# ---- block 1 ----
block_1/port_nets.png
Scale: 3 px per um.
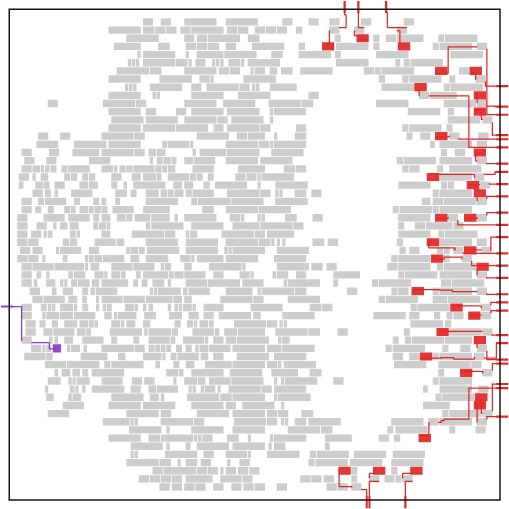
File: src/rtl/proc_fetch_unit.sv
// proc_fetch_unit: credit-limited instruction fetch with a 2-entry response buffer and redirect flush
module proc_fetch_unit #(
  parameter logic [31:0] RESET_PC = 32'h0000_0200,
  parameter int          DEPTH    = 2
) (
  input  logic        clk,
  input  logic        rst,
  output logic        imemreq_val,
  input  logic        imemreq_rdy,
  output logic [31:0] imemreq_addr,
  input  logic        imemresp_val,
  input  logic [31:0] imemresp_data,
  input  logic        redirect_val,
  input  logic [31:0] redirect_pc,
  output logic        inst_val_D,
  output logic [31:0] inst_D,
  output logic [31:0] pc_D,
  input  logic        inst_rdy_D
);
  logic [31:0] pc_f;
  logic [31:0] pcq [2];
  logic        pcq_wr, pcq_rd;
  logic [31:0] buf_pc [2];
  logic [31:0] buf_inst [2];
  logic        buf_wr, buf_rd;
  logic [1:0]  inflight, occ, drop;
  logic        pop, issue, resp, push;
  assign pop          = inst_val_D & inst_rdy_D;
  assign issue        = imemreq_val & imemreq_rdy;
  // responses with nothing outstanding are protocol violations and are ignored
  assign resp         = imemresp_val & (inflight != 2'd0);
  assign push         = resp & (drop == 2'd0);
  assign imemreq_val  = ~rst & ~redirect_val &
                        (({1'b0, inflight} + {1'b0, occ} - {2'b0, pop}) < 3'(DEPTH));
  assign imemreq_addr = pc_f;
  assign inst_val_D   = occ != 2'd0;
  assign inst_D       = buf_inst[buf_rd];
  assign pc_D         = buf_pc[buf_rd];
  always_ff @(posedge clk) begin
    if (rst) begin
      pc_f        <= RESET_PC;
      pcq_wr      <= 1'b0;
      pcq_rd      <= 1'b0;
      buf_wr      <= 1'b0;
      buf_rd      <= 1'b0;
      buf_pc[0]   <= '0;
      buf_pc[1]   <= '0;
      buf_inst[0] <= '0;
      buf_inst[1] <= '0;
      inflight    <= '0;
      occ         <= '0;
      drop        <= '0;
    end else begin
      if (issue) begin
        pcq[pcq_wr] <= pc_f;
        pcq_wr      <= ~pcq_wr;
      end
      if (resp) pcq_rd <= ~pcq_rd;
      if (push) begin
        buf_pc[buf_wr]   <= pcq[pcq_rd];
        buf_inst[buf_wr] <= imemresp_data;
      end
      inflight <= inflight + {1'b0, issue} - {1'b0, resp};
      // every response still outstanding after a redirect cycle is stale
      if (redirect_val) begin
        pc_f   <= redirect_pc;
        occ    <= '0;
        buf_wr <= 1'b0;
        buf_rd <= 1'b0;
        drop   <= inflight - {1'b0, resp};
      end else begin
        if (issue) pc_f <= pc_f + 32'd4;
        occ <= occ + {1'b0, push} - {1'b0, pop};
        if (push) buf_wr <= ~buf_wr;
        if (pop) buf_rd <= ~buf_rd;
        if (resp && drop != 2'd0) drop <= drop - 2'd1;
      end
    end
  end
endmodule
File: config.mk
export PLATFORM = sky130hd
export DESIGN_NAME = proc_fetch_unit
export DESIGN_NICKNAME = d
export VERILOG_FILES = /design/src/rtl/proc_fetch_unit.sv
export SDC_FILE = /design/constraint.sdc
export NUM_CORES = 1
export LEC_CHECK = 0
export CORE_MARGIN = 2
export CORE_UTILIZATION = 40
export DETAILED_ROUTE_END_ITERATION = 10
export PLACE_DENSITY = 0.73
export REMOVE_ABC_BUFFERS = 1
export SLEW_MARGIN = 20
export SYNTH_ARGS = -nofsm -noshare
export SYNTH_HDL_FRONTEND = slang
export SYNTH_SLANG_ARGS = --single-unit
File: constraint.sdc
create_clock -name clk -period 5.3 [get_ports clk]
set_clock_uncertainty 0.2 [all_clocks]
set_input_delay 1.06 -clock clk [delete_from_list [all_inputs] [get_ports clk]]
set_output_delay 1.06 -clock clk [all_outputs]
set_load 0.01 [all_outputs]
==> results_slide.txt <==
Key Metrics from the Run

Timing
  – Endpoints failing setup: 0
  – Tcrit/Tclk final: 88.6%
  – Minimum clock period: about 4700 ps
  – Final Hold Violation Tally: 0

Critical path
  – CP endpoint kind: output port
  – Startpoint type of the worst setup path: input pin
  – Bufs and invs on worst path: 2
  – Critical Path Start: inst_rdy_D
  – R2r worst-path depth: 12
  – Critical path required time: between 4000 and 5000 ps
  – Worst Setup EP: imemreq_val

Synthesis
  – Synth area leader: edfxtp_1
  – Comb area leader: simple AND/OR/NAND/NOR gates
  – Yosys xor share: under 10%
  – Most numerous cell in the Yosys netlist: edfxtp_1
  – Synth Area in Compound Gates: between 3 and 4%
  – Mapped Area: roughly 10000 um2
  – Syn avg cell area: around 14 um2
  – Most used DFF post-synth: edfxtp_1
  – Seq share, synth: between 60 and 70%

Floorplan
  – Row count: 58
  – Init Core Util: about two fifths

Global route
  – Number of global-route vias before repair: 6389
  – Largest net degree at the start of global routing: roughly 65
  – Antenna violations before repair: 0

Hold path
  – Hold Path End: pcq[0][1]

Power
  – Pint: 0.00393 W
  – Clock Power: ~0.0019 W
  – Total sequential power: about 0.0024 W
  – Switching Fraction: about a quarter
  – Top pwr grp: registers
  – Psw: ~0.0013 W

Clocking
  – Htree depth: 1
  – CTS tree: built
  – Reg clk slew, reported paths: around 60 ps
  – CTS Hold Bufs: 0

Finish
  – Commonest Layout Cell: edfxtp_1
  – P&R area growth vs syn: 29.5%
  – Most frequent cells in the layout: edfxtp_1 (192), clkdlybuf4s50_1 (166), nor2_1 (88)
  – Largest registers: buf_inst x64, buf_pc x64, pcq x64

Detailed routing
  – Avg WL per Cell: 18.0 um
  – Post-DR vias/cell: around 5
  – Antenna viol nets, final: 0

Placed design
  – Post-Place Cell Area: ~12000 um2

Run status
  – Status: completed
About block_1/port_nets.png:
port	color	bits	direction	end cells	buffers	wire
inst_D	red	32	output	32	32	528 um
imemresp_val	purple	1	input	1	1	25.5 um

## layout make-up
class	instances	area [um2]	area share (%)
sequential	236	6650	50.7
multi-input combinational	455	3300	25.2
timing repair buffer	177	1770	13.5
clock buffer	31	689	5.26
tap	330	413	3.15
clock inverter	17	236	1.80
inverter	14	52.6	0.401
## through the flow
| stage | setup slack (ps) | hold slack (ps) | util [%] | instances | power (W) |
|---|---|---|---|---|---|
| after floorplan | 121 | 281 | - | 705 | 0.00291 |
| final | 603 | 289 | 52.4 | 1260 | 0.00527 |
| after CTS | 602 | 293 | 52.4 | 1260 | 0.00532 |
| after global routing | 416 | 323 | 52.4 | 1260 | 0.00549 |
| after detailed placement | 629 | 277 | 48.7 | 1212 | 0.00341 |
| after global placement | 646 | 281 | 48.7 | 1212 | 0.00338 |
## routing by layer
metal  track usage, %  vias to the layer above  wire length, um
li1                 -                     3068                -
met1             22.2                     3095             9590
met2             29.2                      215            11200
met3             3.07                       38             1390
met4             5.43                        0              493
met5                0                        -                0

# ---- block 2 ----
block_2/met3.png
Scale: 3 px per um. Cells faint in the background.
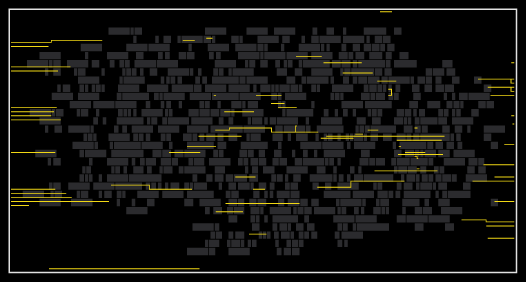
block_2/final_clocks.png
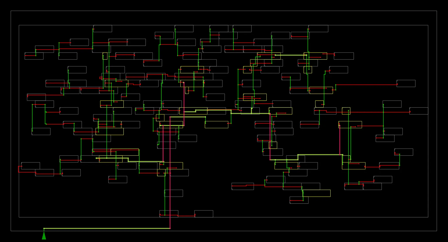
$ cat src/rtl/imem_boot_loader.sv
// Boot loader: receives a length-prefixed, XOR-checksummed byte stream and writes
// it word by word into instruction memory while holding the CPU in reset.
module imem_boot_loader #(
    parameter int ROM_SIZE   = 256,
    parameter bit SAFE_START = 1'b1,
    parameter int AW         = $clog2(ROM_SIZE)
) (
    input  logic          i_clk,
    input  logic          i_rst,
    input  logic          i_boot_req,
    input  logic          i_byte_valid,
    input  logic [7:0]    i_byte_data,
    output logic          o_byte_ready,
    output logic          o_we,
    output logic [AW-1:0] o_waddr,
    output logic [31:0]   o_wdata,
    output logic          o_cpu_hold,
    output logic          o_error,
    output logic [15:0]   o_words_loaded
);

    typedef enum logic [2:0] {
        S_IDLE  = 3'd0,
        S_LEN0  = 3'd1,
        S_LEN1  = 3'd2,
        S_DATA  = 3'd3,
        S_CHECK = 3'd4,
        S_RUN   = 3'd5,
        S_ERROR = 3'd6
    } state_t;

    localparam logic [16:0] MAX_LEN = 17'(ROM_SIZE) - 17'(SAFE_START);
    localparam logic [31:0] NOP_INSN = 32'h0000_0013;

    state_t        state_q;
    logic [7:0]    len_lo_q;
    logic [15:0]   len_q;
    logic [31:0]   asm_q;
    logic [7:0]    csum_q;
    logic [1:0]    bcnt_q;

    logic          xfer_s;
    logic [15:0]   len_s;
    logic          len_bad_s;
    logic [31:0]   word_s;
    logic [AW-1:0] waddr_next_s;
    logic          last_word_s;

    assign xfer_s       = i_byte_valid & o_byte_ready;
    assign len_s        = {i_byte_data, len_lo_q};
    assign len_bad_s    = (len_s == 16'd0) || ({1'b0, len_s} > MAX_LEN);
    // Bytes arrive least-significant first, so each new byte enters at the top.
    assign word_s       = {i_byte_data, asm_q[31:8]};
    assign waddr_next_s = AW'(32'(SAFE_START) + 32'(o_words_loaded));
    assign last_word_s  = ((o_words_loaded + 16'd1) == len_q);

    // Loader FSM with all outputs registered.
    always_ff @(posedge i_clk) begin
        if (i_rst) begin
            state_q        <= S_IDLE;
            len_lo_q       <= 8'd0;
            len_q          <= 16'd0;
            asm_q          <= 32'd0;
            csum_q         <= 8'd0;
            bcnt_q         <= 2'd0;
            o_byte_ready   <= 1'b0;
            o_we           <= 1'b0;
            o_waddr        <= {AW{1'b0}};
            o_wdata        <= 32'd0;
            o_cpu_hold     <= 1'b1;
            o_error        <= 1'b0;
            o_words_loaded <= 16'd0;
        end else begin
            o_we <= 1'b0;
            case (state_q)
                S_IDLE, S_RUN, S_ERROR: begin
                    if (i_boot_req) begin
                        state_q        <= S_LEN0;
                        o_byte_ready   <= 1'b1;
                        o_error        <= 1'b0;
                        o_words_loaded <= 16'd0;
                        o_cpu_hold     <= 1'b1;
                        csum_q         <= 8'd0;
                        bcnt_q         <= 2'd0;
                        asm_q          <= 32'd0;
                        if (SAFE_START) begin
                            o_we    <= 1'b1;
                            o_waddr <= {AW{1'b0}};
                            o_wdata <= NOP_INSN;
                        end
                    end
                end
                S_LEN0: begin
                    if (xfer_s) begin
                        len_lo_q <= i_byte_data;
                        state_q  <= S_LEN1;
                    end
                end
                S_LEN1: begin
                    if (xfer_s) begin
                        len_q <= len_s;
                        if (len_bad_s) begin
                            state_q      <= S_ERROR;
                            o_byte_ready <= 1'b0;
                            o_error      <= 1'b1;
                        end else begin
                            state_q <= S_DATA;
                        end
                    end
                end
                S_DATA: begin
                    if (xfer_s) begin
                        asm_q  <= word_s;
                        csum_q <= csum_q ^ i_byte_data;
                        bcnt_q <= bcnt_q + 2'd1;
                        if (bcnt_q == 2'd3) begin
                            o_we           <= 1'b1;
                            o_waddr        <= waddr_next_s;
                            o_wdata        <= word_s;
                            o_words_loaded <= o_words_loaded + 16'd1;
                            if (last_word_s) begin
                                state_q <= S_CHECK;
                            end
                        end
                    end
                end
                S_CHECK: begin
                    if (xfer_s) begin
                        o_byte_ready <= 1'b0;
                        if (i_byte_data == csum_q) begin
                            state_q    <= S_RUN;
                            o_cpu_hold <= 1'b0;
                        end else begin
                            state_q <= S_ERROR;
                            o_error <= 1'b1;
                        end
                    end
                end
                default: begin
                    state_q      <= S_IDLE;
                    o_byte_ready <= 1'b0;
                    o_cpu_hold   <= 1'b1;
                end
            endcase
        end
    end

endmodule
$ cat config.mk
export PLATFORM = sky130hd
export DESIGN_NAME = imem_boot_loader
export DESIGN_NICKNAME = d
export VERILOG_FILES = /design/src/rtl/imem_boot_loader.sv
export SDC_FILE = /design/constraint.sdc
export NUM_CORES = 1
export LEC_CHECK = 0
export CAP_MARGIN = 20
export CORE_ASPECT_RATIO = 0.5
export CORE_MARGIN = 3
export CORE_UTILIZATION = 40
export CTS_CLUSTER_DIAMETER = 100
export DETAILED_ROUTE_END_ITERATION = 7
export DONT_BUFFER_PORTS = 1
export PLACE_DENSITY = 0.62
export SETUP_SLACK_MARGIN = 0.3
export SYNTH_ARGS = -nofsm -noshare
export SYNTH_HDL_FRONTEND = slang
export SYNTH_SLANG_ARGS = --single-unit
$ cat constraint.sdc
create_clock -name i_clk -period 2.5 [get_ports i_clk]
set_input_delay 0.75 -clock i_clk [delete_from_list [all_inputs] [get_ports i_clk]]
set_output_delay 0.75 -clock i_clk [all_outputs]
set_load 0.01 [all_outputs]
==> results_slide.txt <==
Key Metrics from the Run

Run status
  – Status: completed

Clocking
  – Cts repair resizes: 8
  – Later-pin clock latency in the skew report: 410 ps

Global route
  – Number of global-route vias before repair: ~4.3k
  – Met1 Use GR: between 20% and 30%
  – Met3 usage: 6.21%

Hold path
  – Hold_sp: i_rst

Placed design
  – Post-Place Cell Area: around 5500 um2
  – GP Congestion: approximately 0.85
  – Placed insts: 796

Finish
  – # clk buffers: 18
  – # nets final: about 670
  – Fill cell count: about 1.2k
  – Logic share of the area: between 40% and 50%
  – Non-clock inverter count: 8
  – Antenna Cells: 0
  – Most flops, register: o_wdata
  – Combinational Gates: around 470

Synthesis
  – Adder share: less than 1%
  – Comb area leader: simple AND/OR/NAND/NOR gates
  – EDFF count, synth: 0
  – Syn avg cell area: about 8 um2
  – Post-synthesis cell count: about 650
  – Synth Area in Compound Gates: about a fifth

Power
  – Top pwr grp: the clock network
  – VDD IR max: between 0.0004 and 0.0005 V
  – Power Dens Cells: approximately 750 nW/um2

Timing
  – Final Hold Violation Tally: 0
  – Slew Viols, Final: 0
  – Hold Slack: between 400 and 500 ps
  – Setup Skew: approximately 8.2 ps
  – Slew at the pin closest to its max-slew limit: 622 ps
  – Endpoints failing setup: 0

Floorplan
  – Row count: 28
  – Die Height: just under 90 um

Detailed routing
  – Avg WL per Cell: 17.5 um
  – Via count of the routed design: 4750
  – Met1 wire length: around 7200 um
  – Antenna viol nets, final: 0
  – WL met3: about 770 um

Job
  – Max_cap viols: 0

Critical path
  – CP top delay family: AND-OR/OR-AND gates
  – Slowest stage delay, CP: ~570 ps
  – Critical path fanouts, max: 5
## Picture notes: block_2/met3.png
longest straight run	49.9 um
share of all routed wire	5.3%
wire length on this layer	772 um

## Picture notes: block_2/final_clocks.png
clock sinks: 113
flop count: 113

worst max-delay path by stage:
stage | from | endpoint | slack, ps | cells after the start
final | state_q[1] | o_words_loaded[10] | 300 | 6
after global routing | o_waddr[3] | state_q[0] | 240 | 6
after CTS | o_words_loaded[8] | state_q[0] | 310 | 7
after detailed placement | state_q[0] | o_waddr[3] | 120 | 6
after global placement | state_q[0] | o_waddr[3] | 170 | 6
after floorplan | i_byte_valid | o_waddr[6] | 300 | 7
Yosys cell counts, types with 3 or more instances:
library cell  count  area, um2
nand2_1          95        357
nor2b_1           7       43.8
a21oi_1          75        375
nand4_1           9       56.3
or2_2             3       18.8
clkbuf_1         41        154
a2111oi_0         3       26.3
o21ai_0          19       95.1
nor3_1           16       80.1
o311ai_0          3       26.3
nand3b_1          5       37.5
o211a_1           8       80.1
a211oi_1          3       22.5
inv_1             7       26.3
buf_4             8       60.1
nor2_1           66        248
a22oi_1          28        210
mux2i_1           9       90.1
nor4_1            6       37.5
o22ai_1           5       31.3
xor2_1           10       87.6
nand3_1          23        115
buf_2            11       55.1
xnor2_1          22        193
a311oi_1          4       35.0
nand2b_1          5       31.3
and4_1            3       26.3
dfxtp_1         113       2260
and3_1            4       25.0
or3_1             5       31.3

# ---- block 3 ----
block_3/met3.png
Scale: 3 px per um. Cells faint in the background.
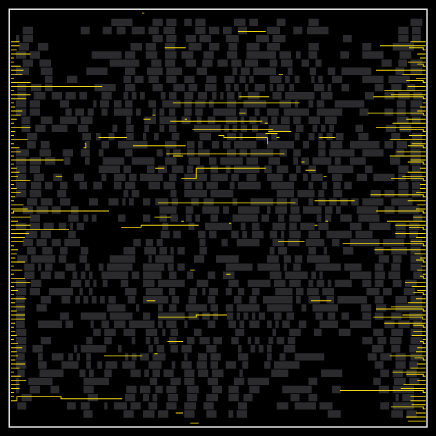
[src/rtl/fetch_stage.sv]
// F stage of the 5-stage MIPS pipeline: PC register, next-PC select,
// instruction fetch and AdEL detection on the fetch address.
module fetch_stage #(
    parameter logic [31:0] PC_RESET  = 32'h0000_3000,
    parameter logic [31:0] EXC_ENTRY = 32'h0000_4180,
    parameter logic [31:0] IM_LO     = 32'h0000_3000,
    parameter logic [31:0] IM_HI     = 32'h0000_6FFC
) (
    input  logic        clk,
    input  logic        reset,
    input  logic        en,
    input  logic [1:0]  pc_sel,
    input  logic [31:0] npc_branch,
    input  logic [31:0] npc_jump,
    input  logic [31:0] npc_jr,
    input  logic        jump_in_D,
    input  logic        exc_req,
    input  logic        eret,
    input  logic [31:0] epc,
    output logic [31:0] imem_addr,
    input  logic [31:0] imem_rdata,
    output logic [31:0] PCF,
    output logic [31:0] InstrF,
    output logic [31:0] PC_4F,
    output logic [6:2]  ExcCodeF,
    output logic        if_bdF
);

    logic [31:0] pc_q;
    logic [31:0] pc_d;
    logic [31:0] pc_plus4;
    logic        fault;

    assign pc_plus4 = pc_q + 32'd4;

    // Redirects (exception entry, eret) bypass the stall so they are never lost.
    always_comb begin
        pc_d = pc_q;
        if (exc_req) begin
            pc_d = EXC_ENTRY;
        end else if (eret) begin
            pc_d = epc;
        end else if (en) begin
            unique case (pc_sel)
                2'd0: pc_d = pc_plus4;
                2'd1: pc_d = npc_branch;
                2'd2: pc_d = npc_jump;
                2'd3: pc_d = npc_jr;
                default: pc_d = pc_plus4;
            endcase
        end
    end

    always_ff @(posedge clk) begin
        if (reset) begin
            pc_q <= PC_RESET;
        end else begin
            pc_q <= pc_d;
        end
    end

    assign fault = (pc_q[1:0] != 2'b00) | (pc_q < IM_LO) | (pc_q > IM_HI);

    always_comb begin
        InstrF   = imem_rdata;
        ExcCodeF = 5'd0;
        if (fault) begin
            InstrF   = 32'h0;
            ExcCodeF = 5'd4;
        end
    end

    assign imem_addr = pc_q;
    assign PCF       = pc_q;
    assign PC_4F     = pc_plus4;
    assign if_bdF    = jump_in_D;

endmodule

[config.mk]
export PLATFORM = sky130hd
export DESIGN_NAME = fetch_stage
export DESIGN_NICKNAME = d
export VERILOG_FILES = /design/src/rtl/fetch_stage.sv
export SDC_FILE = /design/constraint.sdc
export NUM_CORES = 1
export LEC_CHECK = 0
export CELL_PAD_IN_SITES_DETAIL_PLACEMENT = 1
export CELL_PAD_IN_SITES_GLOBAL_PLACEMENT = 1
export CORE_MARGIN = 1
export CORE_UTILIZATION = 20
export CTS_CLUSTER_DIAMETER = 200
export DETAILED_ROUTE_END_ITERATION = 6
export GPL_ROUTABILITY_DRIVEN = 0
export HOLD_SLACK_MARGIN = 0.02
export MAX_ROUTING_LAYER = met4
export PLACE_DENSITY_LB_ADDON = 0.05
export SLEW_MARGIN = 20
export SYNTH_ARGS = -nofsm -noshare
export SYNTH_HDL_FRONTEND = slang
export SYNTH_SLANG_ARGS = --single-unit
[constraint.sdc]
create_clock -name clk -period 2 [get_ports clk]
set_clock_uncertainty 0.1 [all_clocks]
set_input_delay 0.4 -clock clk [delete_from_list [all_inputs] [get_ports clk]]
set_output_delay 0.4 -clock clk [all_outputs]
set_load 0.03 [all_outputs]
==> results_slide.txt <==
Key Metrics from the Run

Run status
  – Status: finished with violations
  – Failing checks: design-rule violations, negative setup slack

Detailed routing
  – Iteration tally of the first detailed-router pass: 6
  – Drt drc: 23
  – Via count of the routed design: between 5k and 6k
  – Avg WL per Cell: between 20 and 25 um

Critical path
  – Flop2flop setup slack: -70 ps
  – Slowest stage delay, CP: around 380 ps

Timing
  – Final WS setup: -466 ps
  – Final Hold Violation Tally: 0
  – Minimum clock period: 2470 ps
  – Endpoints failing setup: between 60 and 70

Floorplan
  – Horiz. Die Dim: around 140 um
  – # IOs: approximately 300

Synthesis
  – Ys async rst share: 0%

Placed design
  – Placed insts: 1088

Clocking
  – Later-pin clock latency in the skew report: between 200 and 300 ps

Power
  – Clock Power: about 0.00086 W
## Picture notes: block_3/met3.png
longest straight run	45.5 um
share of all routed wire	6.2%
main direction	horizontal

per-stage QoR:
stage	cell area (um2)	setup WS (ps)	hold slack (ps)	TNS, ps
after floorplan	4220	-302	360	-1850
after global placement	8140	-507	533	-18280
after detailed placement	8140	-495	553	-19180
after CTS	9140	-499	575	-21440
after global routing	9520	-526	462	-23500
final	9520	-466	438	-19940
synthesized netlist by cell type, types with 4 or more instances:
| cell | n |
|---|---|
| o21ai_0 | 32 |
| or3_1 | 6 |
| and2_1 | 34 |
| nor4_1 | 6 |
| a221oi_1 | 14 |
| or2_2 | 4 |
| nand3_1 | 26 |
| dfxtp_1 | 32 |
| xor2_1 | 10 |
| a31oi_1 | 12 |
| nor3_1 | 21 |
| buf_4 | 41 |
| clkbuf_1 | 26 |
| mux2_2 | 21 |
| mux4_2 | 5 |
| mux2i_1 | 11 |
| or4_1 | 4 |
| nand4_1 | 9 |
| o221ai_1 | 4 |
| xnor2_1 | 17 |
| nand2_1 | 25 |
| nor2_1 | 27 |
| and3_1 | 7 |
| inv_1 | 8 |
| a21oi_1 | 29 |
| buf_2 | 10 |
critical path: cells and delay by family (launching register included):
kind,cells,cell delay [ps]
xor+xnor,1,180
buf+inv,1,130
flops,1,380
simple gates,4,990

# ---- block 4 ----
**src/rtl/note_highway_pkg.sv**
```systemverilog
// Shared geometry defaults and small helpers for the falling-note engine.
package note_highway_pkg;

  localparam int unsigned DEF_SCREEN_H   = 480;
  localparam int unsigned DEF_LANE_X0    = 170;
  localparam int unsigned DEF_LANE_PITCH = 100;
  localparam int unsigned DEF_NOTE_W     = 50;
  localparam int unsigned DEF_NOTE_H     = 50;
  localparam int unsigned DEF_HIT_Y      = 400;

  // Lane-index width; never below 1 so a single-lane build still has a port.
  function automatic int unsigned lane_w(input int unsigned n);
    return (n > 1) ? $clog2(n) : 1;
  endfunction

  function automatic logic [16:0] popcount(input logic [31:0] v);
    logic [16:0] c;
    c = '0;
    for (int unsigned i = 0; i < 32; i++) c = c + 17'(v[i]);
    return c;
  endfunction

endpackage

```
**src/rtl/note_lane.sv**
```systemverilog
// One lane's note slots: allocate, move, retire, strike resolution and pixel y-hit.
module note_lane
  import note_highway_pkg::*;
#(
  parameter int unsigned SLOTS    = 4,
  parameter int unsigned Y_W      = 9,
  parameter int unsigned SCREEN_H = DEF_SCREEN_H,
  parameter int unsigned SPAWN_Y  = 0,
  parameter int unsigned SPEED    = 1,
  parameter int unsigned NOTE_H   = DEF_NOTE_H,
  parameter int unsigned HIT_Y    = DEF_HIT_Y
) (
  input  logic           clk,
  input  logic           reset,
  input  logic           frame_tick,
  input  logic           spawn,
  input  logic           strike,
  input  logic [Y_W-1:0] y,
  output logic           free,
  output logic           hit,
  output logic           bad_strike,
  output logic           miss,
  output logic           y_on
);

  localparam int unsigned PW = Y_W + 1;

  logic [SLOTS-1:0] valid, valid_next;
  logic [PW-1:0]    pos      [SLOTS];
  logic [PW-1:0]    pos_next [SLOTS];
  logic [PW-1:0]    moved    [SLOTS];
  logic [SLOTS-1:0] in_window, take, alloc, retire;
  logic             took, placed;

  always_comb begin
    take   = '0;
    alloc  = '0;
    took   = 1'b0;
    placed = 1'b0;
    for (int unsigned i = 0; i < SLOTS; i++) begin
      in_window[i] = valid[i] && (pos[i] >= PW'(HIT_Y))
                     && ({1'b0, pos[i]} < (PW+1)'(HIT_Y + NOTE_H));
      if (strike && in_window[i] && !took) begin
        take[i] = 1'b1;
        took    = 1'b1;
      end
      // Allocation looks at current valid bits, so a slot freed this cycle is not reused.
      if (spawn && !valid[i] && !placed) begin
        alloc[i] = 1'b1;
        placed   = 1'b1;
      end
    end
  end

  always_comb begin
    for (int unsigned i = 0; i < SLOTS; i++) begin
      moved[i]      = pos[i] + PW'(SPEED);
      retire[i]     = valid[i] && frame_tick && !take[i] && (moved[i] >= PW'(SCREEN_H));
      valid_next[i] = valid[i];
      pos_next[i]   = pos[i];
      if (take[i] || retire[i]) begin
        valid_next[i] = 1'b0;
      end else if (valid[i] && frame_tick) begin
        pos_next[i] = moved[i];
      end
      if (alloc[i]) begin
        valid_next[i] = 1'b1;
        pos_next[i]   = PW'(SPAWN_Y);
      end
    end
  end

  always_ff @(posedge clk or posedge reset) begin
    if (reset) begin
      valid <= '0;
      for (int unsigned i = 0; i < SLOTS; i++) pos[i] <= '0;
    end else begin
      valid <= valid_next;
      for (int unsigned i = 0; i < SLOTS; i++) pos[i] <= pos_next[i];
    end
  end

  always_comb begin
    y_on = 1'b0;
    for (int unsigned i = 0; i < SLOTS; i++) begin
      if (valid[i] && (PW'(y) >= pos[i])
          && ((PW+1)'(y) < ({1'b0, pos[i]} + (PW+1)'(NOTE_H))))
        y_on = 1'b1;
    end
  end

  assign free       = ~&valid;
  assign hit        = took;
  assign bad_strike = strike && !(|in_window);
  assign miss       = |retire;

endmodule

```
**src/rtl/note_highway.sv**
```systemverilog
// Falling-note engine: per-lane slot arrays, pixel lookup, result pulses and score counters.
module note_highway
  import note_highway_pkg::*;
#(
  parameter int unsigned NUM_LANES  = 4,
  parameter int unsigned SLOTS      = 4,
  parameter int unsigned X_W        = 10,
  parameter int unsigned Y_W        = 9,
  parameter int unsigned SCREEN_H   = DEF_SCREEN_H,
  parameter int unsigned SPAWN_Y    = 0,
  parameter int unsigned SPEED      = 1,
  parameter int unsigned LANE_X0    = DEF_LANE_X0,
  parameter int unsigned LANE_PITCH = DEF_LANE_PITCH,
  parameter int unsigned NOTE_W     = DEF_NOTE_W,
  parameter int unsigned NOTE_H     = DEF_NOTE_H,
  parameter int unsigned HIT_Y      = DEF_HIT_Y
) (
  input  logic                            clk,
  input  logic                            reset,
  input  logic                            frame_tick,
  input  logic                            spawn_valid,
  input  logic [NUM_LANES-1:0]            spawn_lanes,
  output logic                            spawn_ready,
  input  logic [NUM_LANES-1:0]            strike,
  output logic [NUM_LANES-1:0]            hit,
  output logic [NUM_LANES-1:0]            bad_strike,
  output logic [NUM_LANES-1:0]            miss,
  input  logic [X_W-1:0]                  x,
  input  logic [Y_W-1:0]                  y,
  output logic                            pixel_on,
  output logic [lane_w(NUM_LANES)-1:0]    pixel_lane,
  output logic [15:0]                     hit_count,
  output logic [15:0]                     miss_count
);

  localparam int unsigned LW = lane_w(NUM_LANES);

  logic [NUM_LANES-1:0] free, lane_spawn, hit_d, bad_d, miss_d, y_on, x_in, on_vec;
  logic                 accept, on_next, found;
  logic [LW-1:0]        lane_next;
  logic [16:0]          hit_sum, miss_sum;

  assign spawn_ready = &free;
  assign accept      = spawn_valid && spawn_ready;

  for (genvar l = 0; l < NUM_LANES; l++) begin : g_lane
    localparam int unsigned LO = LANE_X0 + l * LANE_PITCH;

    assign lane_spawn[l] = accept && spawn_lanes[l];
    assign x_in[l] = ({1'b0, x} >= (X_W+1)'(LO)) && ({1'b0, x} < (X_W+1)'(LO + NOTE_W));

    note_lane #(
      .SLOTS    (SLOTS),
      .Y_W      (Y_W),
      .SCREEN_H (SCREEN_H),
      .SPAWN_Y  (SPAWN_Y),
      .SPEED    (SPEED),
      .NOTE_H   (NOTE_H),
      .HIT_Y    (HIT_Y)
    ) u_lane (
      .clk        (clk),
      .reset      (reset),
      .frame_tick (frame_tick),
      .spawn      (lane_spawn[l]),
      .strike     (strike[l]),
      .y          (y),
      .free       (free[l]),
      .hit        (hit_d[l]),
      .bad_strike (bad_d[l]),
      .miss       (miss_d[l]),
      .y_on       (y_on[l])
    );
  end

  assign on_vec = x_in & y_on;

  always_comb begin
    on_next   = |on_vec;
    lane_next = '0;
    found     = 1'b0;
    for (int unsigned l = 0; l < NUM_LANES; l++) begin
      if (on_vec[l] && !found) begin
        lane_next = LW'(l);
        found     = 1'b1;
      end
    end
  end

  // Counters add the same pulses being registered, so count and pulse become visible together.
  assign hit_sum  = {1'b0, hit_count} + popcount(32'(hit_d));
  assign miss_sum = {1'b0, miss_count} + popcount(32'(miss_d)) + popcount(32'(bad_d));

  always_ff @(posedge clk or posedge reset) begin
    if (reset) begin
      hit        <= '0;
      bad_strike <= '0;
      miss       <= '0;
      pixel_on   <= 1'b0;
      pixel_lane <= '0;
      hit_count  <= '0;
      miss_count <= '0;
    end else begin
      hit        <= hit_d;
      bad_strike <= bad_d;
      miss       <= miss_d;
      pixel_on   <= on_next;
      pixel_lane <= lane_next;
      hit_count  <= hit_sum[16]  ? '1 : hit_sum[15:0];
      miss_count <= miss_sum[16] ? '1 : miss_sum[15:0];
    end
  end

endmodule

```
**config.mk**
```make
export PLATFORM = sky130hd
export DESIGN_NAME = note_highway
export DESIGN_NICKNAME = d
export VERILOG_FILES = /design/src/rtl/note_highway_pkg.sv /design/src/rtl/note_lane.sv /design/src/rtl/note_highway.sv
export SDC_FILE = /design/constraint.sdc
export NUM_CORES = 1
export LEC_CHECK = 0
export CORE_MARGIN = 3
export CORE_UTILIZATION = 30
export CTS_BUF_LIST = sky130_fd_sc_hd__clkbuf_8 sky130_fd_sc_hd__clkbuf_16
export CTS_CLUSTER_SIZE = 14
export DETAILED_ROUTE_END_ITERATION = 16
export MAX_ROUTING_LAYER = met4
export PLACE_DENSITY_LB_ADDON = 0.1
export SKIP_LAST_GASP = 1
export SLEW_MARGIN = 0
export SYNTH_ARGS = -nofsm -noshare
export SYNTH_HDL_FRONTEND = slang
export SYNTH_HIERARCHICAL = 1
export SYNTH_SLANG_ARGS = --single-unit
```
**constraint.sdc**
```tcl
create_clock -name clk -period 12.69 [get_ports clk]
set_input_delay 3.807 -clock clk [delete_from_list [all_inputs] [get_ports clk]]
set_output_delay 3.807 -clock clk [all_outputs]
set_load 0.05 [all_outputs]
```
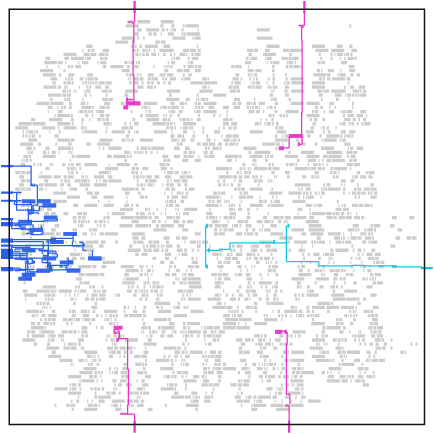
block_4/port_nets.png
Scale: 1.5 px per um.
port	color	bits	direction	end cells	buffers	wire
hit_count	blue	16	output	16	16	802 um
strike	magenta	4	input	15	4	360 um
reset	cyan	1	input	5	1	211 um
# IOs: 79
# port buffers: 77

==> results_slide.txt <==
Key Metrics from the Run

Power
  – Switching Fraction: between 40% and 50%
  – Top pwr grp: combinational logic
  – VDD IR max: roughly 0.00011 V
  – Sequential power share: a little under a third

Global route
  – Antenna violations before repair: 4
  – Tot GR Track Use: around 18%
  – Met1 Use GR: around a quarter

Clocking
  – Clock sinks: 223

Finish
  – Logic area: ~15000 um2
  – Non-clock buffering overhead: approximately 3.3%
  – Largest cell class: logic gates
  – Util after Layout: between 30% and 40%
  – Non-clock inverter count: 207
  – Layout Cells excl Fill: 3541

Floorplan
  – Die Height: approximately 280 um
  – Num tapcells: ~950

Detailed routing
  – Met2 WL: ~30000 um
  – WL met3: roughly 3200 um
  – Via count of the routed design: roughly 19k
  – Met1 wire length: between 30000 and 40000 um
  – Drt drc: 0
  – Max layer used: met4
  – Iteration tally of the first detailed-router pass: 5

Timing
  – Slew Viols, Final: 0
  – Hold Slack: 519 ps
  – Fmax: around 120 MHz

Synthesis
  – Most used DFF post-synth: dfrtp_1
  – Seq share, synth: between 20% and 30%
  – EDFF count, synth: 0

Job
  – Max_cap viols: 0

Critical path
  – Critical path fanouts, max: 14
  – CP endpoint kind: flop
  – Kind of critical path: input pin to flop

Run status
  – Status: completed

Hold path
  – Hold Path Class: flop to flop
placed cells by master (no fill, tap or decap), types with 77 or more instances in the layout:
cell / count
ha_1: 327
nand2_1: 241
dfrtp_1: 223
inv_1: 205
nand3_1: 133
o21ai_0: 130
a21oi_1: 127
xnor2_1: 114
nor2_1: 104
nand4_1: 77
worst max-delay path, stage by stage:
cell and delay (ps):
clkdlybuf4s50_1 560, o21ai_2 200, nor3_1 900, fa_1 570, inv_1 80, fa_1 440
fa_1 510, fa_1 180, inv_1 50, fa_1 420, a211oi_1 320, nor2_1 180
nand3_1 500, o31a_1 240, nand2_1 50
cells by family (layout without fill, tap and decap cells):
| logic type | count (synthesis) | after routing | synth area share, % |
|---|---|---|---|
| fa+ha+maj | 335 | 335 | 19.5 |
| simple gates | 868 | 868 | 21.2 |
| flops | 223 | 223 | 25.6 |
| buf+inv | 304 | 350 | 5.82 |
| compound gates | 629 | 629 | 20.2 |
| other cells | 0 | 2 | 0 |
| xor+xnor | 121 | 121 | 4.85 |
| mux | 63 | 63 | 2.91 |

# ---- block 5 ----
### config.mk
export PLATFORM = sky130hd
export DESIGN_NAME = i2cmb_wb_sequencer
export DESIGN_NICKNAME = d
export VERILOG_FILES = /design/src/rtl/i2cmb_pkg.sv /design/src/rtl/i2cmb_wb_access.sv /design/src/rtl/i2cmb_wb_sequencer.sv
export SDC_FILE = /design/constraint.sdc
export NUM_CORES = 1
export LEC_CHECK = 0
export CAP_MARGIN = 10
export CORE_MARGIN = 2
export CORE_UTILIZATION = 55
export DETAILED_ROUTE_END_ITERATION = 7
export GPL_TIMING_DRIVEN = 0
export PLACE_DENSITY = 0.75
export SYNTH_ARGS = -nofsm -noshare
export SYNTH_HDL_FRONTEND = slang
export SYNTH_SLANG_ARGS = --single-unit
### constraint.sdc
create_clock -name clk_i -period 3.2 [get_ports clk_i]
set_clock_uncertainty 0.15 [all_clocks]
set_input_delay 0.64 -clock clk_i [delete_from_list [all_inputs] [get_ports clk_i]]
set_output_delay 0.64 -clock clk_i [all_outputs]
set_load 0.02 [all_outputs]
### src/rtl/i2cmb_pkg.sv
// Shared encodings for the iicmb Wishbone sequencer: register map, byte-level
// commands, CMDR status bits, completion codes and sequencer states.
package i2cmb_pkg;

    typedef enum logic [1:0] {
        REG_CSR  = 2'd0,
        REG_DPR  = 2'd1,
        REG_CMDR = 2'd2
    } reg_addr_e;

    typedef enum logic [2:0] {
        CMD_WRITE    = 3'b001,
        CMD_READ_ACK = 3'b010,
        CMD_READ_NAK = 3'b011,
        CMD_START    = 3'b100,
        CMD_STOP     = 3'b101,
        CMD_SET_BUS  = 3'b110
    } cmd_e;

    localparam logic [7:0] CSR_ENABLE = 8'hC0;

    localparam int CMDR_DON = 7;
    localparam int CMDR_NAK = 6;
    localparam int CMDR_AL  = 5;
    localparam int CMDR_ERR = 4;

    typedef enum logic [2:0] {
        ST_OK       = 3'd0,
        ST_ADDR_NAK = 3'd1,
        ST_DATA_NAK = 3'd2,
        ST_ARB_LOST = 3'd3,
        ST_CORE_ERR = 3'd4,
        ST_TIMEOUT  = 3'd5,
        ST_BAD_LEN  = 3'd6
    } status_e;

    typedef enum logic [3:0] {
        S_INIT, S_IDLE, S_DPR, S_CMD, S_IRQ, S_CMD_RD, S_WDATA, S_RD_DPR, S_DONE
    } state_e;

    typedef enum logic [2:0] {
        STEP_SEL, STEP_START, STEP_ADDR, STEP_WRITE, STEP_READ, STEP_STOP
    } step_e;

    // The final byte of a read is NAKed so the slave releases SDA before STOP.
    function automatic cmd_e read_cmd(input logic last);
        return last ? CMD_READ_NAK : CMD_READ_ACK;
    endfunction

endpackage

### src/rtl/i2cmb_wb_access.sv
// Single-access Wishbone master: one request in, one done pulse out; bus
// signals held stable until ack, then released on the following cycle.
module i2cmb_wb_access #(
    parameter int AW = 2,
    parameter int DW = 8
) (
    input  logic          clk_i,
    input  logic          rst_i,
    input  logic          acc_req,
    input  logic          acc_we,
    input  logic [AW-1:0] acc_adr,
    input  logic [DW-1:0] acc_wdat,
    output logic          acc_done,
    output logic [DW-1:0] acc_rdata,
    output logic          cyc_o,
    output logic          stb_o,
    output logic          we_o,
    output logic [AW-1:0] adr_o,
    output logic [DW-1:0] dat_o,
    input  logic [DW-1:0] dat_i,
    input  logic          ack_i
);

    always_ff @(posedge clk_i) begin
        if (rst_i) begin
            acc_done  <= 1'b0;
            acc_rdata <= '0;
            cyc_o     <= 1'b0;
            stb_o     <= 1'b0;
            we_o      <= 1'b0;
            adr_o     <= '0;
            dat_o     <= '0;
        end else begin
            acc_done <= 1'b0;
            if (cyc_o) begin
                if (ack_i) begin
                    cyc_o    <= 1'b0;
                    stb_o    <= 1'b0;
                    acc_done <= 1'b1;
                    if (!we_o)
                        acc_rdata <= dat_i;
                end
            end else if (acc_req) begin
                cyc_o <= 1'b1;
                stb_o <= 1'b1;
                we_o  <= acc_we;
                adr_o <= acc_adr;
                dat_o <= acc_wdat;
            end
        end
    end

endmodule

### src/rtl/i2cmb_wb_sequencer.sv
// Hardware sequencer for the iicmb_m_wb controller: turns one I2C transaction
// request into the CSR/DPR/CMDR access stream, waiting on irq per command.
module i2cmb_wb_sequencer
    import i2cmb_pkg::*;
#(
    parameter int WB_ADDR_WIDTH = 2,
    parameter int WB_DATA_WIDTH = 8,
    parameter int LEN_WIDTH     = 8,
    parameter int IRQ_TIMEOUT   = 100000
) (
    input  logic                     clk_i,
    input  logic                     rst_i,
    input  logic                     req_valid,
    output logic                     req_ready,
    input  logic                     req_rw,
    input  logic [3:0]               req_bus,
    input  logic [6:0]               req_addr,
    input  logic [LEN_WIDTH-1:0]     req_len,
    input  logic                     wdata_valid,
    input  logic [7:0]               wdata,
    output logic                     wdata_ready,
    output logic                     rdata_valid,
    output logic [7:0]               rdata,
    output logic                     done,
    output logic [2:0]               status,
    output logic                     cyc_o,
    output logic                     stb_o,
    output logic                     we_o,
    output logic [WB_ADDR_WIDTH-1:0] adr_o,
    output logic [WB_DATA_WIDTH-1:0] dat_o,
    input  logic [WB_DATA_WIDTH-1:0] dat_i,
    input  logic                     ack_i,
    input  logic                     irq_i
);

    localparam int TW = $clog2(IRQ_TIMEOUT + 1);

    state_e                   state;
    step_e                    step;
    cmd_e                     cmd;
    status_e                  res;
    logic                     pend;
    logic                     acc_req;
    logic                     acc_we;
    logic [WB_ADDR_WIDTH-1:0] acc_adr;
    logic [WB_DATA_WIDTH-1:0] acc_wdat;
    logic                     acc_done;
    logic [WB_DATA_WIDTH-1:0] acc_rdata;
    logic [7:0]               dpr_data;
    logic                     r_rw;
    logic [3:0]               r_bus;
    logic [6:0]               r_addr;
    logic [LEN_WIDTH-1:0]     cnt;
    logic [3:0]               bus_cache;
    logic                     bus_valid;
    logic                     err_stop;
    logic [TW-1:0]            tmo;

    i2cmb_wb_access #(.AW(WB_ADDR_WIDTH), .DW(WB_DATA_WIDTH)) u_acc (
        .clk_i     (clk_i),
        .rst_i     (rst_i),
        .acc_req   (acc_req),
        .acc_we    (acc_we),
        .acc_adr   (acc_adr),
        .acc_wdat  (acc_wdat),
        .acc_done  (acc_done),
        .acc_rdata (acc_rdata),
        .cyc_o     (cyc_o),
        .stb_o     (stb_o),
        .we_o      (we_o),
        .adr_o     (adr_o),
        .dat_o     (dat_o),
        .dat_i     (dat_i),
        .ack_i     (ack_i)
    );

    always_ff @(posedge clk_i) begin
        if (rst_i) begin
            state       <= S_INIT;
            step        <= STEP_SEL;
            cmd         <= CMD_STOP;
            res         <= ST_OK;
            pend        <= 1'b0;
            acc_req     <= 1'b0;
            acc_we      <= 1'b0;
            acc_adr     <= '0;
            acc_wdat    <= '0;
            dpr_data    <= '0;
            r_rw        <= 1'b0;
            r_bus       <= '0;
            r_addr      <= '0;
            cnt         <= '0;
            bus_cache   <= '0;
            bus_valid   <= 1'b0;
            err_stop    <= 1'b0;
            tmo         <= '0;
            req_ready   <= 1'b0;
            wdata_ready <= 1'b0;
            rdata_valid <= 1'b0;
            rdata       <= '0;
            done        <= 1'b0;
            status      <= '0;
        end else begin
            acc_req     <= 1'b0;
            wdata_ready <= 1'b0;
            rdata_valid <= 1'b0;
            done        <= 1'b0;

            case (state)
                S_INIT: begin
                    if (!pend) begin
                        acc_req  <= 1'b1;
                        pend     <= 1'b1;
                        acc_we   <= 1'b1;
                        acc_adr  <= WB_ADDR_WIDTH'(REG_CSR);
                        acc_wdat <= WB_DATA_WIDTH'(CSR_ENABLE);
                    end else if (acc_done) begin
                        pend      <= 1'b0;
                        state     <= S_IDLE;
                        req_ready <= 1'b1;
                    end
                end

                S_IDLE: begin
                    if (req_valid && req_ready) begin
                        req_ready <= 1'b0;
                        r_rw      <= req_rw;
                        r_bus     <= req_bus;
                        r_addr    <= req_addr;
                        cnt       <= req_len;
                        err_stop  <= 1'b0;
                        res       <= ST_OK;
                        if (req_rw && req_len == '0) begin
                            state  <= S_DONE;
                            done   <= 1'b1;
                            status <= ST_BAD_LEN;
                        end else if (!bus_valid || bus_cache != req_bus) begin
                            step     <= STEP_SEL;
                            cmd      <= CMD_SET_BUS;
                            dpr_data <= {4'b0, req_bus};
                            state    <= S_DPR;
                        end else begin
                            step  <= STEP_START;
                            cmd   <= CMD_START;
                            state <= S_CMD;
                        end
                    end
                end

                S_DPR: begin
                    if (!pend) begin
                        acc_req  <= 1'b1;
                        pend     <= 1'b1;
                        acc_we   <= 1'b1;
                        acc_adr  <= WB_ADDR_WIDTH'(REG_DPR);
                        acc_wdat <= WB_DATA_WIDTH'(dpr_data);
                    end else if (acc_done) begin
                        pend  <= 1'b0;
                        state <= S_CMD;
                    end
                end

                S_CMD: begin
                    if (!pend) begin
                        acc_req  <= 1'b1;
                        pend     <= 1'b1;
                        acc_we   <= 1'b1;
                        acc_adr  <= WB_ADDR_WIDTH'(REG_CMDR);
                        acc_wdat <= WB_DATA_WIDTH'(cmd);
                    end else if (acc_done) begin
                        // irq is only looked at from here on, so a level left
                        // over from before this write can never be mistaken.
                        pend  <= 1'b0;
                        tmo   <= '0;
                        state <= S_IRQ;
                    end
                end

                S_IRQ: begin
                    if (irq_i) begin
                        state <= S_CMD_RD;
                    end else if (tmo == TW'(IRQ_TIMEOUT - 1)) begin
                        if (err_stop || step == STEP_STOP) begin
                            state  <= S_DONE;
                            done   <= 1'b1;
                            status <= err_stop ? res : ST_TIMEOUT;
                        end else begin
                            res      <= ST_TIMEOUT;
                            err_stop <= 1'b1;
                            step     <= STEP_STOP;
                            cmd      <= CMD_STOP;
                            state    <= S_CMD;
                        end
                    end else begin
                        tmo <= tmo + 1'b1;
                    end
                end

                S_CMD_RD: begin
                    if (!pend) begin
                        acc_req <= 1'b1;
                        pend    <= 1'b1;
                        acc_we  <= 1'b0;
                        acc_adr <= WB_ADDR_WIDTH'(REG_CMDR);
                    end else if (acc_done) begin
                        pend <= 1'b0;
                        if (err_stop) begin
                            state  <= S_DONE;
                            done   <= 1'b1;
                            status <= res;
                        end else if (acc_rdata[CMDR_DON]) begin
                            case (step)
                                STEP_SEL: begin
                                    bus_cache <= r_bus;
                                    bus_valid <= 1'b1;
                                    step      <= STEP_START;
                                    cmd       <= CMD_START;
                                    state     <= S_CMD;
                                end
                                STEP_START: begin
                                    step     <= STEP_ADDR;
                                    cmd      <= CMD_WRITE;
                                    dpr_data <= {r_addr, r_rw};
                                    state    <= S_DPR;
                                end
                                STEP_ADDR, STEP_WRITE: begin
                                    if (r_rw) begin
                                        step  <= STEP_READ;
                                        cmd   <= read_cmd(cnt == LEN_WIDTH'(1));
                                        state <= S_CMD;
                                    end else if (cnt == '0) begin
                                        step  <= STEP_STOP;
                                        cmd   <= CMD_STOP;
                                        state <= S_CMD;
                                    end else begin
                                        state <= S_WDATA;
                                    end
                                end
                                STEP_READ: state <= S_RD_DPR;
                                STEP_STOP: begin
                                    state  <= S_DONE;
                                    done   <= 1'b1;
                                    status <= res;
                                end
                                default: begin
                                    state  <= S_DONE;
                                    done   <= 1'b1;
                                    status <= ST_CORE_ERR;
                                end
                            endcase
                        end else if (acc_rdata[CMDR_NAK]) begin
                            if (step == STEP_STOP) begin
                                state  <= S_DONE;
                                done   <= 1'b1;
                                status <= ST_DATA_NAK;
                            end else begin
                                res      <= (step == STEP_ADDR) ? ST_ADDR_NAK : ST_DATA_NAK;
                                err_stop <= 1'b1;
                                step     <= STEP_STOP;
                                cmd      <= CMD_STOP;
                                state    <= S_CMD;
                            end
                        end else begin
                            // Lost arbitration or core error: the bus is no
                            // longer ours, so STOP is skipped and the cached
                            // selection cannot be trusted.
                            bus_valid <= 1'b0;
                            state     <= S_DONE;
                            done      <= 1'b1;
                            status    <= acc_rdata[CMDR_AL] ? ST_ARB_LOST : ST_CORE_ERR;
                        end
                    end
                end

                S_WDATA: begin
                    if (wdata_ready) begin
                        dpr_data <= wdata;
                        cnt      <= cnt - 1'b1;
                        step     <= STEP_WRITE;
                        cmd      <= CMD_WRITE;
                        state    <= S_DPR;
                    end else if (wdata_valid) begin
                        wdata_ready <= 1'b1;
                    end
                end

                S_RD_DPR: begin
                    if (!pend) begin
                        acc_req <= 1'b1;
                        pend    <= 1'b1;
                        acc_we  <= 1'b0;
                        acc_adr <= WB_ADDR_WIDTH'(REG_DPR);
                    end else if (acc_done) begin
                        pend        <= 1'b0;
                        rdata_valid <= 1'b1;
                        rdata       <= acc_rdata[7:0];
                        cnt         <= cnt - 1'b1;
                        if (cnt == LEN_WIDTH'(1)) begin
                            step  <= STEP_STOP;
                            cmd   <= CMD_STOP;
                            state <= S_CMD;
                        end else begin
                            cmd   <= read_cmd(cnt == LEN_WIDTH'(2));
                            state <= S_CMD;
                        end
                    end
                end

                S_DONE: begin
                    state     <= S_IDLE;
                    req_ready <= 1'b1;
                end

                default: state <= S_INIT;
            endcase
        end
    end

endmodule

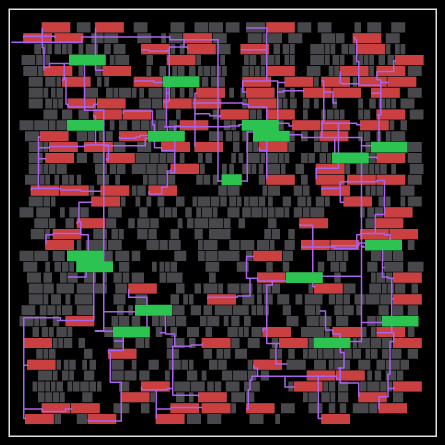
block_5/clock_map.png
Scale: 4 px per um.
[cells driving clock nets] green | count: 17
[clock wires] purple | length: 1460 um
[flip-flops] red | count: 114
flops lie	all over the die
routed clock nets	18
clock share of power: 32.0%
later-pin clock latency in the skew report: 520 ps
Clock Power: 0.00160 W

==> results_slide.txt <==
Key Metrics from the Run

Timing
  – Endpoints failing setup: 0

Run status
  – Status: completed

Finish
  – Most frequent cells in the layout: nand2_1 (121), dfxtp_1 (114), a21oi_1 (87)
  – P&R area growth vs syn: 23.4%

Synthesis
  – Top cells by count: nand2_1 (121), dfxtp_1 (114), a21oi_1 (87)
  – Synth unique cells: 67
  – Synth area leader: dfxtp_1

Clocking
  – Num CTS Buffers: 17
  – CTS max path bufs: 2
  – Reg clk slew, reported paths: around 60 ps

Power
  – Psw: 0.00182 W

Critical path
  – Bufs and invs on worst path: 3
  – R2r worst-path depth: 7

Placed design
  – Post-DP HPWL: 13000 um

Global route
  – Met3 usage: under 10%

Job
  – Tool warning count: 29
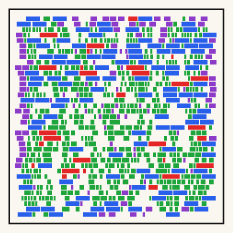
block_5/cell_classes.png
Scale: 2 px per um.
class	color	cells	share of their area
flip-flops	blue	114	33%
other buffers and delay cells	purple	113	13%
all other logic	green	562	47%
clock drivers and dummy loads	red	28	7.2%
Util after Layout: 69.5%
core area: 10200 um2
post-layout instance area: 7110 um2
row count: 37

==> cell type report <==
type	count	area, um2	share of cell area (%)
Clock buffer	22	463	6.51
Multi-Input combinational cell	552	3250	45.7
Clock inverter	6	35.0	0.493
Tap cell	136	170	2.39
Sequential cell	114	2280	32.1
Inverter	10	37.5	0.528
Buffer	45	191	2.69
Timing Repair Buffer	68	681	9.57
==> logic make-up (layout without fill, tap and decap cells) <==
kind of cell | Yosys count | after routing
buffers and inverters | 55 | 151
and+or+nand+nor | 304 | 304
xor gates and xnor gates | 6 | 6
AOI/OAI and AO/OA | 221 | 221
muxes | 16 | 16
adders and majority gates | 5 | 5
DFF | 114 | 114
==> worst paths after layout <==
check / start / to / slack, ps
min reg2reg: u_acc.dat_o[0] / u_acc.dat_o[0] / 300
max: state[2] / dpr_data[1] / 200
min: u_acc.dat_o[0] / u_acc.dat_o[0] / 300
max reg2reg: state[2] / dpr_data[1] / 200
==> state kept, by name, indices dropped and copies added (netlist names), 3 cells and up <==
register	cells
bus_cache	4
status	3
r_addr	7
cnt	8
acc_wdat	8
r_bus	4
step	3
res	3
rdata	8
tmo	17
cmd	3
u_acc.dat_o	8
state	4
u_acc.acc_rdata	8
dpr_data	8

# ---- block 6 ----
block_6/cell_classes.png
Scale: 6 px per um.
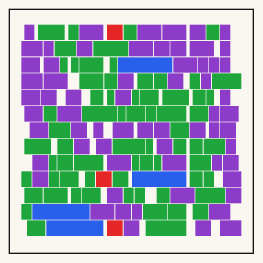
block_6/clock_map.png
Scale: 12 px per um.
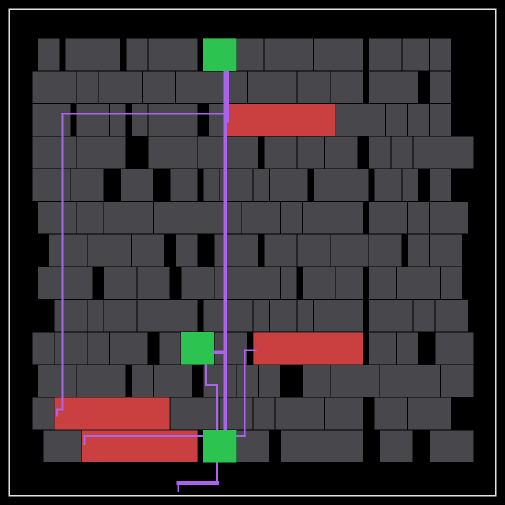
File: config.mk
export PLATFORM = sky130hd
export DESIGN_NAME = mips_mc_main_fsm
export DESIGN_NICKNAME = d
export VERILOG_FILES = /design/src/rtl/mips_mc_main_fsm.sv
export SDC_FILE = /design/constraint.sdc
export NUM_CORES = 1
export LEC_CHECK = 0
export ABC_CLOCK_PERIOD_IN_PS = 1500
export CORE_MARGIN = 1.5
export CORE_UTILIZATION = 35
export CTS_CLUSTER_DIAMETER = 60
export CTS_CLUSTER_SIZE = 30
export DETAILED_ROUTE_END_ITERATION = 7
export PLACE_DENSITY = 0.76
export SETUP_SLACK_MARGIN = 0.1
export SYNTH_ARGS = -nofsm -noshare
export SYNTH_HDL_FRONTEND = slang
export SYNTH_SLANG_ARGS = --single-unit
export TNS_END_PERCENT = 5
File: constraint.sdc
create_clock -name clk -period 1.5 [get_ports clk]
set_input_delay 0.3 -clock clk [delete_from_list [all_inputs] [get_ports clk]]
set_output_delay 0.3 -clock clk [all_outputs]
set_load 0.01 [all_outputs]
File: src/rtl/mips_mc_main_fsm.sv
// Multicycle MIPS main controller: one state register, control
// outputs decoded combinationally from the current state.
module mips_mc_main_fsm #(
    parameter bit HAS_ADDI = 1'b1,
    parameter bit HAS_BNE  = 1'b1,
    parameter bit HAS_JUMP = 1'b1,
    parameter bit MEM_WAIT = 1'b1
) (
    input  logic       clk,
    input  logic       rst_n,
    input  logic [5:0] opcode,
    input  logic       mem_ready,
    output logic       IorD,
    output logic       ALUSrcA,
    output logic       IRWrite,
    output logic       PCWrite,
    output logic       MemWrite,
    output logic       RegWrite,
    output logic       RegDst,
    output logic       MemtoReg,
    output logic       Branch,
    output logic       BranchNe,
    output logic [1:0] ALUSrcB,
    output logic [1:0] ALUOp,
    output logic [1:0] PCSrc,
    output logic       illegal_op,
    output logic [3:0] state_o
);

    typedef enum logic [3:0] {
        S_FETCH    = 4'd0,
        S_DECODE   = 4'd1,
        S_MEMADR   = 4'd2,
        S_MEMREAD  = 4'd3,
        S_MEMWB    = 4'd4,
        S_MEMWRITE = 4'd5,
        S_EXECUTE  = 4'd6,
        S_ALUWB    = 4'd7,
        S_BRANCH   = 4'd8,
        S_ADDIEX   = 4'd9,
        S_ADDIWB   = 4'd10,
        S_JUMP     = 4'd11,
        S_TRAP     = 4'd12
    } state_t;

    localparam logic [5:0] OP_R    = 6'h00;
    localparam logic [5:0] OP_J    = 6'h02;
    localparam logic [5:0] OP_BEQ  = 6'h04;
    localparam logic [5:0] OP_BNE  = 6'h05;
    localparam logic [5:0] OP_ADDI = 6'h08;
    localparam logic [5:0] OP_LW   = 6'h23;
    localparam logic [5:0] OP_SW   = 6'h2B;

    state_t state;
    logic   rdy;
    logic   is_r;
    logic   is_mem;
    logic   is_br;
    logic   is_addi;
    logic   is_j;

    // Without wait support every memory access finishes in one cycle.
    assign rdy = MEM_WAIT ? mem_ready : 1'b1;

    assign is_r    = (opcode == OP_R);
    assign is_mem  = (opcode == OP_LW) || (opcode == OP_SW);
    assign is_br   = (opcode == OP_BEQ) || (HAS_BNE && (opcode == OP_BNE));
    assign is_addi = HAS_ADDI && (opcode == OP_ADDI);
    assign is_j    = HAS_JUMP && (opcode == OP_J);

    always_ff @(posedge clk or negedge rst_n) begin
        if (!rst_n) begin
            state <= S_FETCH;
        end else begin
            unique case (state)
                S_FETCH:    if (rdy) state <= S_DECODE;
                S_DECODE: begin
                    unique case (1'b1)
                        is_r:    state <= S_EXECUTE;
                        is_mem:  state <= S_MEMADR;
                        is_br:   state <= S_BRANCH;
                        is_addi: state <= S_ADDIEX;
                        is_j:    state <= S_JUMP;
                        default: state <= S_TRAP;
                    endcase
                end
                S_MEMADR:   state <= (opcode == OP_LW) ? S_MEMREAD : S_MEMWRITE;
                S_MEMREAD:  if (rdy) state <= S_MEMWB;
                S_MEMWB:    state <= S_FETCH;
                S_MEMWRITE: if (rdy) state <= S_FETCH;
                S_EXECUTE:  state <= S_ALUWB;
                S_ALUWB:    state <= S_FETCH;
                S_BRANCH:   state <= S_FETCH;
                S_ADDIEX:   state <= S_ADDIWB;
                S_ADDIWB:   state <= S_FETCH;
                S_JUMP:     state <= S_FETCH;
                default:    state <= S_TRAP;
            endcase
        end
    end

    always_comb begin
        IorD       = 1'b0;
        ALUSrcA    = 1'b0;
        IRWrite    = 1'b0;
        PCWrite    = 1'b0;
        MemWrite   = 1'b0;
        RegWrite   = 1'b0;
        RegDst     = 1'b0;
        MemtoReg   = 1'b0;
        Branch     = 1'b0;
        BranchNe   = 1'b0;
        ALUSrcB    = 2'b00;
        ALUOp      = 2'b00;
        PCSrc      = 2'b00;
        illegal_op = 1'b0;
        unique case (state)
            S_FETCH: begin
                ALUSrcB = 2'b01;
                IRWrite = rdy;
                PCWrite = rdy;
            end
            S_DECODE:   ALUSrcB = 2'b11;
            S_MEMADR: begin
                ALUSrcA = 1'b1;
                ALUSrcB = 2'b10;
            end
            S_MEMREAD:  IorD = 1'b1;
            S_MEMWB: begin
                MemtoReg = 1'b1;
                RegWrite = 1'b1;
            end
            S_MEMWRITE: begin
                IorD     = 1'b1;
                MemWrite = 1'b1;
            end
            S_EXECUTE: begin
                ALUSrcA = 1'b1;
                ALUOp   = 2'b10;
            end
            S_ALUWB: begin
                RegDst   = 1'b1;
                RegWrite = 1'b1;
            end
            S_BRANCH: begin
                ALUSrcA  = 1'b1;
                ALUOp    = 2'b01;
                PCSrc    = 2'b01;
                Branch   = (opcode == OP_BEQ);
                BranchNe = (opcode == OP_BNE);
            end
            S_ADDIEX: begin
                ALUSrcA = 1'b1;
                ALUSrcB = 2'b10;
            end
            S_ADDIWB:   RegWrite = 1'b1;
            S_JUMP: begin
                PCSrc   = 2'b10;
                PCWrite = 1'b1;
            end
            default:    illegal_op = 1'b1;
        endcase
    end

    assign state_o = state;

endmodule

==> results_slide.txt <==
Key Metrics from the Run

Run status
  – Status: finished with violations
  – Failing checks: negative setup slack

Detailed routing
  – Drt drc: 0
  – Post-DR vias/cell: 6.21
  – Final WL: approximately 3000 um

Synthesis
  – Post-synthesis simple-gate area fraction: between 40% and 50%
  – Most used DFF post-synth: dfrtp_1
  – Ys cells: approximately 75
  – Synth mux share: 0%

Critical path
  – Slowest stage delay, CP: 410 ps
  – Bufs and invs on worst path: 3
  – R2R Path Start: state_o[2]
  – R2r worst-path depth: 7
  – CP endpoint kind: output port
  – Worst EP arrival: 1500 ps

Global route
  – Number of global-route vias before repair: roughly 850
  – Largest net degree at the start of global routing: 9
  – First-pass GRT wire length: around 3700 um

Clocking
  – CTS max path bufs: 2
  – CTS tree: built
  – Htree depth: 1

Timing
  – Endpoints failing setup: 17
  – Final WS setup: -297 ps
  – Fmax: between 500 and 600 MHz
  – Hold Slack: 264 ps
  – Slew Viols, Final: 0
  – Minimum clock period: approximately 1800 ps

Power
  – Design Power: between 0.002 and 0.0025 W
Notes on block_6/cell_classes.png above:
class	color	cells	share of their area
flip-flops	blue	4	8.8%
other buffers and delay cells	purple	64	44%
all other logic	green	67	46%
cells driving clock nets	red	3	1.9%

Notes on block_6/clock_map.png above:
[flip-flops] red | count: 4
[clock wires] purple | length: 124 um
[cells driving clock nets] green | count: 3
routed clock nets	4
Clock Power: 0.000157 W
Setup Skew: 8.18 ps
clock share of power: 7.0%
later-pin clock latency in the skew report: 260 ps

[final cells by class]
cell class | instances | area share, %
Clock buffer | 3 | 1.90
Multi-Input combinational cell | 65 | 44.3
Tap cell | 15 | 1.59
Sequential cell | 4 | 8.67
Timing Repair Buffer | 64 | 42.9
Inverter | 2 | 0.634
[how the worst max path moves through the flow]
| stage | cells after the start | from | end | slack, ps |
|---|---|---|---|---|
| 2_1_floorplan | 5 | state_o[3] | PCWrite | 50 |
| 3_3_place_gp | 5 | opcode[1] | Branch | -590 |
| 3_5_place_dp | 5 | opcode[1] | Branch | -660 |
| 4_1_cts | 5 | state_o[1] | Branch | -200 |
| 5_1_grt | 5 | state_o[2] | IorD | -470 |
| 6_report | 5 | state_o[2] | IorD | -300 |
[layer usage]
layer | vias to the layer above | track usage [%] | routed length (um)
met5 | - | 0 | 0
met3 | 24 | 7.78 | 252
met4 | 0 | 28.3 | 169
met1 | 431 | 32.7 | 1020
met2 | 95 | 64.3 | 1590
li1 | 400 | - | -
[metrics by stage]
step | setup TNS (ps) | instances
after global routing | -3000 | 153
after detailed placement | -6710 | 144
after CTS | -1420 | 151
final | -2300 | 153
after floorplan | 0 | 75
after global placement | -6140 | 144

# ---- block 7 ----
block_7/port_nets.png
Scale: 12 px per um.
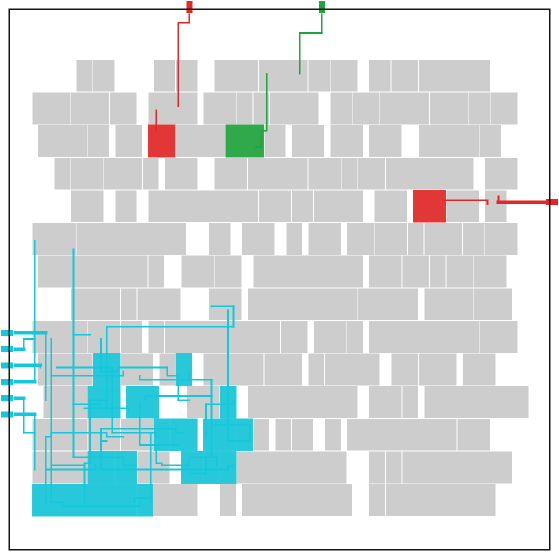
block_7/cell_classes.png
Scale: 6 px per um.
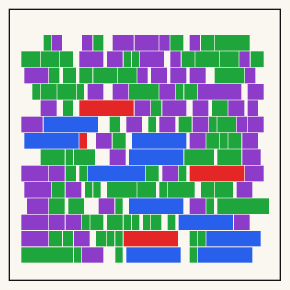
`src/rtl/uc_pkg.sv`:
```
// Shared encodings for the multi-cycle MIPS control unit: state codes,
// recognised opcodes and the select codes driven onto the datapath muxes.
package uc_pkg;

  // FSM state encoding (4 bits)
  localparam logic [3:0] ST_RST    = 4'd0;
  localparam logic [3:0] ST_FETCH  = 4'd1;
  localparam logic [3:0] ST_DECODE = 4'd2;
  localparam logic [3:0] ST_EXE_R  = 4'd3;
  localparam logic [3:0] ST_EXE_I  = 4'd4;
  localparam logic [3:0] ST_ADDR   = 4'd5;
  localparam logic [3:0] ST_MEM_RD = 4'd6;
  localparam logic [3:0] ST_MEM_WR = 4'd7;
  localparam logic [3:0] ST_WB_ALU = 4'd8;
  localparam logic [3:0] ST_WB_MEM = 4'd9;
  localparam logic [3:0] ST_BRANCH = 4'd10;
  localparam logic [3:0] ST_JUMP   = 4'd11;

  // Opcodes with a dedicated path; every other opcode is treated as a jump
  localparam logic [5:0] OP_R   = 6'b000000;
  localparam logic [5:0] OP_I   = 6'b000001;
  localparam logic [5:0] OP_LW  = 6'b100010;
  localparam logic [5:0] OP_LWI = 6'b100011;
  localparam logic [5:0] OP_SW  = 6'b101010;
  localparam logic [5:0] OP_BEQ = 6'b000100;
  localparam logic [5:0] OP_BNE = 6'b000110;

  // aluOp codes
  localparam logic [1:0] ALUOP_ADD   = 2'b00;
  localparam logic [1:0] ALUOP_PASSB = 2'b01;
  localparam logic [1:0] ALUOP_FUNCT = 2'b10;
  localparam logic [1:0] ALUOP_SUB   = 2'b11;

  // ALU B input selects
  localparam logic [1:0] ALUB_RT     = 2'b00;
  localparam logic [1:0] ALUB_FOUR   = 2'b01;
  localparam logic [1:0] ALUB_IMM    = 2'b10;
  localparam logic [1:0] ALUB_IMM_SH = 2'b11;

  // pcSource codes
  localparam logic [1:0] PCS_ALU    = 2'b00;
  localparam logic [1:0] PCS_ALUOUT = 2'b01;
  localparam logic [1:0] PCS_JUMP   = 2'b10;

endpackage

```
`src/rtl/uc_multiciclo.sv`:
```
// Multi-cycle control FSM for the MIPS datapath. Sequences one instruction
// over 3-5 states sharing one ALU and one memory. Outputs are decoded from
// the registered state; the only input-qualified outputs are the FETCH
// write enables and the MEM_WR completion pulse, which follow mem_ready.
module uc_multiciclo
  import uc_pkg::*;
#(
  parameter int OPW = 6
) (
  input  logic           clk,
  input  logic           rst_n,
  input  logic [OPW-1:0] opcode,
  input  logic           mem_ready,
  output logic           irWrite,
  output logic           iorD,
  output logic           memRead,
  output logic           memWrite,
  output logic           memtoReg,
  output logic           regDst,
  output logic           regWrite,
  output logic           aluSrcA,
  output logic [1:0]     aluSrcB,
  output logic [1:0]     aluOp,
  output logic [1:0]     pcSource,
  output logic           pcWrite,
  output logic           pcWriteCond,
  output logic           branchNe,
  output logic           instr_done
);

  logic [3:0]     state;
  logic [3:0]     state_next;
  logic [OPW-1:0] op_q;

  // State register plus opcode capture. The IR is loaded at the end of
  // FETCH, so the opcode is sampled while in DECODE and held in op_q for
  // all later states; opcode may change freely after DECODE.
  always_ff @(posedge clk or negedge rst_n) begin
    if (!rst_n) begin
      state <= ST_RST;
      op_q  <= '0;
    end else begin
      state <= state_next;
      if (state == ST_DECODE) begin
        op_q <= opcode;
      end
    end
  end

  // Next-state logic: memory states wait for mem_ready, DECODE dispatches
  // on the live opcode, later states dispatch on the captured op_q.
  always_comb begin
    state_next = ST_RST;
    case (state)
      ST_RST:    state_next = ST_FETCH;
      ST_FETCH:  state_next = mem_ready ? ST_DECODE : ST_FETCH;
      ST_DECODE: begin
        case (opcode)
          OP_R:                  state_next = ST_EXE_R;
          OP_I:                  state_next = ST_EXE_I;
          OP_LW, OP_LWI, OP_SW:  state_next = ST_ADDR;
          OP_BEQ, OP_BNE:        state_next = ST_BRANCH;
          default:               state_next = ST_JUMP;
        endcase
      end
      ST_EXE_R:  state_next = ST_WB_ALU;
      ST_EXE_I:  state_next = ST_WB_ALU;
      ST_ADDR: begin
        if (op_q == OP_LW) begin
          state_next = ST_MEM_RD;
        end else if (op_q == OP_SW) begin
          state_next = ST_MEM_WR;
        end else begin
          state_next = ST_WB_ALU;
        end
      end
      ST_MEM_RD: state_next = mem_ready ? ST_WB_MEM : ST_MEM_RD;
      ST_MEM_WR: state_next = mem_ready ? ST_FETCH : ST_MEM_WR;
      ST_WB_ALU: state_next = ST_FETCH;
      ST_WB_MEM: state_next = ST_FETCH;
      ST_BRANCH: state_next = ST_FETCH;
      ST_JUMP:   state_next = ST_FETCH;
      default:   state_next = ST_RST;
    endcase
  end

  // Output decode: everything defaults to 0, each state raises only the
  // controls it needs. memRead and memWrite live in disjoint states.
  always_comb begin
    irWrite     = 1'b0;
    iorD        = 1'b0;
    memRead     = 1'b0;
    memWrite    = 1'b0;
    memtoReg    = 1'b0;
    regDst      = 1'b0;
    regWrite    = 1'b0;
    aluSrcA     = 1'b0;
    aluSrcB     = ALUB_RT;
    aluOp       = ALUOP_ADD;
    pcSource    = PCS_ALU;
    pcWrite     = 1'b0;
    pcWriteCond = 1'b0;
    branchNe    = 1'b0;
    instr_done  = 1'b0;
    case (state)
      ST_FETCH: begin
        // PC+4 is computed every cycle, but only committed with the IR
        memRead = 1'b1;
        aluSrcB = ALUB_FOUR;
        irWrite = mem_ready;
        pcWrite = mem_ready;
      end
      ST_DECODE: begin
        // Speculative branch target into ALUOut
        aluSrcB = ALUB_IMM_SH;
      end
      ST_EXE_R: begin
        aluSrcA = 1'b1;
        aluSrcB = ALUB_RT;
        aluOp   = ALUOP_FUNCT;
      end
      ST_EXE_I: begin
        aluSrcA = 1'b1;
        aluSrcB = ALUB_IMM;
        aluOp   = ALUOP_FUNCT;
      end
      ST_ADDR: begin
        // lwi passes the immediate straight through as the result
        aluSrcA = 1'b1;
        aluSrcB = ALUB_IMM;
        aluOp   = (op_q == OP_LWI) ? ALUOP_PASSB : ALUOP_ADD;
      end
      ST_MEM_RD: begin
        memRead = 1'b1;
        iorD    = 1'b1;
      end
      ST_MEM_WR: begin
        memWrite   = 1'b1;
        iorD       = 1'b1;
        instr_done = mem_ready;
      end
      ST_WB_ALU: begin
        regWrite   = 1'b1;
        regDst     = (op_q != OP_LWI);
        instr_done = 1'b1;
      end
      ST_WB_MEM: begin
        regWrite   = 1'b1;
        memtoReg   = 1'b1;
        instr_done = 1'b1;
      end
      ST_BRANCH: begin
        aluSrcA     = 1'b1;
        aluSrcB     = ALUB_RT;
        aluOp       = ALUOP_SUB;
        pcWriteCond = 1'b1;
        pcSource    = PCS_ALUOUT;
        branchNe    = (op_q == OP_BNE);
        instr_done  = 1'b1;
      end
      ST_JUMP: begin
        pcWrite    = 1'b1;
        pcSource   = PCS_JUMP;
        instr_done = 1'b1;
      end
      default: ;
    endcase
  end

endmodule

```
`config.mk`:
```
export PLATFORM = sky130hd
export DESIGN_NAME = uc_multiciclo
export DESIGN_NICKNAME = d
export VERILOG_FILES = /design/src/rtl/uc_pkg.sv /design/src/rtl/uc_multiciclo.sv
export SDC_FILE = /design/constraint.sdc
export NUM_CORES = 1
export LEC_CHECK = 0
export CAP_MARGIN = 20
export CORE_MARGIN = 1.5
export CORE_UTILIZATION = 44
export CTS_BUF_LIST = sky130_fd_sc_hd__clkbuf_16
export DETAILED_ROUTE_END_ITERATION = 6
export GPL_ROUTABILITY_DRIVEN = 0
export HOLD_SLACK_MARGIN = 0.08
export PLACE_DENSITY = 0.75
export SYNTH_ARGS = -nofsm -noshare
export SYNTH_HDL_FRONTEND = slang
export SYNTH_SLANG_ARGS = --single-unit
export TNS_END_PERCENT = 1
```
`constraint.sdc`:
```
create_clock -name clk -period 1.7 [get_ports clk]
set_input_delay 0.255 -clock clk [delete_from_list [all_inputs] [get_ports clk]]
set_output_delay 0.255 -clock clk [all_outputs]
set_load 0.02 [all_outputs]
```
==> results_slide.txt <==
Key Metrics from the Run

Synthesis
  – Yosys chip area: 773 um2
  – Comb area leader: simple AND/OR/NAND/NOR gates
  – Synth unique cells: 37
  – Mapped Area: just under 800 um2
  – Synth area leader: dfrtp_1
  – Adder share: 0%
  – Flops after synth: 10

Detailed routing
  – Max layer used: met4
  – Final WL: about 2500 um
  – Post-DR vias/cell: 5.58
  – WL met3: ~100 um

Run status
  – Status: finished with violations
  – Failing checks: negative setup slack

Floorplan
  – Core area: 1580 um2
  – Die Height: 44.9 um

Global route
  – Grt ovf: 0
  – Number of global-route vias before repair: ~830

Finish
  – Most frequent cells in the layout: buf_4 (30), nand2_1 (20), dfrtp_1 (9)
  – Util after Layout: 86.5%
  – Logic area: roughly 540 um2
  – Layout Cells excl Fill: ~170

Placed design
  – Post-Place Cell Area: between 1000 and 1500 um2
  – Post-DP HPWL: around 1700 um

Power
  – VDD IR max: 0.000994 V
  – Design Power: approximately 0.0021 W

Critical path
  – Kind of critical path: flop to output port
  – Critical Path, Cell by Cell: nand2b_4 > or4b_4 > o21ai_2 > buf_6
  – Startpoint type of the worst setup path: flop

Timing
  – Endpoints failing setup: 4
  – Minimum clock period: roughly 1800 ps
  – Final WS setup: -72.2 ps

Clocking
  – Clock root buffer: clkbuf_16
  – Later-pin clock latency in the skew report: around 240 ps
  – Cts repair resizes: around 62
  – CTS max path bufs: 2
  – Postcts setup bufs: 0
## Picture notes: block_7/port_nets.png
port	color	bits	direction	end cells	buffers	wire
opcode	cyan	6	input	16	12	264 um
aluSrcB	red	2	output	2	2	18.7 um
pcWrite	green	1	output	1	1	13.8 um
# IOs: 27
# port buffers: 26

## Picture notes: block_7/cell_classes.png
class	color	cells	share of their area
clock drivers and dummy loads	red	4	5.9%
all other logic	green	81	41%
flip-flops	blue	10	19%
other buffers and delay cells	purple	56	34%

[where the power goes]
group	total (W)	internal, W	switching [W]
Clock	0.000422	0.000309	0.000114
Sequential	0.000448	0.000342	0.000106
Combinational	0.00125	0.000614	0.000637
[area by class of cell]
class	count	share of cell area, %
clock buffer	3	5.50
clock inverter	1	0.275
inverter	3	0.826
multi-input combinational	78	39.8
sequential	10	18.4
tap	16	1.47
timing repair buffer	56	33.7
[worst max path at each step]
stage	from	cells past startpoint	to
after detailed placement	mem_ready	4	pcWrite
after global placement	mem_ready	4	irWrite
after CTS	state[0]	6	branchNe
after floorplan	state[1]	3	pcWrite
final	state[1]	4	pcWrite
after global routing	state[0]	6	branchNe
[registers in the layout (all words and copies together), names as in the netlist]
name	cells
op_q	6
state	4
[critical path, delay by kind of cell (launching register included)]
family          cells  cell delay (ps)
flops               1              380
buf+inv             1              130
simple gates        2              680
compound gates      1               80
[cell usage after synthesis, drive strengths merged, types with 3 or more instances]
cell,instances
nand2b,8
nand2,21
inv,3
nor2,10
clkbuf,4
a21oi,3
dfrtp,10
buf,3
nor3,3
o21ai,3

# ---- block 8 ----
block_8/final_clocks.png
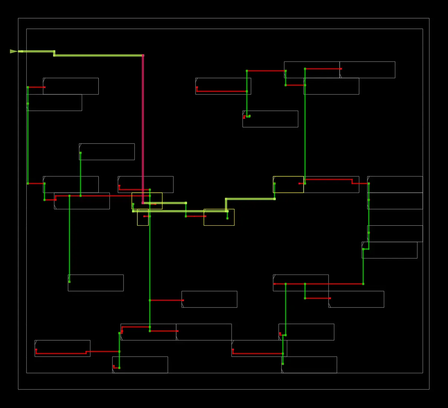
block_8/port_nets.png
Scale: 6 px per um.
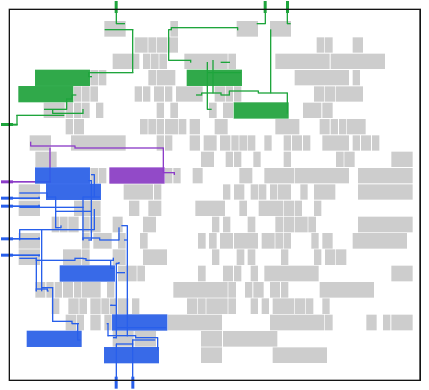
block_8/clock_map.png
Scale: 6 px per um.
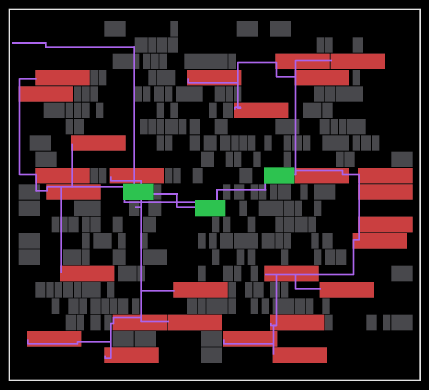
===== src/rtl/invaes_round_ctrl.sv =====
// AES round sequencer: synchronises load, expands the key one word per cycle, then INIT/ROUND/FINAL, then done.
// Outputs are registered and start 3 edges after load falls; a load rise while busy aborts to IDLE.
module invaes_round_ctrl #(
  parameter int K = 192
) (
  input  logic       clk,
  input  logic       reset,
  input  logic       load,
  input  logic       dir,
  output logic       kx_en,
  output logic [5:0] kx_word,
  output logic       rnd_en,
  output logic [3:0] rk_idx,
  output logic       first,
  output logic       last,
  output logic       busy,
  output logic       done
);

  localparam int NK = K / 32;
  localparam int NR = NK + 6;
  localparam int NW = 4 * (NR + 1);

  localparam logic [5:0] KW_FIRST  = 6'(NK);
  localparam logic [5:0] KW_LAST   = 6'(NW - 1);
  localparam logic [3:0] RK_MAX    = 4'(NR);
  localparam logic [3:0] RCNT_LAST = 4'(NR - 1);

  if (!(K == 128 || K == 192 || K == 256)) begin : g_bad_k
    $error("invaes_round_ctrl: K must be 128, 192 or 256");
  end

  typedef enum logic [2:0] {
    S_IDLE,
    S_EXPAND,
    S_INIT,
    S_ROUND,
    S_FINAL,
    S_DONE
  } state_t;

  state_t     state;
  logic       ld_m, ld_s, ld_q;
  logic       dir_q;
  logic [3:0] rcnt;
  logic       start, rise;

  // load is asynchronous to clk; only ld_s and ld_q are used by the FSM
  always_ff @(posedge clk or posedge reset) begin
    if (reset) begin
      ld_m <= 1'b0;
      ld_s <= 1'b0;
      ld_q <= 1'b0;
    end else begin
      ld_m <= load;
      ld_s <= ld_m;
      ld_q <= ld_s;
    end
  end

  assign start = ~ld_s & ld_q;
  assign rise  = ld_s & ~ld_q;

  always_ff @(posedge clk or posedge reset) begin
    if (reset) begin
      state   <= S_IDLE;
      dir_q   <= 1'b0;
      rcnt    <= 4'd0;
      kx_en   <= 1'b0;
      kx_word <= 6'd0;
      rnd_en  <= 1'b0;
      rk_idx  <= 4'd0;
      first   <= 1'b0;
      last    <= 1'b0;
      busy    <= 1'b0;
      done    <= 1'b0;
    end else if (busy && rise) begin
      // abort: kx_word keeps its value, everything else returns to idle
      state  <= S_IDLE;
      kx_en  <= 1'b0;
      rnd_en <= 1'b0;
      rk_idx <= 4'd0;
      first  <= 1'b0;
      last   <= 1'b0;
      busy   <= 1'b0;
    end else begin
      case (state)
        S_IDLE: begin
          if (start) begin
            state   <= S_EXPAND;
            dir_q   <= dir;
            kx_en   <= 1'b1;
            kx_word <= KW_FIRST;
            busy    <= 1'b1;
          end
        end
        S_EXPAND: begin
          if (kx_word == KW_LAST) begin
            state  <= S_INIT;
            kx_en  <= 1'b0;
            first  <= 1'b1;
            rnd_en <= 1'b1;
            rk_idx <= dir_q ? RK_MAX : 4'd0;
          end else begin
            kx_word <= kx_word + 6'd1;
          end
        end
        S_INIT: begin
          state  <= S_ROUND;
          first  <= 1'b0;
          rcnt   <= 4'd1;
          rk_idx <= dir_q ? (RK_MAX - 4'd1) : 4'd1;
        end
        S_ROUND: begin
          if (rcnt == RCNT_LAST) begin
            state  <= S_FINAL;
            last   <= 1'b1;
            rk_idx <= dir_q ? 4'd0 : RK_MAX;
          end else begin
            rcnt   <= rcnt + 4'd1;
            rk_idx <= dir_q ? (rk_idx - 4'd1) : (rk_idx + 4'd1);
          end
        end
        S_FINAL: begin
          state  <= S_DONE;
          last   <= 1'b0;
          rnd_en <= 1'b0;
          rk_idx <= 4'd0;
          busy   <= 1'b0;
          done   <= 1'b1;
        end
        S_DONE: begin
          if (rise) begin
            state <= S_IDLE;
            done  <= 1'b0;
          end
        end
        default: begin
          state <= S_IDLE;
        end
      endcase
    end
  end

endmodule


===== config.mk =====
export PLATFORM = sky130hd
export DESIGN_NAME = invaes_round_ctrl
export DESIGN_NICKNAME = d
export VERILOG_FILES = /design/src/rtl/invaes_round_ctrl.sv
export SDC_FILE = /design/constraint.sdc
export NUM_CORES = 1
export LEC_CHECK = 0
export ABC_AREA = 1
export CAP_MARGIN = 20
export CELL_PAD_IN_SITES_DETAIL_PLACEMENT = 0
export CELL_PAD_IN_SITES_GLOBAL_PLACEMENT = 1
export CORE_ASPECT_RATIO = 0.9
export CORE_UTILIZATION = 40
export DETAILED_ROUTE_END_ITERATION = 7
export GPL_ROUTABILITY_DRIVEN = 0
export PLACE_DENSITY = 0.78
export RECOVER_POWER = 50
export SLEW_MARGIN = 20
export SYNTH_ARGS = -nofsm -noshare
export SYNTH_HDL_FRONTEND = slang
export SYNTH_SLANG_ARGS = --single-unit

===== constraint.sdc =====
create_clock -name clk -period 2.05 [get_ports clk]
set_clock_uncertainty 0.05 [all_clocks]
set_input_delay 0.3075 -clock clk [delete_from_list [all_inputs] [get_ports clk]]
set_output_delay 0.3075 -clock clk [all_outputs]
set_load 0.05 [all_outputs]

==> results_slide.txt <==
Key Metrics from the Run

Run status
  – Status: completed

Critical path
  – Critical path fanouts, max: 6
  – Critical Path, Cell by Cell: clkdlybuf4s50_1
  – CP top delay family: buffers and inverters
  – Startpoint type of the worst setup path: flop
  – Stages on the worst setup path: 1

Floorplan
  – Row count: 21
  – Init Core Util: 42.0%
  – Chip Area: 4200 um2

Synthesis
  – Post-synth area hogs: dfrtp_1 (43%), nand2_1 (15%), inv_1 (5.7%)
  – Synth area leader: dfrtp_1
  – Synth mux share: 0%
  – Comb area leader: simple AND/OR/NAND/NOR gates
  – Top-area cell share: between 40 and 50%
  – Most used DFF post-synth: dfrtp_1

Power
  – Combinational power: about 0.0021 W
  – Comb power frac: approximately 62%
  – Top pwr grp: combinational logic
  – Power Dens Cells: approximately 1800 nW/um2
  – Clock share of power: under 10%
  – Psw: 0.00174 W
  – Sequential power share: approximately 29%
  – VDD IR max: between 0.001 and 0.0015 V

Hold path
  – Hold_sp: ld_m

Clocking
  – CTS max path bufs: 2
  – Reg clk slew, reported paths: approximately 90 ps
  – CTS tree: built

Global route
  – Largest net degree at the start of global routing: 28
  – First-pass GRT wire length: between 5000 and 6000 um
  – Number of global-route vias before repair: 1185

Detailed routing
  – Met2 WL: 1440 um

Timing
  – RSZ-0062 raised after global routing: false
  – Minimum clock period: between 1500 and 2000 ps

Finish
  – P&R area growth vs syn: 18.0%
  – Max reg flops: 6

Job
  – Max_cap viols: 0
## Picture notes: block_8/final_clocks.png
Num CTS Buffers: 3
later-pin clock latency in the skew report: 270 ps
# clk buffers: 3
clock sinks: 27

## Picture notes: block_8/port_nets.png
port	color	bits	direction	end cells	buffers	wire
kx_word	blue	6	output	6	6	226 um
rk_idx	green	4	output	4	4	127 um
first	purple	1	output	1	1	41.2 um

## Picture notes: block_8/clock_map.png
[cells driving clock nets] green | count: 3
[flip-flops] red | count: 27
[clock wires] purple | length: 353 um
routed clock nets	4

==> cells in the mapped netlist, types with 2 or more instances <==
master and number:
nor2_4 2, ha_1 4, nand3_1 16, o21ai_1 5
inv_2 3, dfrtp_1 27, a21oi_1 6, xor2_1 5
nor2_1 16, nand2_2 5, nor2_2 6, o21ai_0 11
inv_1 24, nand2_1 65
==> per-stage QoR <==
| stage | total power (W) | hold slack, ps | cell area [um2] | cells | setup WS, ps |
|---|---|---|---|---|---|
| after global placement | 0.00301 | 286 | 1830 | 273 | 436 |
| after global routing | 0.00362 | 311 | 1860 | 277 | 37.4 |
| after floorplan | 0.00251 | 281 | 1580 | 208 | 343 |
| after detailed placement | 0.00304 | 287 | 1830 | 273 | 411 |
| after CTS | 0.00336 | 310 | 1870 | 277 | 94.7 |
| final | 0.00332 | 306 | 1860 | 277 | 117 |
==> final cells by class <==
class                   count  area (um2)
fillers                   368        1890
clock buffers               3        41.3
repair buffers             21         199
multi-input cells         152         783
inverters                  27         101
clock inverters             1        5.00
well taps                  46        57.6
flip-flops and latches     27         676
==> layer usage <==
layer  up-vias  track usage [%]
met5         -                0
met2        24             28.6
met1       603             22.1
li1        702                -
met3         2             4.44
met4         0             2.68

# ---- block 9 ----
block_9/final_clocks.png
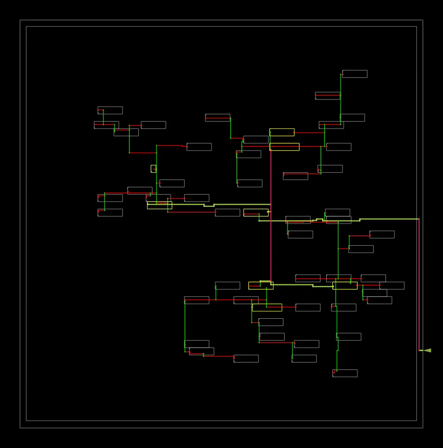
block_9/cell_classes.png
Scale: 2 px per um.
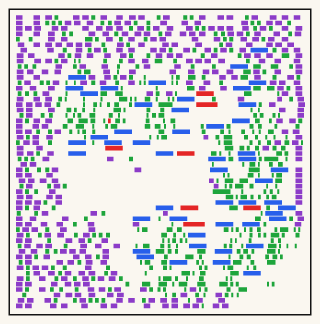
`src/rtl/slv_guard_isolate.sv`:
```
`default_nettype none
// ============================================================================
// Module      : slv_guard_isolate
// Description : AXI subordinate guard. Forwards traffic with outstanding-
//               transaction limits, times out stuck writes/reads, resets the
//               subordinate through a handshake and answers with SLVERR
//               while isolated.
// Revision    : 1.0 - initial release
// ============================================================================

package slv_guard_isolate_pkg;
    typedef struct packed {
        logic [3:0]  aw_id;
        logic [31:0] aw_addr;
        logic [7:0]  aw_len;
        logic        aw_valid;
        logic [31:0] w_data;
        logic [3:0]  w_strb;
        logic        w_last;
        logic        w_valid;
        logic        b_ready;
        logic [3:0]  ar_id;
        logic [31:0] ar_addr;
        logic [7:0]  ar_len;
        logic        ar_valid;
        logic        r_ready;
    } axi_req_t;

    typedef struct packed {
        logic        aw_ready;
        logic        w_ready;
        logic [3:0]  b_id;
        logic [1:0]  b_resp;
        logic        b_valid;
        logic        ar_ready;
        logic [3:0]  r_id;
        logic [31:0] r_data;
        logic [1:0]  r_resp;
        logic        r_last;
        logic        r_valid;
    } axi_rsp_t;
endpackage

module slv_guard_isolate #(
    parameter int unsigned MaxTxns      = 4,
    parameter int unsigned CntWidth     = 8,
    parameter int unsigned PrescalerDiv = 1,
    parameter logic [1:0]  ErrResp      = 2'b10,
    parameter type         req_t        = slv_guard_isolate_pkg::axi_req_t,
    parameter type         rsp_t        = slv_guard_isolate_pkg::axi_rsp_t
) (
    input  logic                clk_i,
    input  logic                rst_i,
    input  logic                guard_ena_i,
    input  logic [CntWidth-1:0] budget_wr_i,
    input  logic [CntWidth-1:0] budget_rd_i,
    input  logic                clr_i,
    input  req_t                req_i,
    output rsp_t                rsp_o,
    output req_t                req_o,
    input  rsp_t                rsp_i,
    output logic                irq_o,
    output logic [1:0]          status_o,
    output logic                rst_req_o,
    input  logic                rst_stat_i
);

    localparam int CW = $clog2(MaxTxns + 1);
    localparam logic [CW-1:0] MAX_OUT = CW'(MaxTxns);
    localparam int PW = (PrescalerDiv > 1) ? $clog2(PrescalerDiv) : 1;
    localparam logic [PW-1:0] PRESC_LAST = PW'(PrescalerDiv - 1);

    typedef enum logic [1:0] {RUN, RST_REQ, RST_DONE, ISOLATED} top_state_t;
    typedef enum logic [1:0] {W_IDLE, W_DATA, W_RESP} wr_state_t;
    typedef enum logic {R_IDLE, R_DATA} rd_state_t;

    top_state_t state, state_nxt;
    wr_state_t  wst, wst_nxt;
    rd_state_t  rst_s, rst_s_nxt;

    logic [CW-1:0]       wr_out, rd_out, w_pend;
    logic [CntWidth-1:0] wr_tmr, rd_tmr;
    logic [PW-1:0]       presc;
    logic                clr_pend;
    logic [$bits(req_i.aw_id)-1:0]  err_b_id;
    logic [$bits(req_i.ar_id)-1:0]  err_r_id;
    logic [$bits(req_i.ar_len)-1:0] beats_left;

    logic run, tick, wr_full, rd_full, w_drain;
    logic aw_hs, b_hs, wl_hs, ar_hs, rl_hs, drop_last;
    logic err_aw_hs, err_w_last, err_b_hs, err_ar_hs, err_r_hs, err_r_last;
    logic wr_to, rd_to, leave_iso;

    assign run      = (state == RUN);
    assign tick     = (presc == PRESC_LAST);
    assign wr_full  = (wr_out == MAX_OUT);
    assign rd_full  = (rd_out == MAX_OUT);
    assign w_drain  = !run && (w_pend != '0);

    // Handshakes on the forwarded path only count while in service.
    assign aw_hs = run && req_i.aw_valid && rsp_i.aw_ready && !wr_full;
    assign b_hs  = run && rsp_i.b_valid && req_i.b_ready;
    assign wl_hs = run && req_i.w_valid && rsp_i.w_ready && req_i.w_last;
    assign ar_hs = run && req_i.ar_valid && rsp_i.ar_ready && !rd_full;
    assign rl_hs = run && rsp_i.r_valid && req_i.r_ready && rsp_i.r_last;

    // Orphan W beats of writes forwarded before the timeout are swallowed.
    assign drop_last  = w_drain && req_i.w_valid && req_i.w_last;
    assign err_aw_hs  = !run && (wst == W_IDLE) && (w_pend == '0) && req_i.aw_valid;
    assign err_w_last = !run && (wst == W_DATA) && !w_drain && req_i.w_valid && req_i.w_last;
    assign err_b_hs   = !run && (wst == W_RESP) && req_i.b_ready;
    assign err_ar_hs  = !run && (rst_s == R_IDLE) && req_i.ar_valid;
    assign err_r_hs   = !run && (rst_s == R_DATA) && req_i.r_ready;
    assign err_r_last = (beats_left == '0);

    assign wr_to = guard_ena_i && (budget_wr_i != '0) && run && (wr_tmr >= budget_wr_i);
    assign rd_to = guard_ena_i && (budget_rd_i != '0) && run && (rd_tmr >= budget_rd_i);

    assign leave_iso = (state == ISOLATED) && clr_pend && (wst == W_IDLE)
                       && (rst_s == R_IDLE) && (w_pend == '0);

    assign irq_o = |status_o;

    // State registers for the top FSM and both error-responder FSMs.
    always_ff @(posedge clk_i or posedge rst_i) begin
        if (rst_i) begin
            state <= RUN;
            wst   <= W_IDLE;
            rst_s <= R_IDLE;
        end else begin
            state <= state_nxt;
            wst   <= wst_nxt;
            rst_s <= rst_s_nxt;
        end
    end

    // Next-state logic for the top FSM and the error responders.
    always_comb begin
        state_nxt = state;
        wst_nxt   = wst;
        rst_s_nxt = rst_s;
        case (state)
            RUN:      if (wr_to || rd_to) state_nxt = RST_REQ;
            RST_REQ:  if (rst_stat_i)     state_nxt = RST_DONE;
            RST_DONE: if (!rst_stat_i)    state_nxt = ISOLATED;
            ISOLATED: if (leave_iso)      state_nxt = RUN;
            default:                      state_nxt = RUN;
        endcase
        case (wst)
            W_IDLE:  if (err_aw_hs)  wst_nxt = W_DATA;
            W_DATA:  if (err_w_last) wst_nxt = W_RESP;
            W_RESP:  if (err_b_hs)   wst_nxt = W_IDLE;
            default:                 wst_nxt = W_IDLE;
        endcase
        case (rst_s)
            R_IDLE:  if (err_ar_hs)               rst_s_nxt = R_DATA;
            R_DATA:  if (err_r_hs && err_r_last)  rst_s_nxt = R_IDLE;
            default:                              rst_s_nxt = R_IDLE;
        endcase
    end

    // Output muxing: gated pass-through in service, error responder otherwise.
    always_comb begin
        req_o     = '0;
        rsp_o     = '0;
        rst_req_o = (state == RST_REQ);
        if (run) begin
            req_o          = req_i;
            rsp_o          = rsp_i;
            req_o.aw_valid = req_i.aw_valid && !wr_full;
            rsp_o.aw_ready = rsp_i.aw_ready && !wr_full;
            req_o.ar_valid = req_i.ar_valid && !rd_full;
            rsp_o.ar_ready = rsp_i.ar_ready && !rd_full;
        end else begin
            rsp_o.aw_ready = (wst == W_IDLE) && (w_pend == '0);
            rsp_o.w_ready  = w_drain || (wst == W_DATA);
            rsp_o.b_valid  = (wst == W_RESP);
            rsp_o.b_id     = err_b_id;
            rsp_o.b_resp   = ErrResp;
            rsp_o.ar_ready = (rst_s == R_IDLE);
            rsp_o.r_valid  = (rst_s == R_DATA);
            rsp_o.r_id     = err_r_id;
            rsp_o.r_resp   = ErrResp;
            rsp_o.r_last   = (rst_s == R_DATA) && err_r_last;
        end
    end

    // Latch IDs and remaining beat count for the generated error responses.
    always_ff @(posedge clk_i or posedge rst_i) begin
        if (rst_i) begin
            err_b_id   <= '0;
            err_r_id   <= '0;
            beats_left <= '0;
        end else begin
            if (err_aw_hs) err_b_id <= req_i.aw_id;
            if (err_ar_hs) begin
                err_r_id   <= req_i.ar_id;
                beats_left <= req_i.ar_len;
            end else if (err_r_hs && !err_r_last) begin
                beats_left <= beats_left - 1'b1;
            end
        end
    end

    // Free-running prescaler producing one tick every PrescalerDiv cycles.
    always_ff @(posedge clk_i or posedge rst_i) begin
        if (rst_i)     presc <= '0;
        else if (tick) presc <= '0;
        else           presc <= presc + 1'b1;
    end

    // Outstanding-transaction and pending-W-data bookkeeping.
    always_ff @(posedge clk_i or posedge rst_i) begin
        if (rst_i) begin
            wr_out <= '0;
            rd_out <= '0;
            w_pend <= '0;
        end else if (leave_iso) begin
            wr_out <= '0;
            rd_out <= '0;
            w_pend <= '0;
        end else begin
            if (aw_hs && !b_hs)      wr_out <= wr_out + 1'b1;
            else if (b_hs && !aw_hs) wr_out <= wr_out - 1'b1;
            if (ar_hs && !rl_hs)      rd_out <= rd_out + 1'b1;
            else if (rl_hs && !ar_hs) rd_out <= rd_out - 1'b1;
            if (run) begin
                if (aw_hs && !wl_hs)                        w_pend <= w_pend + 1'b1;
                else if (wl_hs && !aw_hs && w_pend != '0)   w_pend <= w_pend - 1'b1;
            end else if (drop_last) begin
                w_pend <= w_pend - 1'b1;
            end
        end
    end

    // Saturating timeout timers, idle while nothing is outstanding.
    always_ff @(posedge clk_i or posedge rst_i) begin
        if (rst_i) begin
            wr_tmr <= '0;
            rd_tmr <= '0;
        end else if (leave_iso) begin
            wr_tmr <= '0;
            rd_tmr <= '0;
        end else begin
            if (wr_out == '0 || b_hs)      wr_tmr <= '0;
            else if (tick && wr_tmr != '1) wr_tmr <= wr_tmr + 1'b1;
            if (rd_out == '0 || rl_hs)     rd_tmr <= '0;
            else if (tick && rd_tmr != '1) rd_tmr <= rd_tmr + 1'b1;
        end
    end

    // Sticky timeout status and the pending return-to-service request.
    always_ff @(posedge clk_i or posedge rst_i) begin
        if (rst_i) begin
            status_o <= '0;
            clr_pend <= 1'b0;
        end else if (leave_iso) begin
            status_o <= '0;
            clr_pend <= 1'b0;
        end else begin
            if (wr_to || rd_to)    status_o <= status_o | {rd_to, wr_to};
            else if (run && clr_i) status_o <= '0;
            if (!run && clr_i)     clr_pend <= 1'b1;
        end
    end

endmodule
`default_nettype wire

```
`config.mk`:
```
export PLATFORM = sky130hd
export DESIGN_NAME = slv_guard_isolate
export DESIGN_NICKNAME = d
export VERILOG_FILES = /design/src/rtl/slv_guard_isolate.sv
export SDC_FILE = /design/constraint.sdc
export NUM_CORES = 1
export LEC_CHECK = 0
export CELL_PAD_IN_SITES_DETAIL_PLACEMENT = 1
export CELL_PAD_IN_SITES_GLOBAL_PLACEMENT = 1
export CORE_AREA = 2 2 148 150
export DETAILED_ROUTE_END_ITERATION = 16
export DIE_AREA = 0 0 150 152
export PLACE_DENSITY_LB_ADDON = 0.3
export SLEW_MARGIN = 20
export SYNTH_ARGS = -nofsm -noshare
export SYNTH_HDL_FRONTEND = slang
export SYNTH_SLANG_ARGS = --single-unit
```
`constraint.sdc`:
```
create_clock -name clk_i -period 5.5 [get_ports clk_i]
set_input_delay 1.65 -clock clk_i [delete_from_list [all_inputs] [get_ports clk_i]]
set_output_delay 1.65 -clock clk_i [all_outputs]
set_load 0.005 [all_outputs]
```
==> results_slide.txt <==
Key Metrics from the Run

Critical path
  – Kind of critical path: input pin to output port
  – Flop2flop setup slack: roughly 2400 ps
  – Worst EP arrival: between 3000 and 4000 ps
  – Critical path fanouts, max: 4
  – Critical Path Start: req_i[48]
  – Worst Setup EP: req_o[48]
  – End of the worst register-to-register path: wr_out[2]
  – CP endpoint kind: output port
  – Stages on the worst setup path: 3
  – Startpoint type of the worst setup path: input pin
  – R2R Path Start: state[0]
  – R2r worst-path depth: 12

Finish
  – Largest cell class: non-clock buffers
  – Non-clock buffering overhead: between 40% and 50%
  – P&R area growth vs syn: 101%
  – Flop count: between 40 and 50
  – Flop share of the area: between 10% and 20%
  – Seq. cell area: 1230 um2

Run status
  – Status: completed

Floorplan
  – Num tapcells: roughly 280
  – Row count: ~54
  – # IOs: about 390

Timing
  – Slew Viols, Final: 0
  – Endpoints failing setup: 0
  – Fmax: between 200 and 250 MHz
  – Slew at the pin closest to its max-slew limit: about 740 ps

Clocking
  – Htree depth: 2
  – Later-pin clock latency in the skew report: between 200 and 300 ps

Synthesis
  – Synth area leader: dfrtp_1
  – Post-synth area hogs: dfrtp_1 (29%), and2_1 (24%), ha_1 (7.9%)
  – Adder share: 8.78%
  – Synth Area in Compound Gates: a little under a tenth
  – Synth mux share: approximately 4.1%
  – Synth unique cells: a little over 50
  – Comb area leader: simple AND/OR/NAND/NOR gates
  – Syn avg cell area: just under 8 um2

Placed design
  – # port buffers: approximately 380
  – Post-DP HPWL: 17600 um

Detailed routing
  – WL met3: 1730 um

Power
  – Top pwr grp: combinational logic
  – Pint: ~0.0020 W
  – Sequential power share: approximately a fifth

Hold path
  – Hold depth: 1

Job
  – Max_cap viols: 0
  – Tool warning count: 34
About block_9/final_clocks.png:
# clk buffers: 5
Num CTS Buffers: 5

About block_9/cell_classes.png:
class	color	cells	share of their area
clock drivers and dummy loads	red	8	2.3%
flip-flops	blue	49	15%
all other logic	green	473	36%
other buffers and delay cells	purple	389	47%
core area: 21400 um2
post-layout instance area: 8660 um2

==> per-stage QoR <==
stage	power, W	area, um2	cells	util [%]	hold slack (ps)
2_1_floorplan	0.00160	4300	545	-	442
3_3_place_gp	0.00287	8460	1191	39.6	463
3_5_place_dp	0.00291	8460	1191	39.6	477
4_1_cts	0.00333	8650	1199	40.5	490
5_1_grt	0.00356	8660	1201	40.6	514
6_report	0.00326	8660	1201	40.6	483
==> metal layers <==
metal / vias to the layer above / track usage [%]
met5: - / 0
met4: 2 / 4.36
met3: 26 / 6.70
met2: 181 / 32.2
met1: 2460 / 20.5
li1: 2562 / -
==> cells in the final DEF (no fill, tap or decap), types with 5 or more instances in the layout <==
master and instances:
dfrtp_1 49, o21ai_0 17, buf_4 5, mux2_2 12
a211oi_1 5, inv_1 30, nand4_1 5, clkbuf_16 5
nand2_1 44, a31oi_1 5, nand2b_1 10, and3_1 7
nor2_1 39, nor3_1 7, xnor2_1 7, nand3_1 16
and2_1 163, or3_1 6, xor2_1 7, ha_1 26
a21oi_1 14, nor4_1 5, clkdlybuf4s50_1 384

# ---- block 10 ----
block_10/cell_classes.png
Scale: 3 px per um.
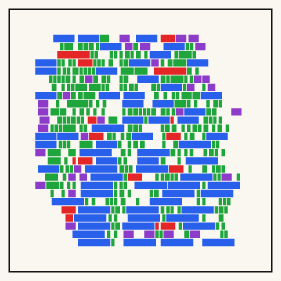
block_10/clock_map.png
Scale: 6 px per um.
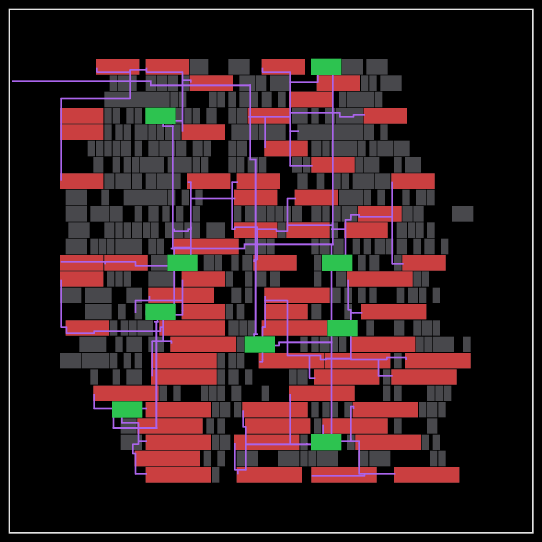
block_10/final_clocks.png
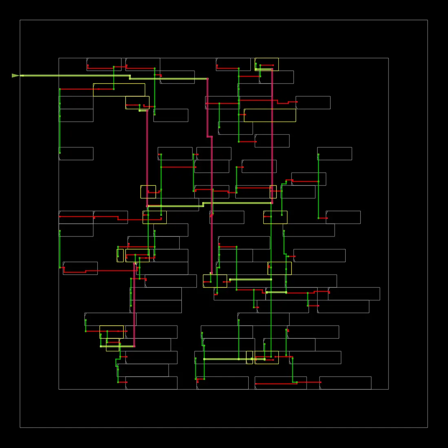
File: src/rtl/fir_ser_pkg.sv
// Shared definitions for the FIR decimating serializer: FSM encoding, default sizes, frame length.
// Frame length depends on FIR_SER_PARITY_EN (adds one even-parity bit after the LSB).
package fir_ser_pkg;

    localparam int DEF_BW_OUT     = 8;
    localparam int DEF_DECIM      = 16;
    localparam int DEF_FIFO_DEPTH = 4;

    typedef enum logic [1:0] {
        ST_IDLE  = 2'd0,
        ST_SHIFT = 2'd1,
        ST_GAP   = 2'd2
    } ser_state_t;

    function automatic int frame_len(input int bw);
`ifdef FIR_SER_PARITY_EN
        return bw + 1;
`else
        return bw;
`endif
    endfunction

endpackage

File: src/rtl/fir_ser_fifo.sv
// Small synchronous FIFO for kept samples; a push into a full FIFO is accepted when a pop
// happens in the same cycle.
module fir_ser_fifo #(
    parameter int WIDTH = 8,
    parameter int DEPTH = 4,
    localparam int AW = $clog2(DEPTH)
) (
    input  logic             clk,
    input  logic             reset,
    input  logic             push,
    input  logic             pop,
    input  logic [WIDTH-1:0] wdata,
    output logic [WIDTH-1:0] rdata,
    output logic [AW:0]      level,
    output logic             full,
    output logic             empty
);

    logic [WIDTH-1:0] mem [DEPTH];
    logic [AW-1:0]    wr_ptr_reg;
    logic [AW-1:0]    rd_ptr_reg;
    logic [AW:0]      level_reg;
    logic             do_push;
    logic             do_pop;

    assign full    = (level_reg == (AW+1)'(DEPTH));
    assign empty   = (level_reg == '0);
    assign do_pop  = pop && !empty;
    assign do_push = push && (!full || do_pop);

    // Head is read combinationally so a pop can load the shift register on the same edge.
    assign rdata = mem[rd_ptr_reg];
    assign level = level_reg;

    always_ff @(posedge clk) begin
        if (do_push)
            mem[wr_ptr_reg] <= wdata;
    end

    always_ff @(posedge clk) begin
        if (reset) begin
            wr_ptr_reg <= '0;
            rd_ptr_reg <= '0;
            level_reg  <= '0;
        end else begin
            if (do_push)
                wr_ptr_reg <= wr_ptr_reg + 1'b1;
            if (do_pop)
                rd_ptr_reg <= rd_ptr_reg + 1'b1;
            level_reg <= level_reg + (AW+1)'(do_push) - (AW+1)'(do_pop);
        end
    end

endmodule

File: src/rtl/fir_decim_serializer.sv
// Keeps every DECIM-th filter sample, queues it, and emits framed MSB-first serial words.
// Optional macro FIR_SER_PARITY_EN appends an even-parity bit to every frame.
module fir_decim_serializer
    import fir_ser_pkg::*;
#(
    parameter int BW_OUT     = DEF_BW_OUT,
    parameter int DECIM      = DEF_DECIM,
    parameter int FIFO_DEPTH = DEF_FIFO_DEPTH,
    localparam int LW = $clog2(FIFO_DEPTH) + 1
) (
    input  logic              clk,
    input  logic              reset,
    input  logic              in_valid,
    input  logic [BW_OUT-1:0] in_data,
    input  logic              ser_ready,
    output logic              ser_data,
    output logic              ser_valid,
    output logic              ser_start,
    output logic              overflow,
    output logic [LW-1:0]     fifo_level
);

    localparam int FRAME_LEN = frame_len(BW_OUT);
    localparam int BCW       = $clog2(FRAME_LEN);

    ser_state_t           state_reg, state_next;
    logic [8:0]           decim_cnt_reg;
    logic [FRAME_LEN-1:0] shreg_reg;
    logic [FRAME_LEN-1:0] load_word;
    logic [BCW-1:0]       bit_cnt_reg;
    logic                 overflow_reg;
    logic                 keep;
    logic                 fifo_pop;
    logic                 fifo_full;
    logic                 fifo_empty;
    logic [BW_OUT-1:0]    fifo_rdata;

    assign keep = in_valid && (decim_cnt_reg == 9'(DECIM - 1));

    always_ff @(posedge clk) begin
        if (reset)
            decim_cnt_reg <= '0;
        else if (in_valid)
            decim_cnt_reg <= keep ? '0 : decim_cnt_reg + 1'b1;
    end

    fir_ser_fifo #(
        .WIDTH (BW_OUT),
        .DEPTH (FIFO_DEPTH)
    ) u_fifo (
        .clk   (clk),
        .reset (reset),
        .push  (keep),
        .pop   (fifo_pop),
        .wdata (in_data),
        .rdata (fifo_rdata),
        .level (fifo_level),
        .full  (fifo_full),
        .empty (fifo_empty)
    );

    // A kept sample is only lost when the FIFO is full and nothing leaves this cycle.
    always_ff @(posedge clk) begin
        if (reset)
            overflow_reg <= 1'b0;
        else if (keep && fifo_full && !fifo_pop)
            overflow_reg <= 1'b1;
    end

`ifdef FIR_SER_PARITY_EN
    assign load_word = {fifo_rdata, ^fifo_rdata};
`else
    assign load_word = fifo_rdata;
`endif

    always_ff @(posedge clk) begin
        if (reset)
            state_reg <= ST_IDLE;
        else
            state_reg <= state_next;
    end

    always_comb begin
        state_next = state_reg;
        fifo_pop   = 1'b0;
        case (state_reg)
            ST_IDLE: begin
                if (!fifo_empty && ser_ready) begin
                    state_next = ST_SHIFT;
                    fifo_pop   = 1'b1;
                end
            end
            ST_SHIFT: begin
                if (bit_cnt_reg == BCW'(FRAME_LEN - 1))
                    state_next = ST_GAP;
            end
            ST_GAP:  state_next = ST_IDLE;
            default: state_next = ST_IDLE;
        endcase
    end

    always_ff @(posedge clk) begin
        if (reset) begin
            shreg_reg   <= '0;
            bit_cnt_reg <= '0;
        end else if (fifo_pop) begin
            shreg_reg   <= load_word;
            bit_cnt_reg <= '0;
        end else if (state_reg == ST_SHIFT) begin
            shreg_reg   <= shreg_reg << 1;
            bit_cnt_reg <= bit_cnt_reg + 1'b1;
        end
    end

    // Serial outputs are decoded from registers only, so no input reaches them combinationally.
    assign ser_valid = (state_reg == ST_SHIFT);
    assign ser_data  = ser_valid && shreg_reg[FRAME_LEN-1];
    assign ser_start = ser_valid && (bit_cnt_reg == '0);
    assign overflow  = overflow_reg;

endmodule

File: config.mk
export PLATFORM = sky130hd
export DESIGN_NAME = fir_decim_serializer
export DESIGN_NICKNAME = d
export VERILOG_FILES = /design/src/rtl/fir_ser_pkg.sv /design/src/rtl/fir_ser_fifo.sv /design/src/rtl/fir_decim_serializer.sv
export SDC_FILE = /design/constraint.sdc
export NUM_CORES = 1
export LEC_CHECK = 0
export ABC_AREA = 1
export CAP_MARGIN = 20
export CORE_MARGIN = 8
export CORE_UTILIZATION = 58
export DETAILED_ROUTE_END_ITERATION = 12
export PLACE_DENSITY = 0.78
export SLEW_MARGIN = 20
export SYNTH_ARGS = -nofsm -noshare
export SYNTH_HDL_FRONTEND = slang
export SYNTH_SLANG_ARGS = --single-unit
File: constraint.sdc
create_clock -name clk -period 2.7 [get_ports clk]
set_input_delay 0.81 -clock clk [delete_from_list [all_inputs] [get_ports clk]]
set_output_delay 0.81 -clock clk [all_outputs]
set_load 0.01 [all_outputs]
==> results_slide.txt <==
Key Metrics from the Run

Run status
  – Status: completed

Detailed routing
  – Final WL: ~5600 um
  – Via count of the routed design: between 2k and 2.5k
  – Initial detailed-routing violation count: ~130
  – Met2 WL: 2750 um

Clocking
  – CTS Hold Bufs: 0
  – Htree depth: 3

Timing
  – Endpoints failing setup: 0
  – Tcrit/Tclk final: between 90 and 100%
  – Minimum clock period: roughly 2600 ps

Synthesis
  – Synth unique cells: 25
  – Synth mux share: 0%
  – Seq share, synth: a little over half
  – Top-area cell share: around a third
  – Yosys warning tally: 0

Finish
  – # nets final: ~400

Floorplan
  – # IOs: 19

Power
  – Psw: 0.000887 W
  – Combinational power: 0.000749 W
  – Power Dens Cells: a little over 800 nW/um2

Global route
  – Grt peak-use layer: met2
  – Met1 Use GR: about a fifth

Hold path
  – Hold Path Class: flop to flop

Placed design
  – Pre-CTS setup slack: -102 ps
  – GP Congestion: 0.854

Critical path
  – CP top delay family: buffers and inverters
  – Critical path fanouts, max: 7
  – Worst EP arrival: roughly 1700 ps
## Picture notes: block_10/cell_classes.png
class	color	cells	share of their area
all other logic	green	268	38%
clock drivers and dummy loads	red	16	6.3%
other buffers and delay cells	purple	33	8.7%
flip-flops	blue	64	47%
core area: 4980 um2
Util after Layout: 69.5%
row count: 26
post-layout instance area: 3460 um2

## Picture notes: block_10/clock_map.png
[flip-flops] red | count: 64
[cells driving clock nets] green | count: 9
[clock wires] purple | length: 748 um
routed clock nets	10
clock share of power: 30.7%
Clock Power: 0.000868 W
Setup Skew: 9.15 ps
later-pin clock latency in the skew report: 340 ps

## Picture notes: block_10/final_clocks.png
Num CTS Buffers: 9
flop count: 64
clock sinks: 64
# clk buffers: 10

==> area by class of cell <==
type / instances / area (um2) / share of cell area (%)
multi-input combinational: 204 / 1020 / 29.5
clock buffer: 10 / 128 / 3.69
timing repair buffer: 33 / 293 / 8.46
inverter: 64 / 244 / 7.05
clock inverter: 6 / 83.8 / 2.42
sequential: 64 / 1600 / 46.3
tap: 70 / 87.6 / 2.53
==> repair_timing <==
action                                  CTS  global route
endpoints found under the hold margin     0             0
gates resized                             0             2
endpoints found under the setup margin    0             1
setup buffers                             0             3
==> final timing paths <==
path | depth (start not counted) | slack [ps] | endpoint | from
worst max-delay path | 5 | 150 | ser_data | state_reg[0]
worst min-delay path | 2 | 450 | overflow | overflow
worst max register to register | 10 | 670 | u_fifo.level[2] | u_fifo.level[1]
worst min register to register | 2 | 450 | overflow | overflow
==> cell usage in the layout, fill, tap and decap left out, types with 3 or more instances in the layout <==
master and n:
o21ai_0 9, nor3_1 5, nor2_1 35, xor2_1 4, edfxtp_1 32, clkdlybuf4s50_1 18, dfxtp_1 32, clkbuf_8 9
nor2_4 3, a21oi_1 14, nand3_1 35, inv_2 3, inv_1 60, nand2_1 82, ha_1 10, buf_4 15

# ---- block 11 ----
block_11/met3.png
Scale: 6 px per um. Cells faint in the background.
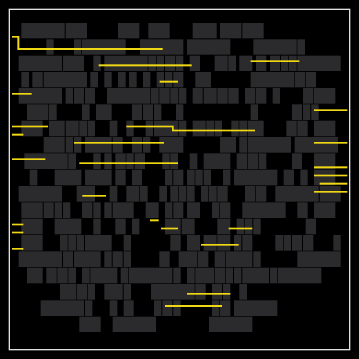
block_11/final_clocks.png
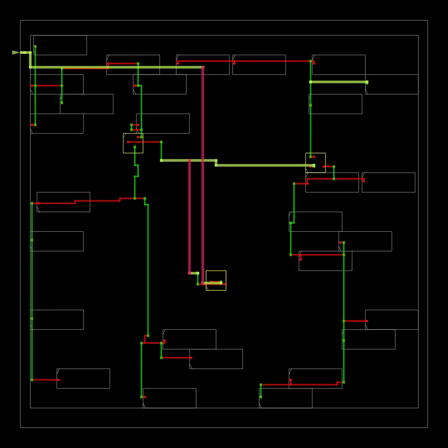
--- src/rtl/seq_pkg.sv ---
// rtl/seq_pkg.sv - shared encodings and constants for the seq_generator / seg_detector link
package seq_pkg;

    localparam int SEQ_PAT_W = 4;
    localparam int SEQ_CNT_W = 4;

    // Pattern the lab top loads into both the generator and the detector
    localparam logic [SEQ_PAT_W-1:0] LAB_PATTERN = 4'b1011;

    localparam logic [1:0] ST_IDLE  = 2'd0;
    localparam logic [1:0] ST_SHIFT = 2'd1;
    localparam logic [1:0] ST_GAP   = 2'd2;
    localparam logic [1:0] ST_DONE  = 2'd3;

    typedef enum logic [1:0] {
        IDLE  = ST_IDLE,
        SHIFT = ST_SHIFT,
        GAP   = ST_GAP,
        DONE  = ST_DONE
    } seq_state_t;

endpackage

--- src/rtl/seq_generator_if.sv ---
// rtl/seq_generator_if.sv - control and serial-output bundle of seq_generator
import seq_pkg::*;

interface seq_generator_if #(
    parameter int PAT_W = SEQ_PAT_W,
    parameter int CNT_W = SEQ_CNT_W
);
    logic             start;
    logic             abort;
    logic [PAT_W-1:0] pattern;
    logic [CNT_W-1:0] reps;
    logic [CNT_W-1:0] gap;
    logic             P1;
    logic             valid;
    logic             busy;
    logic             done;

    // Controlling logic side
    modport master (
        output start, abort, pattern, reps, gap,
        input  P1, valid, busy, done
    );

    // Generator side
    modport slave (
        input  start, abort, pattern, reps, gap,
        output P1, valid, busy, done
    );
endinterface

--- src/rtl/seq_piso.sv ---
// rtl/seq_piso.sv - parallel-in serial-out shift register, MSB first
module seq_piso #(
    parameter int PAT_W = 4
) (
    input  logic             clk,
    input  logic             rst,
    input  logic             load,
    input  logic             shift,
    input  logic [PAT_W-1:0] din,
    output logic             msb_next
);
    logic [PAT_W-1:0] q;

    // MSB the register will hold after this edge; lets the caller register P1 in step with state
    always_comb begin
        msb_next = q[PAT_W-1];
        if (load) begin
            msb_next = din[PAT_W-1];
        end else if (shift) begin
            msb_next = q[PAT_W-2];
        end
    end

    // Load has priority over shift; shifted-in bits are zero
    always_ff @(posedge clk) begin
        if (rst) begin
            q <= '0;
        end else if (load) begin
            q <= din;
        end else if (shift) begin
            q <= {q[PAT_W-2:0], 1'b0};
        end
    end
endmodule

--- src/rtl/seq_generator.sv ---
// rtl/seq_generator.sv - bit-serial pattern transmitter with repeat count and inter-repeat gap
module seq_generator
    import seq_pkg::*;
#(
    parameter int PAT_W = SEQ_PAT_W,
    parameter int CNT_W = SEQ_CNT_W
) (
    input  logic           clk,
    input  logic           rst,
    seq_generator_if.slave bus
);
    localparam int BIT_W = (PAT_W > 2) ? $clog2(PAT_W) : 1;
    localparam logic [BIT_W-1:0] BIT_LAST = BIT_W'(PAT_W - 1);

    seq_state_t       state, state_nxt;
    logic [PAT_W-1:0] pat_r, pat_r_nxt;
    logic [CNT_W-1:0] gap_r, gap_r_nxt;
    logic [CNT_W-1:0] rep_cnt, rep_cnt_nxt;
    logic [CNT_W-1:0] gap_cnt, gap_cnt_nxt;
    logic [BIT_W-1:0] bit_cnt, bit_cnt_nxt;

    logic             piso_load;
    logic             piso_shift;
    logic [PAT_W-1:0] piso_din;
    logic             piso_msb_next;

    logic p1_q, valid_q, busy_q, done_q;
    logic p1_nxt, valid_nxt, busy_nxt, done_nxt;

    seq_piso #(.PAT_W(PAT_W)) u_piso (
        .clk      (clk),
        .rst      (rst),
        .load     (piso_load),
        .shift    (piso_shift),
        .din      (piso_din),
        .msb_next (piso_msb_next)
    );

    // Next-state, counter and shifter control; outputs are derived from the state being entered
    always_comb begin
        state_nxt   = state;
        pat_r_nxt   = pat_r;
        gap_r_nxt   = gap_r;
        rep_cnt_nxt = rep_cnt;
        gap_cnt_nxt = gap_cnt;
        bit_cnt_nxt = bit_cnt;
        piso_load   = 1'b0;
        piso_shift  = 1'b0;
        piso_din    = pat_r;

        case (state)
            IDLE: begin
                // abort alongside start cancels the request
                if (bus.start && !bus.abort) begin
                    pat_r_nxt   = bus.pattern;
                    gap_r_nxt   = bus.gap;
                    rep_cnt_nxt = bus.reps;
                    gap_cnt_nxt = '0;
                    if (bus.reps == '0) begin
                        state_nxt = DONE;
                    end else begin
                        state_nxt   = SHIFT;
                        bit_cnt_nxt = BIT_LAST;
                        piso_load   = 1'b1;
                        piso_din    = bus.pattern;
                    end
                end
            end

            SHIFT: begin
                if (bus.abort) begin
                    state_nxt = IDLE;
                end else if (bit_cnt != '0) begin
                    piso_shift  = 1'b1;
                    bit_cnt_nxt = bit_cnt - BIT_W'(1);
                end else begin
                    if (rep_cnt != '0) begin
                        rep_cnt_nxt = rep_cnt - CNT_W'(1);
                    end
                    if (rep_cnt <= CNT_W'(1)) begin
                        state_nxt = DONE;
                    end else if (gap_r == '0) begin
                        // back-to-back repeat: reload without a bubble
                        piso_load   = 1'b1;
                        bit_cnt_nxt = BIT_LAST;
                    end else begin
                        state_nxt   = GAP;
                        gap_cnt_nxt = gap_r;
                    end
                end
            end

            GAP: begin
                if (bus.abort) begin
                    state_nxt = IDLE;
                end else if (gap_cnt <= CNT_W'(1)) begin
                    gap_cnt_nxt = '0;
                    state_nxt   = SHIFT;
                    piso_load   = 1'b1;
                    bit_cnt_nxt = BIT_LAST;
                end else begin
                    gap_cnt_nxt = gap_cnt - CNT_W'(1);
                end
            end

            DONE: begin
                state_nxt = IDLE;
            end

            default: begin
                state_nxt = IDLE;
            end
        endcase

        valid_nxt = (state_nxt == SHIFT);
        p1_nxt    = valid_nxt & piso_msb_next;
        busy_nxt  = (state_nxt != IDLE);
        done_nxt  = (state_nxt == DONE);
    end

    // State, captured request, counters and registered outputs
    always_ff @(posedge clk) begin
        if (rst) begin
            state   <= IDLE;
            pat_r   <= '0;
            gap_r   <= '0;
            rep_cnt <= '0;
            gap_cnt <= '0;
            bit_cnt <= '0;
            p1_q    <= 1'b0;
            valid_q <= 1'b0;
            busy_q  <= 1'b0;
            done_q  <= 1'b0;
        end else begin
            state   <= state_nxt;
            pat_r   <= pat_r_nxt;
            gap_r   <= gap_r_nxt;
            rep_cnt <= rep_cnt_nxt;
            gap_cnt <= gap_cnt_nxt;
            bit_cnt <= bit_cnt_nxt;
            p1_q    <= p1_nxt;
            valid_q <= valid_nxt;
            busy_q  <= busy_nxt;
            done_q  <= done_nxt;
        end
    end

    assign bus.P1    = p1_q;
    assign bus.valid = valid_q;
    assign bus.busy  = busy_q;
    assign bus.done  = done_q;
endmodule

--- src/flat_wrapper.sv ---
// flat-port wrapper written by rule: the top's interface ports become plain ports
module seq_generator_flat import seq_pkg::*;
#(
    parameter int PAT_W = SEQ_PAT_W,
    parameter int CNT_W = SEQ_CNT_W
)
  (clk, rst, bus_start, bus_abort, bus_pattern, bus_reps, bus_gap, bus_P1, bus_valid, bus_busy, bus_done);
  seq_generator_if #(.PAT_W(PAT_W), .CNT_W(CNT_W)) bus_i ();
  input  logic clk;
  input  logic rst;
  input wire logic [$bits(bus_i.start)-1:0] bus_start;
  input wire logic [$bits(bus_i.abort)-1:0] bus_abort;
  input wire logic [$bits(bus_i.pattern)-1:0] bus_pattern;
  input wire logic [$bits(bus_i.reps)-1:0] bus_reps;
  input wire logic [$bits(bus_i.gap)-1:0] bus_gap;
  output wire logic [$bits(bus_i.P1)-1:0] bus_P1;
  output wire logic [$bits(bus_i.valid)-1:0] bus_valid;
  output wire logic [$bits(bus_i.busy)-1:0] bus_busy;
  output wire logic [$bits(bus_i.done)-1:0] bus_done;
  assign bus_i.start = bus_start;
  assign bus_i.abort = bus_abort;
  assign bus_i.pattern = bus_pattern;
  assign bus_i.reps = bus_reps;
  assign bus_i.gap = bus_gap;
  assign bus_P1 = bus_i.P1;
  assign bus_valid = bus_i.valid;
  assign bus_busy = bus_i.busy;
  assign bus_done = bus_i.done;
  seq_generator #(.PAT_W(PAT_W), .CNT_W(CNT_W)) u_core (.clk(clk), .rst(rst), .bus(bus_i));
endmodule
--- config.mk ---
export PLATFORM = sky130hd
export DESIGN_NAME = seq_generator_flat
export DESIGN_NICKNAME = d
export VERILOG_FILES = /design/src/rtl/seq_pkg.sv /design/src/rtl/seq_generator_if.sv /design/src/rtl/seq_piso.sv /design/src/rtl/seq_generator.sv /design/src/flat_wrapper.sv
export SDC_FILE = /design/constraint.sdc
export NUM_CORES = 1
export LEC_CHECK = 0
export ABC_AREA = 1
export ABC_CLOCK_PERIOD_IN_PS = 2150
export CAP_MARGIN = 20
export CORE_UTILIZATION = 54
export DETAILED_ROUTE_END_ITERATION = 6
export PLACE_DENSITY = 0.78
export SLEW_MARGIN = 20
export SYNTH_ARGS = -nofsm -noshare
export SYNTH_HDL_FRONTEND = slang
export SYNTH_SLANG_ARGS = --single-unit
--- constraint.sdc ---
create_clock -name clk -period 2.15 [get_ports clk]
set_input_delay 0.215 -clock clk [delete_from_list [all_inputs] [get_ports clk]]
set_output_delay 0.215 -clock clk [all_outputs]
set_load 0.05 [all_outputs]
==> results_slide.txt <==
Key Metrics from the Run

Synthesis
  – Post-synth area hogs: dfxtp_1 (35%), nand2_1 (11%), ha_1 (7.8%)
  – Synth area leader: dfxtp_1
  – Seq share, synth: around a third
  – Synth unique cells: 27
  – Post-synthesis simple-gate area fraction: 28.4%
  – Comb area leader: simple AND/OR/NAND/NOR gates

Critical path
  – Startpoint type of the worst setup path: flop
  – End of the worst register-to-register path: u_core.u_piso.q[3]
  – Worst Setup EP: u_core.u_piso.q[3]

Power
  – Pint: between 0.0008 and 0.0009 W
  – VDD IR max: a little under 0.0007 V
  – Sequential power share: ~45%
  – Leak pwr: ~0.82 nW
  – Switching Fraction: about 38%
  – Power Dens Cells: between 700 and 800 nW/um2

Finish
  – Flop share of the area: 30.5%
  – Logic area: between 800 and 900 um2
  – Layout buffer count excluding clock buffers: 20
  – Non-clock inverter count: 35
  – P&R area growth vs syn: 14.7%

Timing
  – RSZ-0062 raised after global routing: false
  – Tcrit/Tclk final: around 84%

Clocking
  – Cts repair resizes: 0

Detailed routing
  – Drt drc: 0
  – Post-DR vias/cell: approximately 5.2

Floorplan
  – Core area: roughly 2800 um2
  – Die Height: 56.5 um

Run status
  – Status: completed

Job
  – Max_cap viols: 0

Placed design
  – # port buffers: 19

Global route
  – Tot GR Track Use: ~22%
Notes on block_11/met3.png above:
nets with wire on the layer	24
share of all routed wire	5.9%
wire length on this layer	190 um

Notes on block_11/final_clocks.png above:
flop count: 28
Num CTS Buffers: 3
later-pin clock latency in the skew report: 330 ps
clock sinks: 28
Clock Power: 0.000217 W

-- layout by cell type (no fill, tap or decap) --
cell	n
clkdlybuf4s50_1	19
xnor2_1	4
inv_1	32
nand2_4	2
buf_4	1
o22ai_1	5
inv_2	3
a31oi_1	2
a211oi_1	1
nand3_2	1
or2_2	1
nor3_1	1
nand4_1	1
dfxtp_1	28
nand3_1	19
o21a_1	2
nand3b_1	1
nand2_2	3
o21ai_0	18
nor2_1	24
nor2_4	1
nor2_2	1
nand2_1	47
o21ai_1	2
clkbuf_4	3
ha_1	10
a21oi_1	21
-- stage by stage --
stage,cells,hold slack [ps],power [W],setup slack (ps),util [%]
floorplan,234,284,0.00103,657,-
global placement,281,439,0.00115,404,65.3
detailed placement,281,448,0.00115,406,65.3
CTS,284,469,0.00137,370,66.1
global route,284,501,0.00147,205,66.1
finish,284,467,0.00136,354,66.1
-- registers in the layout, indices dropped and copies added (netlist names) --
name	cells
u_core.bit_cnt	2
u_core.bus.P1	1
u_core.bus.busy	1
u_core.bus.done	1
u_core.bus.valid	1
u_core.gap_cnt	4
u_core.gap_r	4
u_core.pat_r	4
u_core.rep_cnt	4
u_core.state	2
u_core.u_piso.q	4

# ---- block 12 ----
**config.mk**
```make
export PLATFORM = sky130hd
export DESIGN_NAME = order_group_sort
export DESIGN_NICKNAME = d
export VERILOG_FILES = /design/src/rtl/order_pkg.sv /design/src/rtl/order_sort_stage.sv /design/src/rtl/order_group_sort.sv
export SDC_FILE = /design/constraint.sdc
export NUM_CORES = 2
export LEC_CHECK = 0
export ABC_CLOCK_PERIOD_IN_PS = 56700
export CORE_ASPECT_RATIO = 0.75
export CORE_MARGIN = 2
export CORE_UTILIZATION = 64
export DETAILED_ROUTE_END_ITERATION = 8
export PLACE_DENSITY = 0.91
export SLEW_MARGIN = 15
export SYNTH_ARGS = -nofsm -noshare
export SYNTH_HDL_FRONTEND = slang
export SYNTH_SLANG_ARGS = --single-unit
```
**constraint.sdc**
```tcl
create_clock -name clock -period 56.7 [get_ports clock]
set_input_delay 11.34 -clock clock [delete_from_list [all_inputs] [get_ports clock]]
set_output_delay 11.34 -clock clock [all_outputs]
set_load 0.03 [all_outputs]
```
**src/rtl/order_pkg.sv**
```systemverilog
// order_pkg: sizing helpers, direction type and lane-slice macros shared by the order_* blocks.
`ifndef ORDER_PKG_MACROS
`define ORDER_PKG_MACROS
`define ORDER_LANE(bus, k, w) bus[(k)*(w) +: (w)]
`define ORDER_LAT_OF(gsize) (gsize)
`endif

package order_pkg;

  typedef enum logic {
    ORDER_ASC  = 1'b0,
    ORDER_DESC = 1'b1
  } order_dir_e;

  function automatic int unsigned order_group_cnt(input int unsigned num,
                                                  input int unsigned bypass,
                                                  input int unsigned gsize);
    return (num - bypass) / gsize;
  endfunction

  function automatic int unsigned order_tail_size(input int unsigned num,
                                                  input int unsigned bypass,
                                                  input int unsigned gsize);
    return (num - bypass) % gsize;
  endfunction

endpackage

```
**src/rtl/order_sort_stage.sv**
```systemverilog
// order_sort_stage: one registered odd-even compare-exchange layer over an N-lane group.
module order_sort_stage #(
  parameter int unsigned DSIZE = 8,
  parameter int unsigned N     = 4,
  parameter int unsigned ODD   = 0
) (
  input  logic               clock,
  input  logic               rst,
  input  logic               enable,
  input  logic               desc,
  input  logic [N*DSIZE-1:0] d,
  output logic [N*DSIZE-1:0] q
);
  import order_pkg::*;

  order_dir_e         dir;
  logic [N*DSIZE-1:0] x;
  logic [DSIZE-1:0]   a;
  logic [DSIZE-1:0]   b;

  assign dir = desc ? ORDER_DESC : ORDER_ASC;

  // Pairs never overlap within a layer, so every exchange reads the unmodified input.
  always_comb begin
    x = d;
    a = '0;
    b = '0;
    for (int unsigned i = ODD; i + 1 < N; i += 2) begin
      a = `ORDER_LANE(d, i, DSIZE);
      b = `ORDER_LANE(d, i + 1, DSIZE);
      if ((dir == ORDER_DESC) ? (a < b) : (a > b)) begin
        `ORDER_LANE(x, i, DSIZE)     = b;
        `ORDER_LANE(x, i + 1, DSIZE) = a;
      end
    end
  end

  always_ff @(posedge clock or posedge rst) begin
    if (rst) begin
      q <= '0;
    end else if (enable) begin
      q <= x;
    end
  end

endmodule

```
**src/rtl/order_group_sort.sv**
```systemverilog
// order_group_sort: per-group pipelined odd-even transposition sort with valid/ready stall.
// Optional ORDER_SORT_DIR_EN adds a per-vector sort_desc input.
module order_group_sort #(
  parameter int unsigned DSIZE  = 8,
  parameter int unsigned NUM    = 25,
  parameter int unsigned GSIZE  = 4,
  parameter int unsigned BYPASS = 2
) (
  input  logic                 clock,
  input  logic                 rst,
`ifdef ORDER_SORT_DIR_EN
  input  logic                 sort_desc,
`endif
  input  logic                 in_valid,
  output logic                 in_ready,
  input  logic [NUM*DSIZE-1:0] in_data,
  output logic                 out_valid,
  input  logic                 out_ready,
  output logic [NUM*DSIZE-1:0] out_data
);
  import order_pkg::*;

  localparam int unsigned LAT  = `ORDER_LAT_OF(GSIZE);
  localparam int unsigned NGRP = order_group_cnt(NUM, BYPASS, GSIZE);
  localparam int unsigned TAIL = order_tail_size(NUM, BYPASS, GSIZE);
  localparam int unsigned NALL = NGRP + ((TAIL > 0) ? 1 : 0);

  if (GSIZE < 2 || DSIZE < 1 || BYPASS >= NUM || GSIZE > NUM - BYPASS) begin : g_bad_params
    $error("order_group_sort: illegal parameter combination");
  end

  logic           stall;
  logic           enable;
  logic           dir_in;
  logic [LAT-1:0] vld;
  logic [LAT-2:0] dir;
  logic [LAT-1:0] dsel;

`ifdef ORDER_SORT_DIR_EN
  assign dir_in = sort_desc;
`else
  assign dir_in = 1'b0;
`endif

  assign stall     = out_valid & ~out_ready;
  assign enable    = ~stall;
  assign in_ready  = ~stall;
  assign out_valid = vld[LAT-1];
  // dsel[s] is the direction of the vector entering stage s.
  assign dsel      = {dir, dir_in};

  always_ff @(posedge clock or posedge rst) begin
    if (rst) begin
      vld <= '0;
      dir <= '0;
    end else if (enable) begin
      vld <= {vld[LAT-2:0], in_valid & in_ready};
      dir <= dsel[LAT-2:0];
    end
  end

  if (BYPASS > 0) begin : g_byp
    logic [BYPASS*DSIZE-1:0] byp [LAT];

    always_ff @(posedge clock or posedge rst) begin
      if (rst) begin
        for (int unsigned s = 0; s < LAT; s++) byp[s] <= '0;
      end else if (enable) begin
        byp[0] <= in_data[BYPASS*DSIZE-1:0];
        for (int unsigned s = 1; s < LAT; s++) byp[s] <= byp[s-1];
      end
    end

    assign out_data[BYPASS*DSIZE-1:0] = byp[LAT-1];
  end

  // The tail group runs all LAT layers on T lanes; layers past T see sorted data and act as delay.
  for (genvar g = 0; g < NALL; g++) begin : grp
    localparam int unsigned GN = (g < NGRP) ? GSIZE : TAIL;
    localparam int unsigned LO = (BYPASS + g * GSIZE) * DSIZE;

    logic [GN*DSIZE-1:0] gd [LAT+1];

    assign gd[0] = in_data[LO +: GN*DSIZE];

    for (genvar s = 0; s < LAT; s++) begin : stg
      order_sort_stage #(
        .DSIZE (DSIZE),
        .N     (GN),
        .ODD   (s % 2)
      ) u_stage (
        .clock  (clock),
        .rst    (rst),
        .enable (enable),
        .desc   (dsel[s]),
        .d      (gd[s]),
        .q      (gd[s+1])
      );
    end

    assign out_data[LO +: GN*DSIZE] = gd[LAT];
  end

endmodule
```
==> results_slide.txt <==
Key Metrics from the Run

Run status
  – Status: completed

Detailed routing
  – Post-DR vias/cell: approximately 6.4
  – Final WL: about 130000 um

Global route
  – Antenna violations before repair: 7
  – Number of global-route vias before repair: ~40k
  – Largest net degree at the start of global routing: around 290

Clocking
  – Cts repair resizes: 0
  – Postcts setup bufs: 0
  – Clock sinks: around 800
  – Reg clk slew, reported paths: ~60 ps

Power
  – Psw: roughly 0.0015 W
  – Switching Fraction: between 40% and 50%
  – Power Dens Cells: approximately 61 nW/um2
  – Total sequential power: about 0.001 W
  – Comb power frac: roughly half
  – Sequential power share: between 30 and 40%

Finish
  – Most frequent cells in the layout: nand2_1 (939), dfrtp_1 (804), and3_1 (544), a31oi_1 (544), and2_1 (449)
  – P&R area growth vs syn: 10.7%
  – Layout Cells excl Fill: around 6.5k
  – Most flops, register: grp.stg.u_stage.q

Timing
  – Tcrit/Tclk final: about 45%
  – Endpoints failing setup: 0

Synthesis
  – Flops after synth: between 800 and 900
  – Ys cells: between 5k and 6k

Job
  – Max_cap viols: 0

Critical path
  – Flop2flop setup slack: roughly 52000 ps
  – Critical path required time: approximately 45000 ps
  – Kind of critical path: input pin to output port
  – CP top delay family: buffers and inverters
  – Stages on the worst setup path: 5
  – Slowest stage delay, CP: between 800 and 900 ps

Placed design
  – Post-Place Cell Area: approximately 51000 um2
  – GP Congestion: a little over 0.9
  – Placed insts: around 6.4k

Hold path
  – Hold Path Class: flop to flop
  – Hold_sp: grp[3].stg[0].u_stage.q[1]

Floorplan
  – Row count: 87
  – Horiz. Die Dim: ~320 um
==> cell families (layout without fill, tap and decap cells) <==
| family | after synthesis | after routing | synth area share, % |
|---|---|---|---|
| AND-OR/OR-AND | 1415 | 1415 | 18.9 |
| adder cells (fa/ha/maj) | 272 | 272 | 7.04 |
| buffers and inverters | 882 | 857 | 9.16 |
| flip-flops | 804 | 804 | 41.6 |
| other | 0 | 6 | 0 |
| AND/OR/NAND/NOR | 2199 | 2199 | 23.3 |
==> area by class of cell <==
class	count	area share, %
inverter	274	1.95
sequential	804	37.6
tap	979	2.29
timing repair buffer	437	8.12
clock inverter	36	1.07
multi-input combinational	3886	44.7
antenna	6	0.0280
clock buffer	110	4.28
==> Yosys cell counts (all sizes together) <==
cell	number	share of area, %
nand2b	1	0.013
inv	274	2.1
a21boi	34	0.53
o31ai	272	4.2
nor2b	35	0.45
a211o	68	1.2
dfrtp	804	42
nand2	939	7.3
ha	272	7.0
clkbuf	285	2.2
o21a	68	1.1
a31oi	544	7.0
nand4	34	0.44
or3b	34	0.62
and3	544	7.0
and4	34	0.62
buf	323	4.8
nor2	129	1.0
a21o	34	0.53
a21oi	34	0.62
o21ai	361	3.7
and2	449	5.8
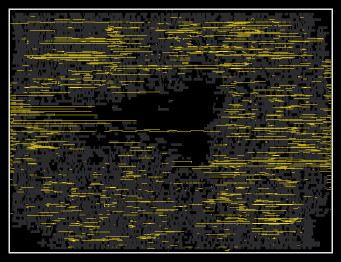
block_12/met3.png
Scale: 1 px per um. Cells faint in the background.
wire length on this layer	11700 um
main direction	horizontal
nets with wire on the layer	769
longest straight run	123 um

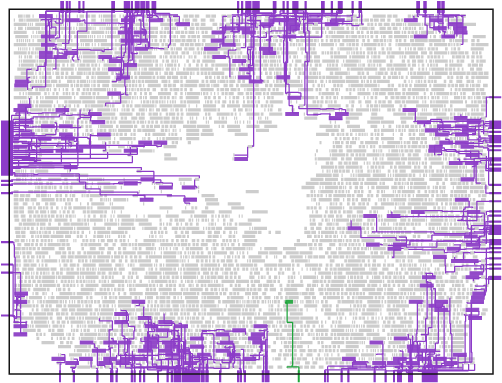
block_12/port_nets.png
Scale: 1.5 px per um.
port	color	bits	direction	end cells	buffers	wire
out_data	purple	200	output	200	200	9840 um
out_ready	green	1	input	1	1	60.1 um

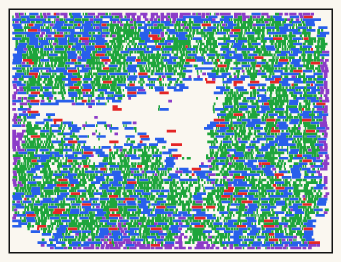
block_12/cell_classes.png
Scale: 1 px per um.
class	color	cells	share of their area
all other logic	green	4160	48%
flip-flops	blue	804	38%
other buffers and delay cells	purple	437	8.3%
clock drivers and dummy loads	red	146	5.5%
Util after Layout: 71.4%
post-layout instance area: 53500 um2
flop share of the area: 37.6%
core area: 75000 um2


# ---- block 13 ----
block_13/final_clocks.png
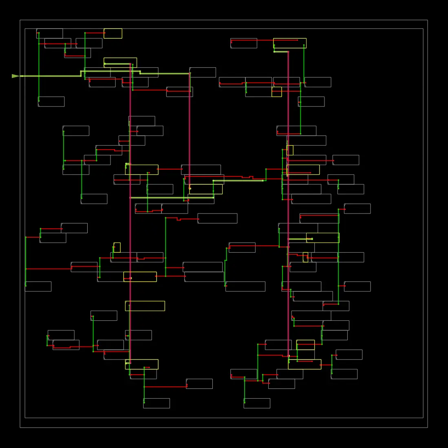
block_13/cell_classes.png
Scale: 2 px per um.
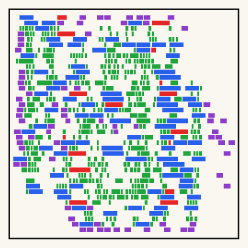
block_13/port_nets.png
Scale: 4 px per um.
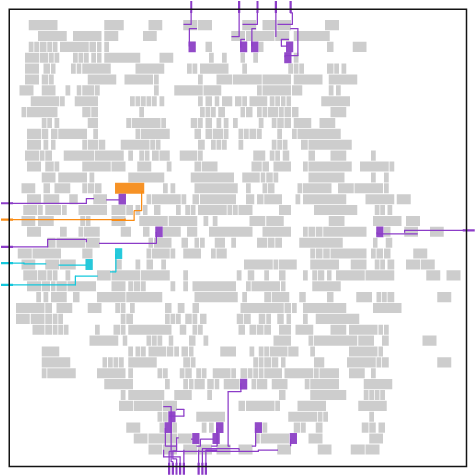
$ cat config.mk
export PLATFORM = sky130hd
export DESIGN_NAME = tfcall_sum_pipe_flat
export DESIGN_NICKNAME = d
export VERILOG_FILES = /design/src/rtl/tfcall_sum_pipe_if.sv /design/src/rtl/tfcall_sum_pipe.sv /design/src/flat_wrapper.sv
export SDC_FILE = /design/constraint.sdc
export NUM_CORES = 1
export LEC_CHECK = 0
export ABC_AREA = 1
export CORE_UTILIZATION = 35
export CTS_CLUSTER_SIZE = 14
export DETAILED_ROUTE_END_ITERATION = 10
export PLACE_DENSITY = 0.59
export SKIP_CTS_REPAIR_TIMING = 1
export SYNTH_ARGS = -nofsm -noshare
export SYNTH_HDL_FRONTEND = slang
export SYNTH_SLANG_ARGS = --single-unit
$ cat constraint.sdc
create_clock -name clk -period 3.9 [get_ports clk]
set_input_delay 0.78 -clock clk [delete_from_list [all_inputs] [get_ports clk]]
set_output_delay 0.78 -clock clk [all_outputs]
set_load 0.01 [all_outputs]
$ cat src/rtl/tfcall_sum_pipe_if.sv
// rtl/tfcall_sum_pipe_if.sv - operand/result handshake bundle for tfcall_sum_pipe
interface tfcall_sum_pipe_if #(
  parameter int WIDTH = 8,
  parameter int LANES = 2
);
  logic                   in_valid;
  logic                   in_ready;
  logic [1:0]             op;
  logic [LANES*WIDTH-1:0] x;
  logic [LANES*WIDTH-1:0] y;
  logic                   out_valid;
  logic                   out_ready;
  logic [LANES*WIDTH-1:0] result;
  logic                   ovf;
  logic [15:0]            count;

  // producer of operands / consumer of results
  modport master (
    output in_valid, op, x, y, out_ready,
    input  in_ready, out_valid, result, ovf, count
  );

  // the pipeline itself
  modport slave (
    input  in_valid, op, x, y, out_ready,
    output in_ready, out_valid, result, ovf, count
  );
endinterface

$ cat src/rtl/tfcall_sum_pipe.sv
// rtl/tfcall_sum_pipe.sv - two-stage multi-lane sum/double/const/acc pipeline (option: TFCALL_SAT_EN)
module tfcall_sum_pipe #(
  parameter int WIDTH = 8,
  parameter int LANES = 2
) (
  input  logic               clk,
  input  logic               rst,
  tfcall_sum_pipe_if.slave   bus
);
  localparam logic [1:0] OP_SUM    = 2'd0;
  localparam logic [1:0] OP_DOUBLE = 2'd1;
  localparam logic [1:0] OP_CONST  = 2'd2;
  localparam logic [1:0] OP_ACC    = 2'd3;

  logic                   s1_valid;
  logic [1:0]             s1_op;
  logic [LANES*WIDTH-1:0] s1_x;
  logic [LANES*WIDTH-1:0] s1_y;
  logic                   s2_valid;
  logic [LANES*WIDTH-1:0] s2_result;
  logic [WIDTH-1:0]       acc [LANES];
  logic                   ovf_q;
  logic [15:0]            count_q;

  logic                   s1_adv;
  logic                   s2_adv;
  logic [WIDTH:0]         wide [LANES];
  logic [LANES*WIDTH-1:0] calc_result;
  logic [LANES-1:0]       lane_ovf;

  // One lane's arithmetic, carried one bit wider so the carry-out is the overflow.
  function automatic logic [WIDTH:0] lane_calc(input logic [1:0] op,
                                               input logic [WIDTH-1:0] a,
                                               input logic [WIDTH-1:0] b,
                                               input logic [WIDTH-1:0] acc_v);
    case (op)
      OP_SUM:    return {1'b0, a} + {1'b0, b};
      OP_DOUBLE: return {a, 1'b0};
      OP_CONST:  return {{WIDTH{1'b0}}, 1'b1};
      default:   return {1'b0, acc_v} + {1'b0, a};
    endcase
  endfunction

  assign s2_adv = !s2_valid || bus.out_ready;
  assign s1_adv = !s1_valid || s2_adv;

  assign bus.in_ready  = s1_adv;
  assign bus.out_valid = s2_valid;
  assign bus.result    = s2_result;
  assign bus.ovf       = ovf_q;
  assign bus.count     = count_q;

  // Per-lane result of the beat sitting in S1, folded to WIDTH bits.
  always_comb begin
    calc_result = '0;
    lane_ovf    = '0;
    for (int i = 0; i < LANES; i++) begin
      wide[i] = lane_calc(s1_op, s1_x[i*WIDTH +: WIDTH], s1_y[i*WIDTH +: WIDTH], acc[i]);
      lane_ovf[i] = wide[i][WIDTH];
`ifdef TFCALL_SAT_EN
      calc_result[i*WIDTH +: WIDTH] = wide[i][WIDTH] ? {WIDTH{1'b1}} : wide[i][WIDTH-1:0];
`else
      calc_result[i*WIDTH +: WIDTH] = wide[i][WIDTH-1:0];
`endif
    end
  end

  // Pipeline registers, accumulators, sticky overflow and transfer counter.
  always_ff @(posedge clk) begin
    if (rst) begin
      s1_valid  <= 1'b0;
      s1_op     <= OP_SUM;
      s1_x      <= '0;
      s1_y      <= '0;
      s2_valid  <= 1'b0;
      s2_result <= '0;
      ovf_q     <= 1'b0;
      count_q   <= '0;
      for (int i = 0; i < LANES; i++) acc[i] <= '0;
    end else begin
      if (s2_adv) begin
        s2_valid <= s1_valid;
        if (s1_valid) begin
          s2_result <= calc_result;
          if (|lane_ovf) ovf_q <= 1'b1;
          if (s1_op == OP_ACC) begin
            for (int i = 0; i < LANES; i++) acc[i] <= calc_result[i*WIDTH +: WIDTH];
          end
        end
      end
      if (s1_adv) begin
        s1_valid <= bus.in_valid;
        if (bus.in_valid) begin
          s1_op <= bus.op;
          s1_x  <= bus.x;
          s1_y  <= bus.y;
        end
      end
      if (s2_valid && bus.out_ready) count_q <= count_q + 16'd1;
    end
  end
endmodule

$ cat src/flat_wrapper.sv
// flat-port wrapper written by rule: the top's interface ports become plain ports
module tfcall_sum_pipe_flat 
#(
  parameter int WIDTH = 8,
  parameter int LANES = 2
)
  (clk, rst, bus_in_valid, bus_op, bus_x, bus_y, bus_out_ready, bus_in_ready, bus_out_valid, bus_result, bus_ovf, bus_count);
  tfcall_sum_pipe_if #(.WIDTH(WIDTH), .LANES(LANES)) bus_i ();
  input  logic clk;
  input  logic rst;
  input wire logic [$bits(bus_i.in_valid)-1:0] bus_in_valid;
  input wire logic [$bits(bus_i.op)-1:0] bus_op;
  input wire logic [$bits(bus_i.x)-1:0] bus_x;
  input wire logic [$bits(bus_i.y)-1:0] bus_y;
  input wire logic [$bits(bus_i.out_ready)-1:0] bus_out_ready;
  output wire logic [$bits(bus_i.in_ready)-1:0] bus_in_ready;
  output wire logic [$bits(bus_i.out_valid)-1:0] bus_out_valid;
  output wire logic [$bits(bus_i.result)-1:0] bus_result;
  output wire logic [$bits(bus_i.ovf)-1:0] bus_ovf;
  output wire logic [$bits(bus_i.count)-1:0] bus_count;
  assign bus_i.in_valid = bus_in_valid;
  assign bus_i.op = bus_op;
  assign bus_i.x = bus_x;
  assign bus_i.y = bus_y;
  assign bus_i.out_ready = bus_out_ready;
  assign bus_in_ready = bus_i.in_ready;
  assign bus_out_valid = bus_i.out_valid;
  assign bus_result = bus_i.result;
  assign bus_ovf = bus_i.ovf;
  assign bus_count = bus_i.count;
  tfcall_sum_pipe #(.WIDTH(WIDTH), .LANES(LANES)) u_core (.clk(clk), .rst(rst), .bus(bus_i));
endmodule
==> results_slide.txt <==
Key Metrics from the Run

Synthesis
  – Mapped Area: 4390 um2
  – Flops after synth: about 85
  – Most numerous cell in the Yosys netlist: nor2_1
  – Seq share, synth: between 40 and 50%
  – Top cells by count: nor2_1 (106), nand2_1 (91), dfxtp_1 (69)
  – Top-area cell share: 31.5%

Floorplan
  – # IOs: 73
  – Chip Area: ~13000 um2
  – Row count: roughly 40
  – Die Height: about 110 um
  – Horiz. Die Dim: about 110 um

Global route
  – GR Util met2: roughly 30%
  – Met3 usage: between 4 and 5%
  – Tot GR Track Use: a little under a fifth

Finish
  – P&R area growth vs syn: 27.0%
  – Logic area: about 2200 um2
  – Combinational Gates: approximately 400
  – # clk buffers: 12
  – Seq. cell area: 1860 um2
  – # nets final: about 700
  – Fill cell count: roughly 1.2k
  – Non-clock buffering overhead: 13.7%
  – Most frequent cells in the layout: nor2_1 (106), nand2_1 (91), clkdlybuf4s50_1 (72)

Detailed routing
  – Met2 WL: between 4000 and 5000 um

Timing
  – Fmax: about 350 MHz
  – Slew headroom: around half

Run status
  – Status: completed

Power
  – VDD IR max: between 0.0002 and 0.00025 V
  – Pint: 0.00165 W

Critical path
  – Most used cell, CP: clkdlybuf4s50_1
  – Critical Path, Cell by Cell: clkdlybuf4s50_1 > nor2_4 > nand2_2 > clkdlybuf4s50_1
  – Bufs and invs on worst path: 2
  – Critical path fanouts, max: 3

Clocking
  – CTS max path bufs: 2
  – Htree depth: 3
  – Clock root buffer: clkbuf_16

Job
  – Tool warning count: 30
About block_13/final_clocks.png:
Clock Power: 0.000874 W
Setup Skew: 8.44 ps
flop count: 85
clock sinks: 85

About block_13/cell_classes.png:
class	color	cells	share of their area
all other logic	green	459	45%
clock drivers and dummy loads	red	16	5.7%
other buffers and delay cells	purple	78	14%
flip-flops	blue	85	35%

About block_13/port_nets.png:
port	color	bits	direction	end cells	buffers	wire
bus_op	cyan	2	input	2	2	45.0 um
bus_x	purple	16	input	16	16	299 um
bus_ovf	orange	1	output	1	1	43.4 um

[registers in the layout, indices dropped and copies added, names as in the netlist]
signal,flops
u_core.s1_valid,1
u_core.s1_x,16
u_core.bus.result,16
u_core.s1_op,2
u_core.bus.ovf,1
u_core.bus.out_valid,1
u_core.bus.count,16
u_core.s1_y,16
u_core.acc,16
[worst paths after layout]
kind	from	endpoint	slack (ps)	cells past startpoint
min reg2reg	u_core.bus.ovf	u_core.bus.ovf	460	2
max reg2reg	u_core.s1_op[0]	u_core.acc[0][12]	1180	12
max	bus_out_ready	bus_in_ready	1060	4
min	u_core.bus.ovf	u_core.bus.ovf	460	2
[power by group through the flow]
stage               Clock, W  Combinational, W  Sequential [W]
floorplan                  0          0.000252        0.000992
global placement           0          0.000390        0.000994
detailed placement         0          0.000395        0.000995
CTS                 0.000895          0.000398        0.000976
global route        0.000929          0.000450        0.000982
finish              0.000874          0.000395        0.000976
[cells by family after synthesis]
logic type | synth area share, %
buffers and inverters | 7.65
AND-OR/OR-AND | 12.6
multiplexers | 4.11
adder cells (fa/ha/maj) | 7.19
flip-flops | 42.5
AND/OR/NAND/NOR | 25.2
XOR/XNOR | 0.799

# ---- block 14 ----
**config.mk**
```make
export PLATFORM = sky130hd
export DESIGN_NAME = sync_ram_dp_flat
export DESIGN_NICKNAME = d
export VERILOG_FILES = /design/src/rtl/sync_ram_dp_if.sv /design/src/rtl/sync_ram_dp.sv /design/src/flat_wrapper.sv
export SDC_FILE = /design/constraint.sdc
export NUM_CORES = 1
export LEC_CHECK = 0
export CORE_UTILIZATION = 27
export DETAILED_ROUTE_END_ITERATION = 8
export PLACE_DENSITY = 0.49
export SLEW_MARGIN = 10
export SYNTH_ARGS = -nofsm -noshare
export SYNTH_HDL_FRONTEND = slang
export SYNTH_SLANG_ARGS = --single-unit
```
**constraint.sdc**
```tcl
create_clock -name clk -period 1.8 [get_ports clk]
set_clock_uncertainty 0.05 [all_clocks]
set_input_delay 0.45 -clock clk [delete_from_list [all_inputs] [get_ports clk]]
set_output_delay 0.45 -clock clk [all_outputs]
set_load 0.03 [all_outputs]
```
**src/rtl/sync_ram_dp_if.sv**
```systemverilog
// Write/read request bundle for sync_ram_dp; master issues requests, slave is the RAM.
// r_valid pulses with r_dat one cycle after an accepted read; busy means requests are dropped.
interface sync_ram_dp_if #(
  parameter int DATA_WIDTH = 8,
  parameter int ADDR_WIDTH = 4,
  parameter int LANE_WIDTH = 8
);
  localparam int NLANES = DATA_WIDTH / LANE_WIDTH;

  logic [ADDR_WIDTH-1:0] w_adr;
  logic [DATA_WIDTH-1:0] w_dat;
  logic [NLANES-1:0]     w_sel;
  logic                  w_en;
  logic [ADDR_WIDTH-1:0] r_adr;
  logic                  r_en;
  logic [DATA_WIDTH-1:0] r_dat;
  logic                  r_valid;
  logic                  busy;

  modport master (
    output w_adr, w_dat, w_sel, w_en, r_adr, r_en,
    input  r_dat, r_valid, busy
  );

  modport slave (
    input  w_adr, w_dat, w_sel, w_en, r_adr, r_en,
    output r_dat, r_valid, busy
  );
endinterface

```
**src/rtl/sync_ram_dp.sv**
```systemverilog
// Simple dual-port RAM with lane write enables and a post-reset clear sweep.
// Read latency 1 cycle; no backpressure, requests are silently dropped while busy.
module sync_ram_dp #(
  parameter int                    DATA_WIDTH     = 8,
  parameter int                    ADDR_WIDTH     = 4,
  parameter int                    LANE_WIDTH     = 8,
  parameter int                    RDW_NEW        = 0,
  parameter int                    CLEAR_ON_RESET = 1,
  parameter logic [DATA_WIDTH-1:0] CLEAR_VALUE    = '0
) (
  input  logic           clk,
  input  logic           rst,
  sync_ram_dp_if.slave   bus
);
  localparam int NLANES = DATA_WIDTH / LANE_WIDTH;
  localparam int DEPTH  = 1 << ADDR_WIDTH;
  localparam logic [ADDR_WIDTH-1:0] LAST_ADR = ADDR_WIDTH'(DEPTH - 1);

  typedef enum logic {ST_CLEAR, ST_IDLE} state_t;

  state_t                state_q, state_d;
  logic [ADDR_WIDTH-1:0] cnt_q, cnt_d;

  logic [DATA_WIDTH-1:0] mem [DEPTH];

  logic                  mem_we;
  logic [ADDR_WIDTH-1:0] mem_adr;
  logic [DATA_WIDTH-1:0] mem_dat;
  logic [NLANES-1:0]     mem_sel;
  logic                  rd_acc;
  logic [DATA_WIDTH-1:0] rd_old, rd_word;
  logic [DATA_WIDTH-1:0] r_dat_q;
  logic                  r_valid_q;

  // The sweep borrows the write port, so user requests are shut out until it finishes.
  always_comb begin
    state_d = state_q;
    cnt_d   = cnt_q;
    mem_we  = 1'b0;
    mem_adr = bus.w_adr;
    mem_dat = bus.w_dat;
    mem_sel = bus.w_sel;
    rd_acc  = 1'b0;
    case (state_q)
      ST_CLEAR: begin
        mem_we  = 1'b1;
        mem_adr = cnt_q;
        mem_dat = CLEAR_VALUE;
        mem_sel = '1;
        if (cnt_q == LAST_ADR) begin
          state_d = ST_IDLE;
        end else begin
          cnt_d = cnt_q + 1'b1;
        end
      end
      default: begin
        mem_we = bus.w_en;
        rd_acc = bus.r_en;
      end
    endcase
    if (rst) begin
      mem_we = 1'b0;
      rd_acc = 1'b0;
    end
  end

  always_ff @(posedge clk) begin
    if (rst) begin
      state_q <= (CLEAR_ON_RESET != 0) ? ST_CLEAR : ST_IDLE;
      cnt_q   <= '0;
    end else begin
      state_q <= state_d;
      cnt_q   <= cnt_d;
    end
  end

  always_ff @(posedge clk) begin
    if (mem_we) begin
      for (int i = 0; i < NLANES; i++) begin
        if (mem_sel[i]) begin
          mem[mem_adr][i*LANE_WIDTH +: LANE_WIDTH] <= mem_dat[i*LANE_WIDTH +: LANE_WIDTH];
        end
      end
    end
  end

  assign rd_old = mem[bus.r_adr];

  // Write-first forwarding only touches the lanes actually being written.
  always_comb begin
    rd_word = rd_old;
    if ((RDW_NEW != 0) && mem_we && (mem_adr == bus.r_adr)) begin
      for (int i = 0; i < NLANES; i++) begin
        if (mem_sel[i]) begin
          rd_word[i*LANE_WIDTH +: LANE_WIDTH] = mem_dat[i*LANE_WIDTH +: LANE_WIDTH];
        end
      end
    end
  end

  always_ff @(posedge clk) begin
    if (rst) begin
      r_dat_q   <= '0;
      r_valid_q <= 1'b0;
    end else begin
      r_valid_q <= rd_acc;
      if (rd_acc) begin
        r_dat_q <= rd_word;
      end
    end
  end

  assign bus.r_dat   = r_dat_q;
  assign bus.r_valid = r_valid_q;
  assign bus.busy    = (state_q == ST_CLEAR);
endmodule

```
**src/flat_wrapper.sv**
```systemverilog
// flat-port wrapper written by rule: the top's interface ports become plain ports
module sync_ram_dp_flat 
#(
  parameter int                    DATA_WIDTH     = 8,
  parameter int                    ADDR_WIDTH     = 4,
  parameter int                    LANE_WIDTH     = 8,
  parameter int                    RDW_NEW        = 0,
  parameter int                    CLEAR_ON_RESET = 1,
  parameter logic [DATA_WIDTH-1:0] CLEAR_VALUE    = '0
)
  (clk, rst, bus_w_adr, bus_w_dat, bus_w_sel, bus_w_en, bus_r_adr, bus_r_en, bus_r_dat, bus_r_valid, bus_busy);
  sync_ram_dp_if #(.DATA_WIDTH(DATA_WIDTH), .ADDR_WIDTH(ADDR_WIDTH), .LANE_WIDTH(LANE_WIDTH)) bus_i ();
  input  logic clk;
  input  logic rst;
  input wire logic [$bits(bus_i.w_adr)-1:0] bus_w_adr;
  input wire logic [$bits(bus_i.w_dat)-1:0] bus_w_dat;
  input wire logic [$bits(bus_i.w_sel)-1:0] bus_w_sel;
  input wire logic [$bits(bus_i.w_en)-1:0] bus_w_en;
  input wire logic [$bits(bus_i.r_adr)-1:0] bus_r_adr;
  input wire logic [$bits(bus_i.r_en)-1:0] bus_r_en;
  output wire logic [$bits(bus_i.r_dat)-1:0] bus_r_dat;
  output wire logic [$bits(bus_i.r_valid)-1:0] bus_r_valid;
  output wire logic [$bits(bus_i.busy)-1:0] bus_busy;
  assign bus_i.w_adr = bus_w_adr;
  assign bus_i.w_dat = bus_w_dat;
  assign bus_i.w_sel = bus_w_sel;
  assign bus_i.w_en = bus_w_en;
  assign bus_i.r_adr = bus_r_adr;
  assign bus_i.r_en = bus_r_en;
  assign bus_r_dat = bus_i.r_dat;
  assign bus_r_valid = bus_i.r_valid;
  assign bus_busy = bus_i.busy;
  sync_ram_dp #(.DATA_WIDTH(DATA_WIDTH), .ADDR_WIDTH(ADDR_WIDTH), .LANE_WIDTH(LANE_WIDTH), .RDW_NEW(RDW_NEW), .CLEAR_ON_RESET(CLEAR_ON_RESET), .CLEAR_VALUE(CLEAR_VALUE)) u_core (.clk(clk), .rst(rst), .bus(bus_i));
endmodule
```
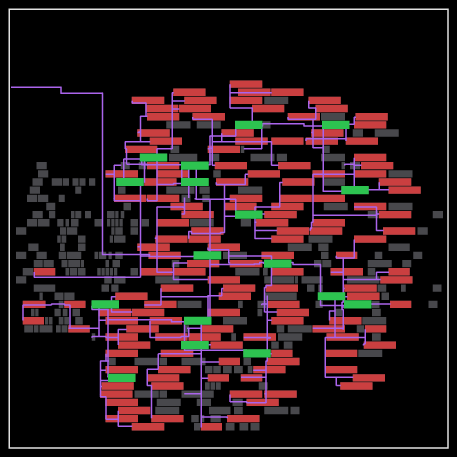
block_14/clock_map.png
Scale: 3 px per um.
[clock wires] purple | length: 1730 um
[flip-flops] red | count: 142
[cells driving clock nets] green | count: 17
routed clock nets	18

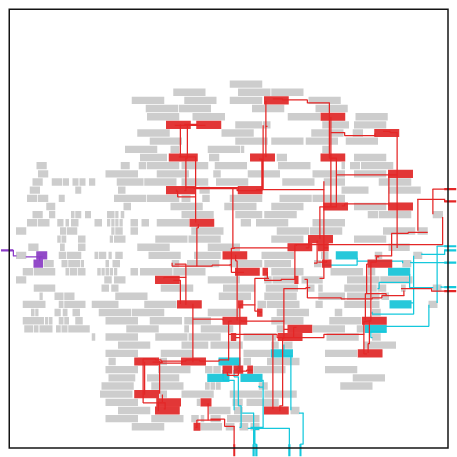
block_14/port_nets.png
Scale: 3 px per um.
port	color	bits	direction	end cells	buffers	wire
bus_w_sel	purple	1	input	2	1	10.4 um
bus_r_adr	red	4	input	44	16	1250 um
bus_r_dat	cyan	8	output	8	8	308 um

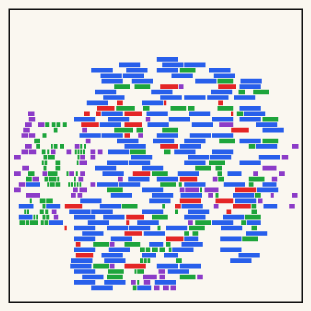
block_14/cell_classes.png
Scale: 2 px per um.
class	color	cells	share of their area
other buffers and delay cells	purple	71	10%
all other logic	green	132	20%
flip-flops	blue	142	61%
clock drivers and dummy loads	red	32	8.8%

==> results_slide.txt <==
Key Metrics from the Run

Run status
  – Status: completed

Critical path
  – Startpoint type of the worst setup path: flop
  – CP top delay family: buffers and inverters
  – Critical Path, Cell by Cell: inv_1 > clkdlybuf4s15_2
  – Stages on the worst setup path: 2
  – R2r worst-path depth: 5

Timing
  – Tcrit/Tclk final: 94.9%
  – Slew headroom: about 45%
  – Final Hold Violation Tally: 0
  – RSZ-0062 raised after global routing: false
  – Final WS setup: 91.5 ps
  – Minimum clock period: between 1500 and 2000 ps

Finish
  – Combinational Gates: between 100 and 150
  – Commonest Layout Cell: edfxtp_1
  – Logic area: approximately 1400 um2
  – Antenna Cells: 0
  – Share of layout cells above drive strength 1: around 28%
  – Flop count: approximately 140
  – Clock-cell share: under 10%
  – Logic share of the area: between 10% and 20%

Clocking
  – Htree depth: 4
  – Num CTS Buffers: 17
  – CTS max path bufs: 2

Synthesis
  – Yosys warning tally: 0
  – Most numerous cell in the Yosys netlist: edfxtp_1
  – Post-synthesis cell count: between 200 and 300
  – Mapped Area: about 5600 um2
  – Flops after synth: approximately 140

Detailed routing
  – Initial detailed-routing violation count: approximately 180
  – Final WL: roughly 13000 um
  – Met2 WL: between 6000 and 7000 um
  – Drt drc: 0
  – Max layer used: met4
  – Antenna viol nets, final: 0

Global route
  – Largest net degree at the start of global routing: 26
  – Tot GR Track Use: between 10 and 15%

Floorplan
  – Die Height: approximately 150 um
  – # IOs: 31
  – Core area: between 20000 and 25000 um2

Job
  – Max_cap viols: 0

Power
  – Psw: between 0.0015 and 0.002 W
  – Design Power: 0.00749 W
  – Comb power frac: under 10%
  – Top pwr grp: registers

Hold path
  – Hold Path Class: flop to flop
worst register-to-register path, cell delays in order, from the launching register on:
cell      delay (ps)
dfxtp_2          370
buf_12           170
mux2i_2          240
o211ai_1         180
nor2_1           140
buf_4            220
repair_timing:
item	CTS	global route
setup endpoints to repair	10	76
pin swaps	0	3
setup buffers	0	0
resized	12	4
path summary, 6_finish.rpt:
path | slack, ps | from | to
hold reg to reg | 460 | u_core.bus.r_dat[1] | u_core.bus.r_dat[1]
setup reg to reg | 130 | u_core.state_q | u_core.mem[3][3]
hold / removal | 460 | u_core.bus.r_dat[1] | u_core.bus.r_dat[1]
setup / recovery | 90 | u_core.state_q | bus_busy
cells by family after synthesis:
family | share of synthesized area (%)
buffers and inverters | 1.86
xor gates and xnor gates | 0.157
adders and majority gates | 0.224
DFF | 73.9
muxes | 14.9
AOI/OAI and AO/OA | 4.08
and+or+nand+nor | 4.87
metal layers:
| layer | vias up | GRT usage, % |
|---|---|---|
| met2 | 66 | 20.3 |
| li1 | 1347 | - |
| met3 | 20 | 3.79 |
| met4 | 0 | 4.42 |
| met5 | - | 0 |
| met1 | 1520 | 17.3 |

# ---- block 15 ----
block_15/cell_classes.png
Scale: 2 px per um.
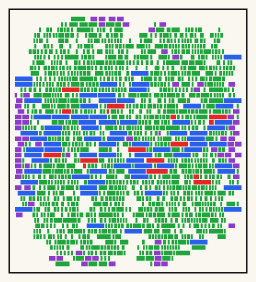
$ cat src/rtl/motor_cmd_sched.sv
// Per-frame motor command scheduler: arm/disarm FSM, per-channel slew limiting
// toward latched targets, and common-frame reload pulses for the PWM channels.
module motor_cmd_sched #(
  parameter int unsigned NUM_MOT    = 4,
  parameter int unsigned RPM_W      = 7,
  parameter int unsigned SLEW_STEP  = 4,
  parameter int unsigned ARM_CYCLES = 256
) (
  input  logic                       clk,
  input  logic                       resetn,
  input  logic                       arm_req,
  input  logic                       disarm_req,
  input  logic                       cmd_valid,
  output logic                       cmd_ready,
  input  logic [NUM_MOT*RPM_W-1:0]   cmd_rpm,
  output logic                       armed,
  output logic [1:0]                 state,
  output logic                       frame_start,
  output logic [NUM_MOT-1:0]         pwm_set,
  output logic [NUM_MOT*RPM_W-1:0]   pwm_rpm
);

  localparam int unsigned ACW = (ARM_CYCLES > 1) ? $clog2(ARM_CYCLES) : 1;
  localparam logic [RPM_W:0] STEP_W = (RPM_W+1)'(SLEW_STEP);

  typedef enum logic [1:0] {
    DISARMED = 2'd0,
    ARMING   = 2'd1,
    ARMED    = 2'd2,
    STOPPING = 2'd3
  } state_t;

  state_t           st;
  logic [RPM_W-1:0] frame_cnt;
  logic [ACW-1:0]   arm_cnt;
  logic [RPM_W-1:0] tgt [NUM_MOT];
  logic [RPM_W-1:0] cur [NUM_MOT];
  logic [RPM_W-1:0] nxt [NUM_MOT];
  logic [RPM_W:0]   diff;
  logic             tick;
  logic             all_zero;

  assign tick  = &frame_cnt;
  assign state = st;

  // Slew step is clamped to the remaining distance, so no overshoot or wrap.
  always_comb begin
    all_zero = 1'b1;
    diff     = '0;
    for (int unsigned i = 0; i < NUM_MOT; i++) begin
      nxt[i] = cur[i];
      if (tgt[i] > cur[i]) begin
        diff   = {1'b0, tgt[i]} - {1'b0, cur[i]};
        nxt[i] = cur[i] + RPM_W'((diff > STEP_W) ? STEP_W : diff);
      end else if (tgt[i] < cur[i]) begin
        diff   = {1'b0, cur[i]} - {1'b0, tgt[i]};
        nxt[i] = cur[i] - RPM_W'((diff > STEP_W) ? STEP_W : diff);
      end
      if (nxt[i] != '0) all_zero = 1'b0;
    end
  end

  always_comb begin
    pwm_rpm = '0;
    for (int unsigned i = 0; i < NUM_MOT; i++)
      pwm_rpm[i*RPM_W +: RPM_W] = cur[i];
  end

  always_ff @(posedge clk or negedge resetn) begin
    if (!resetn) begin
      st          <= DISARMED;
      frame_cnt   <= '0;
      arm_cnt     <= '0;
      frame_start <= 1'b0;
      pwm_set     <= '0;
      armed       <= 1'b0;
      cmd_ready   <= 1'b0;
      for (int unsigned i = 0; i < NUM_MOT; i++) begin
        tgt[i] <= '0;
        cur[i] <= '0;
      end
    end else begin
      frame_cnt   <= frame_cnt + RPM_W'(1);
      frame_start <= tick;
      pwm_set     <= {NUM_MOT{tick}};
      if (tick) begin
        for (int unsigned i = 0; i < NUM_MOT; i++)
          cur[i] <= nxt[i];
      end

      case (st)
        DISARMED: begin
          for (int unsigned i = 0; i < NUM_MOT; i++) tgt[i] <= '0;
          if (arm_req && !disarm_req) begin
            st      <= ARMING;
            arm_cnt <= '0;
          end
        end
        ARMING: begin
          for (int unsigned i = 0; i < NUM_MOT; i++) tgt[i] <= '0;
          arm_cnt <= arm_cnt + ACW'(1);
          if (disarm_req) begin
            st <= DISARMED;
          end else if (arm_cnt == ACW'(ARM_CYCLES-1)) begin
            st        <= ARMED;
            armed     <= 1'b1;
            cmd_ready <= 1'b1;
          end
        end
        ARMED: begin
          // Slew at a tick reads the old target; a new one takes effect next tick.
          if (disarm_req) begin
            st        <= STOPPING;
            armed     <= 1'b0;
            cmd_ready <= 1'b0;
            for (int unsigned i = 0; i < NUM_MOT; i++) tgt[i] <= '0;
          end else if (cmd_valid && cmd_ready) begin
            for (int unsigned i = 0; i < NUM_MOT; i++)
              tgt[i] <= cmd_rpm[i*RPM_W +: RPM_W];
          end
        end
        STOPPING: begin
          for (int unsigned i = 0; i < NUM_MOT; i++) tgt[i] <= '0;
          if (tick && all_zero) st <= DISARMED;
        end
        default: st <= DISARMED;
      endcase
    end
  end

endmodule
$ cat config.mk
export PLATFORM = sky130hd
export DESIGN_NAME = motor_cmd_sched
export DESIGN_NICKNAME = d
export VERILOG_FILES = /design/src/rtl/motor_cmd_sched.sv
export SDC_FILE = /design/constraint.sdc
export NUM_CORES = 1
export LEC_CHECK = 0
export ABC_AREA = 1
export CAP_MARGIN = 20
export CORE_AREA = 2 2 116 129
export CTS_CLUSTER_SIZE = 12
export DETAILED_ROUTE_END_ITERATION = 16
export DIE_AREA = 0 0 118 131
export PLACE_DENSITY = 0.94
export RECOVER_POWER = 100
export SLEW_MARGIN = 10
export SYNTH_ARGS = -nofsm -noshare
export SYNTH_HDL_FRONTEND = slang
export SYNTH_SLANG_ARGS = --single-unit
export TNS_END_PERCENT = 10
$ cat constraint.sdc
create_clock -name clk -period 5.4 [get_ports clk]
set_input_delay 0.81 -clock clk [delete_from_list [all_inputs] [get_ports clk]]
set_output_delay 0.81 -clock clk [all_outputs]
set_load 0.005 [all_outputs]
==> results_slide.txt <==
Key Metrics from the Run

Run status
  – Status: finished with violations
  – Failing checks: max-capacitance violations, max-slew violations

Detailed routing
  – Final WL: between 20000 and 25000 um
  – Met2 WL: approximately 12000 um
  – Iteration tally of the first detailed-router pass: 6
  – Via count of the routed design: around 9.6k
  – Avg WL per Cell: 14.8 um

Power
  – Leak pwr: roughly 5.2 nW
  – Clock share of power: just under 40%
  – Switching Fraction: 30.6%

Synthesis
  – Synth unique cells: approximately 45
  – Yosys chip area: approximately 9000 um2
  – Post-synth area hogs: dfrtp_1 (21%), nand2_1 (16%), ha_1 (14%)
  – Post-synthesis cell count: 1414

Global route
  – GR Util met2: about three fifths
  – Largest net degree at the start of global routing: roughly 76
  – Grt ovf: 0
  – Grt peak-use layer: met2

Clocking
  – Cts repair resizes: 0
  – CTS Hold Bufs: 0
  – Clock sinks: between 70 and 80

Finish
  – Post-layout instance area: between 10000 and 15000 um2
  – Most frequent cells in the layout: nand2_1 (381), inv_1 (215), nor2_1 (153)
  – Seq. cell area: about 1900 um2
  – Layout buffer count excluding clock buffers: ~72

Timing
  – Slew headroom: -174%
  – Setup TNS: 0 ps
  – Slew Viols, Final: ~130
  – Final WS setup: 955 ps
  – RSZ-0062 raised after global routing: false

Placed design
  – Post-DP HPWL: 19500 um
  – # port buffers: between 60 and 70

Job
  – Max_cap viols: 2
  – Tool warning count: approximately 54

Critical path
  – Critical path fanouts, max: 9
  – Critical Path Start: pwm_rpm[12]
## Picture notes: block_15/cell_classes.png
class	color	cells	share of their area
clock drivers and dummy loads	red	16	3.0%
other buffers and delay cells	purple	72	7.1%
flip-flops	blue	75	19%
all other logic	green	1334	71%
row count: 46
core area: 14200 um2
flop share of the area: 18.4%
Util after Layout: 71.7%

==> critical path, cell delays in order (launching register included) <==
cell	delay [ps]
dfrtp_1	480
inv_1	140
ha_1	490
nand2_1	160
nor2_1	220
nand2_1	130
nand3_1	100
nand2_1	60
nand2_1	60
nand2_1	70
nor2_1	300
inv_1	100
nor2_1	210
fa_1	290
o21ai_0	130
xor2_1	180
o21ai_0	150
o21ai_0	160
nor2_1	130
nand2_1	50
nor2_1	100
nand4_1	80
nor2_1	110
nand4_1	90
nand2_1	100
nand3_1	90
nor2b_4	140
==> kinds of logic (layout without fill, tap and decap cells) <==
group | count (synthesis) | in the layout | share of synthesized area, %
buf+inv | 253 | 314 | 11.1
simple gates | 756 | 756 | 36.9
flops | 75 | 75 | 20.7
xor+xnor | 32 | 32 | 3.10
compound gates | 182 | 182 | 11.0
fa+ha+maj | 114 | 114 | 17.1
other cells | 2 | 24 | 0.0830
==> how the worst max path moves through the flow <==
stage / endpoint
global placement: state[0]
CTS: state[0]
global route: pwm_rpm[16]
finish: state[0]
detailed placement: state[0]
floorplan: state[0]

# ---- block 16 ----
==> src/rtl/dsp_mac_pkg.sv <==
// dsp_mac_pkg
//   Shared constants, the channel-select width helper and the control word
//   that travels alongside the product through the multiplier pipeline.
package dsp_mac_pkg;

   localparam int MAX_OP_W  = 27;   // widest supported operand
   localparam int MAX_RES_W = 64;   // widest supported accumulator
   localparam int MAX_CH    = 8;    // most accumulators per instance
   localparam int MAX_CH_W  = 3;    // channel field width able to hold 0..MAX_CH-1

   // Channel select width: at least one bit even for a single channel.
   function automatic int ch_w(input int channels);
      if (channels <= 32'sd2) begin
         return 32'sd1;
      end else begin
         return $clog2(channels);
      end
   endfunction

   // Per-sample control carried through the product pipeline.
   // chan is always MAX_CH_W wide so the type is independent of CHANNELS.
   typedef struct packed {
      logic                valid;
      logic [MAX_CH_W-1:0] chan;
      logic                acc_clear;
   } mac_ctl_t;

endpackage

==> src/rtl/dsp_mult_pipe.sv <==
// dsp_mult_pipe
//   Pipelined multiplier with STAGES register stages. The product is sign- or
//   zero-extended to RESULT_WIDTH before the first register, and the sample's
//   control word moves in lock-step with it. sclr clears every stage so no
//   in-flight sample survives a reset.
// Ports
//   clk      in   clock, all logic on posedge
//   i_sclr   in   synchronous active-high reset
//   i_ax     in   operand A (AX_WIDTH)
//   i_ay     in   operand B (AY_WIDTH)
//   i_ctl    in   control word of the sample presented this cycle
//   o_prod   out  extended product, STAGES cycles later
//   o_ctl    out  control word matching o_prod
module dsp_mult_pipe
   import dsp_mac_pkg::*;
#(
   parameter string FAMILY       = "Agilex",
   parameter int    AX_WIDTH     = 27,
   parameter int    AY_WIDTH     = 27,
   parameter int    RESULT_WIDTH = 64,
   parameter int    SIGNED       = 1,
   parameter int    STAGES       = 2
) (
   input  logic                    clk,
   input  logic                    i_sclr,
   input  logic [AX_WIDTH-1:0]     i_ax,
   input  logic [AY_WIDTH-1:0]     i_ay,
   input  mac_ctl_t                i_ctl,
   output logic [RESULT_WIDTH-1:0] o_prod,
   output mac_ctl_t                o_ctl
);

   localparam int PW = AX_WIDTH + AY_WIDTH;

   // The multiplier mapping depends on the target family; an empty name is a setup error.
   if (FAMILY == "") begin : g_bad_family
      $error("dsp_mult_pipe: FAMILY must name a target family");
   end

   logic [PW-1:0]           w_ax_ext;
   logic [PW-1:0]           w_ay_ext;
   logic [PW-1:0]           w_prod_raw;
   logic [RESULT_WIDTH-1:0] w_prod_ext;

   mac_ctl_t                r_ctl  [STAGES];
   logic [RESULT_WIDTH-1:0] r_prod [STAGES];

   // Operand extension and full-width product; the low PW bits are exact for both signedness modes.
   always_comb begin
      w_ax_ext   = '0;
      w_ay_ext   = '0;
      w_prod_ext = '0;
      if (SIGNED != 0) begin
         w_ax_ext   = PW'($signed(i_ax));
         w_ay_ext   = PW'($signed(i_ay));
         w_prod_raw = w_ax_ext * w_ay_ext;
         w_prod_ext = RESULT_WIDTH'($signed(w_prod_raw));
      end else begin
         w_ax_ext   = PW'(i_ax);
         w_ay_ext   = PW'(i_ay);
         w_prod_raw = w_ax_ext * w_ay_ext;
         w_prod_ext = RESULT_WIDTH'(w_prod_raw);
      end
   end

   // Product/control shift pipeline, cleared as a whole on sclr.
   always_ff @(posedge clk) begin
      if (i_sclr) begin
         for (int i = 0; i < STAGES; i++) begin
            r_ctl[i]  <= '0;
            r_prod[i] <= '0;
         end
      end else begin
         r_ctl[0]  <= i_ctl;
         r_prod[0] <= w_prod_ext;
         for (int i = 1; i < STAGES; i++) begin
            r_ctl[i]  <= r_ctl[i-1];
            r_prod[i] <= r_prod[i-1];
         end
      end
   end

   assign o_prod = r_prod[STAGES-1];
   assign o_ctl  = r_ctl[STAGES-1];

endmodule

==> src/rtl/dsp_mac_nch.sv <==
// dsp_mac_nch
//   Pipelined multiply-accumulate with CHANNELS interleaved accumulators.
//   LATENCY-1 product stages feed a single accumulate/output stage that reads
//   its own accumulator registers, so back-to-back samples on one channel
//   chain without stalls.
// Ports
//   clk        in   clock, all logic on posedge
//   sclr       in   synchronous active-high reset, discards in-flight samples
//   valid_in   in   sample qualifier
//   ax, ay     in   operands
//   chan       in   accumulator select; values >= CHANNELS drop the sample
//   acc_clear  in   load the product instead of adding it
//   valid_out  out  result qualifier
//   chan_out   out  channel of the presented result
//   result     out  updated accumulator value
//   overflow   out  this result wrapped
module dsp_mac_nch
   import dsp_mac_pkg::*;
#(
   parameter string FAMILY       = "Agilex",
   parameter int    AX_WIDTH     = 27,
   parameter int    AY_WIDTH     = 27,
   parameter int    RESULT_WIDTH = 64,
   parameter int    LATENCY      = 3,
   parameter int    CHANNELS     = 4,
   parameter int    SIGNED       = 1
) (
   input  logic                          clk,
   input  logic                          sclr,
   input  logic                          valid_in,
   input  logic [AX_WIDTH-1:0]           ax,
   input  logic [AY_WIDTH-1:0]           ay,
   input  logic [ch_w(CHANNELS)-1:0]     chan,
   input  logic                          acc_clear,
   output logic                          valid_out,
   output logic [ch_w(CHANNELS)-1:0]     chan_out,
   output logic [RESULT_WIDTH-1:0]       result,
   output logic                          overflow
);

   localparam int                CH_W       = ch_w(CHANNELS);
   localparam int                RW         = RESULT_WIDTH;
   localparam logic [CH_W:0]     CH_LIMIT   = (CH_W+1)'(CHANNELS);
   localparam logic [MAX_CH_W:0] CH_LIMIT_W = (MAX_CH_W+1)'(CHANNELS);

   if (AX_WIDTH < 2 || AX_WIDTH > MAX_OP_W || AY_WIDTH < 2 || AY_WIDTH > MAX_OP_W ||
       RESULT_WIDTH < AX_WIDTH + AY_WIDTH || RESULT_WIDTH > MAX_RES_W ||
       LATENCY < 2 || CHANNELS < 1 || CHANNELS > MAX_CH) begin : g_bad_params
      $error("dsp_mac_nch: parameter out of supported range");
   end

   mac_ctl_t          w_ctl_in;
   mac_ctl_t          w_ctl;
   logic [RW-1:0]     w_prod;
   logic              w_take;
   logic [CH_W-1:0]   w_sel;
   logic [RW-1:0]     w_old;
   logic [RW:0]       w_sum;
   logic [RW-1:0]     w_new;
   logic              w_ov;

   logic [RW-1:0]     r_acc [CHANNELS];
   logic              r_valid;
   logic [CH_W-1:0]   r_chan;
   logic [RW-1:0]     r_result;
   logic              r_ov;

   // Qualify the incoming sample; illegal channels never enter the pipeline as valid.
   always_comb begin
      w_ctl_in = '0;
      if (valid_in && ({1'b0, chan} < CH_LIMIT)) begin
         w_ctl_in.valid     = 1'b1;
         w_ctl_in.chan      = MAX_CH_W'(chan);
         w_ctl_in.acc_clear = acc_clear;
      end else begin
         w_ctl_in = '0;
      end
   end

   dsp_mult_pipe #(
      .FAMILY       (FAMILY),
      .AX_WIDTH     (AX_WIDTH),
      .AY_WIDTH     (AY_WIDTH),
      .RESULT_WIDTH (RESULT_WIDTH),
      .SIGNED       (SIGNED),
      .STAGES       (LATENCY - 1)
   ) u_mult (
      .clk    (clk),
      .i_sclr (sclr),
      .i_ax   (ax),
      .i_ay   (ay),
      .i_ctl  (w_ctl_in),
      .o_prod (w_prod),
      .o_ctl  (w_ctl)
   );

   // Accumulate adder and wrap detection; the extra sum bit is the unsigned carry.
   always_comb begin
      // Channel is re-checked at full width so a corrupted control word cannot address past the array.
      w_take = w_ctl.valid && ({1'b0, w_ctl.chan} < CH_LIMIT_W);
      w_sel  = w_ctl.chan[CH_W-1:0];
      w_old  = r_acc[w_sel];
      w_sum  = {1'b0, w_old} + {1'b0, w_prod};
      w_new  = w_sum[RW-1:0];
      w_ov   = 1'b0;
      if (w_ctl.acc_clear) begin
         w_new = w_prod;
         w_ov  = 1'b0;
      end else if (SIGNED != 0) begin
         w_ov = (w_prod[RW-1] == w_old[RW-1]) && (w_sum[RW-1] != w_prod[RW-1]);
      end else begin
         w_ov = w_sum[RW];
      end
   end

   // Accumulator array and output registers; bubbles only drop valid_out, other outputs hold.
   always_ff @(posedge clk) begin
      if (sclr) begin
         for (int i = 0; i < CHANNELS; i++) begin
            r_acc[i] <= '0;
         end
         r_valid  <= 1'b0;
         r_chan   <= '0;
         r_result <= '0;
         r_ov     <= 1'b0;
      end else if (w_take) begin
         r_acc[w_sel] <= w_new;
         r_valid      <= 1'b1;
         r_chan       <= w_sel;
         r_result     <= w_new;
         r_ov         <= w_ov;
      end else begin
         r_valid <= 1'b0;
      end
   end

   assign valid_out = r_valid;
   assign chan_out  = r_chan;
   assign result    = r_result;
   assign overflow  = r_ov;

endmodule
==> config.mk <==
export PLATFORM = sky130hd
export DESIGN_NAME = dsp_mac_nch
export DESIGN_NICKNAME = d
export VERILOG_FILES = /design/src/rtl/dsp_mac_pkg.sv /design/src/rtl/dsp_mult_pipe.sv /design/src/rtl/dsp_mac_nch.sv
export SDC_FILE = /design/constraint.sdc
export NUM_CORES = 2
export LEC_CHECK = 0
export ABC_AREA = 0
export CAP_MARGIN = 15
export CORE_ASPECT_RATIO = 0.8
export CORE_MARGIN = 3
export CORE_UTILIZATION = 40
export DETAILED_ROUTE_END_ITERATION = 7
export GPL_TIMING_DRIVEN = 0
export MAX_ROUTING_LAYER = met4
export PLACE_DENSITY = 0.61
export SETUP_SLACK_MARGIN = 0.4
export SYNTH_ARGS = -nofsm -noshare
export SYNTH_HDL_FRONTEND = slang
export SYNTH_SLANG_ARGS = --single-unit
==> constraint.sdc <==
create_clock -name clk -period 15.43 [get_ports clk]
set_input_delay 2.3145 -clock clk [delete_from_list [all_inputs] [get_ports clk]]
set_output_delay 2.3145 -clock clk [all_outputs]
set_load 0.03 [all_outputs]
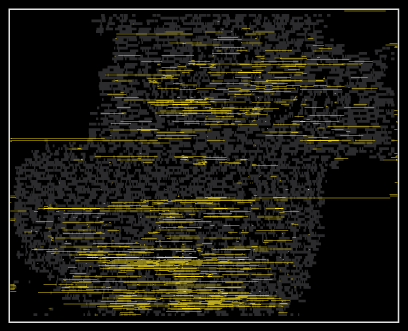
block_16/met3.png
Scale: 1 px per um. Cells faint in the background.
nets with wire on the layer	438
share of all routed wire	9.2%
wire length on this layer	13300 um

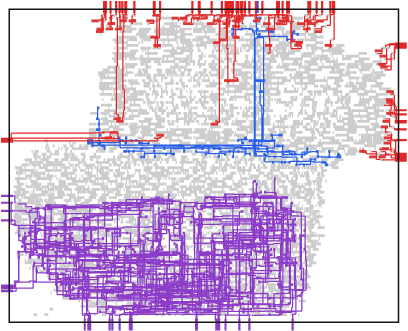
block_16/port_nets.png
Scale: 1 px per um.
port	color	bits	direction	end cells	buffers	wire
result	red	64	output	64	64	2460 um
ax	purple	27	input	729	81	19400 um
sclr	blue	1	input	124	14	1900 um

-- cells in the mapped netlist, types with 4 or more instances --
cell type	number
inv_1	929
fa_1	762
nand2_1	644
nor2_1	332
and2_1	314
edfxtp_1	256
ha_1	221
clkbuf_1	219
dfxtp_1	184
a21oi_1	133
o21ai_0	95
xnor2_1	82
nor2b_1	74
a21o_1	68
mux4_2	64
nand4_1	33
o21bai_1	28
xor2_1	28
nand3_1	23
nor3_1	23
a22oi_1	21
a31oi_1	20
a211oi_1	18
o21a_1	18
nand2b_1	17
buf_1	12
buf_2	12
o31ai_1	12
mux2i_1	10
or3_1	9
and3_1	8
nor4_1	7
o211ai_1	7
buf_4	6
or2_2	6
o21ai_1	5
a21boi_0	4
-- worst paths after layout --
path | to | depth (start not counted) | from
max | u_mult.r_prod[0][47] | 24 | ax[26]
min | u_mult.r_prod[0][106] | 1 | u_mult.r_prod[0][42]
max reg2reg | r_acc[1][63] | 16 | u_mult.r_ctl[0][6]
min reg2reg | u_mult.r_prod[0][106] | 1 | u_mult.r_prod[0][42]
-- stage by stage --
stage	worst slack [ps]	instance area (um2)
floorplan	6390	46600
global placement	4280	49600
detailed placement	4280	49700
CTS	4850	51100
global route	4270	51100
finish	4820	51100
==> results_slide.txt <==
Key Metrics from the Run

Run status
  – Status: completed

Clocking
  – Reg clk slew, reported paths: around 60 ps

Finish
  – Antenna Cells: 10

Floorplan
  – # IOs: around 130
  – Row count: roughly 110

Synthesis
  – Synth area leader: fa_1
  – EDFF count, synth: 256
  – Syn nets: 5830
  – Adder share: about 39%

Critical path
  – Flop2flop setup slack: just over 9000 ps

Detailed routing
  – Max layer used: met4

# ---- block 17 ----
===== src/rtl/gray_capture_pkg.sv =====
// gray_capture_pkg: shared state type, default widths and latched per-frame configuration
package gray_capture_pkg;
  localparam int DEF_COORD_W = 12;
  localparam int DEF_FCNT_W = 16;
  typedef enum logic [1:0] {IDLE, ARMED, CAPTURE, DONE} state_t;
  typedef struct packed {
    logic continuous;
    logic [DEF_COORD_W-1:0] width;
    logic [DEF_COORD_W-1:0] height;
    logic [DEF_COORD_W-1:0] roi_x0;
    logic [DEF_COORD_W-1:0] roi_x1;
    logic [DEF_COORD_W-1:0] roi_y0;
    logic [DEF_COORD_W-1:0] roi_y1;
  } cfg_t;
endpackage


===== src/rtl/gray_capture_sequencer_pixel_xy_counter.sv =====
// pixel_xy_counter: raster x/y position of the pixel being accepted this cycle
// Ports: load_zero makes this cycle's pixel (0,0); en accepts the pixel at the held
// position; cur_x/cur_y/last describe this cycle's pixel; the register advances past it.
module pixel_xy_counter #(
  parameter int W = 12
) (
  input  logic         clock,
  input  logic         reset,
  input  logic         load_zero,
  input  logic         en,
  input  logic [W-1:0] width,
  input  logic [W-1:0] height,
  output logic [W-1:0] cur_x,
  output logic [W-1:0] cur_y,
  output logic         last
);
  logic [W-1:0] x, y;
  logic x_end, y_end;
  assign cur_x = load_zero ? '0 : x;
  assign cur_y = load_zero ? '0 : y;
  assign x_end = cur_x == width - 1'b1;
  assign y_end = cur_y == height - 1'b1;
  assign last = x_end & y_end;
  always_ff @(posedge clock) begin
    if (reset) begin
      x <= '0;
      y <= '0;
    end else if (load_zero | en) begin
      x <= x_end ? '0 : cur_x + 1'b1;
      y <= x_end ? (y_end ? '0 : cur_y + 1'b1) : cur_y;
    end
  end
endmodule


===== src/rtl/gray_capture_sequencer.sv =====
// gray_capture_sequencer: arms on command, aligns to frame start, gates pixels and flags the ROI
// Ports: cmd_start/cmd_stop control; cfg_* latched on each frame start; in_frame_start/in_valid
// from the sensor; out_* registered pixel strobe, coordinates, ROI flag and done pulse;
// busy/error/frame_count status.
module gray_capture_sequencer
  import gray_capture_pkg::*;
#(
  parameter int COORD_W = DEF_COORD_W,
  parameter int FCNT_W = DEF_FCNT_W
) (
  input  logic               clock,
  input  logic               reset,
  input  logic               cmd_start,
  input  logic               cmd_stop,
  input  logic               cfg_continuous,
  input  logic [COORD_W-1:0] cfg_width,
  input  logic [COORD_W-1:0] cfg_height,
  input  logic [COORD_W-1:0] cfg_roi_x0,
  input  logic [COORD_W-1:0] cfg_roi_x1,
  input  logic [COORD_W-1:0] cfg_roi_y0,
  input  logic [COORD_W-1:0] cfg_roi_y1,
  input  logic               in_frame_start,
  input  logic               in_valid,
  output logic               out_valid,
  output logic               out_visual,
  output logic               out_done,
  output logic [COORD_W-1:0] out_x,
  output logic [COORD_W-1:0] out_y,
  output logic               busy,
  output logic               error,
  output logic [FCNT_W-1:0]  frame_count
);
  state_t state, state_n;
  cfg_t cfg_q, cfg_eff;
  logic stop_pending, fs, start, emit, step, set_err, clr_err, arm_ok, done, last, roi_hit;
  logic [COORD_W-1:0] cur_x, cur_y;
  assign fs = in_frame_start & in_valid;
  assign start = fs & ((state == ARMED & ~cmd_stop) | state == CAPTURE);
  assign emit = start | (state == CAPTURE & in_valid);
  assign step = state == CAPTURE & in_valid & ~fs;
  assign set_err = fs & state == CAPTURE;
  assign arm_ok = cmd_start & ~cmd_stop & |cfg_width & |cfg_height;
  assign clr_err = state == IDLE & arm_ok;
  assign done = state == DONE;
  // the frame-start pixel already uses the configuration being latched this cycle
  assign cfg_eff = start ? {cfg_continuous, cfg_width, cfg_height, cfg_roi_x0, cfg_roi_x1, cfg_roi_y0, cfg_roi_y1} : cfg_q;
  assign roi_hit = cur_x >= cfg_eff.roi_x0 & cur_x <= cfg_eff.roi_x1 & cur_y >= cfg_eff.roi_y0 & cur_y <= cfg_eff.roi_y1;
  pixel_xy_counter #(.W(COORD_W)) u_xy (
    .clock(clock),
    .reset(reset),
    .load_zero(start),
    .en(step),
    .width(cfg_eff.width),
    .height(cfg_eff.height),
    .cur_x(cur_x),
    .cur_y(cur_y),
    .last(last)
  );
  always_comb begin
    state_n = state;
    case (state)
      IDLE: state_n = arm_ok ? ARMED : IDLE;
      ARMED: state_n = cmd_stop ? IDLE : start ? (last ? DONE : CAPTURE) : ARMED;
      CAPTURE: state_n = emit & last ? DONE : CAPTURE;
      DONE: state_n = cfg_q.continuous & ~stop_pending & ~cmd_stop ? ARMED : IDLE;
      default: state_n = IDLE;
    endcase
  end
  always_ff @(posedge clock) begin
    if (reset) begin
      state <= IDLE;
      stop_pending <= 1'b0;
      cfg_q <= '0;
      out_valid <= 1'b0;
      out_visual <= 1'b0;
      out_done <= 1'b0;
      out_x <= '0;
      out_y <= '0;
      busy <= 1'b0;
      error <= 1'b0;
      frame_count <= '0;
    end else begin
      state <= state_n;
      stop_pending <= done ? 1'b0 : stop_pending | (state == CAPTURE & cmd_stop);
      if (start) cfg_q <= cfg_eff;
      out_valid <= emit;
      out_visual <= emit & roi_hit;
      out_done <= done;
      out_x <= emit ? cur_x : '0;
      out_y <= emit ? cur_y : '0;
      busy <= state_n != IDLE;
      error <= set_err | (error & ~clr_err);
      frame_count <= frame_count + FCNT_W'(done);
    end
  end
endmodule


===== config.mk =====
export PLATFORM = sky130hd
export DESIGN_NAME = gray_capture_sequencer
export DESIGN_NICKNAME = d
export VERILOG_FILES = /design/src/rtl/gray_capture_pkg.sv /design/src/rtl/gray_capture_sequencer_pixel_xy_counter.sv /design/src/rtl/gray_capture_sequencer.sv
export SDC_FILE = /design/constraint.sdc
export NUM_CORES = 1
export LEC_CHECK = 0
export ABC_AREA = 0
export CAP_MARGIN = 20
export CORE_ASPECT_RATIO = 0.75
export CORE_MARGIN = 1
export CORE_UTILIZATION = 50
export DETAILED_ROUTE_END_ITERATION = 6
export MAX_ROUTING_LAYER = met4
export PLACE_DENSITY = 0.75
export SYNTH_ARGS = -nofsm -noshare
export SYNTH_HDL_FRONTEND = slang
export SYNTH_SLANG_ARGS = --single-unit

===== constraint.sdc =====
create_clock -name clock -period 7.8 [get_ports clock]
set_input_delay 2.34 -clock clock [delete_from_list [all_inputs] [get_ports clock]]
set_output_delay 2.34 -clock clock [all_outputs]
set_load 0.02 [all_outputs]

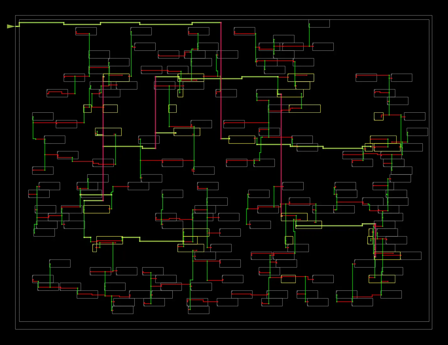
block_17/final_clocks.png
later-pin clock latency in the skew report: 430 ps
# clk buffers: 23
Num CTS Buffers: 17
clock sinks: 145

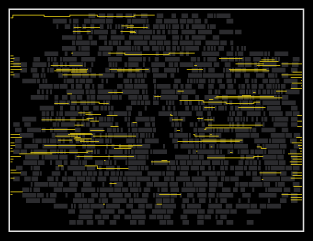
block_17/met3.png
Scale: 2 px per um. Cells faint in the background.
share of all routed wire	6.4%
nets with wire on the layer	110
longest straight run	48.8 um
wire length on this layer	1270 um
main direction	horizontal

==> layer usage <==
metal / up-vias / wire, um
met4: 0 / 213
met2: 248 / 8810
met3: 20 / 1270
met1: 3191 / 9400
li1: 3446 / -
met5: - / 0
==> flip-flops by register name, indices dropped and copies added, names as in the netlist <==
signal,flops
out_x,12
out_visual,1
cfg_q,73
frame_count,16
out_y,12
out_valid,1
u_xy.y,12
state,2
stop_pending,1
u_xy.x,12
busy,1
out_done,1
error,1
==> worst reg2reg max path, delay by kind of cell (launching register included) <==
kind                       cells  cell delay (ps)
and+or+nand+nor                4             1630
xor gates and xnor gates       1              130
DFF                            1              440
AOI/OAI and AO/OA              6             1540
muxes                          1              320
adders and majority gates      1              300
==> metrics by stage <==
stage | util (%) | hold WS, ps | std cells
floorplan | - | 437 | 920
global placement | 60.1 | 446 | 1204
detailed placement | 60.1 | 455 | 1204
CTS | 63.8 | 463 | 1235
global route | 63.8 | 496 | 1235
finish | 63.8 | 462 | 1235
==> layout make-up <==
type                    instances  area [um2]
inverters                      24        90.1
clock buffers                  23         488
repair buffers                127        1280
well taps                     205         256
fillers                      1289        5530
clock inverters                 8        78.8
multi-input cells             703        4640
flip-flops and latches        145        2900
==> results_slide.txt <==
Key Metrics from the Run

Synthesis
  – Ys async rst share: 0%
  – Most used DFF post-synth: dfxtp_1
  – Flops after synth: around 150
  – Synth area leader: dfxtp_1
  – Top cells by count: dfxtp_1 (145), nor2_1 (111), nand2_1 (101)
  – Post-synthesis cell count: between 900 and 1k
  – Post-synthesis simple-gate area fraction: 24.5%
  – Adder share: roughly 8.6%

Detailed routing
  – Post-DR vias/cell: ~5.6
  – Antenna viol nets, final: 0
  – Initial detailed-routing violation count: between 600 and 700
  – Via count of the routed design: 6905

Global route
  – Antenna violations before repair: 0
  – Number of global-route vias before repair: approximately 6.4k
  – Met3 usage: 4.57%

Power
  – Comb power frac: around 5.4%
  – Top pwr grp: the clock network
  – VDD IR max: about 0.00012 V
  – Switching Fraction: a little over a fifth
  – Combinational power: slightly below 0.00009 W
  – Power Dens Cells: roughly 170 nW/um2
  – Total sequential power: about 0.00074 W
  – Sequential power share: a little under half
  – Clock share of power: approximately half

Run status
  – Status: completed

Timing
  – Endpoints failing setup: 0
  – Slew Viols, Final: 0
  – Slew headroom: about a third
  – RSZ-0062 raised after global routing: false

Job
  – Tool warning count: 26

Critical path
  – Worst Setup EP: state[0]
  – Startpoint type of the worst setup path: input pin
  – Critical path required time: just over 8000 ps
  – CP top delay family: simple AND/OR/NAND/NOR gates
  – Bufs and invs on worst path: 1

Clocking
  – Htree depth: 4
  – Postcts setup bufs: 0

Finish
  – Most frequent cells in the layout: dfxtp_1 (145), clkdlybuf4s50_1 (122), nor2_1 (111)
  – Post-layout instance area: just under 10000 um2
  – Commonest Layout Cell: dfxtp_1
  – Share of layout cells above drive strength 1: 5.24%

Placed design
  – Post-DP HPWL: 14100 um

Hold path
  – Hold Path End: cfg_q[72]

# ---- block 18 ----
<file path="src/rtl/hub75_scan_ctrl.sv">
// HUB75 LED panel scan controller: fetches one bitplane per row from BRAM,
// shifts it out, latches it and displays it for a binary-weighted time.
module hub75_scan_ctrl #(
   parameter int FIFO_WIDTH = 64,
   parameter int ADDR_WIDTH = 8,
   parameter int ROWS       = 32,
   parameter int PLANES     = 8,
   parameter int BASE_ON    = 1
) (
   input  logic                    clk,
   input  logic                    rst,
   input  logic                    frame_valid,
   output logic                    frame_ready,
   output logic                    bram_re,
   output logic [ADDR_WIDTH-1:0]   bram_addr,
   input  logic [FIFO_WIDTH-1:0]   bram_red_0,
   input  logic [FIFO_WIDTH-1:0]   bram_green_0,
   input  logic [FIFO_WIDTH-1:0]   bram_blue_0,
   input  logic [FIFO_WIDTH-1:0]   bram_red_1,
   input  logic [FIFO_WIDTH-1:0]   bram_green_1,
   input  logic [FIFO_WIDTH-1:0]   bram_blue_1,
   output logic                    hub_r0,
   output logic                    hub_g0,
   output logic                    hub_b0,
   output logic                    hub_r1,
   output logic                    hub_g1,
   output logic                    hub_b1,
   output logic                    hub_clk,
   output logic                    hub_lat,
   output logic                    hub_oe_n,
   output logic [$clog2(ROWS)-1:0] hub_row,
   output logic                    frame_done
);

   localparam int RW       = $clog2(ROWS);
   localparam int PW       = (PLANES > 1) ? $clog2(PLANES) : 1;
   localparam int CW       = (FIFO_WIDTH > 1) ? $clog2(FIFO_WIDTH) : 1;
   localparam int DISP_MAX = BASE_ON << (PLANES - 1);
   localparam int DW       = $clog2(DISP_MAX + 1);

   typedef enum logic [2:0] {
      S_IDLE, S_FETCH, S_LOAD, S_SHIFT, S_BLANK, S_LATCH, S_DISPLAY
   } state_t;

   function automatic logic [ADDR_WIDTH-1:0] fetch_addr(input int r, input int p);
      return ADDR_WIDTH'(r * PLANES + p);
   endfunction

   function automatic logic [DW-1:0] disp_len(input int p);
      return DW'((BASE_ON << p) - 1);
   endfunction

   state_t                       state_q;
   logic [RW-1:0]                row_q;
   logic [PW-1:0]                plane_q;
   logic [CW-1:0]                col_q;
   logic [DW-1:0]                disp_q;
   logic [5:0][FIFO_WIDTH-1:0]   sr_q;
   logic [5:0]                   data_q;
   logic                         frame_ready_q, bram_re_q, hub_clk_q, hub_lat_q, hub_oe_n_q, frame_done_q;
   logic [ADDR_WIDTH-1:0]        bram_addr_q;
   logic [RW-1:0]                hub_row_q;

   logic [5:0][FIFO_WIDTH-1:0]   words_d;
   logic                         last_plane_d, last_row_d, last_col_d;
   logic [ADDR_WIDTH-1:0]        next_addr_d;

   always_comb begin
      words_d      = {bram_red_0, bram_green_0, bram_blue_0, bram_red_1, bram_green_1, bram_blue_1};
      last_plane_d = (plane_q == PW'(PLANES - 1));
      last_row_d   = (row_q == RW'(ROWS - 1));
      last_col_d   = (col_q == CW'(FIFO_WIDTH - 1));
      next_addr_d  = last_plane_d ? fetch_addr(int'(row_q) + 1, 0)
                                  : fetch_addr(int'(row_q), int'(plane_q) + 1);
   end

   // Shift registers hold the not-yet-driven pixels; bit 0 goes out first.
   always_ff @(posedge clk) begin
      if (state_q == S_LOAD) begin
         for (int c = 0; c < 6; c++) sr_q[c] <= words_d[c] >> 1;
      end else if (state_q == S_SHIFT && hub_clk_q && !last_col_d) begin
         for (int c = 0; c < 6; c++) sr_q[c] <= sr_q[c] >> 1;
      end
   end

   always_ff @(posedge clk) begin
      if (rst) begin
         state_q       <= S_IDLE;
         row_q         <= '0;
         plane_q       <= '0;
         col_q         <= '0;
         disp_q        <= '0;
         data_q        <= '0;
         frame_ready_q <= 1'b0;
         bram_re_q     <= 1'b0;
         bram_addr_q   <= '0;
         hub_clk_q     <= 1'b0;
         hub_lat_q     <= 1'b0;
         hub_oe_n_q    <= 1'b1;
         hub_row_q     <= '0;
         frame_done_q  <= 1'b0;
      end else begin
         frame_done_q <= 1'b0;
         case (state_q)
            S_IDLE: begin
               if (frame_valid) begin
                  state_q       <= S_FETCH;
                  row_q         <= '0;
                  plane_q       <= '0;
                  frame_ready_q <= 1'b0;
                  bram_re_q     <= 1'b1;
                  bram_addr_q   <= '0;
               end else begin
                  frame_ready_q <= 1'b1;
               end
            end
            S_FETCH: begin
               bram_re_q <= 1'b0;
               state_q   <= S_LOAD;
            end
            S_LOAD: begin
               for (int c = 0; c < 6; c++) data_q[c] <= words_d[c][0];
               col_q   <= '0;
               state_q <= S_SHIFT;
            end
            S_SHIFT: begin
               // hub_clk doubles as the pixel phase: low half, then high half.
               if (!hub_clk_q) begin
                  hub_clk_q <= 1'b1;
               end else begin
                  hub_clk_q <= 1'b0;
                  if (last_col_d) begin
                     state_q <= S_BLANK;
                  end else begin
                     col_q <= col_q + CW'(1);
                     for (int c = 0; c < 6; c++) data_q[c] <= sr_q[c][0];
                  end
               end
            end
            S_BLANK: begin
               hub_lat_q <= 1'b1;
               hub_row_q <= row_q;
               state_q   <= S_LATCH;
            end
            S_LATCH: begin
               hub_lat_q  <= 1'b0;
               hub_oe_n_q <= 1'b0;
               disp_q     <= disp_len(int'(plane_q));
               state_q    <= S_DISPLAY;
            end
            S_DISPLAY: begin
               if (disp_q != '0) begin
                  disp_q <= disp_q - DW'(1);
               end else begin
                  hub_oe_n_q <= 1'b1;
                  if (!last_plane_d || !last_row_d) begin
                     plane_q     <= last_plane_d ? '0 : plane_q + PW'(1);
                     row_q       <= last_plane_d ? row_q + RW'(1) : row_q;
                     bram_re_q   <= 1'b1;
                     bram_addr_q <= next_addr_d;
                     state_q     <= S_FETCH;
                  end else begin
                     // The done cycle is spent in IDLE, where frame_valid decides what follows.
                     row_q         <= '0;
                     plane_q       <= '0;
                     frame_done_q  <= 1'b1;
                     frame_ready_q <= 1'b1;
                     state_q       <= S_IDLE;
                  end
               end
            end
            default: state_q <= S_IDLE;
         endcase
      end
   end

   assign frame_ready = frame_ready_q;
   assign bram_re     = bram_re_q;
   assign bram_addr   = bram_addr_q;
   assign hub_r0      = data_q[5];
   assign hub_g0      = data_q[4];
   assign hub_b0      = data_q[3];
   assign hub_r1      = data_q[2];
   assign hub_g1      = data_q[1];
   assign hub_b1      = data_q[0];
   assign hub_clk     = hub_clk_q;
   assign hub_lat     = hub_lat_q;
   assign hub_oe_n    = hub_oe_n_q;
   assign hub_row     = hub_row_q;
   assign frame_done  = frame_done_q;

endmodule

</file>
<file path="config.mk">
export PLATFORM = sky130hd
export DESIGN_NAME = hub75_scan_ctrl
export DESIGN_NICKNAME = d
export VERILOG_FILES = /design/src/rtl/hub75_scan_ctrl.sv
export SDC_FILE = /design/constraint.sdc
export NUM_CORES = 1
export LEC_CHECK = 0
export CORE_UTILIZATION = 30
export CTS_CLUSTER_SIZE = 24
export DETAILED_ROUTE_END_ITERATION = 8
export GPL_ROUTABILITY_DRIVEN = 0
export PLACE_DENSITY = 0.56
export SLEW_MARGIN = 20
export SYNTH_ARGS = -nofsm -noshare
export SYNTH_HDL_FRONTEND = slang
export SYNTH_SLANG_ARGS = --single-unit
</file>
<file path="constraint.sdc">
create_clock -name clk -period 6.69 [get_ports clk]
set_input_delay 1.338 -clock clk [delete_from_list [all_inputs] [get_ports clk]]
set_output_delay 1.338 -clock clk [all_outputs]
set_load 0.02 [all_outputs]
</file>
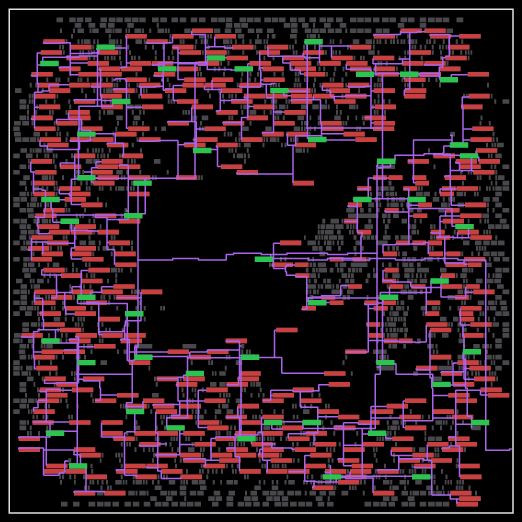
block_18/clock_map.png
Scale: 2 px per um.
[flip-flops] red | count: 428
[cells driving clock nets] green | count: 50
[clock wires] purple | length: 6320 um
flops lie	all over the die

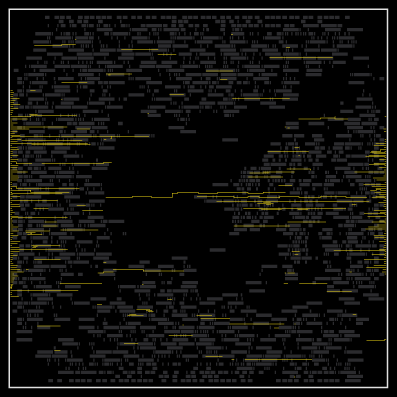
block_18/met3.png
Scale: 1.5 px per um. Cells faint in the background.
share of all routed wire	5.7%
nets with wire on the layer	216
longest straight run	102 um
main direction	horizontal
met3 usage: 3.50%
via count of the routed design: 14.1k
final WL: 48400 um

==> results_slide.txt <==
Key Metrics from the Run

Finish
  – # clk buffers: 71
  – Layout Cells excl Fill: 3109
  – Combinational Gates: about 1.4k
  – P&R area growth vs syn: 34.0%
  – Post-layout instance area: roughly 25000 um2
  – Largest cell class: sequential cells
  – Fill cell count: 5954

Critical path
  – R2r worst-path depth: 4
  – Worst Setup EP: sr_q[32]
  – Flop2flop setup slack: about 3100 ps
  – Critical path fanouts, max: approximately 140
  – Slowest library cell on the worst path: buf_4
  – Worst EP arrival: approximately 3800 ps
  – Critical Path Start: state_q[1]

Detailed routing
  – Max layer used: met5
  – Drt drc: 0
  – Iteration tally of the first detailed-router pass: 5
  – Avg WL per Cell: between 15 and 20 um
  – Initial detailed-routing violation count: roughly 900
  – Met2 WL: between 20000 and 25000 um

Synthesis
  – Yosys xor share: less than 1%
  – Post-synthesis cell count: between 1.5k and 2k
  – Post-synthesis simple-gate area fraction: a little over a quarter
  – Comb area leader: simple AND/OR/NAND/NOR gates
  – Syn nets: 2315
  – Syn avg cell area: 9.73 um2

Timing
  – Endpoints failing setup: 0

Placed design
  – Placed insts: between 3k and 4k

Run status
  – Status: completed

Global route
  – GR Util met2: 24.6%
  – Number of global-route vias before repair: roughly 14k

Clocking
  – Htree depth: 2
  – Num CTS Buffers: 50
  – Later-pin clock latency in the skew report: approximately 580 ps

Power
  – Switching Fraction: 22.5%
  – Total sequential power: between 0.003 and 0.004 W
  – Psw: 0.00141 W
  – Comb power frac: 9.6%

Hold path
  – Hold Path Class: flop to flop

Job
  – Max_cap viols: 0

Floorplan
  – Die Height: approximately 250 um
[Yosys cell counts (11+ instances only)]
cell type  instances  area share [%]
buf_2             33            0.89
nor2_1            45            0.91
nand2_1         1157              23
nor3_1            11            0.30
o21ai_0           17            0.46
nand3_1           13            0.35
edfxtp_1         378              61
ha_1              14            0.94
inv_1             11            0.22
a21oi_1           26            0.70
dfxtp_1           50             5.4
clkbuf_1          62             1.3
[worst min path at each step]
stage	from	end	slack (ps)
6_report	disp_q[1]	disp_q[1]	480
5_1_grt	bram_re	bram_re	510
4_1_cts	disp_q[1]	disp_q[1]	480
3_5_place_dp	bram_addr[5]	bram_addr[5]	470
3_3_place_gp	disp_q[1]	disp_q[1]	460
2_1_floorplan	disp_q[1]	disp_q[1]	450
[stage by stage]
step           worst slack [ps]  power [W]  utilization [%]  hold slack, ps
2_1_floorplan               560    0.00342                -             445
3_3_place_gp               3110    0.00374             38.5             464
3_5_place_dp               2940    0.00375             38.5             474
4_1_cts                    2940    0.00637             41.0             482
5_1_grt                    2680    0.00653             41.0             512
6_report                   3080    0.00627             41.0             480

# ---- block 19 ----
File: src/rtl/ahb2apb_apbm_swc_pkg.sv
// Shared types and constants for the AHB-to-APB bridge: APB sequencer state
// encoding, AHB HTRANS codes used by the front end, and parameter defaults.
package ahb2apb_pkg_swc;

  typedef enum logic [1:0] {
    ST_IDLE     = 2'd0,
    ST_SETUP    = 2'd1,
    ST_ACCESS   = 2'd2,
    ST_COMPLETE = 2'd3
  } apb_state_e;

  localparam logic [1:0] HTRANS_IDLE   = 2'b00;
  localparam logic [1:0] HTRANS_BUSY   = 2'b01;
  localparam logic [1:0] HTRANS_NONSEQ = 2'b10;
  localparam logic [1:0] HTRANS_SEQ    = 2'b11;

  localparam int SEL_LSB_DEF = 12;
  localparam int TIMEOUT_DEF = 255;

endpackage

File: src/rtl/ahb2apb_apbm_swc_if.sv
// Request/response and APB bus bundle between the AHB front end, the APB
// master sequencer (master modport) and the peripherals (slave modport).
interface ahb2apb_apbm_swc_if #(
  parameter int NSLV = 4
);
  logic                 wreq;
  logic [31:0]          wbuffdata;
  logic [31:0]          wbuffaddr;
  logic                 rreq;
  logic [31:0]          rbuffaddr;
  logic                 done;
  logic [31:0]          rbuffdata;
  logic                 err;
  logic [31:0]          paddr;
  logic [31:0]          pwdata;
  logic                 pwrite;
  logic [NSLV-1:0]      psel;
  logic                 penable;
  logic [32*NSLV-1:0]   prdata;
  logic [NSLV-1:0]      pready;
  logic [NSLV-1:0]      pslverr;

  modport master (
    input  wreq, wbuffdata, wbuffaddr, rreq, rbuffaddr,
    output done, rbuffdata, err,
    output paddr, pwdata, pwrite, psel, penable,
    input  prdata, pready, pslverr
  );

  modport slave (
    output wreq, wbuffdata, wbuffaddr, rreq, rbuffaddr,
    input  done, rbuffdata, err,
    input  paddr, pwdata, pwrite, psel, penable,
    output prdata, pready, pslverr
  );
endinterface

File: src/rtl/ahb2apb_apbm_swc_dec.sv
// Slave-index to one-hot select decoder; an index beyond the populated
// slaves yields an all-zero select and raises miss_o.
module ahb2apb_dec_swc #(
  parameter int NSLV = 4
) (
  input  logic [3:0]      idx_i,
  output logic [NSLV-1:0] sel_o,
  output logic            miss_o
);

  // One-hot select and out-of-range detection
  always_comb begin
    sel_o  = '0;
    miss_o = ({1'b0, idx_i} >= 5'(NSLV));
    for (int i = 0; i < NSLV; i++) begin
      sel_o[i] = (idx_i == 4'(i));
    end
  end

endmodule

File: src/rtl/ahb2apb_apbm_swc.sv
// APB master sequencer: captures write/read requests, runs SETUP/ACCESS to the
// decoded slave with a wait-state timeout, and returns a done pulse.
module ahb2apb_apbm_swc
  import ahb2apb_pkg_swc::*;
#(
  parameter int NSLV    = 4,
  parameter int SEL_LSB = SEL_LSB_DEF,
  parameter int TIMEOUT = TIMEOUT_DEF
) (
  input  logic               hclk,
  input  logic               hrst,
  ahb2apb_apbm_swc_if.master bus
);

  localparam logic [15:0] CNT_LAST = 16'(TIMEOUT - 1);

  apb_state_e      state_q;
  logic [31:0]     paddr_q, pwdata_q, rbuf_q, pend_addr_q;
  logic            pwrite_q, penable_q, done_q, err_q, miss_q, pend_q;
  logic [NSLV-1:0] psel_q;
  logic [15:0]     cnt_q, cnt_d;

  logic [3:0]      cap_idx_s;
  logic [NSLV-1:0] dec_sel_s;
  logic            dec_miss_s;
  logic            rdy_s, slverr_s;
  logic [31:0]     rdata_s;

  // Address field to decode: the pending read in COMPLETE, else the incoming request
  always_comb begin
    if (state_q == ST_COMPLETE) begin
      cap_idx_s = pend_addr_q[SEL_LSB+3:SEL_LSB];
    end else if (bus.wreq) begin
      cap_idx_s = bus.wbuffaddr[SEL_LSB+3:SEL_LSB];
    end else begin
      cap_idx_s = bus.rbuffaddr[SEL_LSB+3:SEL_LSB];
    end
  end

  ahb2apb_dec_swc #(.NSLV(NSLV)) u_dec (
    .idx_i  (cap_idx_s),
    .sel_o  (dec_sel_s),
    .miss_o (dec_miss_s)
  );

  // Response mux from the selected slave, steered by the registered one-hot select
  always_comb begin
    rdy_s    = 1'b0;
    slverr_s = 1'b0;
    rdata_s  = 32'h0;
    for (int i = 0; i < NSLV; i++) begin
      rdy_s    = rdy_s    | (psel_q[i] & bus.pready[i]);
      slverr_s = slverr_s | (psel_q[i] & bus.pslverr[i]);
      rdata_s  = rdata_s  | (bus.prdata[32*i +: 32] & {32{psel_q[i]}});
    end
  end

  assign cnt_d = cnt_q + 16'd1;

  // Sequencer FSM with all outputs registered
  always_ff @(posedge hclk or posedge hrst) begin
    if (hrst) begin
      state_q     <= ST_IDLE;
      paddr_q     <= 32'h0;
      pwdata_q    <= 32'h0;
      rbuf_q      <= 32'h0;
      pend_addr_q <= 32'h0;
      pwrite_q    <= 1'b0;
      penable_q   <= 1'b0;
      done_q      <= 1'b0;
      err_q       <= 1'b0;
      miss_q      <= 1'b0;
      pend_q      <= 1'b0;
      psel_q      <= '0;
      cnt_q       <= 16'd0;
    end else begin
      case (state_q)
        ST_IDLE: begin
          if (bus.wreq) begin
            paddr_q     <= bus.wbuffaddr;
            pwdata_q    <= bus.wbuffdata;
            pwrite_q    <= 1'b1;
            psel_q      <= dec_sel_s;
            miss_q      <= dec_miss_s;
            pend_q      <= bus.rreq;
            pend_addr_q <= bus.rbuffaddr;
            state_q     <= ST_SETUP;
          end else if (bus.rreq) begin
            paddr_q  <= bus.rbuffaddr;
            pwrite_q <= 1'b0;
            psel_q   <= dec_sel_s;
            miss_q   <= dec_miss_s;
            state_q  <= ST_SETUP;
          end else begin
            state_q <= ST_IDLE;
          end
        end
        ST_SETUP: begin
          if (miss_q) begin
            done_q  <= 1'b1;
            err_q   <= 1'b1;
            rbuf_q  <= 32'h0;
            state_q <= ST_COMPLETE;
          end else begin
            penable_q <= 1'b1;
            state_q   <= ST_ACCESS;
          end
        end
        ST_ACCESS: begin
          if (rdy_s) begin
            done_q    <= 1'b1;
            err_q     <= slverr_s;
            rbuf_q    <= pwrite_q ? rbuf_q : rdata_s;
            psel_q    <= '0;
            penable_q <= 1'b0;
            cnt_q     <= 16'd0;
            state_q   <= ST_COMPLETE;
          end else if (cnt_q == CNT_LAST) begin
            done_q    <= 1'b1;
            err_q     <= 1'b1;
            rbuf_q    <= 32'h0;
            psel_q    <= '0;
            penable_q <= 1'b0;
            cnt_q     <= 16'd0;
            state_q   <= ST_COMPLETE;
          end else begin
            cnt_q <= cnt_d;
          end
        end
        ST_COMPLETE: begin
          done_q <= 1'b0;
          err_q  <= 1'b0;
          cnt_q  <= 16'd0;
          psel_q <= '0;
          // A read queued behind a simultaneous write goes straight to SETUP
          if (pend_q) begin
            paddr_q  <= pend_addr_q;
            pwrite_q <= 1'b0;
            pend_q   <= 1'b0;
            psel_q   <= dec_sel_s;
            miss_q   <= dec_miss_s;
            state_q  <= ST_SETUP;
          end else begin
            state_q <= ST_IDLE;
          end
        end
        default: begin
          state_q   <= ST_IDLE;
          psel_q    <= '0;
          penable_q <= 1'b0;
          done_q    <= 1'b0;
          err_q     <= 1'b0;
        end
      endcase
    end
  end

  assign bus.done      = done_q;
  assign bus.err       = err_q;
  assign bus.rbuffdata = rbuf_q;
  assign bus.paddr     = paddr_q;
  assign bus.pwdata    = pwdata_q;
  assign bus.pwrite    = pwrite_q;
  assign bus.psel      = psel_q;
  assign bus.penable   = penable_q;

endmodule

File: src/flat_wrapper.sv
// flat-port wrapper written by rule: the top's interface ports become plain ports
module ahb2apb_apbm_swc_flat import ahb2apb_pkg_swc::*;
#(
  parameter int NSLV    = 4,
  parameter int SEL_LSB = SEL_LSB_DEF,
  parameter int TIMEOUT = TIMEOUT_DEF
)
  (hclk, hrst, bus_wreq, bus_wbuffdata, bus_wbuffaddr, bus_rreq, bus_rbuffaddr, bus_done, bus_rbuffdata, bus_err, bus_paddr, bus_pwdata, bus_pwrite, bus_psel, bus_penable, bus_prdata, bus_pready, bus_pslverr);
  ahb2apb_apbm_swc_if #(.NSLV(NSLV)) bus_i ();
  input  logic hclk;
  input  logic hrst;
  input wire logic [$bits(bus_i.wreq)-1:0] bus_wreq;
  input wire logic [$bits(bus_i.wbuffdata)-1:0] bus_wbuffdata;
  input wire logic [$bits(bus_i.wbuffaddr)-1:0] bus_wbuffaddr;
  input wire logic [$bits(bus_i.rreq)-1:0] bus_rreq;
  input wire logic [$bits(bus_i.rbuffaddr)-1:0] bus_rbuffaddr;
  output wire logic [$bits(bus_i.done)-1:0] bus_done;
  output wire logic [$bits(bus_i.rbuffdata)-1:0] bus_rbuffdata;
  output wire logic [$bits(bus_i.err)-1:0] bus_err;
  output wire logic [$bits(bus_i.paddr)-1:0] bus_paddr;
  output wire logic [$bits(bus_i.pwdata)-1:0] bus_pwdata;
  output wire logic [$bits(bus_i.pwrite)-1:0] bus_pwrite;
  output wire logic [$bits(bus_i.psel)-1:0] bus_psel;
  output wire logic [$bits(bus_i.penable)-1:0] bus_penable;
  input wire logic [$bits(bus_i.prdata)-1:0] bus_prdata;
  input wire logic [$bits(bus_i.pready)-1:0] bus_pready;
  input wire logic [$bits(bus_i.pslverr)-1:0] bus_pslverr;
  assign bus_i.wreq = bus_wreq;
  assign bus_i.wbuffdata = bus_wbuffdata;
  assign bus_i.wbuffaddr = bus_wbuffaddr;
  assign bus_i.rreq = bus_rreq;
  assign bus_i.rbuffaddr = bus_rbuffaddr;
  assign bus_done = bus_i.done;
  assign bus_rbuffdata = bus_i.rbuffdata;
  assign bus_err = bus_i.err;
  assign bus_paddr = bus_i.paddr;
  assign bus_pwdata = bus_i.pwdata;
  assign bus_pwrite = bus_i.pwrite;
  assign bus_psel = bus_i.psel;
  assign bus_penable = bus_i.penable;
  assign bus_i.prdata = bus_prdata;
  assign bus_i.pready = bus_pready;
  assign bus_i.pslverr = bus_pslverr;
  ahb2apb_apbm_swc #(.NSLV(NSLV), .SEL_LSB(SEL_LSB), .TIMEOUT(TIMEOUT)) u_core (.hclk(hclk), .hrst(hrst), .bus(bus_i));
endmodule
File: config.mk
export PLATFORM = sky130hd
export DESIGN_NAME = ahb2apb_apbm_swc_flat
export DESIGN_NICKNAME = d
export VERILOG_FILES = /design/src/rtl/ahb2apb_apbm_swc_pkg.sv /design/src/rtl/ahb2apb_apbm_swc_if.sv /design/src/rtl/ahb2apb_apbm_swc_dec.sv /design/src/rtl/ahb2apb_apbm_swc.sv /design/src/flat_wrapper.sv
export SDC_FILE = /design/constraint.sdc
export NUM_CORES = 1
export LEC_CHECK = 0
export CORE_MARGIN = 2
export CORE_UTILIZATION = 43
export CTS_CLUSTER_SIZE = 8
export DETAILED_ROUTE_END_ITERATION = 12
export GPL_ROUTABILITY_DRIVEN = 0
export PLACE_DENSITY = 0.82
export SLEW_MARGIN = 20
export SYNTH_ARGS = -nofsm -noshare
export SYNTH_HDL_FRONTEND = slang
export SYNTH_SLANG_ARGS = --single-unit
File: constraint.sdc
create_clock -name hclk -period 6.3 [get_ports hclk]
set_input_delay 1.26 -clock hclk [delete_from_list [all_inputs] [get_ports hclk]]
set_output_delay 1.26 -clock hclk [all_outputs]
set_load 0.01 [all_outputs]
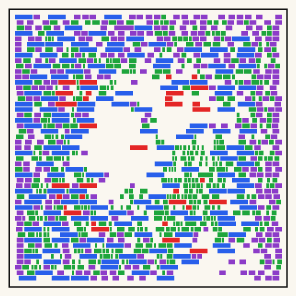
block_19/cell_classes.png
Scale: 2 px per um.
class	color	cells	share of their area
flip-flops	blue	156	34%
clock drivers and dummy loads	red	32	5.0%
other buffers and delay cells	purple	349	30%
all other logic	green	507	31%

==> results_slide.txt <==
Key Metrics from the Run

Global route
  – Tot GR Track Use: 25.0%
  – Grt ovf: 0

Timing
  – Tcrit/Tclk final: 61.9%
  – Setup TNS: 0 ps
  – Hold Slack: between 400 and 500 ps

Synthesis
  – Seq share, synth: about 50%
  – Syn nets: 964
  – Synth unique cells: 44
  – Adder share: ~1.1%
  – Post-synthesis cell count: ~720
  – Top cells by count: dfrtp_1 (156), mux2_2 (96), a21oi_1 (70), a22oi_1 (70), nand2_1 (59)
  – Yosys warning tally: 0

Clocking
  – Postcts setup bufs: 0

Critical path
  – Slowest library cell on the worst path: nand4bb_2
  – End of the worst register-to-register path: u_core.bus.rbuffdata[1]
  – Stages on the worst setup path: 7
  – CP endpoint kind: flop
  – Slowest stage delay, CP: just under 1000 ps

Floorplan
  – Chip Area: about 19000 um2

Finish
  – Antenna Cells: 0

Detailed routing
  – Final WL: between 20000 and 25000 um

Run status
  – Status: completed
cells in the final DEF, fill, tap and decap left out, types with 3 or more instances in the layout:
master,n
mux2_1,3
buf_4,9
nor2b_1,4
clkdlybuf4s50_1,338
nand2_1,57
nor4_1,4
nand3b_1,3
inv_1,7
dfrtp_1,156
a22o_1,4
o21ai_0,42
mux2i_1,34
a211oi_1,3
nand3_1,11
inv_6,7
clkinv_4,3
nor2_1,44
clkbuf_16,17
ha_1,6
nand4_1,4
or3_1,5
a22oi_1,70
mux2_2,96
a21oi_1,70
nor3_1,5
a31oi_1,7
where the power goes:
part / total [W] / internal [W] / switching, W
clock network: 0.00101 / 0.000558 / 0.000451
logic: 0.00232 / 0.00116 / 0.00116
registers: 0.00162 / 0.00139 / 0.000233
total: 0.00495 / 0.00311 / 0.00184
final cells by class:
class                           count  area [um2]  area share (%)
Timing Repair Buffer              349        3480            29.4
Clock inverter                     15         151            1.28
Inverter                            8        35.0           0.296
Tap cell                          229         287            2.42
Sequential cell                   156        3900            32.9
Multi-Input combinational cell    499        3570            30.1
Clock buffer                       17         425            3.59

# ---- block 20 ----
--- src/rtl/divider_4bit_seq.sv ---
// divider_4bit_seq: sequential restoring divider for unsigned operands.
// One quotient bit is produced per clock, MSB first, behind a start/busy/done handshake.
// Optional feature macro: DIV_ZERO_CHECK_EN. When defined, a zero divisor short-circuits
// straight to DONE with div_by_zero=1. When undefined, a zero divisor iterates normally
// and div_by_zero stays 0.
module divider_4bit_seq #(
  parameter int unsigned WIDTH = 4
) (
  input  logic             clk,
  input  logic             rst_n,
  input  logic             start,
  input  logic [WIDTH-1:0] dividend,
  input  logic [WIDTH-1:0] divisor,
  output logic             busy,
  output logic             done,
  output logic [WIDTH-1:0] quotient,
  output logic [WIDTH-1:0] remainder,
  output logic             div_by_zero
);

  localparam int unsigned    CNT_W     = $clog2(WIDTH);
  localparam logic [CNT_W-1:0] LAST_STEP = CNT_W'(WIDTH - 1);

  typedef enum logic [1:0] {
    S_IDLE = 2'd0,
    S_RUN  = 2'd1,
    S_DONE = 2'd2
  } state_e;

  state_e           state_q, state_d;
  logic [WIDTH-1:0] d_q, d_d;        // dividend shifter; fills with quotient bits
  logic [WIDTH-1:0] v_q, v_d;        // captured divisor
  logic [WIDTH-1:0] r_q, r_d;        // partial remainder (always < divisor between steps)
  logic [CNT_W-1:0] cnt_q, cnt_d;
  logic [WIDTH-1:0] quot_q, quot_d;
  logic [WIDTH-1:0] rem_q, rem_d;
  logic             dbz_q, dbz_d;
  logic             busy_q, busy_d;
  logic             done_q, done_d;

  logic [WIDTH:0]   r_shift;
  logic [WIDTH-1:0] r_sub;
  logic             fits;

  // One restoring step: shift in the next dividend bit and trial-subtract the divisor.
  // r_shift < 2*divisor, so the WIDTH-bit difference is exact whenever fits is set.
  always_comb begin
    r_shift = {r_q, d_q[WIDTH-1]};
    fits    = (r_shift >= {1'b0, v_q});
    r_sub   = r_shift[WIDTH-1:0] - v_q;
  end

  // Next-state and datapath updates; results only move on entry to DONE.
  always_comb begin
    state_d = state_q;
    d_d     = d_q;
    v_d     = v_q;
    r_d     = r_q;
    cnt_d   = cnt_q;
    quot_d  = quot_q;
    rem_d   = rem_q;
    dbz_d   = dbz_q;

    case (state_q)
      S_IDLE, S_DONE: begin
        state_d = S_IDLE;
        if (start) begin
          d_d     = dividend;
          v_d     = divisor;
          r_d     = '0;
          cnt_d   = '0;
          state_d = S_RUN;
`ifdef DIV_ZERO_CHECK_EN
          if (divisor == '0) begin
            state_d = S_DONE;
            quot_d  = '1;
            rem_d   = dividend;
            dbz_d   = 1'b1;
          end
`endif
        end
      end
      S_RUN: begin
        d_d   = {d_q[WIDTH-2:0], fits};
        r_d   = fits ? r_sub : r_shift[WIDTH-1:0];
        cnt_d = cnt_q + CNT_W'(1);
        if (cnt_q == LAST_STEP) begin
          state_d = S_DONE;
          quot_d  = {d_q[WIDTH-2:0], fits};
          rem_d   = fits ? r_sub : r_shift[WIDTH-1:0];
          dbz_d   = 1'b0;
        end
      end
      default: state_d = S_IDLE;
    endcase

    busy_d = (state_d == S_RUN);
    done_d = (state_d == S_DONE);
  end

  // State and output registers; reset aborts any divide in flight.
  always_ff @(posedge clk or negedge rst_n) begin
    if (!rst_n) begin
      state_q <= S_IDLE;
      d_q     <= '0;
      v_q     <= '0;
      r_q     <= '0;
      cnt_q   <= '0;
      quot_q  <= '0;
      rem_q   <= '0;
      dbz_q   <= 1'b0;
      busy_q  <= 1'b0;
      done_q  <= 1'b0;
    end else begin
      state_q <= state_d;
      d_q     <= d_d;
      v_q     <= v_d;
      r_q     <= r_d;
      cnt_q   <= cnt_d;
      quot_q  <= quot_d;
      rem_q   <= rem_d;
      dbz_q   <= dbz_d;
      busy_q  <= busy_d;
      done_q  <= done_d;
    end
  end

  assign busy        = busy_q;
  assign done        = done_q;
  assign quotient    = quot_q;
  assign remainder   = rem_q;
  assign div_by_zero = dbz_q;

endmodule

--- config.mk ---
export PLATFORM = sky130hd
export DESIGN_NAME = divider_4bit_seq
export DESIGN_NICKNAME = d
export VERILOG_FILES = /design/src/rtl/divider_4bit_seq.sv
export SDC_FILE = /design/constraint.sdc
export NUM_CORES = 1
export LEC_CHECK = 0
export CORE_MARGIN = 5
export CORE_UTILIZATION = 30
export CTS_CLUSTER_DIAMETER = 150
export DETAILED_ROUTE_END_ITERATION = 8
export PLACE_DENSITY = 0.6
export SYNTH_ARGS = -nofsm -noshare
export SYNTH_HDL_FRONTEND = slang
export SYNTH_SLANG_ARGS = --single-unit
--- constraint.sdc ---
create_clock -name clk -period 1.7 [get_ports clk]
set_input_delay 0.425 -clock clk [delete_from_list [all_inputs] [get_ports clk]]
set_output_delay 0.425 -clock clk [all_outputs]
set_load 0.01 [all_outputs]
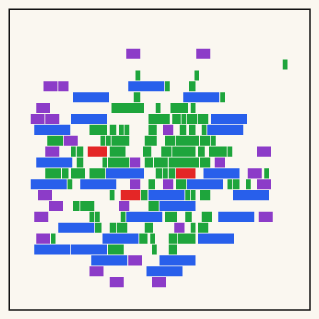
block_20/cell_classes.png
Scale: 4 px per um.
class	color	cells	share of their area
all other logic	green	91	40%
cells driving clock nets	red	3	2.6%
flip-flops	blue	26	41%
other buffers and delay cells	purple	28	17%

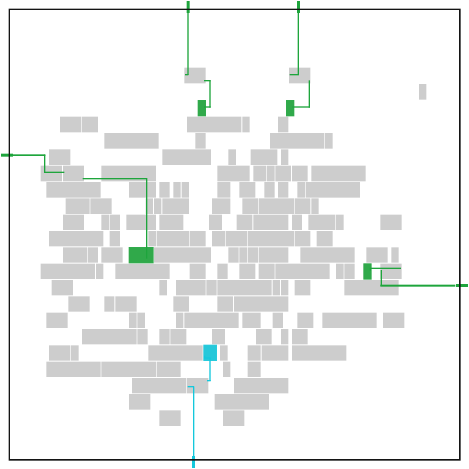
block_20/port_nets.png
Scale: 6 px per um.
port	color	bits	direction	end cells	buffers	wire
start	cyan	1	input	1	1	18.1 um
divisor	green	4	input	4	4	91.4 um
# port buffers: 20
# IOs: 22

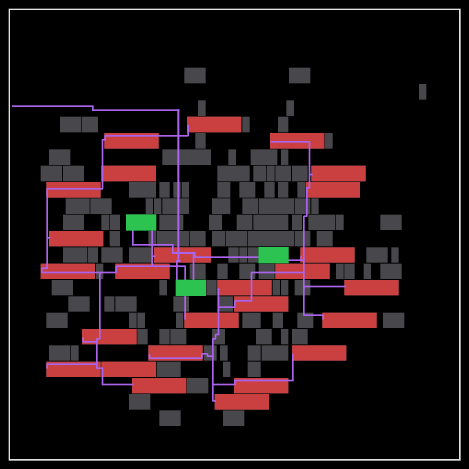
block_20/clock_map.png
Scale: 6 px per um.
[flip-flops] red | count: 26
[cells driving clock nets] green | count: 3
[clock wires] purple | length: 349 um
routed clock nets	4

==> results_slide.txt <==
Key Metrics from the Run

Floorplan
  – Row count: 23
  – Die Height: between 70 and 80 um

Critical path
  – Slowest library cell on the worst path: dfrtp_1
  – Worst EP arrival: ~1800 ps
  – Kind of critical path: flop to flop
  – Critical path fanouts, max: 3
  – Critical Path, Cell by Cell: inv_1 > ha_2 > inv_1 > fa_2 > xor2_1 > nor3_2 > o31ai_1
  – Bufs and invs on worst path: 2
  – Stages on the worst setup path: 7

Timing
  – Slew at the pin closest to its max-slew limit: 524 ps
  – RSZ-0062 raised after global routing: false

Detailed routing
  – Iteration tally of the first detailed-router pass: 4
  – Via count of the routed design: between 900 and 1k
  – Final WL: about 2800 um

Global route
  – Met3 usage: around 4%
  – GR Util met2: 17.3%

Clocking
  – Cts repair resizes: 1
  – CTS max path bufs: 2

Power
  – Switching Fraction: about 42%
  – Power Dens Cells: about 2200 nW/um2
  – Pint: approximately 0.0021 W
  – VDD IR max: approximately 0.00096 V

Run status
  – Status: completed

Hold path
  – Hold Path End: remainder[2]
  – Hold depth: 2

Finish
  – Share of layout cells above drive strength 1: between 10% and 20%
  – # nets final: 167

Synthesis
  – Most numerous cell in the Yosys netlist: dfrtp_1
  – Top cells by count: dfrtp_1 (26), nand2_1 (17), o21ai_0 (10)
  – Syn nets: roughly 140
  – Post-synth area hogs: dfrtp_1 (52%), nand2_1 (5.1%), ha_1 (5.0%)
  – Post-synthesis simple-gate area fraction: between 10% and 20%
power by group through the flow:
stage / Sequential (W) / Clock (W) / Combinational, W
after floorplan: 0.00114 / 0 / 0.00129
after global placement: 0.00112 / 0 / 0.00190
after detailed placement: 0.00113 / 0 / 0.00196
after CTS: 0.00112 / 0.000361 / 0.00199
after global routing: 0.00116 / 0.000388 / 0.00245
final: 0.00112 / 0.000349 / 0.00220
cell type report:
cell class                      instances  area, um2
Timing Repair Buffer                   28        260
Multi-Input combinational cell         82        589
Clock buffer                            3       41.3
Fill cell                             401       2390
Tap cell                               50       62.6
Sequential cell                        26        652
Inverter                                9       33.8
sequential cells by signal, summed over array words and instances (netlist names):
signal     flops
d_q            4
quotient       4
r_q            4
remainder      4
v_q            4
cnt_q          2
state_q        2
busy           1
done           1
layout by cell type, fill, tap and decap left out, types with 4 or more instances in the layout:
cell / n
o21ai_0: 10
dfrtp_1: 25
buf_4: 8
a21oi_1: 5
o31ai_1: 4
inv_1: 9
nor2_1: 5
nand2_1: 17
clkdlybuf4s50_1: 20
mux2_2: 4
routing by layer:
metal	up-vias	wire, um
met4	0	33
met5	-	0
li1	469	-
met1	487	1280
met2	36	1310
met3	4	192

# ---- block 21 ----
$ cat src/rtl/readout_stream_arbiter.sv
// readout_stream_arbiter
//  Scans up to N_SOURCES snapshot readout memories over one shared address bus and
//  serialises their entries onto a single valid/ready stream tagged with source and
//  index. Triggers are rising edges of readoutValid while readoutActive is high;
//  pending triggers are serviced round robin, one full scan per trigger.
//
//  Optional feature: define READOUT_STREAM_SKIP_ABSENT_EN to suppress beats for
//  entries whose present flag is 0. Default build emits every entry, with absent
//  entries carrying zero data.
//
// Ports
//  sysClk, sysReset   clock, asynchronous active-high reset
//  readoutActive      per-source snapshot active
//  readoutValid       per-source snapshot valid (rising edge = trigger)
//  readoutSel         source currently addressed
//  readoutAddress     shared read address
//  readoutData        concatenated per-source read data, source 0 in the LSBs
//  readoutPresent     per-source present flag for the addressed entry
//  streamSource/Index/Data/Valid, streamReady   output stream
//  scanDone           one-cycle pulse at the end of each scan
//  busy               high whenever a scan is in progress
//  overrunCount       saturating count of dropped/merged triggers and aborts
module readout_stream_arbiter #(
    parameter int unsigned N_SOURCES   = 2,
    parameter int unsigned SRC_WIDTH   = 1,
    parameter int unsigned INDEX_WIDTH = 5,
    parameter int unsigned DATA_WIDTH  = 32,
    parameter int unsigned RD_LATENCY  = 1
) (
    input  logic                            sysClk,
    input  logic                            sysReset,
    input  logic [N_SOURCES-1:0]            readoutActive,
    input  logic [N_SOURCES-1:0]            readoutValid,
    output logic [SRC_WIDTH-1:0]            readoutSel,
    output logic [INDEX_WIDTH-1:0]          readoutAddress,
    input  logic [N_SOURCES*DATA_WIDTH-1:0] readoutData,
    input  logic [N_SOURCES-1:0]            readoutPresent,
    output logic [SRC_WIDTH-1:0]            streamSource,
    output logic [INDEX_WIDTH-1:0]          streamIndex,
    output logic [DATA_WIDTH-1:0]           streamData,
    output logic                            streamValid,
    input  logic                            streamReady,
    output logic                            scanDone,
    output logic                            busy,
    output logic [15:0]                     overrunCount
);

    localparam int unsigned LAT_WIDTH = 2;
    localparam int unsigned INC_WIDTH = 5;
    localparam logic [INDEX_WIDTH-1:0] LAST_INDEX = '1;

    typedef enum logic [1:0] {
        ST_IDLE,
        ST_READ,
        ST_EMIT,
        ST_DONE
    } stateT;

    stateT                  state;
    logic [N_SOURCES-1:0]   validQ;
    logic [N_SOURCES-1:0]   activeQ;
    logic [N_SOURCES-1:0]   pending;
    logic [SRC_WIDTH-1:0]   rrPtr;
    logic [LAT_WIDTH-1:0]   latCnt;
    logic                   abortPending;

    logic [N_SOURCES-1:0]   validRise;
    logic [N_SOURCES-1:0]   activeFall;
    logic [N_SOURCES-1:0]   setMask;
    logic [N_SOURCES-1:0]   clrMask;
    logic [N_SOURCES-1:0]   candMask;
    logic                   scanning;
    logic                   curActiveFall;
    logic                   abortNow;
    logic [INC_WIDTH-1:0]   overrunInc;
    logic [16:0]            overrunSum;
    logic                   pickValid;
    logic [SRC_WIDTH-1:0]   pickSrc;
    int unsigned            cand;
    logic [DATA_WIDTH-1:0]  curData;
    logic                   curPresent;
    logic                   lastIndex;
    logic                   latDone;

    // Trigger/abort edge detection, round-robin pick and read-data mux
    always_comb begin
        validRise     = readoutValid & ~validQ;
        activeFall    = activeQ & ~readoutActive;
        setMask       = validRise & readoutActive;
        scanning      = (state == ST_READ) || (state == ST_EMIT);
        curActiveFall = 1'b0;
        curData       = '0;
        curPresent    = 1'b0;
        overrunInc    = '0;
        pickValid     = 1'b0;
        pickSrc       = '0;
        cand          = 0;
        candMask      = '0;

        for (int i = 0; i < N_SOURCES; i++) begin
            if (readoutSel == SRC_WIDTH'(i)) begin
                curData       = readoutData[i*DATA_WIDTH +: DATA_WIDTH];
                curPresent    = readoutPresent[i];
                curActiveFall = scanning && activeFall[i];
            end
            // A trigger on an already-pending or currently-scanned source is merged
            if (setMask[i] && (pending[i] || (scanning && readoutSel == SRC_WIDTH'(i))))
                overrunInc = overrunInc + INC_WIDTH'(1);
        end
        if (curActiveFall)
            overrunInc = overrunInc + INC_WIDTH'(1);

        for (int k = 0; k < N_SOURCES; k++) begin
            cand     = (int'(rrPtr) + k) % N_SOURCES;
            candMask = N_SOURCES'(1) << cand;
            if (!pickValid && ((pending & candMask) != '0)) begin
                pickValid = 1'b1;
                pickSrc   = SRC_WIDTH'(cand);
            end
        end

        clrMask    = (state == ST_IDLE && pickValid) ? (N_SOURCES'(1) << pickSrc) : '0;
        abortNow   = abortPending || curActiveFall;
        lastIndex  = (readoutAddress == LAST_INDEX);
        latDone    = (latCnt == LAT_WIDTH'(RD_LATENCY - 1));
        overrunSum = 17'(overrunCount) + 17'(overrunInc);
    end

    // Scan FSM with registered stream, status and bookkeeping
    always_ff @(posedge sysClk or posedge sysReset) begin
        if (sysReset) begin
            state          <= ST_IDLE;
            validQ         <= '0;
            activeQ        <= '0;
            pending        <= '0;
            rrPtr          <= '0;
            latCnt         <= '0;
            abortPending   <= 1'b0;
            readoutSel     <= '0;
            readoutAddress <= '0;
            streamSource   <= '0;
            streamIndex    <= '0;
            streamData     <= '0;
            streamValid    <= 1'b0;
            scanDone       <= 1'b0;
            busy           <= 1'b0;
            overrunCount   <= '0;
        end else begin
            validQ       <= readoutValid;
            activeQ      <= readoutActive;
            pending      <= (pending & ~clrMask) | setMask;
            overrunCount <= overrunSum[16] ? 16'hFFFF : overrunSum[15:0];
            scanDone     <= 1'b0;

            case (state)
                ST_IDLE: begin
                    if (pickValid) begin
                        readoutSel     <= pickSrc;
                        readoutAddress <= '0;
                        latCnt         <= '0;
                        abortPending   <= 1'b0;
                        busy           <= 1'b1;
                        state          <= ST_READ;
                    end
                end

                ST_READ: begin
                    if (abortNow) begin
                        scanDone <= 1'b1;
                        state    <= ST_DONE;
                    end else if (latDone) begin
`ifdef READOUT_STREAM_SKIP_ABSENT_EN
                        if (!curPresent) begin
                            latCnt <= '0;
                            if (lastIndex) begin
                                scanDone <= 1'b1;
                                state    <= ST_DONE;
                            end else begin
                                readoutAddress <= readoutAddress + 1'b1;
                            end
                        end else begin
                            streamSource <= readoutSel;
                            streamIndex  <= readoutAddress;
                            streamData   <= curData;
                            streamValid  <= 1'b1;
                            state        <= ST_EMIT;
                        end
`else
                        streamSource <= readoutSel;
                        streamIndex  <= readoutAddress;
                        streamData   <= curPresent ? curData : '0;
                        streamValid  <= 1'b1;
                        state        <= ST_EMIT;
`endif
                    end else begin
                        latCnt <= latCnt + 1'b1;
                    end
                end

                ST_EMIT: begin
                    // An abort is remembered; the beat on the bus still needs its handshake
                    if (curActiveFall)
                        abortPending <= 1'b1;
                    if (streamReady) begin
                        streamValid <= 1'b0;
                        latCnt      <= '0;
                        if (lastIndex || abortNow) begin
                            scanDone <= 1'b1;
                            state    <= ST_DONE;
                        end else begin
                            readoutAddress <= readoutAddress + 1'b1;
                            state          <= ST_READ;
                        end
                    end
                end

                ST_DONE: begin
                    if (readoutSel == SRC_WIDTH'(N_SOURCES - 1))
                        rrPtr <= '0;
                    else
                        rrPtr <= readoutSel + 1'b1;
                    busy  <= 1'b0;
                    state <= ST_IDLE;
                end

                default: state <= ST_IDLE;
            endcase
        end
    end

endmodule

$ cat config.mk
export PLATFORM = sky130hd
export DESIGN_NAME = readout_stream_arbiter
export DESIGN_NICKNAME = d
export VERILOG_FILES = /design/src/rtl/readout_stream_arbiter.sv
export SDC_FILE = /design/constraint.sdc
export NUM_CORES = 1
export LEC_CHECK = 0
export ABC_AREA = 0
export CAP_MARGIN = 20
export CORE_MARGIN = 4
export CORE_UTILIZATION = 40
export CTS_BUF_LIST = sky130_fd_sc_hd__clkbuf_8
export DETAILED_ROUTE_END_ITERATION = 16
export GPL_ROUTABILITY_DRIVEN = 0
export PLACE_DENSITY = 0.7
export SLEW_MARGIN = 40
export SYNTH_ARGS = -nofsm -noshare
export SYNTH_HDL_FRONTEND = slang
export SYNTH_SLANG_ARGS = --single-unit
$ cat constraint.sdc
create_clock -name sysClk -period 5.16 [get_ports sysClk]
set_clock_uncertainty 0.15 [all_clocks]
set_input_delay 1.032 -clock sysClk [delete_from_list [all_inputs] [get_ports sysClk]]
set_output_delay 1.032 -clock sysClk [all_outputs]
set_load 0.02 [all_outputs]
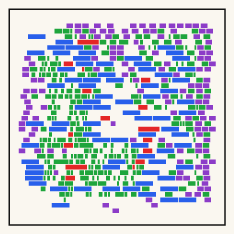
block_21/cell_classes.png
Scale: 2 px per um.
class	color	cells	share of their area
other buffers and delay cells	purple	139	25%
all other logic	green	277	36%
clock drivers and dummy loads	red	16	4.4%
flip-flops	blue	75	34%

==> results_slide.txt <==
Key Metrics from the Run

Power
  – Sequential power share: roughly 31%
  – Comb power frac: roughly half
  – Combinational power: 0.00154 W
  – Pint: 0.00187 W
  – Power Dens Cells: around 530 nW/um2
  – VDD IR max: between 0.0004 and 0.0005 V

Clocking
  – Later-pin clock latency in the skew report: between 300 and 400 ps
  – Num CTS Buffers: 9
  – CTS Hold Bufs: 0

Synthesis
  – Syn avg cell area: 10.7 um2
  – Yosys warning tally: 0
  – Adder share: 4.33%
  – Synth mux share: about 20%
  – Synth Area in Compound Gates: 7.89%

Critical path
  – Critical path required time: around 5300 ps
  – Worst EP arrival: 4570 ps
  – Critical Path, Cell by Cell: clkdlybuf4s50_1 > and4b_1 > nor2_1 > xnor2_1 > ha_1 > inv_1 > fa_1 > nor2b_1 > o21ai_1 > or4_1 > nand2b_1
  – Slowest stage delay, CP: between 700 and 800 ps
  – Bufs and invs on worst path: 2
  – Slowest library cell on the worst path: or4_1

Job
  – Tool warning count: 30

Timing
  – Slew headroom: between 40% and 50%
  – Final Hold Violation Tally: 0
  – Slew Viols, Final: 0
  – Tcrit/Tclk final: between 80% and 90%

Finish
  – # nets final: between 500 and 600
  – Largest registers: streamData x32, overrunCount x16
  – Antenna Cells: 0

Floorplan
  – Init Core Util: about two fifths

Global route
  – Met3 usage: 5.24%
  – GR Util met2: between 20% and 30%

Run status
  – Status: completed

Detailed routing
  – Via count of the routed design: between 3k and 4k
  – Met2 WL: 4630 um
  – Iteration tally of the first detailed-router pass: 4
  – Final WL: 10500 um

Placed design
  – Placed insts: 620

Hold path
  – Hold Path Class: flop to flop
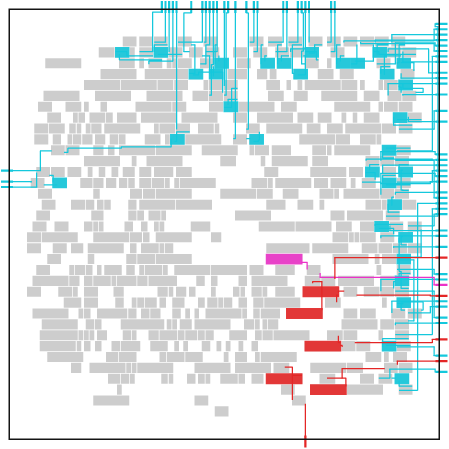
block_21/port_nets.png
Scale: 4 px per um.
port	color	bits	direction	end cells	buffers	wire
readoutData	cyan	64	input	32	64	1490 um
scanDone	magenta	1	output	1	1	35.2 um
streamIndex	red	5	output	5	5	140 um
# IOs: 136
# port buffers: 135

[worst paths after layout]
path | startpoint | end | cells after the start
max reg2reg | state[0] | overrunCount[0] | 12
min reg2reg | streamData[4] | streamData[4] | 1
max in group asynchronous | sysReset | streamData[2] | 3
min in group asynchronous | sysReset | streamData[14] | 2
min | streamData[4] | streamData[4] | 1
max | readoutActive[1] | overrunCount[0] | 11
[cell usage in the layout, fill, tap and decap left out, drive strengths merged, types with 3 or more instances in the layout]
cell and count:
and3 3, clkdlybuf4s50 135, nor2b 4, nand2 24, o31ai 3, xor2 4, buf 4, bufinv 3
nor4 5, nand4 4, nor3 4, o211ai 4, o221ai 4, or4 5, nand2b 3, inv 21
nor2 40, o21ai 12, clkbuf 10, mux2 41, ha 12, a21oi 10, mux2i 33, a31oi 5
nand3 11, xnor2 4, dfrtp 75
[final cells by class]
class | instances | area (um2) | share of cell area, %
Timing Repair Buffer | 139 | 1380 | 24.4
Sequential cell | 75 | 1880 | 33.2
Clock inverter | 6 | 105 | 1.86
Tap cell | 129 | 161 | 2.85
Multi-Input combinational cell | 257 | 1920 | 33.9
Inverter | 20 | 76.3 | 1.35
Clock buffer | 10 | 138 | 2.43


## Gallery

Clock routing.
shot_01.png
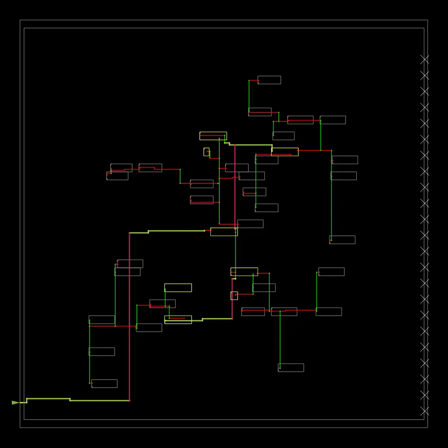
shot_02.png
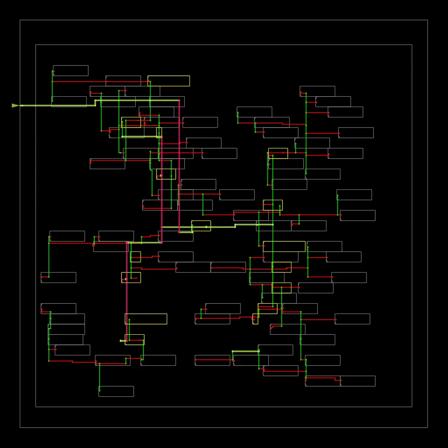
shot_03.png
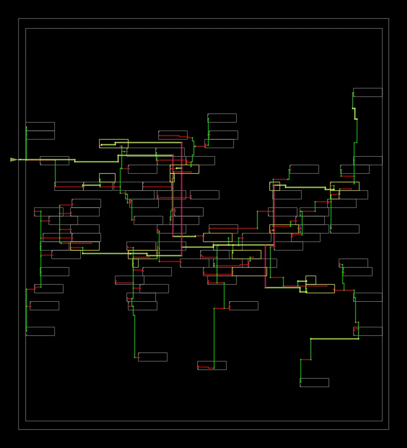
shot_04.png
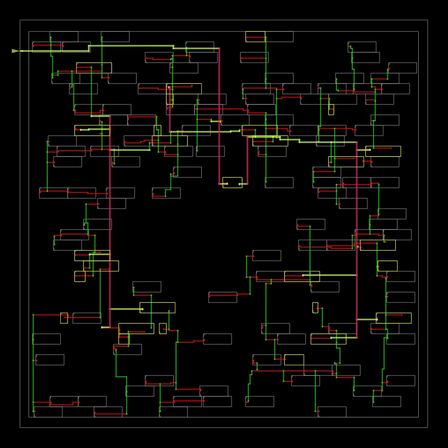
shot_05.png
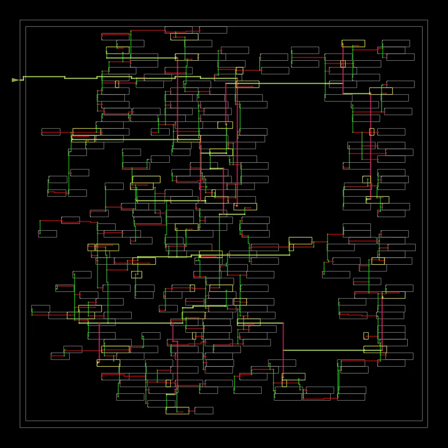
shot_06.png
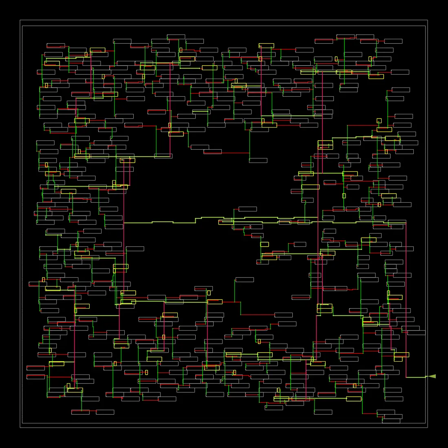
Of these, most sequential cells: shot_06.png
Of these, fewest clock buffers: shot_01.png
shot_06.png -> block 18
shot_04.png -> block 5
shot_02.png -> block 21
shot_03.png -> block 15
shot_05.png -> block 1
shot_01.png -> block 3


==> screenshots <==
The metal 3 layer.
panel A
Scale: 2 px per um. Cells faint in the background.
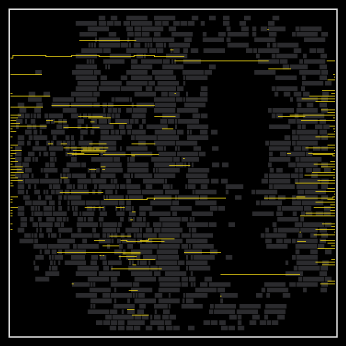
panel B
Scale: 2 px per um. Cells faint in the background.
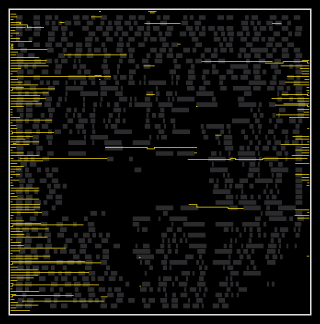
panel C
Scale: 4 px per um. Cells faint in the background.
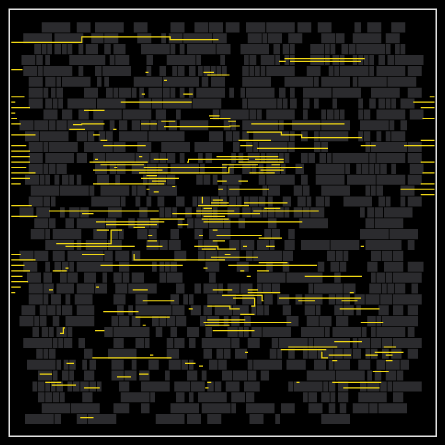
panel D
Scale: 3 px per um. Cells faint in the background.
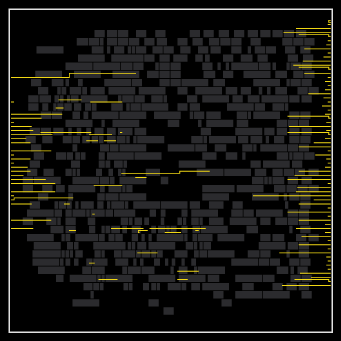
panel E
Scale: 2 px per um. Cells faint in the background.
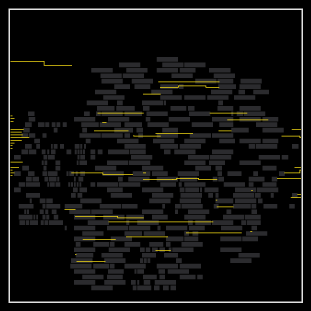
panel F
Scale: 10 px per um. Cells faint in the background.
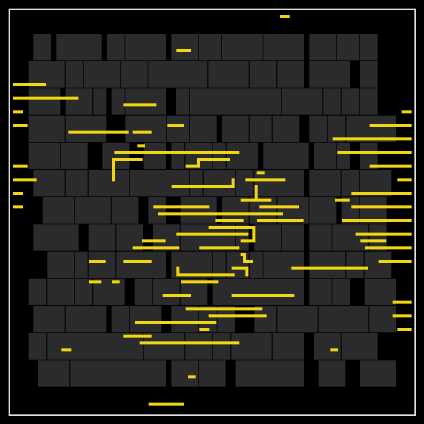
block 9: panel B
block 1: panel A
block 14: panel E
block 5: panel C
block 6: panel F
block 21: panel D

Power is estimated from default activity; no workload was simulated.
